# f_rob

f_rob, cell placement:
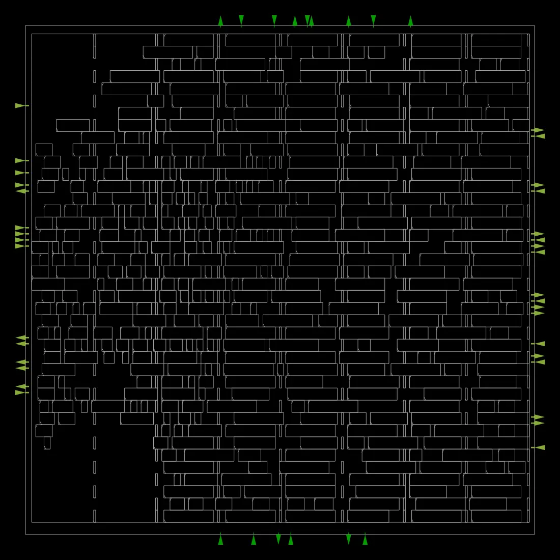

==> config.mk <==
export PLATFORM = sky130hd
export DESIGN_NAME = f_rob
export DESIGN_NICKNAME = d
export VERILOG_FILES = /design/src/rtl/f_rob.sv
export SDC_FILE = /design/constraint.sdc
export NUM_CORES = 1
export LEC_CHECK = 0
export CELL_PAD_IN_SITES_DETAIL_PLACEMENT = 1
export CELL_PAD_IN_SITES_GLOBAL_PLACEMENT = 1
export CORE_MARGIN = 1
export CORE_UTILIZATION = 54
export CTS_CLUSTER_DIAMETER = 30
export DETAILED_ROUTE_END_ITERATION = 8
export PLACE_DENSITY = 0.94
export SYNTH_ARGS = -nofsm -noshare
export SYNTH_HDL_FRONTEND = slang
export SYNTH_SLANG_ARGS = --single-unit
==> constraint.sdc <==
create_clock -name clk -period 7.5 [get_ports clk]
set_input_delay 1.875 -clock clk [delete_from_list [all_inputs] [get_ports clk]]
set_output_delay 1.875 -clock clk [all_outputs]
set_load 0.03 [all_outputs]
==> src/rtl/f_rob.sv <==
// FPU reorder buffer: records renamed FP instructions in order, retires the head into the PRF.
// Latency: a completion registered at edge N can retire in the cycle after N; commit/flush are combinational.
// Backpressure: alloc_ready drops at DEPTH entries, regardless of a commit in the same cycle.
module f_rob #(
    parameter int DEPTH = 8,
    parameter int IDX_W = 3
) (
    input  logic             clk,
    input  logic             resetn,
    input  logic             flush_in,
    input  logic             alloc_valid,
    input  logic             alloc_wen0,
    input  logic             alloc_wen1,
    input  logic [3:0]       alloc_waddr,
    input  logic [4:0]       alloc_prf0,
    input  logic [4:0]       alloc_prf1,
    output logic             alloc_ready,
    output logic [IDX_W-1:0] alloc_idx,
    input  logic             cmpl_valid,
    input  logic [IDX_W-1:0] cmpl_idx,
    input  logic             cmpl_except,
    output logic             fpr_wen0,
    output logic             fpr_wen1,
    output logic [3:0]       fpr_waddr,
    output logic [4:0]       fpr_wprf0,
    output logic [4:0]       fpr_wprf1,
    output logic             commit_valid,
    output logic             flush,
    output logic             exc_valid
);

    typedef struct packed {
        logic       wen0;
        logic       wen1;
        logic [3:0] waddr;
        logic [4:0] prf0;
        logic [4:0] prf1;
    } ent_t;

    localparam logic [IDX_W:0]   CNT_FULL = (IDX_W+1)'(DEPTH);
    localparam logic [IDX_W:0]   CNT_ONE  = (IDX_W+1)'(1);
    localparam logic [IDX_W-1:0] IDX_ONE  = IDX_W'(1);

    ent_t             ent_q [DEPTH];
    logic [DEPTH-1:0] vld_q;
    logic [DEPTH-1:0] done_q;
    logic [DEPTH-1:0] exc_q;
    logic [IDX_W-1:0] head_q;
    logic [IDX_W-1:0] tail_q;
    logic [IDX_W:0]   cnt_q;

    ent_t head_ent;
    logic ret;
    logic exc;
    logic alloc_fire;
    logic cmpl_fire;

    assign head_ent   = ent_q[head_q];
    assign ret        = vld_q[head_q] & done_q[head_q] & ~exc_q[head_q];
    assign exc        = vld_q[head_q] & done_q[head_q] &  exc_q[head_q];
    assign flush      = flush_in | exc;
    assign alloc_ready = (cnt_q != CNT_FULL);
    assign alloc_idx  = tail_q;
    assign alloc_fire = alloc_valid & alloc_ready & ~flush;
    assign cmpl_fire  = cmpl_valid & vld_q[cmpl_idx] & ~flush;

    // A normal retire still commits alongside flush_in: the head is older than the flush cause.
    assign commit_valid = ret;
    assign fpr_wen0     = ret & head_ent.wen0;
    assign fpr_wen1     = ret & head_ent.wen1;
    assign fpr_waddr    = head_ent.waddr;
    assign fpr_wprf0    = head_ent.prf0;
    assign fpr_wprf1    = head_ent.prf1;
    assign exc_valid    = exc;

    always_ff @(posedge clk) begin
        if (!resetn) begin
            vld_q  <= '0;
            done_q <= '0;
            exc_q  <= '0;
            head_q <= '0;
            tail_q <= '0;
            cnt_q  <= '0;
        end else if (flush) begin
            vld_q  <= '0;
            head_q <= '0;
            tail_q <= '0;
            cnt_q  <= '0;
        end else begin
            if (ret) begin
                vld_q[head_q] <= 1'b0;
                head_q        <= head_q + IDX_ONE;
            end
            if (alloc_fire) begin
                vld_q[tail_q]  <= 1'b1;
                done_q[tail_q] <= 1'b0;
                exc_q[tail_q]  <= 1'b0;
                tail_q         <= tail_q + IDX_ONE;
            end
            if (cmpl_fire) begin
                done_q[cmpl_idx] <= 1'b1;
                exc_q[cmpl_idx]  <= cmpl_except;
            end
            if (alloc_fire && !ret) begin
                cnt_q <= cnt_q + CNT_ONE;
            end else if (ret && !alloc_fire) begin
                cnt_q <= cnt_q - CNT_ONE;
            end
        end
    end

    // Payload needs no reset: it is only observed through a valid head.
    always_ff @(posedge clk) begin
        if (alloc_fire) begin
            ent_q[tail_q] <= '{wen0: alloc_wen0, wen1: alloc_wen1, waddr: alloc_waddr,
                               prf0: alloc_prf0, prf1: alloc_prf1};
        end
    end

endmodule
# rs232_line_parser_flat

==> config.mk <==
export PLATFORM = sky130hd
export DESIGN_NAME = rs232_line_parser_flat
export DESIGN_NICKNAME = d
export VERILOG_FILES = /design/src/rtl/rs232_line_parser_if.sv /design/src/rtl/rs232_line_parser.sv /design/src/flat_wrapper.sv
export SDC_FILE = /design/constraint.sdc
export NUM_CORES = 1
export LEC_CHECK = 0
export CORE_MARGIN = 1.5
export CORE_UTILIZATION = 51
export DETAILED_ROUTE_END_ITERATION = 7
export GPL_TIMING_DRIVEN = 0
export PLACE_DENSITY = 0.79
export REMOVE_ABC_BUFFERS = 1
export SLEW_MARGIN = 20
export SYNTH_ARGS = -nofsm -noshare
export SYNTH_HDL_FRONTEND = slang
export SYNTH_SLANG_ARGS = --single-unit
==> constraint.sdc <==
create_clock -name clock -period 6.3 [get_ports clock]
set_input_delay 1.26 -clock clock [delete_from_list [all_inputs] [get_ports clock]]
set_output_delay 1.26 -clock clock [all_outputs]
set_load 0.005 [all_outputs]
==> src/rtl/rs232_line_parser_if.sv <==
// rtl/rs232_line_parser_if.sv - rx byte stream and tx burst handshake bundle for the line parser
interface rs232_line_parser_if #(
    parameter int TX_MAX_BYTES = 8
);
    logic [7:0]                rx_byte;
    logic                      rx_valid;
    logic                      tx_ready;
    logic [TX_MAX_BYTES*8-1:0] tx_bytes;
    logic [3:0]                tx_num_bytes;
    logic                      tx_valid;

    modport master (
        output rx_byte, rx_valid, tx_ready,
        input  tx_bytes, tx_num_bytes, tx_valid
    );

    modport slave (
        input  rx_byte, rx_valid, tx_ready,
        output tx_bytes, tx_num_bytes, tx_valid
    );
endinterface

==> src/rtl/rs232_line_parser.sv <==
// rtl/rs232_line_parser.sv - line-buffered UART command parser with keyword and hex-argument decode
module rs232_line_parser #(
    parameter int MAX_BYTES    = 8,
    parameter int TX_MAX_BYTES = 8,
    parameter int ARG_WIDTH    = 16
) (
    input  logic                 clock,
    input  logic                 reset,
    rs232_line_parser_if.slave   bus,
    output logic [7:0]           command_valid,
    output logic                 rs_232_reset,
    output logic [ARG_WIDTH-1:0] arg_data,
    output logic                 arg_valid,
    output logic                 rx_overrun,
    output logic                 busy
);
    localparam int         TXW          = TX_MAX_BYTES * 8;
    localparam logic [3:0] MAX_COUNT    = 4'(MAX_BYTES);
    localparam logic [3:0] WR_MAX_COUNT = 4'(3 + ARG_WIDTH / 4);

    localparam logic [7:0] CODE_CMD   = 8'h01;
    localparam logic [7:0] CODE_RESET = 8'h02;
    localparam logic [7:0] CODE_WR    = 8'h03;
    localparam logic [7:0] CODE_ERR   = 8'hFF;

    localparam logic [7:0] CH_LF = 8'h0A;
    localparam logic [7:0] CH_BS = 8'h08;
    localparam logic [7:0] CH_CR = 8'h0D;

    localparam logic [39:0] TXT_RESP = 40'h72_65_73_70_0D;
    localparam logic [23:0] TXT_OK   = 24'h6F_6B_0D;
    localparam logic [31:0] TXT_ERR  = 32'h65_72_72_0D;

    typedef enum logic [2:0] {
        S_COLLECT,
        S_MATCH,
        S_ARG,
        S_ERR,
        S_RESP
    } state_t;

    state_t state, state_next;

    // Sixteen slots so the 4-bit count indexes without truncation; slots at or
    // beyond MAX_BYTES are never written and stay at their reset value.
    logic [7:0]           line_buf [16];
    logic [3:0]           count;
    logic                 ovf;
    logic [3:0]           idx;
    logic [ARG_WIDTH-1:0] acc;
    logic                 rx_valid_q;
    logic [TXW-1:0]       tx_bytes_r;
    logic [3:0]           tx_num_r;

    logic                 strobe;
    logic                 line_cmd;
    logic                 line_reset;
    logic                 line_wr;
    logic [7:0]           digit;
    logic                 hex_ok;
    logic [3:0]           hex_val;
    logic                 last_digit;
    logic [ARG_WIDTH-1:0] acc_next;

    always_comb begin
        strobe     = bus.rx_valid & ~rx_valid_q;

        line_cmd   = (count == 4'd3)
                   && (line_buf[0] == "c") && (line_buf[1] == "m") && (line_buf[2] == "d");
        line_reset = (count == 4'd5)
                   && (line_buf[0] == "r") && (line_buf[1] == "e") && (line_buf[2] == "s")
                   && (line_buf[3] == "e") && (line_buf[4] == "t");
        line_wr    = (count >= 4'd4) && (count <= WR_MAX_COUNT)
                   && (line_buf[0] == "w") && (line_buf[1] == "r") && (line_buf[2] == " ");

        digit   = line_buf[idx];
        hex_ok  = 1'b0;
        hex_val = 4'd0;
        if (digit >= "0" && digit <= "9") begin
            hex_ok  = 1'b1;
            hex_val = digit[3:0];
        end else if ((digit >= "a" && digit <= "f") || (digit >= "A" && digit <= "F")) begin
            // Low nibble of a..f / A..F is 1..6, so adding 9 yields 10..15.
            hex_ok  = 1'b1;
            hex_val = digit[3:0] + 4'd9;
        end

        last_digit = (idx == count - 4'd1);
        acc_next   = {acc[ARG_WIDTH-5:0], hex_val};

        state_next = state;
        case (state)
            S_COLLECT: begin
                if (strobe && bus.rx_byte == CH_CR && (count != 4'd0 || ovf)) begin
                    state_next = S_MATCH;
                end
            end
            S_MATCH: begin
                if (ovf) begin
                    state_next = S_ERR;
                end else if (line_cmd) begin
                    state_next = S_RESP;
                end else if (line_reset) begin
                    state_next = S_COLLECT;
                end else if (line_wr) begin
                    state_next = S_ARG;
                end else begin
                    state_next = S_ERR;
                end
            end
            S_ARG: begin
                if (!hex_ok) begin
                    state_next = S_ERR;
                end else if (last_digit) begin
                    state_next = S_RESP;
                end
            end
            S_ERR: begin
                state_next = S_RESP;
            end
            S_RESP: begin
                if (bus.tx_ready) begin
                    state_next = S_COLLECT;
                end
            end
            default: begin
                state_next = S_COLLECT;
            end
        endcase
    end

    always_ff @(posedge clock or posedge reset) begin
        if (reset) begin
            state         <= S_COLLECT;
            for (int i = 0; i < 16; i++) begin
                line_buf[i] <= 8'h00;
            end
            count         <= 4'd0;
            ovf           <= 1'b0;
            idx           <= 4'd0;
            acc           <= '0;
            rx_valid_q    <= 1'b0;
            tx_bytes_r    <= '0;
            tx_num_r      <= 4'd0;
            command_valid <= 8'h00;
            rs_232_reset  <= 1'b0;
            arg_data      <= '0;
            arg_valid     <= 1'b0;
            rx_overrun    <= 1'b0;
        end else begin
            state        <= state_next;
            rx_valid_q   <= bus.rx_valid;
            rs_232_reset <= 1'b0;
            arg_valid    <= 1'b0;

            if (strobe && state != S_COLLECT) begin
                rx_overrun <= 1'b1;
            end

            case (state)
                S_COLLECT: begin
                    if (strobe) begin
                        if (bus.rx_byte == CH_BS) begin
                            // Any removal leaves count below MAX_BYTES, so overflow is forgiven.
                            if (count != 4'd0) begin
                                count <= count - 4'd1;
                                ovf   <= 1'b0;
                            end
                        end else if (bus.rx_byte != CH_LF && bus.rx_byte != CH_CR) begin
                            if (count < MAX_COUNT) begin
                                line_buf[count] <= bus.rx_byte;
                                count           <= count + 4'd1;
                            end else begin
                                ovf <= 1'b1;
                            end
                        end
                    end
                end
                S_MATCH: begin
                    if (!ovf) begin
                        if (line_cmd) begin
                            command_valid <= CODE_CMD;
                            tx_bytes_r    <= TXW'(TXT_RESP) << (TXW - 40);
                            tx_num_r      <= 4'd5;
                        end else if (line_reset) begin
                            command_valid <= CODE_RESET;
                            rs_232_reset  <= 1'b1;
                            count         <= 4'd0;
                        end else if (line_wr) begin
                            acc <= '0;
                            idx <= 4'd3;
                        end
                    end
                end
                S_ARG: begin
                    if (hex_ok) begin
                        acc <= acc_next;
                        idx <= idx + 4'd1;
                        if (last_digit) begin
                            arg_data      <= acc_next;
                            arg_valid     <= 1'b1;
                            command_valid <= CODE_WR;
                            tx_bytes_r    <= TXW'(TXT_OK) << (TXW - 24);
                            tx_num_r      <= 4'd3;
                        end
                    end
                end
                S_ERR: begin
                    command_valid <= CODE_ERR;
                    tx_bytes_r    <= TXW'(TXT_ERR) << (TXW - 32);
                    tx_num_r      <= 4'd4;
                end
                S_RESP: begin
                    if (bus.tx_ready) begin
                        count <= 4'd0;
                        ovf   <= 1'b0;
                    end
                end
                default: begin
                end
            endcase
        end
    end

    assign bus.tx_bytes     = tx_bytes_r;
    assign bus.tx_num_bytes = tx_num_r;
    assign bus.tx_valid     = (state == S_RESP);
    assign busy             = (state != S_COLLECT);

endmodule

==> src/flat_wrapper.sv <==
// flat-port wrapper written by rule: the top's interface ports become plain ports
module rs232_line_parser_flat 
#(
    parameter int MAX_BYTES    = 8,
    parameter int TX_MAX_BYTES = 8,
    parameter int ARG_WIDTH    = 16
)
  (clock, reset, command_valid, rs_232_reset, arg_data, arg_valid, rx_overrun, busy, bus_rx_byte, bus_rx_valid, bus_tx_ready, bus_tx_bytes, bus_tx_num_bytes, bus_tx_valid);
  rs232_line_parser_if #(.TX_MAX_BYTES(TX_MAX_BYTES)) bus_i ();
  input  logic clock;
  input  logic reset;
  output logic [7:0] command_valid;
  output logic rs_232_reset;
  output logic [ARG_WIDTH-1:0] arg_data;
  output logic arg_valid;
  output logic rx_overrun;
  output logic busy;
  input wire logic [$bits(bus_i.rx_byte)-1:0] bus_rx_byte;
  input wire logic [$bits(bus_i.rx_valid)-1:0] bus_rx_valid;
  input wire logic [$bits(bus_i.tx_ready)-1:0] bus_tx_ready;
  output wire logic [$bits(bus_i.tx_bytes)-1:0] bus_tx_bytes;
  output wire logic [$bits(bus_i.tx_num_bytes)-1:0] bus_tx_num_bytes;
  output wire logic [$bits(bus_i.tx_valid)-1:0] bus_tx_valid;
  assign bus_i.rx_byte = bus_rx_byte;
  assign bus_i.rx_valid = bus_rx_valid;
  assign bus_i.tx_ready = bus_tx_ready;
  assign bus_tx_bytes = bus_i.tx_bytes;
  assign bus_tx_num_bytes = bus_i.tx_num_bytes;
  assign bus_tx_valid = bus_i.tx_valid;
  rs232_line_parser #(.MAX_BYTES(MAX_BYTES), .TX_MAX_BYTES(TX_MAX_BYTES), .ARG_WIDTH(ARG_WIDTH)) u_core (.clock(clock), .reset(reset), .bus(bus_i), .command_valid(command_valid), .rs_232_reset(rs_232_reset), .arg_data(arg_data), .arg_valid(arg_valid), .rx_overrun(rx_overrun), .busy(busy));
endmodule
rs232_line_parser_flat, supply network:
Pins as bars on the die edge. Tap cells in gray.
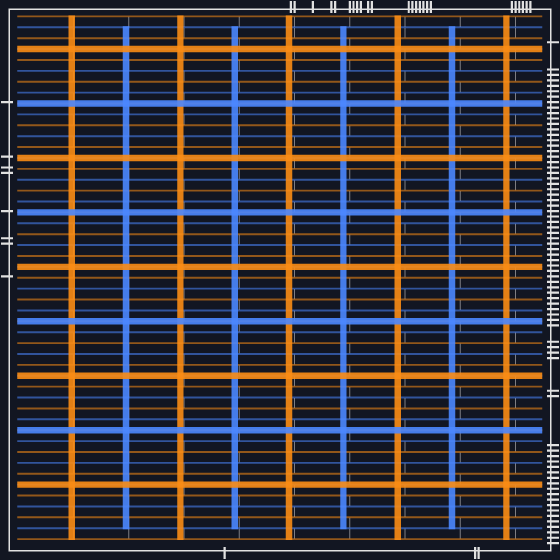
| net | color |
|---|---|
| VSS | orange |
| VDD | blue |
tap cells: 225
signal pins: 109
rows: 48

==> out/results.txt, rs232_line_parser_flat <==
Pwr dens = 459 nW/µm²
HP Class = reg -> reg
M1 GR Usage = 0.271
Final cell count without fillers = 928
Synth Instances = 719
Dominant kind of cell = flip-flops and latches
YS chip area = 8870 µm²
Num ports = 109
Critical-path cell list = nor2b_1 -> a221oi_1 -> nor2_1 -> o21ai_2 -> ha_1 -> o21ai_1 -> a2111oi_4 -> a41oi_4 -> nor3_4 -> mux2_2
Post-synth top cells = dfrtp_1 (182), clkbuf_1 (78), mux2_2 (76), buf_4 (66), nor2_1 (30)
DRT met1 WL = 7620 µm
Multi-input gates = 397
Post-synth EDFFs = 0
Synthesized cell area = 8870 µm²
Top cells by area = dfrtp_1 (51%), mux2_2 (9.6%), buf_4 (5.6%)
Top cells excl fill/tap = dfrtp_1 (180), mux2_2 (76), clkdlybuf4s50_1 (73)
Final min period = 4.74 ns
Clock buffer count in the final layout = 17
Non-clock buffer share = 0.0797
Synth warn = 0
Layout filler cell count = 1,338
Worst path arrival time = 5.05 ns
Fin Hold WS = 0.371 ns
Status = complete, no violations
Skew-Pair Late Insertion Delay = 0.44 ns
Via density = 5.73
Worst Setup EP = u_core.arg_data[11]
Reg2Reg Depth = 10
CP Max Fanout = 22
Top pwr grp = registers
Pint = 2.87 mW
Max Slew Vio Count = 0
Logic area = 3470 µm²
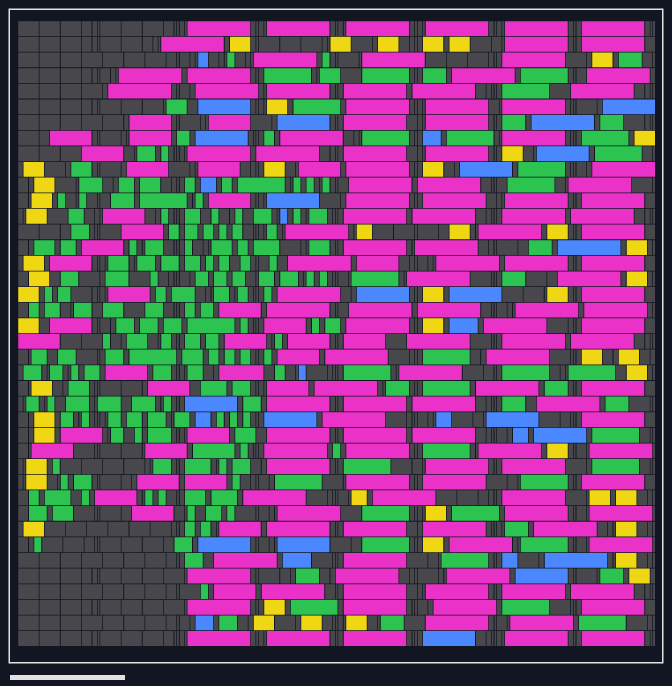
f_rob: placement by cell class
Scale bar: 20 µm. Fill, decap, tap and diode cells in gray.
| class | color | cells | share of their area |
|---|---|---|---|
| remaining logic cells | green | 206 | 26% |
| remaining buffers and delay cells | yellow | 49 | 6.3% |
| registers | magenta | 165 | 60% |
| clock drivers and dummy loads | blue | 32 | 7.9% |

## Picture notes: 'cell placement' of f_rob
Tap Cells: 168
fin util: 0.655
sequential portion of the cell area: 0.580
final cell count without fillers: 620
flip-flops: 165

==> out/results.txt, f_rob <==
CP Max Fanout = 19
Final design area excluding fillers = 7900 µm²
Fmax = 179 MHz
DRT antenna net count = 0
AO/OA Area Share = 0.0586
Element type at the critical path start = register
Dominant kind of cell = flip-flops and latches
NetSw = 0.406 mW
Combinational share of cell area = 0.247
Die Size = 12,900 µm²
Fin Hold WS = 0.485 ns
Drt initial violations = 367
Post-synth top cells = edfxtp_1 (128), dfxtp_1 (37), mux4_2 (34), nor2_1 (24)
Max reg flops = 128
Crit path DRT = 5.62 ns
Worst Setup EP = fpr_wen1
Placed cell area = 7290 µm²
Met3 usage = 0.0563
Final period utilization = 0.745
Crit Path Category = reg -> out
Status = complete, no violations
Skew-Pair Late Insertion Delay = 0.42 ns
FFs w/ async S/R, synth = 0
Distinct lib cells used = 47
Pint = 1.57 mW
Grt ovf = 0
Top cells by area = edfxtp_1 (57%), mux4_2 (11%), dfxtp_1 (11%)
Post-CTS Resized = 0
Clock network share of area = 0.0773
Number of H-tree levels = 4
Hold EP = done_q[6]
Top cell excl fill/tap = edfxtp_1
Reg2Reg Depth = 15
TritonCTS clock tree = built
Initial DRT Pass Iterations = 4
CP Capture Type = output port
Layout cells sized above 1 = 0.208
Clk root buf = clkbuf_16
Reg2reg start = head_q[0]
Port bufs = 47
Non-clock buffers = 49
DRT met1 WL = 6520 µm
Final Hold Fails = 0
Avg Cell Area, Syn = 17.0 µm²
Critical Path Stages = 6
Metal2 WL = 8280 µm
Worst path top cell family by delay = multiplexers
Min-delay src = done_q[6]
Synth warn = 0
Cell depth of the worst hold path = 2
Via density = 6.15
GRT Util Overall = 0.268
Gate power share = 0.039
Top reg by flops = ent_q
Die W = 113 µm
FA/HA/MAJ Cells, Area Fraction = 0.0123
HP Class = reg -> reg
YS chip area = 6700 µm²
FP Core Util = 0.556
Critical-path cell list = mux4_2 -> mux2i_4 -> inv_2 -> or2_1 -> nor2_1 -> clkdlybuf4s50_1
Setup Fix Bufs, Post-CTS = 0

==> notes/layouts.md <==
Pictures saved along the way, in no particular order.

Clock network drawn from the DEF.
picture 1
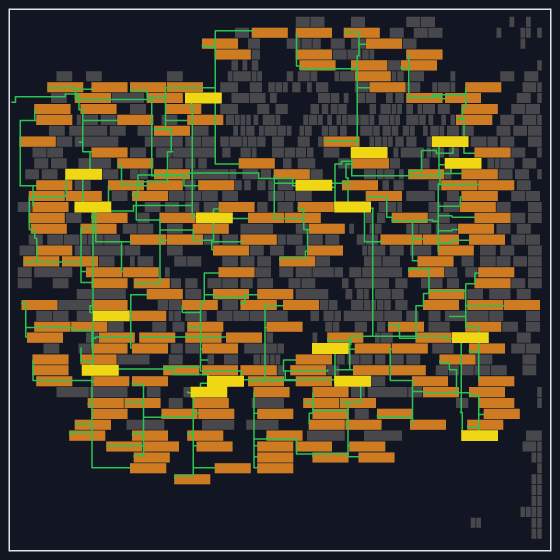
picture 2
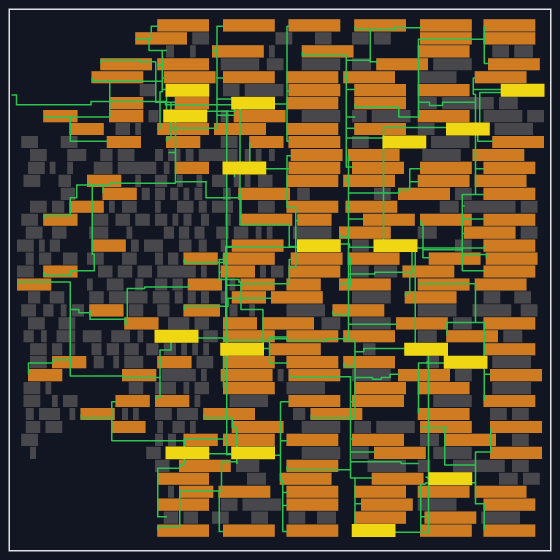
picture 2: f_rob
picture 1: rs232_line_parser_flat

Key to picture 2:
[clock-net drivers] yellow | count: 17
[flip-flops] orange | count: 165
[clock wires] green | length: 1,880 µm
flops lie: widely spread


# expr_eval

File: src/rtl/expr_eval_pkg.sv
// Shared constants, FSM encoding and character-class record for the expression evaluator.
package expr_pkg;

   localparam logic [7:0] CH_MUL  = 8'd42;
   localparam logic [7:0] CH_ADD  = 8'd43;
   localparam logic [7:0] CH_ZERO = 8'd48;
   localparam logic [7:0] CH_NINE = 8'd57;

   typedef enum logic [1:0] {
      EXP_NUM = 2'd0,
      EXP_OP  = 2'd1,
      ERR     = 2'd2
   } state_t;

   typedef struct packed {
      logic       is_digit;
      logic       is_add;
      logic       is_mul;
      logic [3:0] digit;
   } char_t;

endpackage

File: src/rtl/expr_eval_char_class.sv
// Combinational ASCII classifier: digit / '+' / '*' flags plus the digit value.
module char_class
   import expr_pkg::*;
(
   input  logic [7:0] in,
   output char_t      cls
);

   logic [7:0] offset;

   // NOTE: every always_comb output gets a default first so no path can infer a latch.
   always_comb begin
      cls          = '0;
      offset       = in - CH_ZERO;
      cls.is_digit = (in >= CH_ZERO) && (in <= CH_NINE);
      cls.is_add   = (in == CH_ADD);
      cls.is_mul   = (in == CH_MUL);
      cls.digit    = offset[3:0];
   end

endmodule

File: src/rtl/expr_eval.sv
// Streaming evaluator for single-digit '+'/'*' expressions with precedence, 32-bit wrap.
module expr_eval
   import expr_pkg::*;
(
   input  logic        clk,
   input  logic        clr,
   input  logic        in_valid,
   input  logic [7:0]  in,
   output logic [31:0] result,
   output logic        ok,
   output logic        err,
   output logic        ovf,
   output logic [7:0]  count
);

   state_t      state;
   char_t       cls;
   logic [31:0] sum;
   logic [31:0] prod;
   logic        mul_pend;

   logic [35:0] prod_full;
   logic [31:0] new_prod;
   logic        prod_ovf;
   logic [32:0] term_sum;
   logic [32:0] add_sum;

   char_class u_char_class (
      .in  (in),
      .cls (cls)
   );

   // Term arithmetic is widened so the carry-out doubles as the wrap detector.
   always_comb begin
      prod_full = {4'd0, prod} * {32'd0, cls.digit};
      prod_ovf  = mul_pend && (prod_full[35:32] != 4'd0);
      new_prod  = mul_pend ? prod_full[31:0] : {28'd0, cls.digit};
      term_sum  = {1'b0, sum} + {1'b0, new_prod};
      add_sum   = {1'b0, sum} + {1'b0, prod};
   end

   // NOTE: sequential state uses non-blocking assignments so all flops update from pre-edge values.
   always_ff @(posedge clk) begin
      if (clr) begin
         state    <= EXP_NUM;
         sum      <= '0;
         prod     <= '0;
         mul_pend <= 1'b0;
         result   <= '0;
         ok       <= 1'b0;
         err      <= 1'b0;
         ovf      <= 1'b0;
         count    <= '0;
      end else if (in_valid && (state != ERR)) begin
         if (count != 8'hFF) count <= count + 8'd1;
         case (state)
            EXP_NUM: begin
               if (cls.is_digit) begin
                  state  <= EXP_OP;
                  ok     <= 1'b1;
                  prod   <= new_prod;
                  result <= term_sum[31:0];
                  if (prod_ovf || term_sum[32]) ovf <= 1'b1;
               end else begin
                  state <= ERR;
                  err   <= 1'b1;
               end
            end
            EXP_OP: begin
               ok <= 1'b0;
               if (cls.is_add) begin
                  state    <= EXP_NUM;
                  sum      <= add_sum[31:0];
                  mul_pend <= 1'b0;
                  if (add_sum[32]) ovf <= 1'b1;
               end else if (cls.is_mul) begin
                  state    <= EXP_NUM;
                  mul_pend <= 1'b1;
               end else begin
                  state <= ERR;
                  err   <= 1'b1;
               end
            end
            default: ;
         endcase
      end
   end

endmodule

File: config.mk
export PLATFORM = sky130hd
export DESIGN_NAME = expr_eval
export DESIGN_NICKNAME = d
export VERILOG_FILES = /design/src/rtl/expr_eval_pkg.sv /design/src/rtl/expr_eval_char_class.sv /design/src/rtl/expr_eval.sv
export SDC_FILE = /design/constraint.sdc
export NUM_CORES = 1
export LEC_CHECK = 0
export CAP_MARGIN = 5
export CORE_MARGIN = 8
export CORE_UTILIZATION = 25
export CTS_CLUSTER_SIZE = 30
export DETAILED_ROUTE_END_ITERATION = 6
export GPL_TIMING_DRIVEN = 0
export PLACE_DENSITY_LB_ADDON = 0.2
export SYNTH_ARGS = -nofsm -noshare
export SYNTH_HDL_FRONTEND = slang
export SYNTH_SLANG_ARGS = --single-unit
File: constraint.sdc
create_clock -name clk -period 8.6 [get_ports clk]
set_input_delay 1.72 -clock clk [delete_from_list [all_inputs] [get_ports clk]]
set_output_delay 1.72 -clock clk [all_outputs]
set_load 0.02 [all_outputs]
# qspi_bus_arbiter

--- config.mk ---
export PLATFORM = sky130hd
export DESIGN_NAME = qspi_bus_arbiter
export DESIGN_NICKNAME = d
export VERILOG_FILES = /design/src/rtl/qspi_pkg.sv /design/src/rtl/qspi_nibble_shifter.sv /design/src/rtl/qspi_bus_arbiter.sv
export SDC_FILE = /design/constraint.sdc
export NUM_CORES = 1
export LEC_CHECK = 0
export CAP_MARGIN = 5
export CORE_MARGIN = 5
export CORE_UTILIZATION = 40
export CTS_CLUSTER_SIZE = 28
export DETAILED_ROUTE_END_ITERATION = 8
export PLACE_DENSITY = 0.66
export SYNTH_ARGS = -nofsm -noshare
export SYNTH_HDL_FRONTEND = slang
export SYNTH_SLANG_ARGS = --single-unit
--- constraint.sdc ---
create_clock -name clock -period 4.2 [get_ports clock]
set_input_delay 0.84 -clock clock [delete_from_list [all_inputs] [get_ports clock]]
set_output_delay 0.84 -clock clock [all_outputs]
set_load 0.05 [all_outputs]
--- src/rtl/qspi_pkg.sv ---
// Shared types and constants for the quad-SPI bus arbiter: FSM states,
// grant owner, default opcodes and per-phase nibble counts.
package qspi_pkg;

    typedef enum logic [2:0] {IDLE, CMD, ADDR, DUMMY, DATA, DONE} state_t;
    typedef enum logic {FETCH, MEM} grant_t;

    localparam logic [7:0] OP_FLASH_READ = 8'hEB;
    localparam logic [7:0] OP_RAM_READ   = 8'hEB;
    localparam logic [7:0] OP_RAM_WRITE  = 8'h38;

    localparam int CMD_NIBBLES  = 2;
    localparam int ADDR_NIBBLES = 6;
    localparam int DATA_NIBBLES = 2;

    // Chip select is low and the SPI clock runs only in these states.
    function automatic logic is_busy(input state_t s);
        return (s == CMD) || (s == ADDR) || (s == DUMMY) || (s == DATA);
    endfunction

endpackage

--- src/rtl/qspi_nibble_shifter.sv ---
// Nibble-serial datapath: 32-bit MSB-first transmit register, 8-bit receive
// register and the two-cycle phase toggle that forms the SPI clock.
module qspi_nibble_shifter (
    input  logic        clock,
    input  logic        reset,
    input  logic        run,
    input  logic        load,
    input  logic [31:0] load_value,
    input  logic        shift_in_en,
    input  logic [3:0]  data_in,
    output logic        phase,
    output logic        strobe,
    output logic [3:0]  tx_nibble,
    output logic [7:0]  rx_next
);

    logic        phase_reg;
    logic [31:0] tx_reg;
    logic [7:0]  rx_reg;

    // strobe marks the clock edge that closes phase 1, i.e. the end of a nibble.
    assign phase     = phase_reg;
    assign strobe    = run & phase_reg;
    assign tx_nibble = tx_reg[31:28];
    assign rx_next   = {rx_reg[3:0], data_in};

    always_ff @(posedge clock or posedge reset) begin
        if (reset) begin
            phase_reg <= 1'b0;
            tx_reg    <= '0;
            rx_reg    <= '0;
        end else begin
            phase_reg <= run ? ~phase_reg : 1'b0;
            if (load) begin
                tx_reg <= load_value;
            end else if (strobe) begin
                tx_reg <= {tx_reg[27:0], 4'h0};
            end
            if (strobe && shift_in_en) begin
                rx_reg <= rx_next;
            end
        end
    end

endmodule

--- src/rtl/qspi_bus_arbiter.sv ---
// Round-robin owner of the shared QPI bus: serves one byte transaction per
// grant for the instruction-fetch port (flash) and the data port (RAM A).
module qspi_bus_arbiter
    import qspi_pkg::*;
#(
    parameter int         ADDRESS_WIDTH  = 16,
    parameter int         DATA_BUS_WIDTH = 8,
    parameter int         FLASH_DUMMY    = 4,
    parameter int         RAM_DUMMY      = 6,
    parameter logic [7:0] CMD_FLASH_READ = OP_FLASH_READ,
    parameter logic [7:0] CMD_RAM_READ   = OP_RAM_READ,
    parameter logic [7:0] CMD_RAM_WRITE  = OP_RAM_WRITE
) (
    input  logic                      clock,
    input  logic                      reset,
    input  logic                      fetch_req,
    input  logic [ADDRESS_WIDTH-1:0]  fetch_addr,
    output logic [DATA_BUS_WIDTH-1:0] fetch_data,
    output logic                      fetch_ack,
    input  logic                      mem_req,
    input  logic                      mem_we,
    input  logic [ADDRESS_WIDTH-1:0]  mem_addr,
    input  logic [DATA_BUS_WIDTH-1:0] mem_wdata,
    output logic [DATA_BUS_WIDTH-1:0] mem_rdata,
    output logic                      mem_ack,
    input  logic [3:0]                spi_data_in,
    output logic [3:0]                spi_data_out,
    output logic [3:0]                spi_data_oe,
    output logic                      spi_clk_out,
    output logic                      spi_flash_select,
    output logic                      spi_ram_a_select
);

    state_t                    state_reg, state_next;
    grant_t                    last_grant_reg, last_grant_next, pick;
    logic [7:0]                cnt_reg, cnt_next, nibble_limit;
    logic                      we_reg, we_next;
    logic [DATA_BUS_WIDTH-1:0] wdata_reg, wdata_next;
    logic [DATA_BUS_WIDTH-1:0] fetch_data_reg, fetch_data_next;
    logic [DATA_BUS_WIDTH-1:0] mem_rdata_reg, mem_rdata_next;
    logic                      last_nibble, load, busy, phase, strobe;
    logic [31:0]               load_value;
    logic [3:0]                tx_nibble;
    logic [7:0]                rx_next;

    qspi_nibble_shifter u_shifter (
        .clock       (clock),
        .reset       (reset),
        .run         (busy),
        .load        (load),
        .load_value  (load_value),
        .shift_in_en ((state_reg == DATA) && !we_reg),
        .data_in     (spi_data_in),
        .phase       (phase),
        .strobe      (strobe),
        .tx_nibble   (tx_nibble),
        .rx_next     (rx_next)
    );

    always_ff @(posedge clock or posedge reset) begin
        if (reset) begin
            state_reg      <= IDLE;
            last_grant_reg <= MEM;
            cnt_reg        <= '0;
            we_reg         <= 1'b0;
            wdata_reg      <= '0;
            fetch_data_reg <= '0;
            mem_rdata_reg  <= '0;
        end else begin
            state_reg      <= state_next;
            last_grant_reg <= last_grant_next;
            cnt_reg        <= cnt_next;
            we_reg         <= we_next;
            wdata_reg      <= wdata_next;
            fetch_data_reg <= fetch_data_next;
            mem_rdata_reg  <= mem_rdata_next;
        end
    end

    always_comb begin
        state_next      = state_reg;
        last_grant_next = last_grant_reg;
        cnt_next        = cnt_reg;
        we_next         = we_reg;
        wdata_next      = wdata_reg;
        fetch_data_next = fetch_data_reg;
        mem_rdata_next  = mem_rdata_reg;
        load            = 1'b0;
        load_value      = '0;
        pick            = FETCH;
        nibble_limit    = 8'd1;

        case (state_reg)
            CMD:     nibble_limit = 8'(CMD_NIBBLES);
            ADDR:    nibble_limit = 8'(ADDR_NIBBLES);
            DUMMY:   nibble_limit = (last_grant_reg == FETCH) ? 8'(FLASH_DUMMY) : 8'(RAM_DUMMY);
            DATA:    nibble_limit = 8'(DATA_NIBBLES);
            default: nibble_limit = 8'd1;
        endcase
        last_nibble = strobe && (cnt_reg == nibble_limit - 8'd1);
        if (strobe) begin
            cnt_next = last_nibble ? 8'd0 : cnt_reg + 8'd1;
        end

        case (state_reg)
            IDLE: begin
                if (fetch_req || mem_req) begin
                    // last_grant doubles as the owner of the transaction in flight.
                    if (fetch_req && mem_req) begin
                        pick = (last_grant_reg == FETCH) ? MEM : FETCH;
                    end else begin
                        pick = fetch_req ? FETCH : MEM;
                    end
                    last_grant_next = pick;
                    we_next         = (pick == MEM) && mem_we;
                    wdata_next      = mem_wdata;
                    load            = 1'b1;
                    if (pick == FETCH) begin
                        load_value = {CMD_FLASH_READ, 24'(fetch_addr)};
                    end else begin
                        load_value = {(mem_we ? CMD_RAM_WRITE : CMD_RAM_READ), 24'(mem_addr)};
                    end
                    cnt_next   = 8'd0;
                    state_next = CMD;
                end
            end
            CMD: begin
                if (last_nibble) state_next = ADDR;
            end
            ADDR: begin
                if (last_nibble) begin
                    if (we_reg) begin
                        // Writes go straight to data; reload the shifter with the byte.
                        state_next = DATA;
                        load       = 1'b1;
                        load_value = {wdata_reg, 24'h0};
                    end else begin
                        state_next = DUMMY;
                    end
                end
            end
            DUMMY: begin
                if (last_nibble) state_next = DATA;
            end
            DATA: begin
                if (last_nibble) begin
                    state_next = DONE;
                    if (!we_reg) begin
                        if (last_grant_reg == FETCH) fetch_data_next = rx_next;
                        else                         mem_rdata_next  = rx_next;
                    end
                end
            end
            DONE:    state_next = IDLE;
            default: state_next = IDLE;
        endcase
    end

    assign busy             = is_busy(state_reg);
    assign spi_flash_select = ~(busy && (last_grant_reg == FETCH));
    assign spi_ram_a_select = ~(busy && (last_grant_reg == MEM));
    assign spi_clk_out      = phase;
    assign spi_data_oe      = ((state_reg == CMD) || (state_reg == ADDR) ||
                               ((state_reg == DATA) && we_reg)) ? 4'hF : 4'h0;
    assign spi_data_out     = (spi_data_oe != 4'h0) ? tx_nibble : 4'h0;
    assign fetch_ack        = (state_reg == DONE) && (last_grant_reg == FETCH);
    assign mem_ack          = (state_reg == DONE) && (last_grant_reg == MEM);
    assign fetch_data       = fetch_data_reg;
    assign mem_rdata        = mem_rdata_reg;

endmodule

# spectrum_stream_reader

### config.mk
export PLATFORM = sky130hd
export DESIGN_NAME = spectrum_stream_reader
export DESIGN_NICKNAME = d
export VERILOG_FILES = /design/src/rtl/spectrum_pkg.sv /design/src/rtl/ssr_align_pipe.sv /design/src/rtl/spectrum_stream_reader.sv
export SDC_FILE = /design/constraint.sdc
export NUM_CORES = 1
export LEC_CHECK = 0
export ABC_CLOCK_PERIOD_IN_PS = 3400
export CAP_MARGIN = 20
export CORE_UTILIZATION = 35
export DETAILED_ROUTE_END_ITERATION = 6
export GPL_TIMING_DRIVEN = 0
export PLACE_DENSITY_LB_ADDON = 0.08
export SYNTH_ARGS = -nofsm -noshare
export SYNTH_HDL_FRONTEND = slang
export SYNTH_SLANG_ARGS = --single-unit
### constraint.sdc
create_clock -name clk -period 3.4 [get_ports clk]
set_clock_uncertainty 0.2 [all_clocks]
set_input_delay 0.34 -clock clk [delete_from_list [all_inputs] [get_ports clk]]
set_output_delay 0.34 -clock clk [all_outputs]
set_load 0.02 [all_outputs]
### src/rtl/spectrum_pkg.sv
// Shared types and constants for the spectrum stream reader.
package spectrum_pkg;

  localparam int ADDR_W   = 10;
  localparam int DATA_W   = 32;
  localparam int BIN_W    = 5;
  localparam int SPEC_LEN = 1 << ADDR_W;

  typedef enum logic [2:0] {
    S_IDLE,
    S_WAIT_RDY,
    S_READ,
    S_DRAIN,
    S_GAP
  } state_e;

  // RAM address layout: range bin in the upper bits, sample index below.
  function automatic logic [BIN_W+ADDR_W-1:0] pack_addr(input logic [BIN_W-1:0]  bin,
                                                         input logic [ADDR_W-1:0] smp);
    return {bin, smp};
  endfunction

endpackage

### src/rtl/ssr_align_pipe.sv
// Delay line that carries valid, sample index and bin index alongside the
// RAM read data path, so they emerge aligned with the registered sample.
module ssr_align_pipe #(
  parameter int ADDR_W = 10,
  parameter int BIN_W  = 5,
  parameter int STAGES = 2
) (
  input  logic              clk,
  input  logic              rst_n,
  input  logic              vld_i,
  input  logic [ADDR_W-1:0] addr_i,
  input  logic [BIN_W-1:0]  bin_i,
  output logic              mid_vld_o,
  output logic [ADDR_W-1:0] mid_addr_o,
  output logic [BIN_W-1:0]  mid_bin_o,
  output logic              vld_o,
  output logic [ADDR_W-1:0] addr_o,
  output logic [BIN_W-1:0]  bin_o
);

  logic [STAGES:1]             vld_pipe;
  logic [STAGES:1][ADDR_W-1:0] addr_pipe;
  logic [STAGES:1][BIN_W-1:0]  bin_pipe;

  // Shift register; stage 1 lines up with RAM data, last stage with D_out.
  always_ff @(posedge clk or negedge rst_n) begin
    if (!rst_n) begin
      vld_pipe  <= '0;
      addr_pipe <= '0;
      bin_pipe  <= '0;
    end else begin
      vld_pipe[1]  <= vld_i;
      addr_pipe[1] <= addr_i;
      bin_pipe[1]  <= bin_i;
      for (int s = 2; s <= STAGES; s++) begin
        vld_pipe[s]  <= vld_pipe[s-1];
        addr_pipe[s] <= addr_pipe[s-1];
        bin_pipe[s]  <= bin_pipe[s-1];
      end
    end
  end

  assign mid_vld_o  = vld_pipe[1];
  assign mid_addr_o = addr_pipe[1];
  assign mid_bin_o  = bin_pipe[1];
  assign vld_o      = vld_pipe[STAGES];
  assign addr_o     = addr_pipe[STAGES];
  assign bin_o      = bin_pipe[STAGES];

endmodule

### src/rtl/spectrum_stream_reader.sv
// Streams accumulated spectra out of the range-bin RAM one bin at a time,
// with an idle gap between bursts so the peak detector clears per bin.
// Optional feature: define SSR_TEST_PATTERN_EN to let test_mode replace the
// RAM data with {bin, sample}.
module spectrum_stream_reader #(
  parameter int ADDR_W  = spectrum_pkg::ADDR_W,
  parameter int DATA_W  = spectrum_pkg::DATA_W,
  parameter int BIN_W   = spectrum_pkg::BIN_W,
  parameter int GAP_CYC = 8
) (
  input  logic                    clk,
  input  logic                    rst_n,
  input  logic                    start,
  input  logic [BIN_W-1:0]        RangBin_total,
  input  logic                    ds_ready,
  input  logic                    test_mode,
  output logic                    ram_rd_en,
  output logic [BIN_W+ADDR_W-1:0] ram_rd_addr,
  input  logic [DATA_W-1:0]       ram_rd_data,
  output logic                    data_valid_out,
  output logic [DATA_W-1:0]       D_out,
  output logic [ADDR_W-1:0]       D_addr,
  output logic [BIN_W-1:0]        RangBin_counts,
  output logic                    busy,
  output logic                    frame_done
);
  import spectrum_pkg::*;

  localparam int TMR_W = $clog2(GAP_CYC + 1);
  localparam logic [ADDR_W-1:0] LAST_SMP = '1;

  state_e             state_q, state_d;
  logic [ADDR_W-1:0]  smp_q, smp_d;
  logic [BIN_W-1:0]   bin_q, bin_d;
  logic [BIN_W-1:0]   total_q, total_d;
  logic [TMR_W-1:0]   tmr_q, tmr_d;
  logic               done_q, done_d;
  logic               last_bin;

  logic               s1_vld;
  logic [ADDR_W-1:0]  s1_addr;
  logic [BIN_W-1:0]   s1_bin;
  logic [DATA_W-1:0]  smp_data;
  logic [DATA_W-1:0]  dout_q;

  // Only the latched total matters once a frame is running.
  assign last_bin = (bin_q == total_q - BIN_W'(1));

  // Control state register.
  always_ff @(posedge clk or negedge rst_n) begin
    if (!rst_n) begin
      state_q <= S_IDLE;
      smp_q   <= '0;
      bin_q   <= '0;
      total_q <= '0;
      tmr_q   <= '0;
      done_q  <= 1'b0;
    end else begin
      state_q <= state_d;
      smp_q   <= smp_d;
      bin_q   <= bin_d;
      total_q <= total_d;
      tmr_q   <= tmr_d;
      done_q  <= done_d;
    end
  end

  // Next-state logic; a burst, once started, always runs to its end.
  always_comb begin
    state_d = state_q;
    smp_d   = smp_q;
    bin_d   = bin_q;
    total_d = total_q;
    tmr_d   = tmr_q;
    done_d  = 1'b0;
    case (state_q)
      S_IDLE: begin
        if (start) begin
          if (RangBin_total != '0) begin
            total_d = RangBin_total;
            bin_d   = '0;
            smp_d   = '0;
            state_d = S_WAIT_RDY;
          end else begin
            done_d = 1'b1;
          end
        end
      end
      S_WAIT_RDY: begin
        if (ds_ready) state_d = S_READ;
      end
      S_READ: begin
        smp_d = smp_q + ADDR_W'(1);
        if (smp_q == LAST_SMP) begin
          tmr_d   = '0;
          state_d = S_DRAIN;
        end
      end
      S_DRAIN: begin
        tmr_d = tmr_q + TMR_W'(1);
        if (tmr_q == TMR_W'(1)) begin
          tmr_d   = '0;
          state_d = S_GAP;
        end
      end
      S_GAP: begin
        tmr_d = tmr_q + TMR_W'(1);
        if (tmr_q == TMR_W'(GAP_CYC - 1)) begin
          tmr_d = '0;
          if (last_bin) begin
            bin_d   = '0;
            done_d  = 1'b1;
            state_d = S_IDLE;
          end else begin
            bin_d   = bin_q + BIN_W'(1);
            state_d = S_WAIT_RDY;
          end
        end
      end
      default: state_d = S_IDLE;
    endcase
  end

  assign ram_rd_en   = (state_q == S_READ);
  assign ram_rd_addr = pack_addr(bin_q, smp_q);
  assign busy        = (state_q != S_IDLE);
  assign frame_done  = done_q;

  ssr_align_pipe #(
    .ADDR_W (ADDR_W),
    .BIN_W  (BIN_W),
    .STAGES (2)
  ) u_align (
    .clk        (clk),
    .rst_n      (rst_n),
    .vld_i      (ram_rd_en),
    .addr_i     (smp_q),
    .bin_i      (bin_q),
    .mid_vld_o  (s1_vld),
    .mid_addr_o (s1_addr),
    .mid_bin_o  (s1_bin),
    .vld_o      (data_valid_out),
    .addr_o     (D_addr),
    .bin_o      (RangBin_counts)
  );

`ifdef SSR_TEST_PATTERN_EN
  // Bring-up pattern uses the stage-1 tags, which match the RAM data slot.
  assign smp_data = test_mode ? DATA_W'(pack_addr(s1_bin, s1_addr)) : ram_rd_data;
`else
  logic unused_tags;
  assign unused_tags = ^{test_mode, s1_addr, s1_bin};
  assign smp_data    = ram_rd_data;
`endif

  // Output data register; holds the last sample outside a burst.
  always_ff @(posedge clk or negedge rst_n) begin
    if (!rst_n)      dout_q <= '0;
    else if (s1_vld) dout_q <= smp_data;
  end

  assign D_out = dout_q;

endmodule

expr_eval, supply network:
Pins as bars on the die edge. Tap cells in gray.
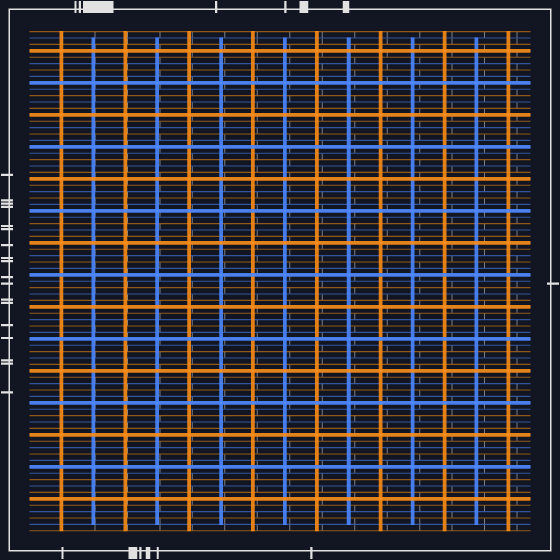
| net | color |
|---|---|
| VDD | blue |
| VSS | orange |
met5 straps: 15
rows: 78
tap cells: 600
met1 rails: 79
met4 straps: 15

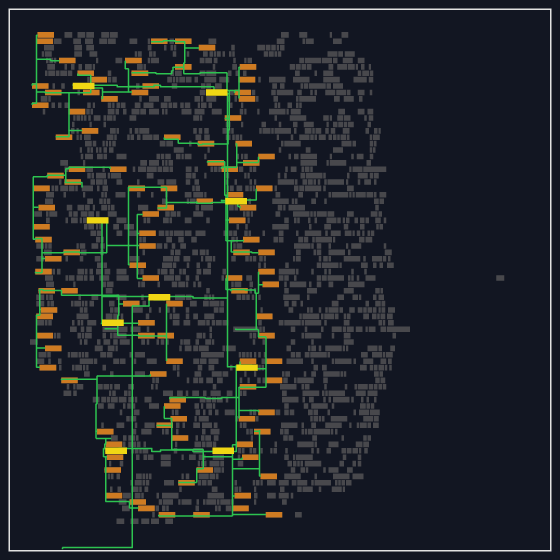
expr_eval: clock network drawn from the DEF
[clock-net drivers] yellow | count: 9
[clock wires] green | length: 1,890 µm
[flip-flops] orange | count: 110
routed clock nets: 10

==> out/results.txt, expr_eval <==
Post-synth seq share = 0.193
Non-clock buffer share = 0.0583
Synth warn = 0
Placed cell count = 2,142
Fmax = 121 MHz
RSZ-0062 raised after global routing = false
Final design area excluding fillers = 13,100 µm²
Crit Path Category = in -> reg
Core Rows = 78
Net Sw Frac = 0.246
Worst Setup EP = ovf
Port bufs = 52
OpenROAD warning count = 26
FA/HA/MAJ Cells, Area Fraction = 0.224
Initial DRT Pass Iterations = 5
Layout cells sized above 1 = 0.0365
NetSw = 0.260 mW
Initial antenna violation count = 0
Final period utilization = 0.961
Setup Skew = 0.0128 ns
Sequential power share = 0.484
Pin count of the biggest net entering global routing = 18
Grt ovf = 0
CTS buffer count = 9
CTS sink count = 110
Synthesized cell area = 11,400 µm²
Status = complete, no violations
HP Class = reg -> reg
Max Buffers Root-to-Sink = 2
Gate power share = 0.055
Setup Fix Bufs, Post-CTS = 0
GRT Util Overall = 0.141
Clock transition at the registers of the reported paths = 0.07 ns
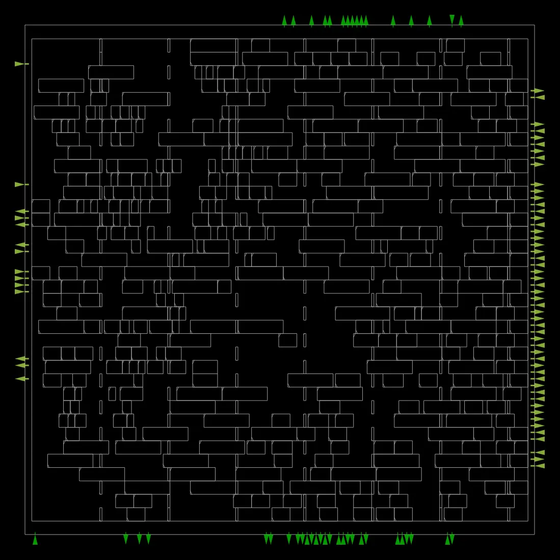
spectrum_stream_reader: cell placement
sequential portion of the cell area: 0.450
Tap Cells: 133
flip-flops: 92
Core Rows: 36

==> out/results.txt, spectrum_stream_reader <==
FFs w/ async S/R, synth = 1.00
Vias = 2,463
Min-delay src = u_align.mid_bin_o[2]
Slowest-stage cell, CP = clkdlybuf4s50_1
Net Sw Frac = 0.336
Count leader, synth = dfrtp_1
Register Area = 2300 µm²
Critical path origin = state_q[2]
Max Slew Vio Count = 0
Sequential power share = 0.375
Status = complete, no violations
TritonCTS clock tree = built
Xor/xnor share = 0.0427
Comb area leader = multiplexers
Clock network share of area = 0.0497
Setup-failing EPs final = 0
Fmax = 376 MHz
First-pass GRT wire length = 11,600 µm
DRT antenna net count = 0
Fin util = 0.518
Gate power share = 0.419
GRT Util Overall = 0.143
Reg2reg start = tmr_q[0]
DRT met1 WL = 3360 µm
Clock transition at the registers of the reported paths = 0.09 ns
Critical Path Stages = 5
Clk root buf = clkbuf_8
Fin Hold WS = 0.150 ns
M1 GR Usage = 0.190
Metal2 WL = 3270 µm
Synthesized cell area = 3600 µm²
Post-synth top cells = dfrtp_1 (92), mux2_2 (36), nand2_1 (23), nor2_1 (14), o21ai_0 (13)
Rel. slew slack = 0.555
Max stage delay on crit path = 0.64 ns
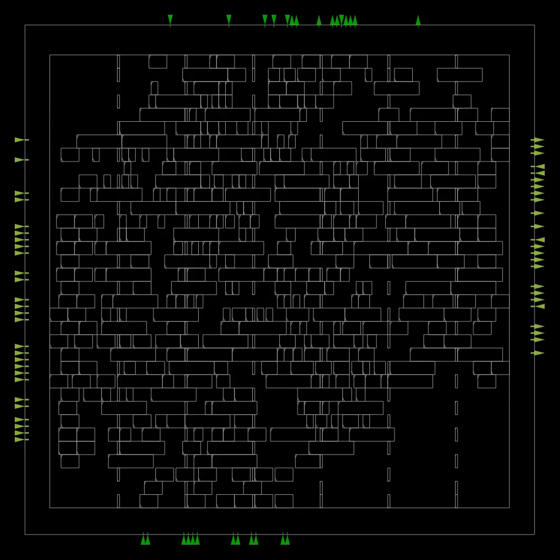
qspi_bus_arbiter: cell placement
core area: 8680 µm²
sequential portion of the cell area: 0.403
fin util: 0.530

==> out/results.txt, qspi_bus_arbiter <==
Least-Margin Pin Slew = 1.02 ns
Post-synth EDFFs = 0
Worst path arrival time = 2.79 ns
P_comb = 1.37 mW
M1 GR Usage = 0.185
OpenROAD warning count = 26
Clk power = 0.594 mW
YS chip area = 3540 µm²
Metal2 WL = 3620 µm
Ys flop type = dfrtp_1
Comb area leader = simple AND/OR/NAND/NOR gates
Sequential power = 1.10 mW
Initial DRT Pass Iterations = 7
Met3 usage = 0.0509
Post-synth top area cell = dfrtp_1
Worst path top cell family by delay = buffers and inverters
Flip-flops = 74
Flop-to-flop setup slack = 0.90 ns
FP Core Util = 0.408
Synth warn = 0
Ys cells = 328
Multi-input gates = 229
DIE HEIGHT = 104 µm
Max Slew Vio Count = 0
Xor/xnor share = 0.0248
FA/HA/MAJ Cells, Area Fraction = 0.00707
Pwr dens = 665 nW/µm²
Clk root buf = clkbuf_8
Final min period = 3.63 ns
Post-synthesis simple-gate area fraction = 0.181
GPL Wtd Cong = 0.776
Non-CTS inverters = 3
Final cell count without fillers = 513
FF-to-FF End = u_shifter.tx_reg[15]
Min-delay src = wdata_reg[4]
Met2 usage = 0.243
Setup Fix Bufs, Post-CTS = 0
HP Class = reg -> reg
Placed cell area = 4390 µm²
Critical-path cell list = or3b_1 -> o22ai_1 -> and2_1 -> clkdlybuf4s50_1
Post-synth seq share = 0.524
Die W = 104 µm
Routed wire per std cell = 14.7 µm
Critical path origin = state_reg[1]
GRT Util Overall = 0.148
Final design area excluding fillers = 4600 µm²
Port bufs = 77
Net Sw Frac = 0.411
Top cells excl fill/tap = clkdlybuf4s50_1 (77), dfrtp_1 (73), nand2_1 (63)
Clk network pwr share = 0.194
Vias = 2,623
Status = complete, no violations
Distinct lib cells used = 43
Via density = 5.11
Top pwr grp = combinational cells
Crit Path Category = reg -> out
Clock buffer count in the final layout = 11
Max reg flops = 32
CTS buffer count = 9
Layout filler cell count = 802
Top cell excl fill/tap = clkdlybuf4s50_1
Rel. slew slack = 0.320
Combinational share of cell area = 0.342
Initial antenna violation count = 0
Non-clock buffers = 83
Register Area = 1850 µm²
Pin count of the biggest net entering global routing = 53
Grt ovf = 0
FFs w/ async S/R, synth = 1.00

# read_ctrl

## src/rtl/read_ctrl.sv

```systemverilog
// -----------------------------------------------------------------------------
// read_ctrl
//
// Read-side sequencer for the two-slot ping-pong buffer. Slots are read in
// strict alternation (0, 1, 0, ...): only the flag of the slot the read
// pointer currently targets is looked at, so a filled "other" slot never
// jumps the queue. Each word fetched from the buffer memory is held on a
// valid/ready output until the consumer takes it, after which a one-cycle
// r_done pulse tells the write controller that slot can be refilled.
//
// Ports
//   clk         system clock, rising edge
//   n_rst       asynchronous active-low reset
//   status_vld  per-slot "holds unread data" flags from the write controller
//   r_done      one-cycle one-hot pulse, bit i = slot i consumed
//   r_addr      memory read address (slot index)
//   r_en        memory read enable, one-cycle pulse per read
//   r_data      memory read data, valid RD_LAT cycles after r_en
//   dout        registered output word
//   dout_vld    dout valid
//   dout_rdy    downstream accepts dout
//   empty       both slot flags clear (combinational)
//   busy        registered, high whenever a read transaction is in flight
//
// State table
//   state   | meaning
//   --------+--------------------------------------------------------------
//   IDLE    | waiting for status_vld[rd_ptr]
//   REQ     | r_en pulse, latency counter loaded with RD_LAT-1
//   WAIT    | counting down memory latency; capture r_data when count is 0
//   OUT     | dout_vld high, holding dout until dout_rdy
//   DONE    | r_done pulse for the slot just consumed, rd_ptr toggles on exit
// -----------------------------------------------------------------------------
module read_ctrl #(
    parameter int DATA_W = 8,
    parameter int RD_LAT = 1
) (
    input  logic              clk,
    input  logic              n_rst,
    input  logic [1:0]        status_vld,
    output logic [1:0]        r_done,
    output logic              r_addr,
    output logic              r_en,
    input  logic [DATA_W-1:0] r_data,
    output logic [DATA_W-1:0] dout,
    output logic              dout_vld,
    input  logic              dout_rdy,
    output logic              empty,
    output logic              busy
);

    // RD_LAT is limited to 1..7, so a 3-bit down-counter covers RD_LAT-1.
    localparam logic [2:0] LAT_LOAD = 3'(RD_LAT - 1);

    typedef enum logic [2:0] {
        ST_IDLE = 3'd0,
        ST_REQ  = 3'd1,
        ST_WAIT = 3'd2,
        ST_OUT  = 3'd3,
        ST_DONE = 3'd4
    } state_t;

    state_t      state;
    state_t      state_nxt;
    logic        rd_ptr;
    logic        rd_ptr_nxt;
    logic [2:0]  lat_cnt;
    logic [2:0]  lat_cnt_nxt;
    logic        capture;

    // -------------------------------------------------------------------------
    // State, pointer and counter registers
    // -------------------------------------------------------------------------
    always_ff @(posedge clk or negedge n_rst) begin
        if (!n_rst) begin
            state   <= ST_IDLE;
            rd_ptr  <= 1'b0;
            lat_cnt <= 3'd0;
        end else begin
            state   <= state_nxt;
            rd_ptr  <= rd_ptr_nxt;
            lat_cnt <= lat_cnt_nxt;
        end
    end

    // -------------------------------------------------------------------------
    // Next-state and decoded outputs
    // -------------------------------------------------------------------------
    always_comb begin
        state_nxt   = state;
        rd_ptr_nxt  = rd_ptr;
        lat_cnt_nxt = lat_cnt;
        capture     = 1'b0;
        r_en        = 1'b0;
        r_done      = 2'b00;
        dout_vld    = 1'b0;

        case (state)
            ST_IDLE: begin
                // Only the targeted slot counts; this is what enforces order.
                if (status_vld[rd_ptr]) begin
                    state_nxt = ST_REQ;
                end
            end

            ST_REQ: begin
                r_en        = 1'b1;
                lat_cnt_nxt = LAT_LOAD;
                state_nxt   = ST_WAIT;
            end

            ST_WAIT: begin
                if (lat_cnt == 3'd0) begin
                    capture   = 1'b1;
                    state_nxt = ST_OUT;
                end else begin
                    lat_cnt_nxt = lat_cnt - 3'd1;
                end
            end

            ST_OUT: begin
                dout_vld = 1'b1;
                if (dout_rdy) begin
                    state_nxt = ST_DONE;
                end
            end

            ST_DONE: begin
                r_done     = rd_ptr ? 2'b10 : 2'b01;
                rd_ptr_nxt = ~rd_ptr;
                state_nxt  = ST_IDLE;
            end

            default: begin
                state_nxt = ST_IDLE;
            end
        endcase
    end

    // -------------------------------------------------------------------------
    // Output data register: loads only on the last latency cycle, so it stays
    // frozen throughout OUT regardless of backpressure.
    // -------------------------------------------------------------------------
    always_ff @(posedge clk or negedge n_rst) begin
        if (!n_rst) begin
            dout <= '0;
        end else if (capture) begin
            dout <= r_data;
        end
    end

    // busy tracks the state the FSM is entering, so it lines up with the
    // state register without an extra cycle of lag.
    always_ff @(posedge clk or negedge n_rst) begin
        if (!n_rst) begin
            busy <= 1'b0;
        end else begin
            busy <= (state_nxt != ST_IDLE);
        end
    end

    assign r_addr = rd_ptr;
    assign empty  = (status_vld == 2'b00);

endmodule

```

## config.mk

```make
export PLATFORM = sky130hd
export DESIGN_NAME = read_ctrl
export DESIGN_NICKNAME = d
export VERILOG_FILES = /design/src/rtl/read_ctrl.sv
export SDC_FILE = /design/constraint.sdc
export NUM_CORES = 1
export LEC_CHECK = 0
export CAP_MARGIN = 15
export CORE_MARGIN = 5
export CORE_UTILIZATION = 44
export CTS_BUF_LIST = sky130_fd_sc_hd__clkbuf_2 sky130_fd_sc_hd__clkbuf_4 sky130_fd_sc_hd__clkbuf_8
export CTS_CLUSTER_DIAMETER = 30
export CTS_CLUSTER_SIZE = 24
export DETAILED_ROUTE_END_ITERATION = 12
export PLACE_DENSITY_LB_ADDON = 0.08
export SETUP_SLACK_MARGIN = 0.02
export SLEW_MARGIN = 5
export SYNTH_ARGS = -nofsm -noshare
export SYNTH_HDL_FRONTEND = slang
export SYNTH_SLANG_ARGS = --single-unit
```

## constraint.sdc

```tcl
create_clock -name clk -period 1.5 [get_ports clk]
set_input_delay 0.3 -clock clk [delete_from_list [all_inputs] [get_ports clk]]
set_output_delay 0.3 -clock clk [all_outputs]
set_load 0.05 [all_outputs]
```

# tiny8_control

==> src/rtl/tiny8_control.sv <==
// tiny8_control: multicycle control FSM for the tiny8 core.
//
// Sequences FETCH -> EXEC -> (MEM) -> FETCH from the IR opcode field and
// drives every datapath register load and mux select. Owns the memory
// request handshake; no data words pass through this block.
//
// Ports:
//   clk, rst            clock (rising edge), synchronous active-high reset
//   opcode[2:0]         IR opcode, valid from the cycle after load_ir
//   br_en               branch condition, sampled in EXEC
//   mem_resp            memory completes the current request this cycle
//   load_pc/ir/acc/rs/rd  datapath register loads
//   aluop[2:0]          000 add, 001 sub, 010 and
//   pcmux_sel           0 = pc+1, 1 = pc+imm4
//   addrmux_sel[1:0]    00 = pc, 01 = rs, 10 = rd
//   alumux1_sel         0 = rs, 1 = rd
//   alumux2_sel         0 = delta2, 1 = imm4
//   regfilemux_sel      0 = alu_out, 1 = mem_rdata
//   mem_read, mem_write level-held request strobes until mem_resp
//   halted              high while in HALTED
//
// Optional feature (macro TINY8_CTRL_PERF_EN): adds cycle_count[15:0]
// (non-reset, non-halted cycles) and instr_count[15:0] (EXEC cycles).
module tiny8_control (
  input  logic       clk,
  input  logic       rst,
  input  logic [2:0] opcode,
  input  logic       br_en,
  input  logic       mem_resp,
  output logic       load_pc,
  output logic       load_ir,
  output logic       load_acc,
  output logic       load_rs,
  output logic       load_rd,
  output logic [2:0] aluop,
  output logic       pcmux_sel,
  output logic [1:0] addrmux_sel,
  output logic       alumux1_sel,
  output logic       alumux2_sel,
  output logic       regfilemux_sel,
  output logic       mem_read,
  output logic       mem_write,
  output logic       halted
`ifdef TINY8_CTRL_PERF_EN
  ,
  output logic [15:0] cycle_count,
  output logic [15:0] instr_count
`endif
);

  localparam logic [2:0] OpAddi = 3'b000;
  localparam logic [2:0] OpSubi = 3'b001;
  localparam logic [2:0] OpAndi = 3'b010;
  localparam logic [2:0] OpAcc  = 3'b011;
  localparam logic [2:0] OpLd   = 3'b100;
  localparam logic [2:0] OpSt   = 3'b101;
  localparam logic [2:0] OpBrz  = 3'b110;
  localparam logic [2:0] OpHalt = 3'b111;

  localparam logic [2:0] AluAdd = 3'b000;

  typedef enum logic [1:0] {StFetch, StExec, StMem, StHalted} state_e;

  state_e state_q, state_d;

  always_ff @(posedge clk) begin
    if (rst) begin
      state_q <= StFetch;
    end else begin
      state_q <= state_d;
    end
  end

  always_comb begin
    state_d        = state_q;
    load_pc        = 1'b0;
    load_ir        = 1'b0;
    load_acc       = 1'b0;
    load_rs        = 1'b0;
    load_rd        = 1'b0;
    aluop          = AluAdd;
    pcmux_sel      = 1'b0;
    addrmux_sel    = 2'b00;
    alumux1_sel    = 1'b0;
    alumux2_sel    = 1'b0;
    regfilemux_sel = 1'b0;
    mem_read       = 1'b0;
    mem_write      = 1'b0;
    halted         = 1'b0;

    // Reset masks every output, including a coincident mem_resp.
    if (!rst) begin
      unique case (state_q)
        StFetch: begin
          mem_read = 1'b1;
          load_ir  = mem_resp;
          if (mem_resp) state_d = StFetch == StFetch ? StExec : StFetch;
        end
        StExec: begin
          load_pc = (opcode != OpHalt);
          state_d = StFetch;
          unique case (opcode)
            OpAddi, OpSubi, OpAndi: begin
              // Opcode encoding of the immediate ops matches the aluop encoding.
              alumux1_sel = 1'b1;
              alumux2_sel = 1'b1;
              aluop       = opcode;
              load_rd     = 1'b1;
            end
            OpAcc:        load_acc  = 1'b1;
            OpBrz:        pcmux_sel = br_en;
            OpLd, OpSt:   state_d   = StMem;
            OpHalt:       state_d   = StHalted;
            default:      state_d   = StFetch;
          endcase
        end
        StMem: begin
          addrmux_sel = 2'b01;
          mem_read    = (opcode == OpLd);
          mem_write   = (opcode == OpSt);
          if (mem_resp) begin
            // rs post-increment by delta2 shares the resp cycle with the access.
            load_rs = 1'b1;
            if (opcode == OpLd) begin
              load_rd        = 1'b1;
              regfilemux_sel = 1'b1;
            end
            state_d = StFetch;
          end
        end
        StHalted: halted = 1'b1;
        default:  state_d = StFetch;
      endcase
    end
  end

`ifdef TINY8_CTRL_PERF_EN
  logic [15:0] cycle_count_q, instr_count_q;

  always_ff @(posedge clk) begin
    if (rst) begin
      cycle_count_q <= 16'h0000;
      instr_count_q <= 16'h0000;
    end else begin
      if (state_q != StHalted) cycle_count_q <= cycle_count_q + 16'd1;
      if (state_q == StExec)   instr_count_q <= instr_count_q + 16'd1;
    end
  end

  assign cycle_count = cycle_count_q;
  assign instr_count = instr_count_q;
`else
  // Performance counters not built.
`endif

endmodule

==> config.mk <==
export PLATFORM = sky130hd
export DESIGN_NAME = tiny8_control
export DESIGN_NICKNAME = d
export VERILOG_FILES = /design/src/rtl/tiny8_control.sv
export SDC_FILE = /design/constraint.sdc
export NUM_CORES = 1
export LEC_CHECK = 0
export CAP_MARGIN = 20
export CORE_AREA = 2 2 39 41
export CTS_CLUSTER_DIAMETER = 80
export CTS_CLUSTER_SIZE = 16
export DETAILED_ROUTE_END_ITERATION = 8
export DIE_AREA = 0 0 41 43
export PLACE_DENSITY = 0.67
export SETUP_SLACK_MARGIN = 0.15
export SLEW_MARGIN = 10
export SYNTH_ARGS = -nofsm -noshare
export SYNTH_HDL_FRONTEND = slang
export SYNTH_SLANG_ARGS = --single-unit
==> constraint.sdc <==
create_clock -name clk -period 1.35 [get_ports clk]
set_input_delay 0.3375 -clock clk [delete_from_list [all_inputs] [get_ports clk]]
set_output_delay 0.3375 -clock clk [all_outputs]
set_load 0.01 [all_outputs]
# store_align_unit_flat

### src/rtl/store_align_unit_pkg.sv
// Shared memory-access width codes and byte-lane mask constants for the
// load truncation and store alignment paths.
package store_align_unit_pkg;

    typedef enum logic [2:0] {
        MW_NONE = 3'b000,
        MW_D    = 3'b001,
        MW_W    = 3'b010,
        MW_H    = 3'b011,
        MW_B    = 3'b100,
        MW_WU   = 3'b101,
        MW_HU   = 3'b110,
        MW_BU   = 3'b111
    } mem_width_e;

    localparam logic [7:0] LANE_MASK_D = 8'hFF;
    localparam logic [7:0] LANE_MASK_W = 8'h0F;
    localparam logic [7:0] LANE_MASK_H = 8'h03;
    localparam logic [7:0] LANE_MASK_B = 8'h01;

    // Byte enables for a store of width w at byte offset s within the doubleword.
    function automatic logic [7:0] lane_mask(mem_width_e w, logic [2:0] s);
        logic [7:0] m;
        case (w)
            MW_D:    m = LANE_MASK_D;
            MW_W:    m = LANE_MASK_W << s;
            MW_H:    m = LANE_MASK_H << s;
            MW_B:    m = LANE_MASK_B << s;
            default: m = 8'h00;
        endcase
        return m;
    endfunction

endpackage

### src/rtl/store_align_unit_if.sv
// Store request (MEM stage) and data-memory write port bundle.
interface store_align_unit_if #(
    parameter int ADDR_W = 64
);
    logic              req_valid;
    logic              req_ready;
    logic [ADDR_W-1:0] req_addr;
    logic [63:0]       req_data;
    logic [2:0]        req_width;
    logic              mem_valid;
    logic              mem_ready;
    logic [ADDR_W-1:0] mem_addr;
    logic [63:0]       mem_wdata;
    logic [7:0]        mem_wmask;
    logic              misalign;
    logic [ADDR_W-1:0] misalign_addr;
    logic              sb_empty;

    modport master (
        output req_valid, req_addr, req_data, req_width, mem_ready,
        input  req_ready, mem_valid, mem_addr, mem_wdata, mem_wmask,
               misalign, misalign_addr, sb_empty
    );

    modport slave (
        input  req_valid, req_addr, req_data, req_width, mem_ready,
        output req_ready, mem_valid, mem_addr, mem_wdata, mem_wmask,
               misalign, misalign_addr, sb_empty
    );
endinterface

### src/rtl/store_align_unit_store_buf_fifo.sv
// Store buffer: DEPTH entries of {addr, wdata, wmask}, head presented combinationally.
module store_buf_fifo #(
    parameter int DEPTH  = 2,
    parameter int ADDR_W = 64
) (
    input  logic              clk,
    input  logic              rstn,
    input  logic              push_i,
    input  logic [ADDR_W-1:0] push_addr_i,
    input  logic [63:0]       push_wdata_i,
    input  logic [7:0]        push_wmask_i,
    input  logic              pop_i,
    output logic              full_o,
    output logic              empty_o,
    output logic [ADDR_W-1:0] head_addr_o,
    output logic [63:0]       head_wdata_o,
    output logic [7:0]        head_wmask_o
);
    localparam int PTR_W = $clog2(DEPTH);
    localparam int CNT_W = PTR_W + 1;

    logic [PTR_W-1:0]  wr_ptr_q, wr_ptr_d;
    logic [PTR_W-1:0]  rd_ptr_q, rd_ptr_d;
    logic [CNT_W-1:0]  count_q, count_d;
    logic              push_ok, pop_ok;

    logic [ADDR_W-1:0] addr_mem  [DEPTH];
    logic [63:0]       wdata_mem [DEPTH];
    logic [7:0]        wmask_mem [DEPTH];

    assign full_o  = (count_q == CNT_W'(DEPTH));
    assign empty_o = (count_q == '0);
    assign push_ok = push_i && !full_o;
    assign pop_ok  = pop_i && !empty_o;

    always_comb begin
        wr_ptr_d = wr_ptr_q;
        rd_ptr_d = rd_ptr_q;
        count_d  = count_q;
        if (push_ok) wr_ptr_d = wr_ptr_q + PTR_W'(1);
        if (pop_ok)  rd_ptr_d = rd_ptr_q + PTR_W'(1);
        case ({push_ok, pop_ok})
            2'b10:   count_d = count_q + CNT_W'(1);
            2'b01:   count_d = count_q - CNT_W'(1);
            default: count_d = count_q;
        endcase
    end

    always_ff @(posedge clk or negedge rstn) begin
        if (!rstn) begin
            wr_ptr_q <= '0;
            rd_ptr_q <= '0;
            count_q  <= '0;
        end else begin
            wr_ptr_q <= wr_ptr_d;
            rd_ptr_q <= rd_ptr_d;
            count_q  <= count_d;
        end
    end

    // Payload storage needs no reset: the head is gated to zero while empty.
    always_ff @(posedge clk) begin
        if (push_ok) begin
            addr_mem[wr_ptr_q]  <= push_addr_i;
            wdata_mem[wr_ptr_q] <= push_wdata_i;
            wmask_mem[wr_ptr_q] <= push_wmask_i;
        end
    end

    assign head_addr_o  = empty_o ? '0 : addr_mem[rd_ptr_q];
    assign head_wdata_o = empty_o ? '0 : wdata_mem[rd_ptr_q];
    assign head_wmask_o = empty_o ? '0 : wmask_mem[rd_ptr_q];

endmodule

### src/rtl/store_align_unit.sv
// Store alignment check and byte-lane builder feeding a small store buffer
// that drains to the data-memory write port.
module store_align_unit
    import store_align_unit_pkg::*;
#(
    parameter int DEPTH  = 2,
    parameter int ADDR_W = 64
) (
    input  logic               clk,
    input  logic               rstn,
    store_align_unit_if.slave  bus
);
    mem_width_e        width;
    logic [2:0]        lane_s;
    logic              width_ok;
    logic              aligned;
    logic              accept;
    logic              push;
    logic [63:0]       lane_wdata;
    logic [7:0]        lane_wmask;
    logic [ADDR_W-1:0] dw_addr;
    logic              full, empty;

    logic              misalign_q, misalign_d;
    logic [ADDR_W-1:0] misalign_addr_q, misalign_addr_d;

    assign width  = mem_width_e'(bus.req_width);
    assign lane_s = bus.req_addr[2:0];

    always_comb begin
        width_ok   = 1'b1;
        aligned    = 1'b1;
        lane_wdata = '0;
        case (width)
            MW_D: begin
                aligned    = (lane_s == 3'b000);
                lane_wdata = bus.req_data;
            end
            MW_W: begin
                aligned    = (lane_s[1:0] == 2'b00);
                lane_wdata = {2{bus.req_data[31:0]}};
            end
            MW_H: begin
                aligned    = !lane_s[0];
                lane_wdata = {4{bus.req_data[15:0]}};
            end
            MW_B: begin
                lane_wdata = {8{bus.req_data[7:0]}};
            end
            default: width_ok = 1'b0;
        endcase
    end

    assign lane_wmask = lane_mask(width, lane_s);
    assign dw_addr    = {bus.req_addr[ADDR_W-1:3], 3'b000};
    assign accept     = bus.req_valid && bus.req_ready;
    assign push       = accept && width_ok && aligned;

    always_comb begin
        misalign_d      = accept && width_ok && !aligned;
        misalign_addr_d = misalign_d ? bus.req_addr : misalign_addr_q;
    end

    always_ff @(posedge clk or negedge rstn) begin
        if (!rstn) begin
            misalign_q      <= 1'b0;
            misalign_addr_q <= '0;
        end else begin
            misalign_q      <= misalign_d;
            misalign_addr_q <= misalign_addr_d;
        end
    end

    store_buf_fifo #(
        .DEPTH  (DEPTH),
        .ADDR_W (ADDR_W)
    ) u_fifo (
        .clk          (clk),
        .rstn         (rstn),
        .push_i       (push),
        .push_addr_i  (dw_addr),
        .push_wdata_i (lane_wdata),
        .push_wmask_i (lane_wmask),
        .pop_i        (bus.mem_ready),
        .full_o       (full),
        .empty_o      (empty),
        .head_addr_o  (bus.mem_addr),
        .head_wdata_o (bus.mem_wdata),
        .head_wmask_o (bus.mem_wmask)
    );

    assign bus.req_ready     = !full;
    assign bus.mem_valid     = !empty;
    assign bus.sb_empty      = empty;
    assign bus.misalign      = misalign_q;
    assign bus.misalign_addr = misalign_addr_q;

endmodule

### src/flat_wrapper.sv
// flat-port wrapper written by rule: the top's interface ports become plain ports
module store_align_unit_flat import store_align_unit_pkg::*;
#(
    parameter int DEPTH  = 2,
    parameter int ADDR_W = 64
)
  (clk, rstn, bus_req_valid, bus_req_addr, bus_req_data, bus_req_width, bus_mem_ready, bus_req_ready, bus_mem_valid, bus_mem_addr, bus_mem_wdata, bus_mem_wmask, bus_misalign, bus_misalign_addr, bus_sb_empty);
  store_align_unit_if #(.ADDR_W(ADDR_W)) bus_i ();
  input  logic clk;
  input  logic rstn;
  input wire logic [$bits(bus_i.req_valid)-1:0] bus_req_valid;
  input wire logic [$bits(bus_i.req_addr)-1:0] bus_req_addr;
  input wire logic [$bits(bus_i.req_data)-1:0] bus_req_data;
  input wire logic [$bits(bus_i.req_width)-1:0] bus_req_width;
  input wire logic [$bits(bus_i.mem_ready)-1:0] bus_mem_ready;
  output wire logic [$bits(bus_i.req_ready)-1:0] bus_req_ready;
  output wire logic [$bits(bus_i.mem_valid)-1:0] bus_mem_valid;
  output wire logic [$bits(bus_i.mem_addr)-1:0] bus_mem_addr;
  output wire logic [$bits(bus_i.mem_wdata)-1:0] bus_mem_wdata;
  output wire logic [$bits(bus_i.mem_wmask)-1:0] bus_mem_wmask;
  output wire logic [$bits(bus_i.misalign)-1:0] bus_misalign;
  output wire logic [$bits(bus_i.misalign_addr)-1:0] bus_misalign_addr;
  output wire logic [$bits(bus_i.sb_empty)-1:0] bus_sb_empty;
  assign bus_i.req_valid = bus_req_valid;
  assign bus_i.req_addr = bus_req_addr;
  assign bus_i.req_data = bus_req_data;
  assign bus_i.req_width = bus_req_width;
  assign bus_i.mem_ready = bus_mem_ready;
  assign bus_req_ready = bus_i.req_ready;
  assign bus_mem_valid = bus_i.mem_valid;
  assign bus_mem_addr = bus_i.mem_addr;
  assign bus_mem_wdata = bus_i.mem_wdata;
  assign bus_mem_wmask = bus_i.mem_wmask;
  assign bus_misalign = bus_i.misalign;
  assign bus_misalign_addr = bus_i.misalign_addr;
  assign bus_sb_empty = bus_i.sb_empty;
  store_align_unit #(.DEPTH(DEPTH), .ADDR_W(ADDR_W)) u_core (.clk(clk), .rstn(rstn), .bus(bus_i));
endmodule
### config.mk
export PLATFORM = sky130hd
export DESIGN_NAME = store_align_unit_flat
export DESIGN_NICKNAME = d
export VERILOG_FILES = /design/src/rtl/store_align_unit_pkg.sv /design/src/rtl/store_align_unit_if.sv /design/src/rtl/store_align_unit_store_buf_fifo.sv /design/src/rtl/store_align_unit.sv /design/src/flat_wrapper.sv
export SDC_FILE = /design/constraint.sdc
export NUM_CORES = 1
export LEC_CHECK = 0
export ABC_AREA = 1
export CORE_MARGIN = 5
export CORE_UTILIZATION = 36
export DETAILED_ROUTE_END_ITERATION = 10
export GPL_TIMING_DRIVEN = 1
export PLACE_DENSITY_LB_ADDON = 0.3
export RECOVER_POWER = 50
export SYNTH_ARGS = -nofsm -noshare
export SYNTH_HDL_FRONTEND = slang
export SYNTH_SLANG_ARGS = --single-unit
### constraint.sdc
create_clock -name clk -period 8.6 [get_ports clk]
set_input_delay 1.72 -clock clk [delete_from_list [all_inputs] [get_ports clk]]
set_output_delay 1.72 -clock clk [all_outputs]
set_load 0.005 [all_outputs]

==> screenshots <==
Placement by cell class.
Plate I
Scale bar: 20 µm. Fill, decap, tap and diode cells in gray.
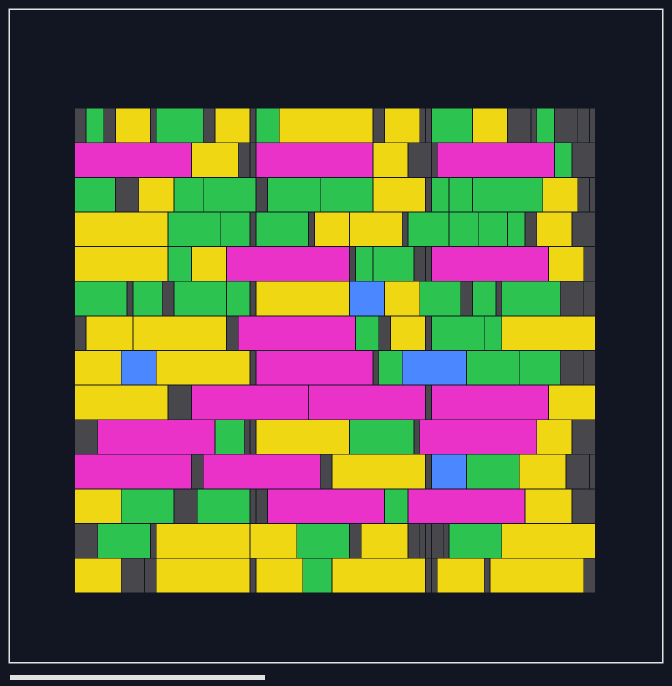
Plate II
Scale bar: 50 µm. Fill, decap, tap and diode cells in gray.
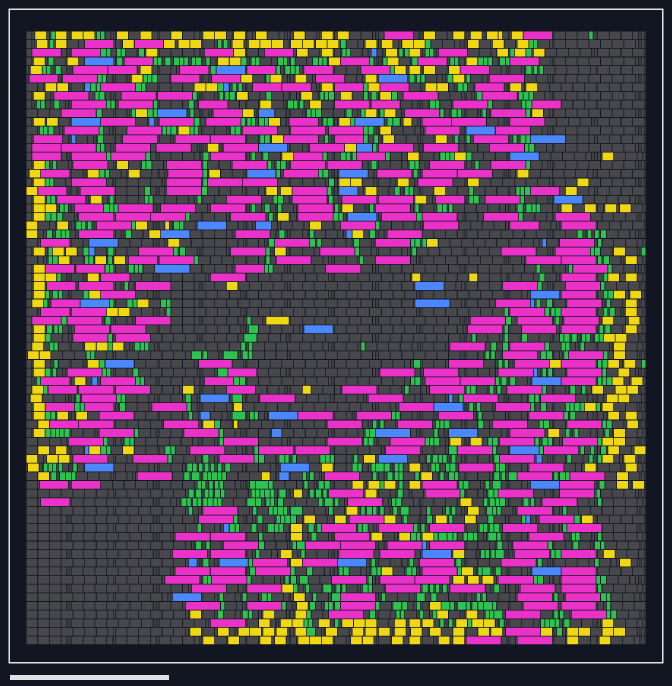
Plate III
Scale bar: 10 µm. Fill, decap, tap and diode cells in gray.
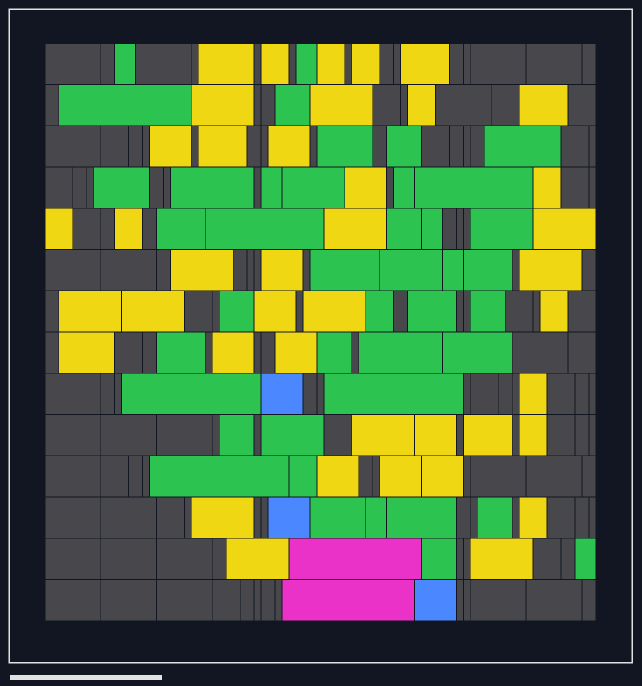
For store_align_unit_flat, see Plate II.
For tiny8_control, see Plate III.
For read_ctrl, see Plate I.

Key to Plate III:
| class | color | cells | share of their area |
|---|---|---|---|
| clock-net drivers | blue | 3 | 2.7% |
| remaining buffers and delay cells | yellow | 41 | 40% |
| remaining logic cells | green | 42 | 51% |
| registers | magenta | 2 | 5.7% |

read_ctrl, M2 wires:
Scale bar: 20 µm.
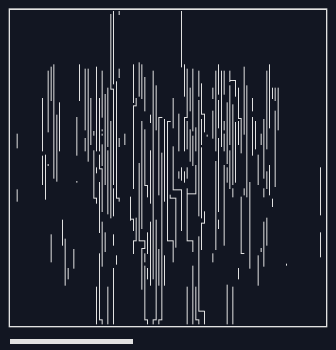
longest straight run: 33.7 µm
main direction: vertical
wire length on this layer: 1,200 µm
share of all routed wire: 55%

==> out/results.txt, read_ctrl <==
Area Growth Syn to Fin = 85.6%
Met3 usage = 0.0640
Status = complete, but fails checks
OpenROAD warning count = 30
Distinct lib cells used = 25
Ys cells = 67
Worst VDD drop = 1790 µV
Sequential power share = 0.253
Routed wl met3 = 129 µm
Clk network pwr share = 0.088
Number of H-tree levels = 1
Top reg by flops = dout
Hpwl dp = 1270 µm
Drt initial violations = 11
Fin util = 0.891
Flip-flops = 16
Max stage delay on crit path = 0.40 ns
Vias in the first global route = 713
Core Rows = 14
Setup-failing EPs final = 5
Fmax = 630 MHz
Avg Cell Area, Syn = 11.2 µm²
FFs w/ async S/R, synth = 1.00
AO/OA Area Share = 0.0920
Layout net count = 126
Layout cells sized above 1 = 0.418
Placed cell area = 1230 µm²
Count leader, synth = dfrtp_1
Setup_tns = -0.348 ns
Reg2Reg Depth = 3
Top cells by area = dfrtp_1 (54%), mux2_1 (12%), ha_1 (3.3%)
Final WS setup = -0.0868 ns
Die W = 51.2 µm
Slowest-stage cell, CP = dfrtp_1
Worst path arrival time = 1.29 ns
YS chip area = 748 µm²
Rel. slew slack = 0.778
Pint = 1.85 mW
M1 GR Usage = 0.199
CTS Hold Buffers Added = 0
FP Core Util = 0.480
Metal2 WL = 1200 µm
Net Sw Frac = 0.443
Skew-Pair Late Insertion Delay = 0.29 ns
Post-synth top cells = dfrtp_1 (16), mux2_1 (8), nor2_1 (5), inv_1 (4), nand2_1 (4)
Biggest regs = dout (8), lat_cnt (3), state (3)
Layout filler cell count = 62
CP Max Fanout = 5
Flop-to-flop setup slack = -0.02 ns
Non-clock buffer share = 0.395
Initial DRT Pass Iterations = 4
Gate power share = 0.659
HP Class = in -> async
Setup Fix Bufs, Post-CTS = 5
Register Area = 402 µm²
CTS sink count = 16
Die Size = 2630 µm²
Post-CTS Resized = 13
Routed wire per std cell = 17.3 µm
Non-CTS inverters = 4
P_comb = 2.18 mW
Failing checks = negative setup slack
Ys flop type = dfrtp_1
Pin count of the biggest net entering global routing = 17
GPL Wtd Cong = 0.893
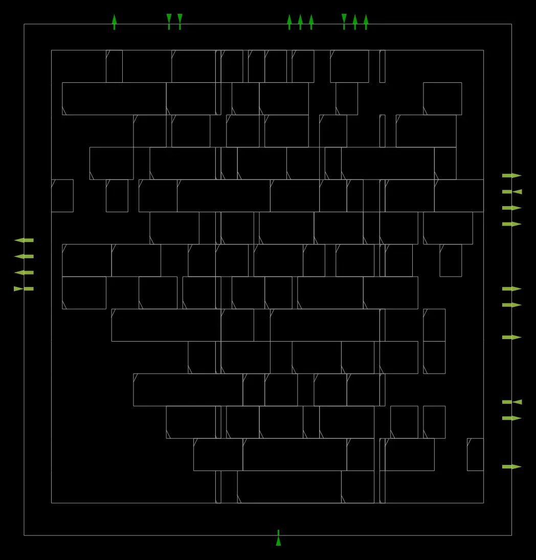
tiny8_control: cell placement
Tap Cells: 16
fin util: 0.620

==> out/results.txt, tiny8_control <==
Worst path arrival time = 1.39 ns
Biggest regs = state_q (2)
Top cells excl fill/tap = buf_6 (13), buf_2 (11), buf_4 (11)
Critical path origin = state_q[0]
OpenROAD warning count = 32
Sequential power share = 0.167
Final WS setup = -0.379 ns
Status = complete, but fails checks
Failing checks = negative setup slack
Top pwr grp = combinational cells
Final period utilization = 1.28
Setup Fix Bufs, Post-CTS = 4
GRT Util Overall = 0.171
Worst path top cell family by delay = flip-flops
Reg2reg start = state_q[0]
Max-Cap Viols = 0
Number of H-tree levels = 1
Initial antenna violation count = 0
Logic area = 409 µm²
Post-CTS Resized = 95
FP Core Util = 0.269
NetSw = 0.132 mW
HP Class = in -> reg
Non-CTS inverters = 4
Comb area leader = simple AND/OR/NAND/NOR gates
AO/OA Area Share = 0.114
Port bufs = 21
Distinct lib cells used = 26
Drt initial violations = 12
Setup-failing EPs final = 17
Layout cells sized above 1 = 0.739
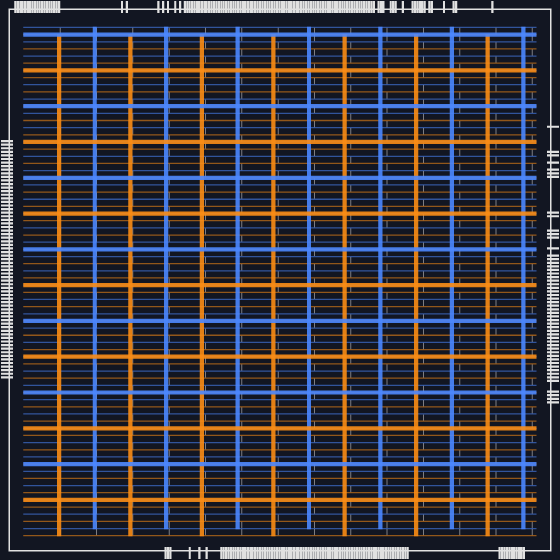
store_align_unit_flat: supply network
Pins as bars on the die edge. Tap cells in gray.
| net | color |
|---|---|
| VSS | orange |
| VDD | blue |
signal pins: 339
met4 straps: 14

==> out/results.txt, store_align_unit_flat <==
Min-delay src = u_core.bus.misalign_addr[12]
Post-synth top area cell = edfxtp_1
Num ports = 339
Max Slew Vio Count = 194
Max-Cap Viols = 4
Multi-input gates = 791
Hpwl dp = 26,700 µm
Top cells by area = edfxtp_1 (58%), nand2_1 (13%), dfrtp_1 (13%)
Pint = 4.08 mW
Uppermost layer routed = met4
Reg2reg start = u_core.u_fifo.count_q[0]
Most frequent CP cell = nand2_1
Rel. slew slack = -1.73
Status = complete, but fails checks
Failing checks = max-capacitance violations, max-slew violations
Top cell excl fill/tap = nand2_1

# pipeline_hazard_ctrl

pipeline_hazard_ctrl, placement by cell class:
Scale bar: 10 µm. Fill, decap, tap and diode cells in gray.
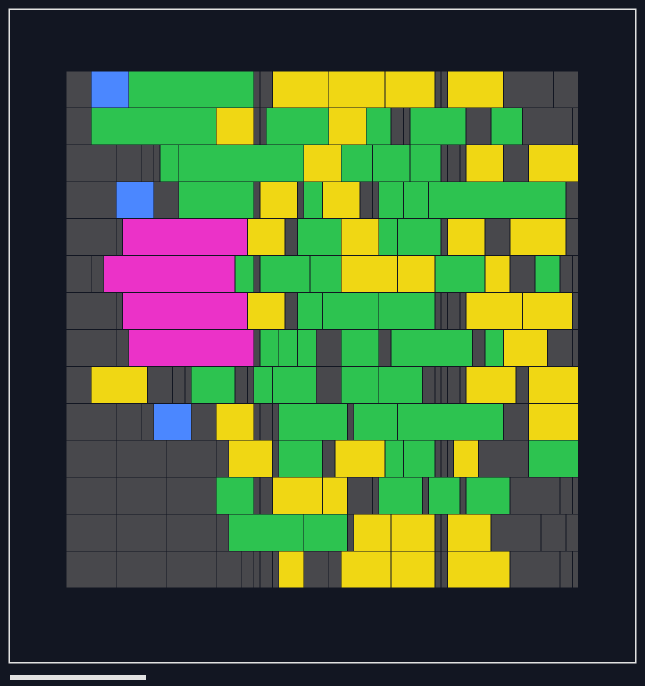

==> src/rtl/pipeline_hazard_ctrl.sv <==
// ---------------------------------------------------------------------------
// pipeline_hazard_ctrl
//
// Hazard and sequencing controller for the 4-stage IF/ID/EX/MEM pipeline.
// It drives the enable/flush controls of the PC, the IF/ID register (pr1) and
// the ID/EX register (pr2). It resolves:
//   - load-use data hazards, including extra data-memory latency (MEM_LAT)
//   - control redirects resolved in EX, squashing IF/ID for FLUSH_DEPTH cycles
//   - back-to-back accesses to the single-ported return stack
//
// Outputs are Mealy: they are combinational from the FSM state and the
// current inputs. Their effect is seen on the next clk edge. While rst is
// high the outputs are forced to their reset values.
//
// Optional feature macro: HAZARD_PERF_CNT_EN
//   When defined, adds the saturating performance counters stall_cycles_o
//   and flush_cycles_o. The default build has neither the ports nor the
//   counters.
//
// Ports:
//   clk               in   clock, rising edge
//   rst               in   asynchronous active-high reset
//   id_rs1_i/_rs2_i   in   source registers of the ID instruction
//   id_uses_rs1_i/2_i in   ID instruction reads rs1 / rs2
//   id_is_stack_i     in   ID instruction pushes or pops the return stack
//   ex_valid_i        in   ID/EX holds a real instruction
//   ex_rd_i           in   destination register of the EX instruction
//   ex_mem_read_i     in   EX instruction is a load
//   ex_rf_write_en_i  in   EX instruction writes the register file
//   ex_is_stack_i     in   EX instruction pushes or pops the stack
//   ex_redirect_i     in   EX resolved a PC redirect this cycle
//   pc_en_o           out  PC update enable
//   pr1_en_o          out  IF/ID load enable
//   pr1_flush_o       out  IF/ID loads a bubble
//   pr2_flush_o       out  ID/EX loads a bubble
//   busy_o            out  FSM not in RUN
//   stall_cycles_o    out  (HAZARD_PERF_CNT_EN) cycles with pc_en_o=0
//   flush_cycles_o    out  (HAZARD_PERF_CNT_EN) cycles with pr1_flush_o=1
// ---------------------------------------------------------------------------
module pipeline_hazard_ctrl #(
  parameter int REG_ADDR_W  = 3,
  parameter int MEM_LAT     = 1,
  parameter int FLUSH_DEPTH = 2
) (
  input  logic                  clk,
  input  logic                  rst,
  input  logic [REG_ADDR_W-1:0] id_rs1_i,
  input  logic [REG_ADDR_W-1:0] id_rs2_i,
  input  logic                  id_uses_rs1_i,
  input  logic                  id_uses_rs2_i,
  input  logic                  id_is_stack_i,
  input  logic                  ex_valid_i,
  input  logic [REG_ADDR_W-1:0] ex_rd_i,
  input  logic                  ex_mem_read_i,
  input  logic                  ex_rf_write_en_i,
  input  logic                  ex_is_stack_i,
  input  logic                  ex_redirect_i,
  output logic                  pc_en_o,
  output logic                  pr1_en_o,
  output logic                  pr1_flush_o,
  output logic                  pr2_flush_o,
  output logic                  busy_o
`ifdef HAZARD_PERF_CNT_EN
  ,
  output logic [15:0]           stall_cycles_o,
  output logic [15:0]           flush_cycles_o
`endif
);

  localparam int CNT_MAX = (MEM_LAT > FLUSH_DEPTH) ? MEM_LAT : FLUSH_DEPTH;
  localparam int CNT_W   = $clog2(CNT_MAX + 1);

  localparam logic [CNT_W-1:0] FLUSH_RELOAD = CNT_W'(FLUSH_DEPTH - 1);
  localparam logic [CNT_W-1:0] LAT_RELOAD   = CNT_W'(MEM_LAT);
  localparam logic [CNT_W-1:0] CNT_ONE      = CNT_W'(1);
  localparam logic [CNT_W-1:0] CNT_ZERO     = CNT_W'(0);

  typedef enum logic [1:0] {
    ST_RUN        = 2'd0,
    ST_LOAD_STALL = 2'd1,
    ST_FLUSH      = 2'd2
  } state_e;

  state_e           state_q, state_d;
  logic [CNT_W-1:0] cnt_q, cnt_d;

  logic redir_s, lu_s, stk_s;
  logic pc_en_s, pr1_en_s, pr1_flush_s, pr2_flush_s, busy_s;

  // Hazard terms against the instruction held in ID/EX.
  always_comb begin
    redir_s = ex_valid_i & ex_redirect_i;
    lu_s    = ex_valid_i & ex_mem_read_i & ex_rf_write_en_i &
              ((id_uses_rs1_i & (id_rs1_i == ex_rd_i)) |
               (id_uses_rs2_i & (id_rs2_i == ex_rd_i)));
    stk_s   = ex_valid_i & ex_is_stack_i & id_is_stack_i;
  end

  // Next-state, counter and unforced Mealy outputs.
  always_comb begin
    state_d     = state_q;
    cnt_d       = cnt_q;
    pc_en_s     = 1'b1;
    pr1_en_s    = 1'b1;
    pr1_flush_s = 1'b0;
    pr2_flush_s = 1'b0;
    case (state_q)
      ST_RUN: begin
        if (redir_s) begin
          pr1_flush_s = 1'b1;
          pr2_flush_s = 1'b1;
          if (FLUSH_DEPTH > 1) begin
            state_d = ST_FLUSH;
            cnt_d   = FLUSH_RELOAD;
          end else begin
            state_d = ST_RUN;
          end
        end else if (lu_s) begin
          pc_en_s     = 1'b0;
          pr1_en_s    = 1'b0;
          pr2_flush_s = 1'b1;
          if (MEM_LAT > 0) begin
            state_d = ST_LOAD_STALL;
            cnt_d   = LAT_RELOAD;
          end else begin
            state_d = ST_RUN;
          end
        end else if (stk_s) begin
          // One bubble into EX is enough to serialise the stack port.
          pc_en_s     = 1'b0;
          pr1_en_s    = 1'b0;
          pr2_flush_s = 1'b1;
        end else begin
          state_d = ST_RUN;
        end
      end
      ST_LOAD_STALL: begin
        // EX holds a bubble here, so hazard inputs are deliberately ignored.
        pc_en_s     = 1'b0;
        pr1_en_s    = 1'b0;
        pr2_flush_s = 1'b1;
        if (cnt_q <= CNT_ONE) begin
          state_d = ST_RUN;
          cnt_d   = CNT_ZERO;
        end else begin
          cnt_d = cnt_q - CNT_ONE;
        end
      end
      ST_FLUSH: begin
        pr1_flush_s = 1'b1;
        if (redir_s) begin
          // A fresh redirect restarts the squash window and kills EX too.
          pr2_flush_s = 1'b1;
          cnt_d       = FLUSH_RELOAD;
        end else if (cnt_q <= CNT_ONE) begin
          state_d = ST_RUN;
          cnt_d   = CNT_ZERO;
        end else begin
          cnt_d = cnt_q - CNT_ONE;
        end
      end
      default: begin
        state_d     = ST_RUN;
        cnt_d       = CNT_ZERO;
        pc_en_s     = 1'b0;
        pr1_en_s    = 1'b0;
        pr1_flush_s = 1'b1;
        pr2_flush_s = 1'b1;
      end
    endcase
    busy_s = (state_q != ST_RUN);
  end

  // Output forcing while reset is asserted; otherwise pass the Mealy terms.
  always_comb begin
    if (rst) begin
      pc_en_o     = 1'b0;
      pr1_en_o    = 1'b0;
      pr1_flush_o = 1'b1;
      pr2_flush_o = 1'b1;
      busy_o      = 1'b0;
    end else begin
      pc_en_o     = pc_en_s;
      pr1_en_o    = pr1_en_s;
      pr1_flush_o = pr1_flush_s;
      pr2_flush_o = pr2_flush_s;
      busy_o      = busy_s;
    end
  end

  // FSM state and cycle counter.
  always_ff @(posedge clk or posedge rst) begin
    if (rst) begin
      state_q <= ST_RUN;
      cnt_q   <= CNT_ZERO;
    end else begin
      state_q <= state_d;
      cnt_q   <= cnt_d;
    end
  end

`ifdef HAZARD_PERF_CNT_EN
  logic [15:0] stall_cnt_q, flush_cnt_q;

  // Saturating stall/flush cycle counters.
  always_ff @(posedge clk or posedge rst) begin
    if (rst) begin
      stall_cnt_q <= 16'd0;
      flush_cnt_q <= 16'd0;
    end else begin
      if (!pc_en_o && (stall_cnt_q != 16'hFFFF)) begin
        stall_cnt_q <= stall_cnt_q + 16'd1;
      end
      if (pr1_flush_o && (flush_cnt_q != 16'hFFFF)) begin
        flush_cnt_q <= flush_cnt_q + 16'd1;
      end
    end
  end

  assign stall_cycles_o = stall_cnt_q;
  assign flush_cycles_o = flush_cnt_q;
`endif

endmodule

==> config.mk <==
export PLATFORM = sky130hd
export DESIGN_NAME = pipeline_hazard_ctrl
export DESIGN_NICKNAME = d
export VERILOG_FILES = /design/src/rtl/pipeline_hazard_ctrl.sv
export SDC_FILE = /design/constraint.sdc
export NUM_CORES = 1
export LEC_CHECK = 0
export CORE_AREA = 4 4 42 44
export CTS_CLUSTER_SIZE = 25
export DETAILED_ROUTE_END_ITERATION = 8
export DIE_AREA = 0 0 46 48
export GPL_TIMING_DRIVEN = 0
export PLACE_DENSITY = 0.82
export SLEW_MARGIN = 10
export SYNTH_ARGS = -nofsm -noshare
export SYNTH_HDL_FRONTEND = slang
export SYNTH_SLANG_ARGS = --single-unit
==> constraint.sdc <==
create_clock -name clk -period 1.4 [get_ports clk]
set_input_delay 0.14 -clock clk [delete_from_list [all_inputs] [get_ports clk]]
set_output_delay 0.14 -clock clk [all_outputs]
set_load 0.02 [all_outputs]
# uart_baud_detect

$ cat config.mk
export PLATFORM = sky130hd
export DESIGN_NAME = uart_baud_detect
export DESIGN_NICKNAME = d
export VERILOG_FILES = /design/src/rtl/uart_pkg.sv /design/src/rtl/uart_rx_sync.sv /design/src/rtl/uart_baud_detect.sv
export SDC_FILE = /design/constraint.sdc
export NUM_CORES = 1
export LEC_CHECK = 0
export ABC_AREA = 1
export CAP_MARGIN = 20
export CORE_ASPECT_RATIO = 0.6
export CORE_MARGIN = 8
export CORE_UTILIZATION = 35
export CTS_CLUSTER_DIAMETER = 60
export DETAILED_ROUTE_END_ITERATION = 8
export PLACE_DENSITY = 0.48
export REMOVE_ABC_BUFFERS = 1
export SYNTH_ARGS = -nofsm -noshare
export SYNTH_HDL_FRONTEND = slang
export SYNTH_HIERARCHICAL = 1
export SYNTH_SLANG_ARGS = --single-unit
$ cat constraint.sdc
create_clock -name clk -period 4.1 [get_ports clk]
set_input_delay 0.615 -clock clk [delete_from_list [all_inputs] [get_ports clk]]
set_output_delay 0.615 -clock clk [all_outputs]
set_load 0.005 [all_outputs]
$ cat src/rtl/uart_pkg.sv
// Shared UART constants, detector state encoding and the baud-width classifier.
package uart_pkg;

  localparam int unsigned DEF_CLK_HZ = 50_000_000;
  localparam int unsigned DEF_CNT_W  = 14;
  localparam int unsigned TOL_SHIFT  = 3;
  localparam int          NUM_BAUDS  = 6;

  localparam logic [16:0] BAUD_4800  = 17'd4800;
  localparam logic [16:0] BAUD_9600  = 17'd9600;
  localparam logic [16:0] BAUD_14400 = 17'd14400;
  localparam logic [16:0] BAUD_19200 = 17'd19200;
  localparam logic [16:0] BAUD_38400 = 17'd38400;
  localparam logic [16:0] BAUD_57600 = 17'd57600;

  localparam logic [16:0] BAUD_CODES [NUM_BAUDS] = '{
    BAUD_4800, BAUD_9600, BAUD_14400, BAUD_19200, BAUD_38400, BAUD_57600
  };

  typedef enum logic [2:0] {
    ST_IDLE,
    ST_ARM,
    ST_MEAS_LOW,
    ST_MEAS_HIGH,
    ST_CLASSIFY,
    ST_REPORT
  } bd_state_t;

  typedef struct packed {
    logic        match;
    logic [16:0] code;
  } baud_class_t;

  typedef logic [DEF_CNT_W:0] bd_diff_t;

  function automatic int unsigned nominal_period(input int unsigned clk_hz,
                                                 input logic [16:0] baud);
    return clk_hz / {15'd0, baud};
  endfunction

  // Windows are +/- N>>3 around each nominal period; they never overlap, so first hit wins.
  function automatic baud_class_t classify(input logic [DEF_CNT_W-1:0] w,
                                           input int unsigned clk_hz);
    baud_class_t r;
    bd_diff_t    n;
    bd_diff_t    tol;
    bd_diff_t    wx;
    bd_diff_t    diff;
    r.match = 1'b0;
    r.code  = BAUD_9600;
    wx      = bd_diff_t'(w);
    for (int i = 0; i < NUM_BAUDS; i++) begin
      n    = bd_diff_t'(nominal_period(clk_hz, BAUD_CODES[i]));
      tol  = n >> TOL_SHIFT;
      diff = (wx >= n) ? (wx - n) : (n - wx);
      if (!r.match && (diff <= tol)) begin
        r.match = 1'b1;
        r.code  = BAUD_CODES[i];
      end
    end
    return r;
  endfunction

endpackage

$ cat src/rtl/uart_rx_sync.sv
// Two-flop synchronizer for an idle-high serial line; both flops reset to idle.
module uart_rx_sync (
  input  logic clk,
  input  logic rst_n,
  input  logic rx,
  output logic rx_s
);

  logic meta;

  always_ff @(posedge clk or negedge rst_n) begin
    if (!rst_n) begin
      meta <= 1'b1;
      rx_s <= 1'b1;
    end else begin
      meta <= rx;
      rx_s <= meta;
    end
  end

endmodule

$ cat src/rtl/uart_baud_detect.sv
// Auto-baud detector: times the start bit and bit 0 of a 0x55 sync character
// and publishes the matching baud code for the baud-clock generator.
//
// state        | meaning
// IDLE         | not armed, waiting for i_start
// ARM          | waiting for line high, then the first falling edge
// MEAS_LOW     | counting the low start bit
// MEAS_HIGH    | counting the high bit 0
// CLASSIFY     | matching both widths against the baud windows
// REPORT       | result pulse cycle, then back to IDLE
module uart_baud_detect
  import uart_pkg::*;
#(
  parameter int unsigned CLK_HZ = DEF_CLK_HZ,
  parameter int unsigned CNT_W  = DEF_CNT_W
) (
  input  logic        clk,
  input  logic        rst_n,
  input  logic        i_rx,
  input  logic        i_start,
  output logic [16:0] o_baud,
  output logic        o_valid,
  output logic        o_err,
  output logic        o_busy
);

  localparam logic [CNT_W-1:0] CNT_MAX = '1;
  localparam logic [CNT_W-1:0] CNT_ONE = CNT_W'(1);

  bd_state_t        state;
  logic             rx_s;
  logic             seen_high;
  logic [CNT_W-1:0] cnt;
  logic [CNT_W-1:0] len_l;
  logic [CNT_W-1:0] len_h;
  baud_class_t      cls_l;
  baud_class_t      cls_h;
  logic             cls_ok;

  uart_rx_sync u_rx_sync (
    .clk  (clk),
    .rst_n(rst_n),
    .rx   (i_rx),
    .rx_s (rx_s)
  );

  always_comb begin
    cls_l  = classify(DEF_CNT_W'(len_l), CLK_HZ);
    cls_h  = classify(DEF_CNT_W'(len_h), CLK_HZ);
    cls_ok = cls_l.match && cls_h.match && (cls_l.code == cls_h.code);
  end

  always_ff @(posedge clk or negedge rst_n) begin
    if (!rst_n) begin
      state     <= ST_IDLE;
      seen_high <= 1'b0;
      cnt       <= '0;
      len_l     <= '0;
      len_h     <= '0;
      o_baud    <= BAUD_9600;
      o_valid   <= 1'b0;
      o_err     <= 1'b0;
      o_busy    <= 1'b0;
    end else begin
      o_valid <= 1'b0;
      o_err   <= 1'b0;
      case (state)
        ST_IDLE: begin
          if (i_start) begin
            seen_high <= 1'b0;
            o_busy    <= 1'b1;
            state     <= ST_ARM;
          end
        end
        // Requiring a high sample first keeps an arm during a low run from measuring it.
        ST_ARM: begin
          if (rx_s) begin
            seen_high <= 1'b1;
          end else if (seen_high) begin
            cnt   <= CNT_ONE;
            state <= ST_MEAS_LOW;
          end
        end
        ST_MEAS_LOW: begin
          if (rx_s) begin
            len_l <= cnt;
            cnt   <= CNT_ONE;
            state <= ST_MEAS_HIGH;
          end else if (cnt == CNT_MAX) begin
            o_err <= 1'b1;
            state <= ST_REPORT;
          end else begin
            cnt <= cnt + 1'b1;
          end
        end
        ST_MEAS_HIGH: begin
          if (!rx_s) begin
            len_h <= cnt;
            state <= ST_CLASSIFY;
          end else if (cnt == CNT_MAX) begin
            o_err <= 1'b1;
            state <= ST_REPORT;
          end else begin
            cnt <= cnt + 1'b1;
          end
        end
        ST_CLASSIFY: begin
          if (cls_ok) begin
            o_baud  <= cls_l.code;
            o_valid <= 1'b1;
          end else begin
            o_err <= 1'b1;
          end
          state <= ST_REPORT;
        end
        ST_REPORT: begin
          o_busy <= 1'b0;
          state  <= ST_IDLE;
        end
        default: begin
          o_busy <= 1'b0;
          state  <= ST_IDLE;
        end
      endcase
    end
  end

endmodule

# rom_stream_reader_flat

## config.mk

```make
export PLATFORM = sky130hd
export DESIGN_NAME = rom_stream_reader_flat
export DESIGN_NICKNAME = d
export VERILOG_FILES = /design/src/rtl/rom_stream_reader_if.sv /design/src/rtl/rom_stream_reader.sv /design/src/flat_wrapper.sv
export SDC_FILE = /design/constraint.sdc
export NUM_CORES = 1
export LEC_CHECK = 0
export CORE_MARGIN = 3
export CORE_UTILIZATION = 25
export DETAILED_ROUTE_END_ITERATION = 10
export DONT_BUFFER_PORTS = 1
export SYNTH_ARGS = -nofsm -noshare
export SYNTH_HDL_FRONTEND = slang
export SYNTH_SLANG_ARGS = --single-unit
export TNS_END_PERCENT = 1
```

## constraint.sdc

```tcl
create_clock -name clk -period 3 [get_ports clk]
set_clock_uncertainty 0.15 [all_clocks]
set_input_delay 0.3 -clock clk [delete_from_list [all_inputs] [get_ports clk]]
set_output_delay 0.3 -clock clk [all_outputs]
set_load 0.005 [all_outputs]
```

## src/rtl/rom_stream_reader_if.sv

```systemverilog
// rom_stream_reader_if: bus bundle for the ROM stream reader.
//   ROM side (Avalon-MM read): rom_address, rom_chipselect, rom_clken,
//     rom_byteenable, rom_write driven by the reader; rom_readdata returned by the ROM.
//   Stream side (valid/ready): st_data, st_valid, st_last driven by the reader;
//     st_ready returned by the consumer.
// modport master = the reader, modport slave = ROM + consumer side.
interface rom_stream_reader_if #(
    parameter int ADDR_W = 5,
    parameter int DATA_W = 16
);
    logic [ADDR_W-1:0]   rom_address;
    logic                rom_chipselect;
    logic                rom_clken;
    logic [DATA_W/8-1:0] rom_byteenable;
    logic                rom_write;
    logic [DATA_W-1:0]   rom_readdata;
    logic [DATA_W-1:0]   st_data;
    logic                st_valid;
    logic                st_ready;
    logic                st_last;

    modport master (
        output rom_address, rom_chipselect, rom_clken, rom_byteenable, rom_write,
        output st_data, st_valid, st_last,
        input  rom_readdata, st_ready
    );

    modport slave (
        input  rom_address, rom_chipselect, rom_clken, rom_byteenable, rom_write,
        input  st_data, st_valid, st_last,
        output rom_readdata, st_ready
    );
endinterface

```

## src/rtl/rom_stream_reader.sv

```systemverilog
// rom_stream_reader: walks a (base, length) window of a 1-cycle-latency ROM and
// streams the words out through a small FIFO on a valid/ready interface.
// One-shot or looping playback, with an orderly stop that drains buffered words.
//
// Ports:
//   clk, reset_n         clock, asynchronous active-low reset
//   start/stop/loop      control pulses / loop mode (loop sampled at start)
//   base_addr, length    window, sampled at an accepted start (length 1..2^ADDR_W)
//   busy, done, err      status: busy window, end-of-playback pulse, bad-start pulse
//   checksum             running sum of streamed words (optional feature)
//   bus                  rom_stream_reader_if.master: ROM read port + output stream
//
// Optional feature macro: ROM_STREAM_READER_CHECKSUM_EN
//   defined   -> checksum = modulo-2^DATA_W sum of words transferred, cleared on
//                accepted start, frozen once playback is done
//   undefined -> checksum tied to 0
module rom_stream_reader #(
    parameter int ADDR_W     = 5,
    parameter int DATA_W     = 16,
    parameter int FIFO_DEPTH = 4
) (
    input  logic                 clk,
    input  logic                 reset_n,
    input  logic                 start,
    input  logic                 stop,
    input  logic                 loop,
    input  logic [ADDR_W-1:0]    base_addr,
    input  logic [ADDR_W:0]      length,
    output logic                 busy,
    output logic                 done,
    output logic                 err,
    output logic [DATA_W-1:0]    checksum,
    rom_stream_reader_if.master  bus
);
    localparam int PW = $clog2(FIFO_DEPTH);
    localparam int CW = PW + 1;
    localparam logic [ADDR_W:0] MAX_LEN = {1'b1, {ADDR_W{1'b0}}};
    localparam logic [CW-1:0]   DEPTH_C = CW'(FIFO_DEPTH);

    typedef enum logic [1:0] {IDLE, RUN, DRAIN} state_t;

    typedef struct packed {
        logic              last;
        logic [DATA_W-1:0] data;
    } entry_t;

    state_t            state, state_nx;
    logic [ADDR_W-1:0] ptr, base_q;
    logic [ADDR_W:0]   len_q, idx;
    logic              loop_q;
    logic              inflight, inflight_last;

    entry_t            mem [FIFO_DEPTH];
    logic [PW-1:0]     rd_ptr, wr_ptr;
    logic [CW-1:0]     count;

    logic len_ok, start_ok, issue, pass_end, push, pop, fifo_empty;

    assign len_ok     = (length != '0) && (length <= MAX_LEN);
    assign pass_end   = (idx == len_q - 1'b1);
    assign fifo_empty = (count == '0);
    // The word issued last cycle is on rom_readdata now; it always has room
    // because issue only happens while occupancy + in-flight < FIFO_DEPTH.
    assign push       = inflight;
    assign pop        = bus.st_valid & bus.st_ready;

    always_ff @(posedge clk or negedge reset_n) begin
        if (!reset_n) state <= IDLE;
        else          state <= state_nx;
    end

    always_comb begin
        state_nx = state;
        start_ok = 1'b0;
        issue    = 1'b0;
        done     = 1'b0;
        case (state)
            IDLE: begin
                if (start && len_ok) begin
                    start_ok = 1'b1;
                    state_nx = RUN;
                end
            end
            RUN: begin
                // stop suppresses the issue in its own cycle as well
                if (stop) begin
                    state_nx = DRAIN;
                end else if ((count + CW'(inflight)) < DEPTH_C) begin
                    issue = 1'b1;
                    if (pass_end && !loop_q) state_nx = DRAIN;
                end
            end
            DRAIN: begin
                if (!inflight && fifo_empty) begin
                    done     = 1'b1;
                    state_nx = IDLE;
                end
            end
            default: state_nx = IDLE;
        endcase
    end

    // busy drops in the done cycle so the two edges line up
    assign busy = (state != IDLE) && !done;

    assign bus.rom_address    = ptr;
    assign bus.rom_chipselect = issue;
    assign bus.rom_clken      = busy;
    assign bus.rom_byteenable = '1;
    assign bus.rom_write      = 1'b0;
    assign bus.st_valid       = !fifo_empty;
    assign bus.st_data        = mem[rd_ptr].data;
    assign bus.st_last        = mem[rd_ptr].last;

    // window walker
    always_ff @(posedge clk or negedge reset_n) begin
        if (!reset_n) begin
            ptr           <= '0;
            base_q        <= '0;
            len_q         <= '0;
            idx           <= '0;
            loop_q        <= 1'b0;
            inflight      <= 1'b0;
            inflight_last <= 1'b0;
            err           <= 1'b0;
        end else begin
            err           <= start && (state == IDLE) && !len_ok;
            inflight      <= issue;
            inflight_last <= issue && pass_end;
            if (start_ok) begin
                ptr    <= base_addr;
                base_q <= base_addr;
                len_q  <= length;
                loop_q <= loop;
                idx    <= '0;
            end else if (issue) begin
                if (pass_end) begin
                    // reload for the next pass; harmless when not looping
                    ptr <= base_q;
                    idx <= '0;
                end else begin
                    ptr <= ptr + 1'b1;
                    idx <= idx + 1'b1;
                end
            end
        end
    end

    // output FIFO
    always_ff @(posedge clk or negedge reset_n) begin
        if (!reset_n) begin
            for (int i = 0; i < FIFO_DEPTH; i++) mem[i] <= '0;
            rd_ptr <= '0;
            wr_ptr <= '0;
            count  <= '0;
        end else begin
            if (push) begin
                mem[wr_ptr] <= '{last: inflight_last, data: bus.rom_readdata};
                wr_ptr      <= wr_ptr + 1'b1;
            end
            if (pop) rd_ptr <= rd_ptr + 1'b1;
            count <= count + CW'(push) - CW'(pop);
        end
    end

`ifdef ROM_STREAM_READER_CHECKSUM_EN
    // pops only happen while busy, so the sum holds still after done
    always_ff @(posedge clk or negedge reset_n) begin
        if (!reset_n)      checksum <= '0;
        else if (start_ok) checksum <= '0;
        else if (pop)      checksum <= checksum + bus.st_data;
    end
`else
    assign checksum = '0;
`endif
endmodule
```

## src/flat_wrapper.sv

```systemverilog
// flat-port wrapper written by rule: the top's interface ports become plain ports
module rom_stream_reader_flat 
#(
    parameter int ADDR_W     = 5,
    parameter int DATA_W     = 16,
    parameter int FIFO_DEPTH = 4
)
  (clk, reset_n, start, stop, loop, base_addr, length, busy, done, err, checksum, bus_rom_address, bus_rom_chipselect, bus_rom_clken, bus_rom_byteenable, bus_rom_write, bus_st_data, bus_st_valid, bus_st_last, bus_rom_readdata, bus_st_ready);
  rom_stream_reader_if #(.ADDR_W(ADDR_W), .DATA_W(DATA_W)) bus_i ();
  input  logic clk;
  input  logic reset_n;
  input  logic start;
  input  logic stop;
  input  logic loop;
  input  logic [ADDR_W-1:0] base_addr;
  input  logic [ADDR_W:0] length;
  output logic busy;
  output logic done;
  output logic err;
  output logic [DATA_W-1:0] checksum;
  output wire logic [$bits(bus_i.rom_address)-1:0] bus_rom_address;
  output wire logic [$bits(bus_i.rom_chipselect)-1:0] bus_rom_chipselect;
  output wire logic [$bits(bus_i.rom_clken)-1:0] bus_rom_clken;
  output wire logic [$bits(bus_i.rom_byteenable)-1:0] bus_rom_byteenable;
  output wire logic [$bits(bus_i.rom_write)-1:0] bus_rom_write;
  output wire logic [$bits(bus_i.st_data)-1:0] bus_st_data;
  output wire logic [$bits(bus_i.st_valid)-1:0] bus_st_valid;
  output wire logic [$bits(bus_i.st_last)-1:0] bus_st_last;
  input wire logic [$bits(bus_i.rom_readdata)-1:0] bus_rom_readdata;
  input wire logic [$bits(bus_i.st_ready)-1:0] bus_st_ready;
  assign bus_rom_address = bus_i.rom_address;
  assign bus_rom_chipselect = bus_i.rom_chipselect;
  assign bus_rom_clken = bus_i.rom_clken;
  assign bus_rom_byteenable = bus_i.rom_byteenable;
  assign bus_rom_write = bus_i.rom_write;
  assign bus_st_data = bus_i.st_data;
  assign bus_st_valid = bus_i.st_valid;
  assign bus_st_last = bus_i.st_last;
  assign bus_i.rom_readdata = bus_rom_readdata;
  assign bus_i.st_ready = bus_st_ready;
  rom_stream_reader #(.ADDR_W(ADDR_W), .DATA_W(DATA_W), .FIFO_DEPTH(FIFO_DEPTH)) u_core (.clk(clk), .reset_n(reset_n), .start(start), .stop(stop), .loop(loop), .base_addr(base_addr), .length(length), .busy(busy), .done(done), .err(err), .checksum(checksum), .bus(bus_i));
endmodule
```

# pattern_response_compactor

**src/rtl/pattern_response_compactor.sv**
```systemverilog
// Collects circuit-under-test responses over valid/ready, compacts them into a MISR
// signature and compares it with a golden value. Optional macro RESP_MASK_EN adds resp_mask.
module pattern_response_compactor #(
  parameter int unsigned      WIDTH = 11,
  parameter int unsigned      SIG_W = 16,
  parameter int unsigned      CNT_W = 16,
  parameter logic [SIG_W-1:0] POLY  = SIG_W'(16'h1021)
) (
  input  logic             blif_clk_net,
  input  logic             blif_reset_net,
  input  logic             start,
  input  logic             abort,
  input  logic [CNT_W-1:0] num_patterns,
  input  logic [SIG_W-1:0] seed,
  input  logic [SIG_W-1:0] expected_sig,
  input  logic             resp_valid,
  input  logic [WIDTH-1:0] resp_data,
`ifdef RESP_MASK_EN
  input  logic [WIDTH-1:0] resp_mask,
`endif
  output logic             resp_ready,
  output logic             busy,
  output logic             done,
  output logic             pass,
  output logic [SIG_W-1:0] signature,
  output logic [CNT_W-1:0] pattern_count
);

  typedef enum logic [1:0] {S_IDLE, S_RUN, S_CHECK, S_DONE} state_e;

  state_e           state_q, state_d;
  logic [SIG_W-1:0] sig_q, sig_d;
  logic [CNT_W-1:0] cnt_q, cnt_d;
  logic [CNT_W-1:0] target_q, target_d;
  logic             pass_q, pass_d;

  logic [WIDTH-1:0] comp_data;
  logic [SIG_W-1:0] misr_next;
  logic [CNT_W-1:0] cnt_inc;
  logic             launch;

`ifdef RESP_MASK_EN
  assign comp_data = resp_data & ~resp_mask;
`else
  assign comp_data = resp_data;
`endif

  // One MISR shift with polynomial feedback and the response folded in.
  assign misr_next = {sig_q[SIG_W-2:0], 1'b0}
                   ^ (sig_q[SIG_W-1] ? POLY : '0)
                   ^ SIG_W'(comp_data);
  assign cnt_inc   = cnt_q + CNT_W'(1);

  always_comb begin
    state_d  = state_q;
    sig_d    = sig_q;
    cnt_d    = cnt_q;
    target_d = target_q;
    pass_d   = pass_q;
    launch   = 1'b0;

    unique case (state_q)
      S_IDLE: launch = start;
      S_RUN: begin
        if (abort) begin
          state_d = S_IDLE;
          pass_d  = 1'b0;
        end else if (resp_valid) begin
          sig_d = misr_next;
          cnt_d = cnt_inc;
          if (cnt_inc == target_q) state_d = S_CHECK;
        end
      end
      S_CHECK: begin
        if (abort) begin
          state_d = S_IDLE;
          pass_d  = 1'b0;
        end else begin
          pass_d  = (sig_q == expected_sig);
          state_d = S_DONE;
        end
      end
      S_DONE: begin
        if (abort) begin
          state_d = S_IDLE;
          pass_d  = 1'b0;
        end else begin
          launch = start;
        end
      end
      default: state_d = S_IDLE;
    endcase

    // A zero-length run skips straight to the compare.
    if (launch) begin
      sig_d    = seed;
      cnt_d    = '0;
      target_d = num_patterns;
      pass_d   = 1'b0;
      state_d  = (num_patterns == '0) ? S_CHECK : S_RUN;
    end
  end

  always_ff @(posedge blif_clk_net) begin
    if (!blif_reset_net) begin
      state_q  <= S_IDLE;
      sig_q    <= '0;
      cnt_q    <= '0;
      target_q <= '0;
      pass_q   <= 1'b0;
    end else begin
      state_q  <= state_d;
      sig_q    <= sig_d;
      cnt_q    <= cnt_d;
      target_q <= target_d;
      pass_q   <= pass_d;
    end
  end

  assign resp_ready    = (state_q == S_RUN);
  assign busy          = (state_q == S_RUN) || (state_q == S_CHECK);
  assign done          = (state_q == S_DONE);
  assign pass          = pass_q;
  assign signature     = sig_q;
  assign pattern_count = cnt_q;

endmodule

```
**config.mk**
```make
export PLATFORM = sky130hd
export DESIGN_NAME = pattern_response_compactor
export DESIGN_NICKNAME = d
export VERILOG_FILES = /design/src/rtl/pattern_response_compactor.sv
export SDC_FILE = /design/constraint.sdc
export NUM_CORES = 1
export LEC_CHECK = 0
export CORE_ASPECT_RATIO = 0.8
export CORE_UTILIZATION = 48
export CTS_BUF_LIST = sky130_fd_sc_hd__clkbuf_8
export CTS_CLUSTER_DIAMETER = 120
export DETAILED_ROUTE_END_ITERATION = 10
export MAX_ROUTING_LAYER = met4
export PLACE_DENSITY = 0.84
export SETUP_SLACK_MARGIN = 0.5
export SLEW_MARGIN = 15
export SYNTH_ARGS = -nofsm -noshare
export SYNTH_HDL_FRONTEND = slang
export SYNTH_SLANG_ARGS = --single-unit
```
**constraint.sdc**
```tcl
create_clock -name blif_clk_net -period 3 [get_ports blif_clk_net]
set_clock_uncertainty 0.1 [all_clocks]
set_input_delay 0.6 -clock blif_clk_net [delete_from_list [all_inputs] [get_ports blif_clk_net]]
set_output_delay 0.6 -clock blif_clk_net [all_outputs]
set_load 0.1 [all_outputs]
```

==> screenshots <==
Clock network drawn from the DEF.
(a)
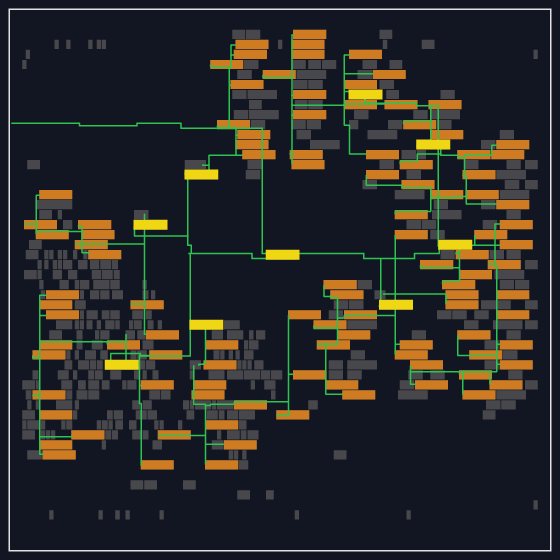
(b)
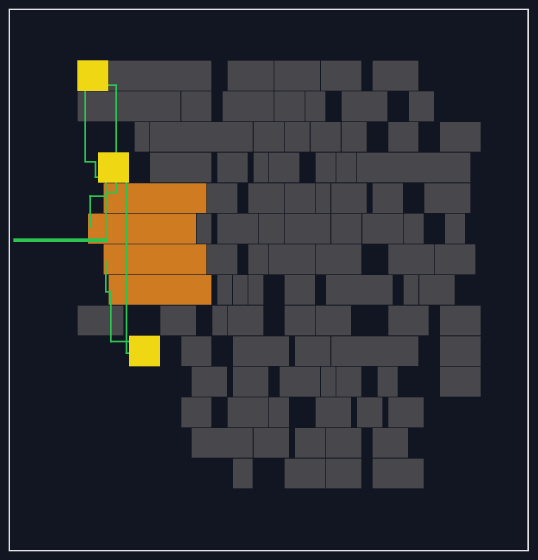
(c)
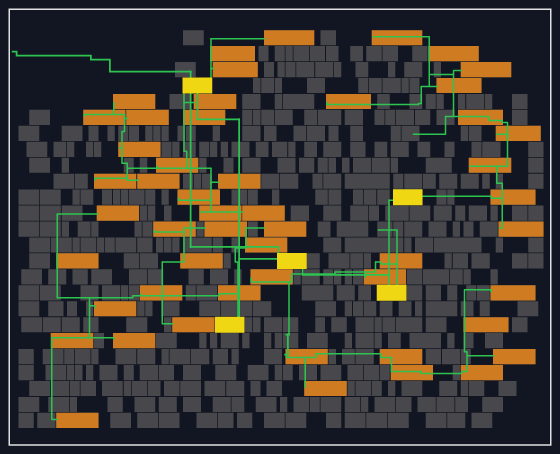
(d)
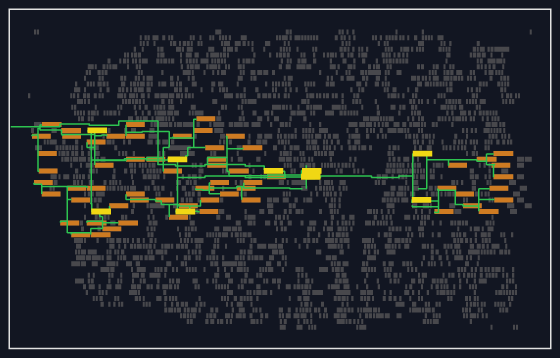
- most sequential cells: (a)
- fewest sequential cells: (b)
For uart_baud_detect, see (d).
For pipeline_hazard_ctrl, see (b).
For pattern_response_compactor, see (c).
For rom_stream_reader_flat, see (a).

rom_stream_reader_flat, placement by cell class:
Scale bar: 50 µm. Fill, decap, tap and diode cells in gray.
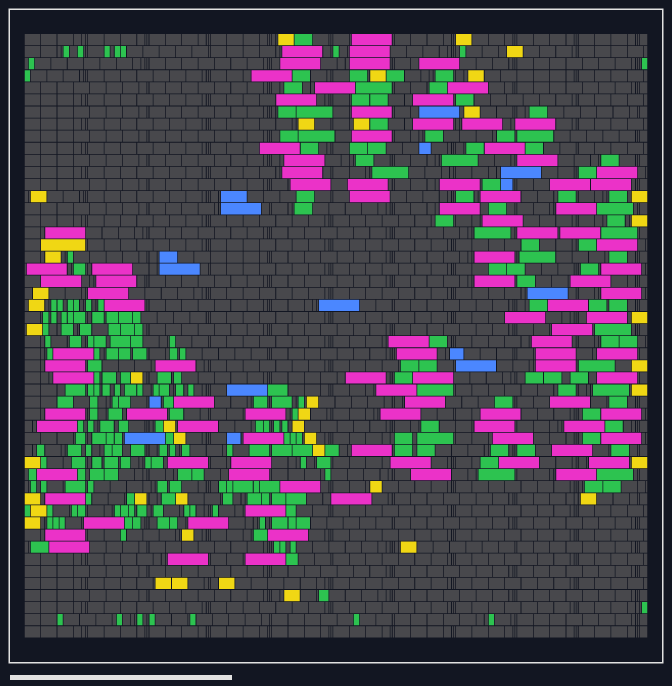
| class | color | cells | share of their area |
|---|---|---|---|
| remaining logic cells | green | 268 | 40% |
| clock drivers and dummy loads | blue | 16 | 5.3% |
| remaining buffers and delay cells | yellow | 42 | 7.4% |
| registers | magenta | 103 | 47% |

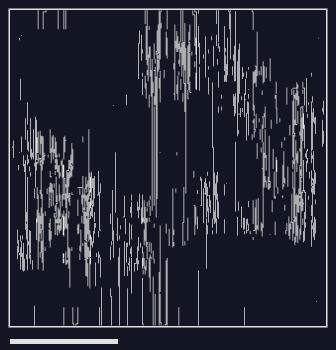
rom_stream_reader_flat: M2 wires
Scale bar: 50 µm.
nets with wire on the layer: 412
share of all routed wire: 52%
wire length on this layer: 5,680 µm

==> out/results.txt, rom_stream_reader_flat <==
Status = complete, no violations
Final Hold Fails = 0
Met3 usage = 0.0293
Distinct lib cells used = 45
Clk network pwr share = 0.229
Ant diodes = 0
Residual DRC = 0
First-pass GRT wire length = 17,700 µm
Net Sw Frac = 0.334
Top cells by area = dfrtp_1 (52%), mux2_2 (15%), mux4_2 (7.7%)
Post-synth seq share = 0.521
Placed cell count = 643
GPL Wtd Cong = 0.768
Sequential power share = 0.451
Sequential portion of the cell area = 0.443
Die Size = 21,500 µm²
Hpwl dp = 7370 µm
Skew-Pair Late Insertion Delay = 0.35 ns
Initial antenna violation count = 0
Multi-input gates = 256
Cell depth of the worst hold path = 2
Setup-failing EPs final = 0
Metal2 WL = 5680 µm
Top pwr grp = registers
Ys flop type = dfrtp_1
Worst Setup EP = bus_rom_chipselect
Vias = 3,084
Placed cell area = 5210 µm²
Post-synth EDFFs = 0
AO/OA Area Share = 0.0594
Post-synthesis simple-gate area fraction = 0.0806
Gate power share = 0.321
Combinational share of cell area = 0.373
WL final = 10,900 µm
Reg2Reg Depth = 9
Fmax = 367 MHz
HP Class = in -> reg
#FFs+latches synth = 103
Pint = 3.29 mW
Setup Fix Bufs, Post-CTS = 0
Buf/Inv on CP = 2
M1 GR Usage = 0.123
Final min period = 2.72 ns
CP Capture Type = output port
Most frequent CP cell = ha_1
Avg Cell Area, Syn = 12.7 µm²
Final cell count without fillers = 689
Least-Margin Pin Slew = 0.944 ns
FF-to-FF End = u_core.idx[5]
FA/HA/MAJ Cells, Area Fraction = 0.0278
Ys cells = 390
GRT busiest layer = met2
Setup_tns = 0 ns
Flop-to-flop setup slack = 0.46 ns
Layout net count = 468
Top cell excl fill/tap = dfrtp_1
FP Core Util = 0.259
Via density = 4.48
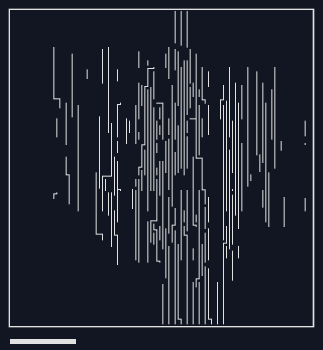
pipeline_hazard_ctrl: M2 wires
Scale bar: 10 µm.
main direction: vertical
nets with wire on the layer: 110
longest straight run: 20.4 µm
wire length on this layer: 983 µm
share of all routed wire: 56%

About 'placement by cell class' of pipeline_hazard_ctrl:
| class | color | cells | share of their area |
|---|---|---|---|
| remaining buffers and delay cells | yellow | 39 | 36% |
| clock-net drivers | blue | 3 | 2.4% |
| remaining logic cells | green | 51 | 51% |
| registers | magenta | 4 | 11% |

==> out/results.txt, pipeline_hazard_ctrl <==
Status = complete, but fails checks
Failing checks = negative setup slack
Clk power = 0.138 mW
DIE HEIGHT = 48 µm
Top pwr grp = combinational cells
Sequential power share = 0.237
TritonCTS clock tree = built
Non-clock buffers = 39
Element type at the critical path start = register
Final WS setup = -0.295 ns
Max Buffers Root-to-Sink = 2
Number of H-tree levels = 1
FP Core Util = 0.318
OpenROAD warning count = 32
Buf/Inv on CP = 2
Sequential power = 0.134 mW
Setup-failing EPs final = 7
Vias = 601
HP Class = in -> async
Least-Margin Pin Slew = 0.334 ns
Critical path origin = state_q[1]
Layout cells sized above 1 = 0.495
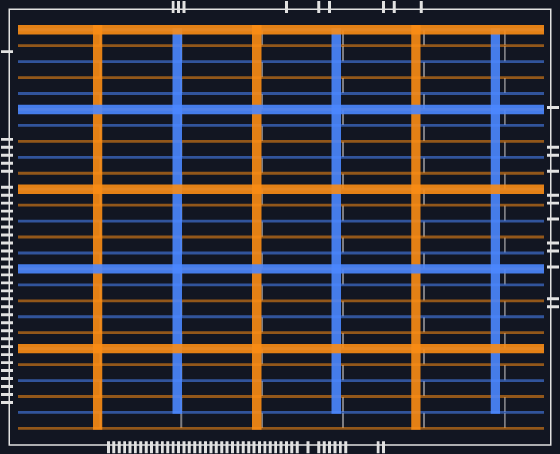
pattern_response_compactor: supply network
Pins as bars on the die edge. Tap cells in gray.
| net | color |
|---|---|
| VSS | orange |
| VDD | blue |
met5 straps: 5
rows: 25
tap cells: 81
met1 rails: 26

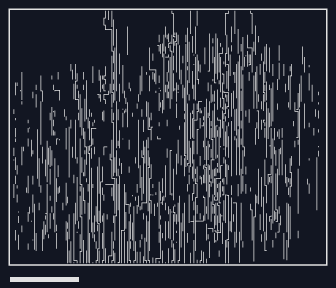
pattern_response_compactor: M2 wires
Scale bar: 20 µm.
wire length on this layer: 3,730 µm
longest straight run: 34.8 µm
nets with wire on the layer: 453
share of all routed wire: 42%
main direction: vertical

==> out/results.txt, pattern_response_compactor <==
Post-synth top area cell = dfxtp_1
Register Area = 1050 µm²
Critical-path cell list = ha_2 -> nand4_4 -> or3_4 -> a2111oi_4 -> nand4_1 -> a221oi_1
Drt initial violations = 197
Max Buffers Root-to-Sink = 2
Worst VDD drop = 575 µV
Clk root buf = clkbuf_8
Layout filler cell count = 494
Top cells by area = dfxtp_1 (33%), xnor2_1 (12%), nand2_1 (8.7%)
GRT Util Overall = 0.281
Least-Margin Pin Slew = 0.781 ns
Area Growth Syn to Fin = 34.6%
RSZ-0062 raised after global routing = false
TritonCTS clock tree = built
Hold EP = target_q[4]
Setup Fix Bufs, Post-CTS = 0
Placed cell count = 555
FFs w/ async S/R, synth = 0
Pint = 1.54 mW
AO/OA Area Share = 0.169
Number of H-tree levels = 2
GPL Wtd Cong = 1.00
Via density = 5.66
Worst path arrival time = 2.49 ns
HP Class = reg -> reg
FF-to-FF End = state_q[0]
Post-synth EDFFs = 0
Layout cells sized above 1 = 0.164
First-pass GRT wire length = 14,400 µm
Met3 usage = 0.0440
Sequential portion of the cell area = 0.250
Reg2reg start = pattern_count[0]
Clock network share of area = 0.0236
Grt ovf = 0
Cell depth of the worst hold path = 2
Non-CTS inverters = 7
DIE HEIGHT = 74.1 µm
WL final = 8850 µm
Synthesized cell area = 3120 µm²
Die Size = 6820 µm²
Max Slew Vio Count = 0
Layout net count = 551
Buf/Inv on CP = 0
Crit Path Category = reg -> reg
Element type at the critical path start = register
Count leader, synth = nand2_1
CP Capture Type = register
Status = complete, no violations
Dpl ws = 0.502 ns
Pwr dens = 739 nW/µm²
Clock transition at the registers of the reported paths = 0.10 ns
Rel. slew slack = 0.479
Max-Cap Viols = 0
Clk network pwr share = 0.141
FP Core Util = 0.511
#FFs+latches synth = 51
Post-synthesis simple-gate area fraction = 0.257
Flip-flops = 51
Combinational share of cell area = 0.469
Non-clock buffers = 106
Metal2 WL = 3730 µm
Worst path top cell family by delay = simple AND/OR/NAND/NOR gates
Post-layout total power = 3.10 mW
Initial antenna violation count = 0
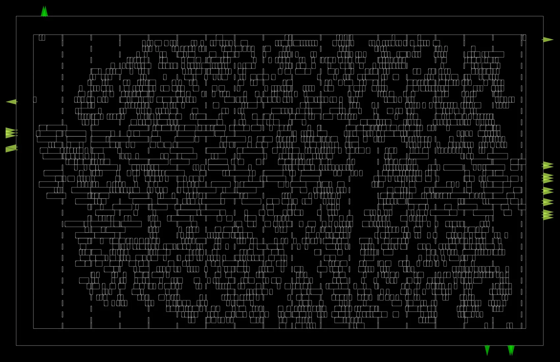
uart_baud_detect: cell placement
final cell count without fillers: 2,698
layout filler cell count: 3,750

==> out/results.txt, uart_baud_detect <==
Rel. slew slack = 0.354
Die Size = 40,200 µm²
Distinct lib cells used = 56
First-pass GRT wire length = 81,900 µm
FF-to-FF End = o_baud[7]
Sequential power = 0.769 mW
Setup-failing EPs final = 0
Layout net count = 2,283
YS chip area = 11,900 µm²
DIE HEIGHT = 159 µm
Initial antenna violation count = 0
AO/OA Area Share = 0.118
Core Rows = 52
Top-area cell share = 0.272
Dpl ws = 0.125 ns
Reg2reg start = len_h[1]
Worst Setup EP = o_baud[7]
Status = complete, no violations
Tap Cells = 459
FFs w/ async S/R, synth = 1.00
Grt ovf = 0
Crit path DRT = 4.38 ns
Critical Path Stages = 27
Ant diodes = 0
Post-CTS Resized = 0
Gate power share = 0.577
Top cells excl fill/tap = nand2_1 (859), nor2_1 (244), nand3_1 (179)
Sequential portion of the cell area = 0.116
Hpwl dp = 43,900 µm
Setup Fix Bufs, Post-CTS = 0
Post-synth EDFFs = 0
Xor/xnor share = 0.0732
HP Class = reg -> reg
FP Core Util = 0.354
Sequential power share = 0.208
Worst VDD drop = 261 µV
Pin count of the biggest net entering global routing = 40
M1 GR Usage = 0.419
Buf/Inv on CP = 5


==> notes/layouts.md <==
Pictures saved along the way, in no particular order.

M2 wires.
panel A
Scale bar: 10 µm.
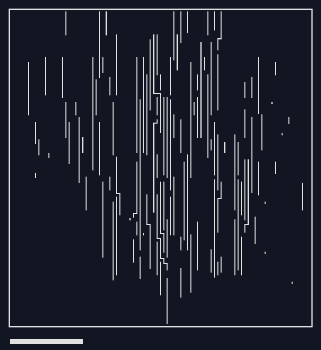
panel B
Scale bar: 100 µm.
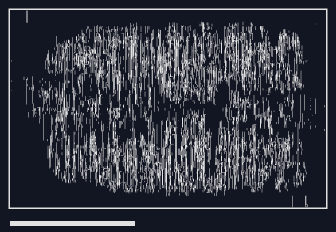
panel C
Scale bar: 20 µm.
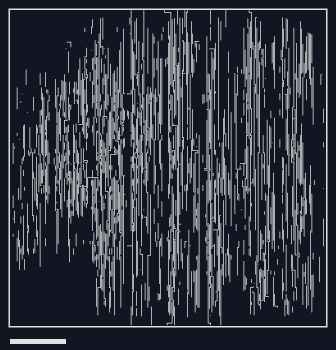
panel D
Scale bar: 50 µm.
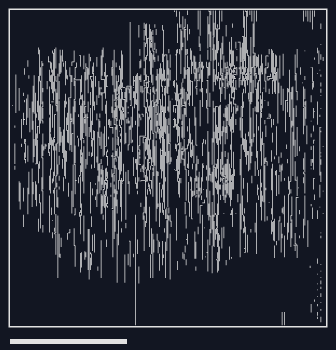
panel E
Scale bar: 20 µm.
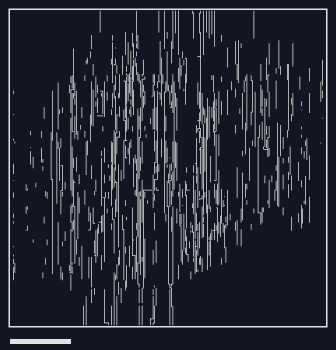
panel F
Scale bar: 50 µm.
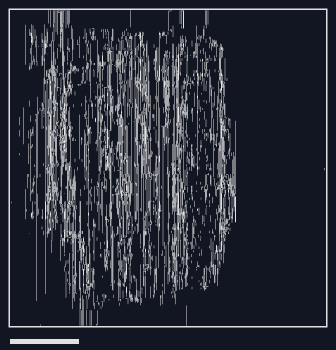
f_rob: panel C
rs232_line_parser_flat: panel D
tiny8_control: panel A
expr_eval: panel F
uart_baud_detect: panel B
qspi_bus_arbiter: panel E

Key to panel D:
share of all routed wire: 48%
longest straight run: 49.3 µm
nets with wire on the layer: 661
wire length on this layer: 8,340 µm


==> screenshots <==
Supply network.
Pins as bars on the die edge. Tap cells in gray.
shot_01.png
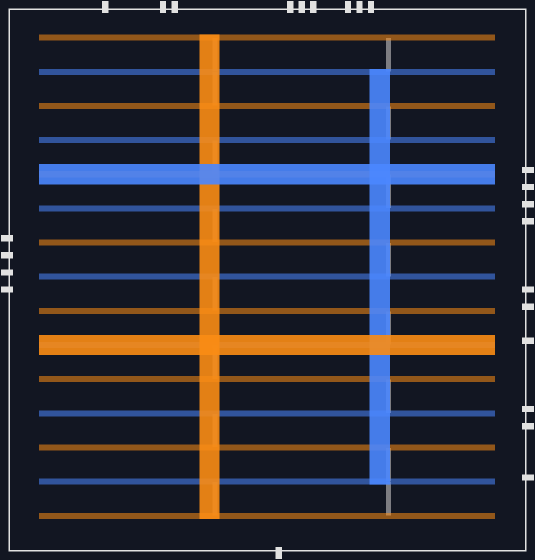
shot_02.png
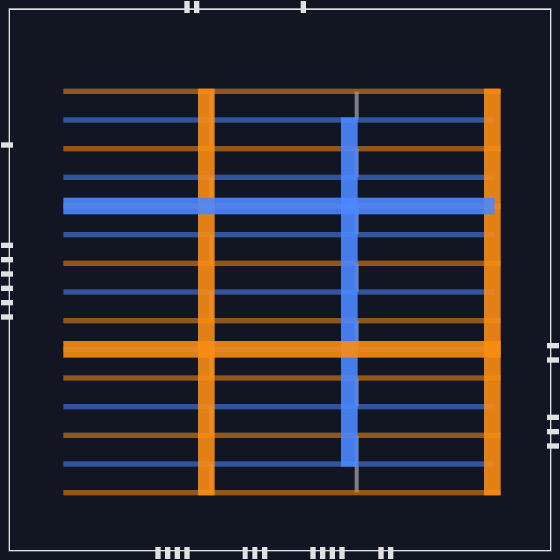
shot_03.png
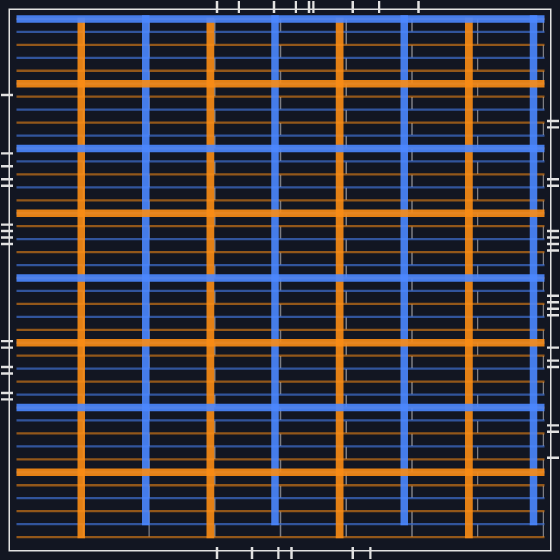
shot_04.png
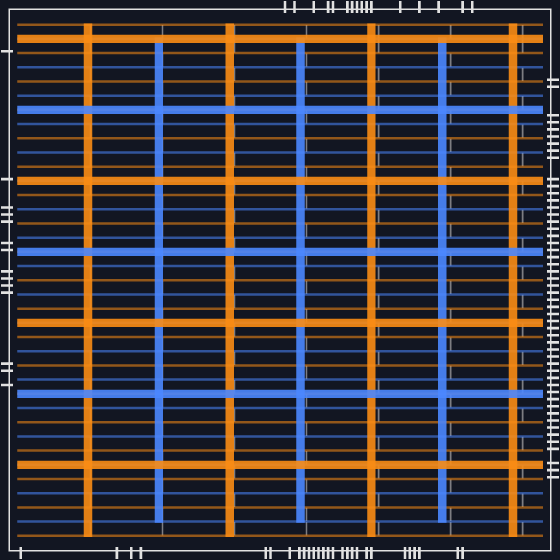
shot_05.png
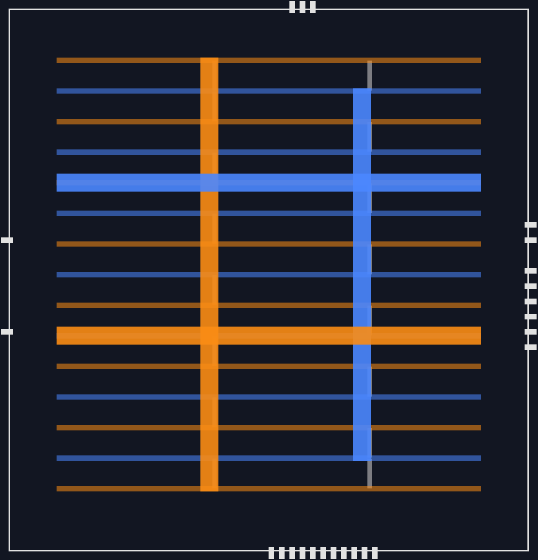
shot_06.png
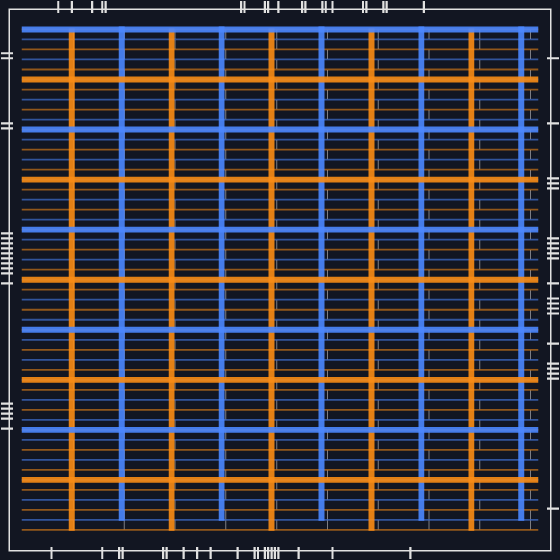
- most pins: shot_04.png
- smallest die: shot_01.png
- rom_stream_reader_flat = shot_06.png
- spectrum_stream_reader = shot_04.png
- f_rob = shot_03.png
- tiny8_control = shot_01.png
- read_ctrl = shot_02.png
- pipeline_hazard_ctrl = shot_05.png

Key to shot_05.png:
| net | color |
|---|---|
| VSS | orange |
| VDD | blue |
met5 straps: 2
met1 rails: 15
rows: 14

Power figures rest on the tool's default switching activity, not on a simulated workload.
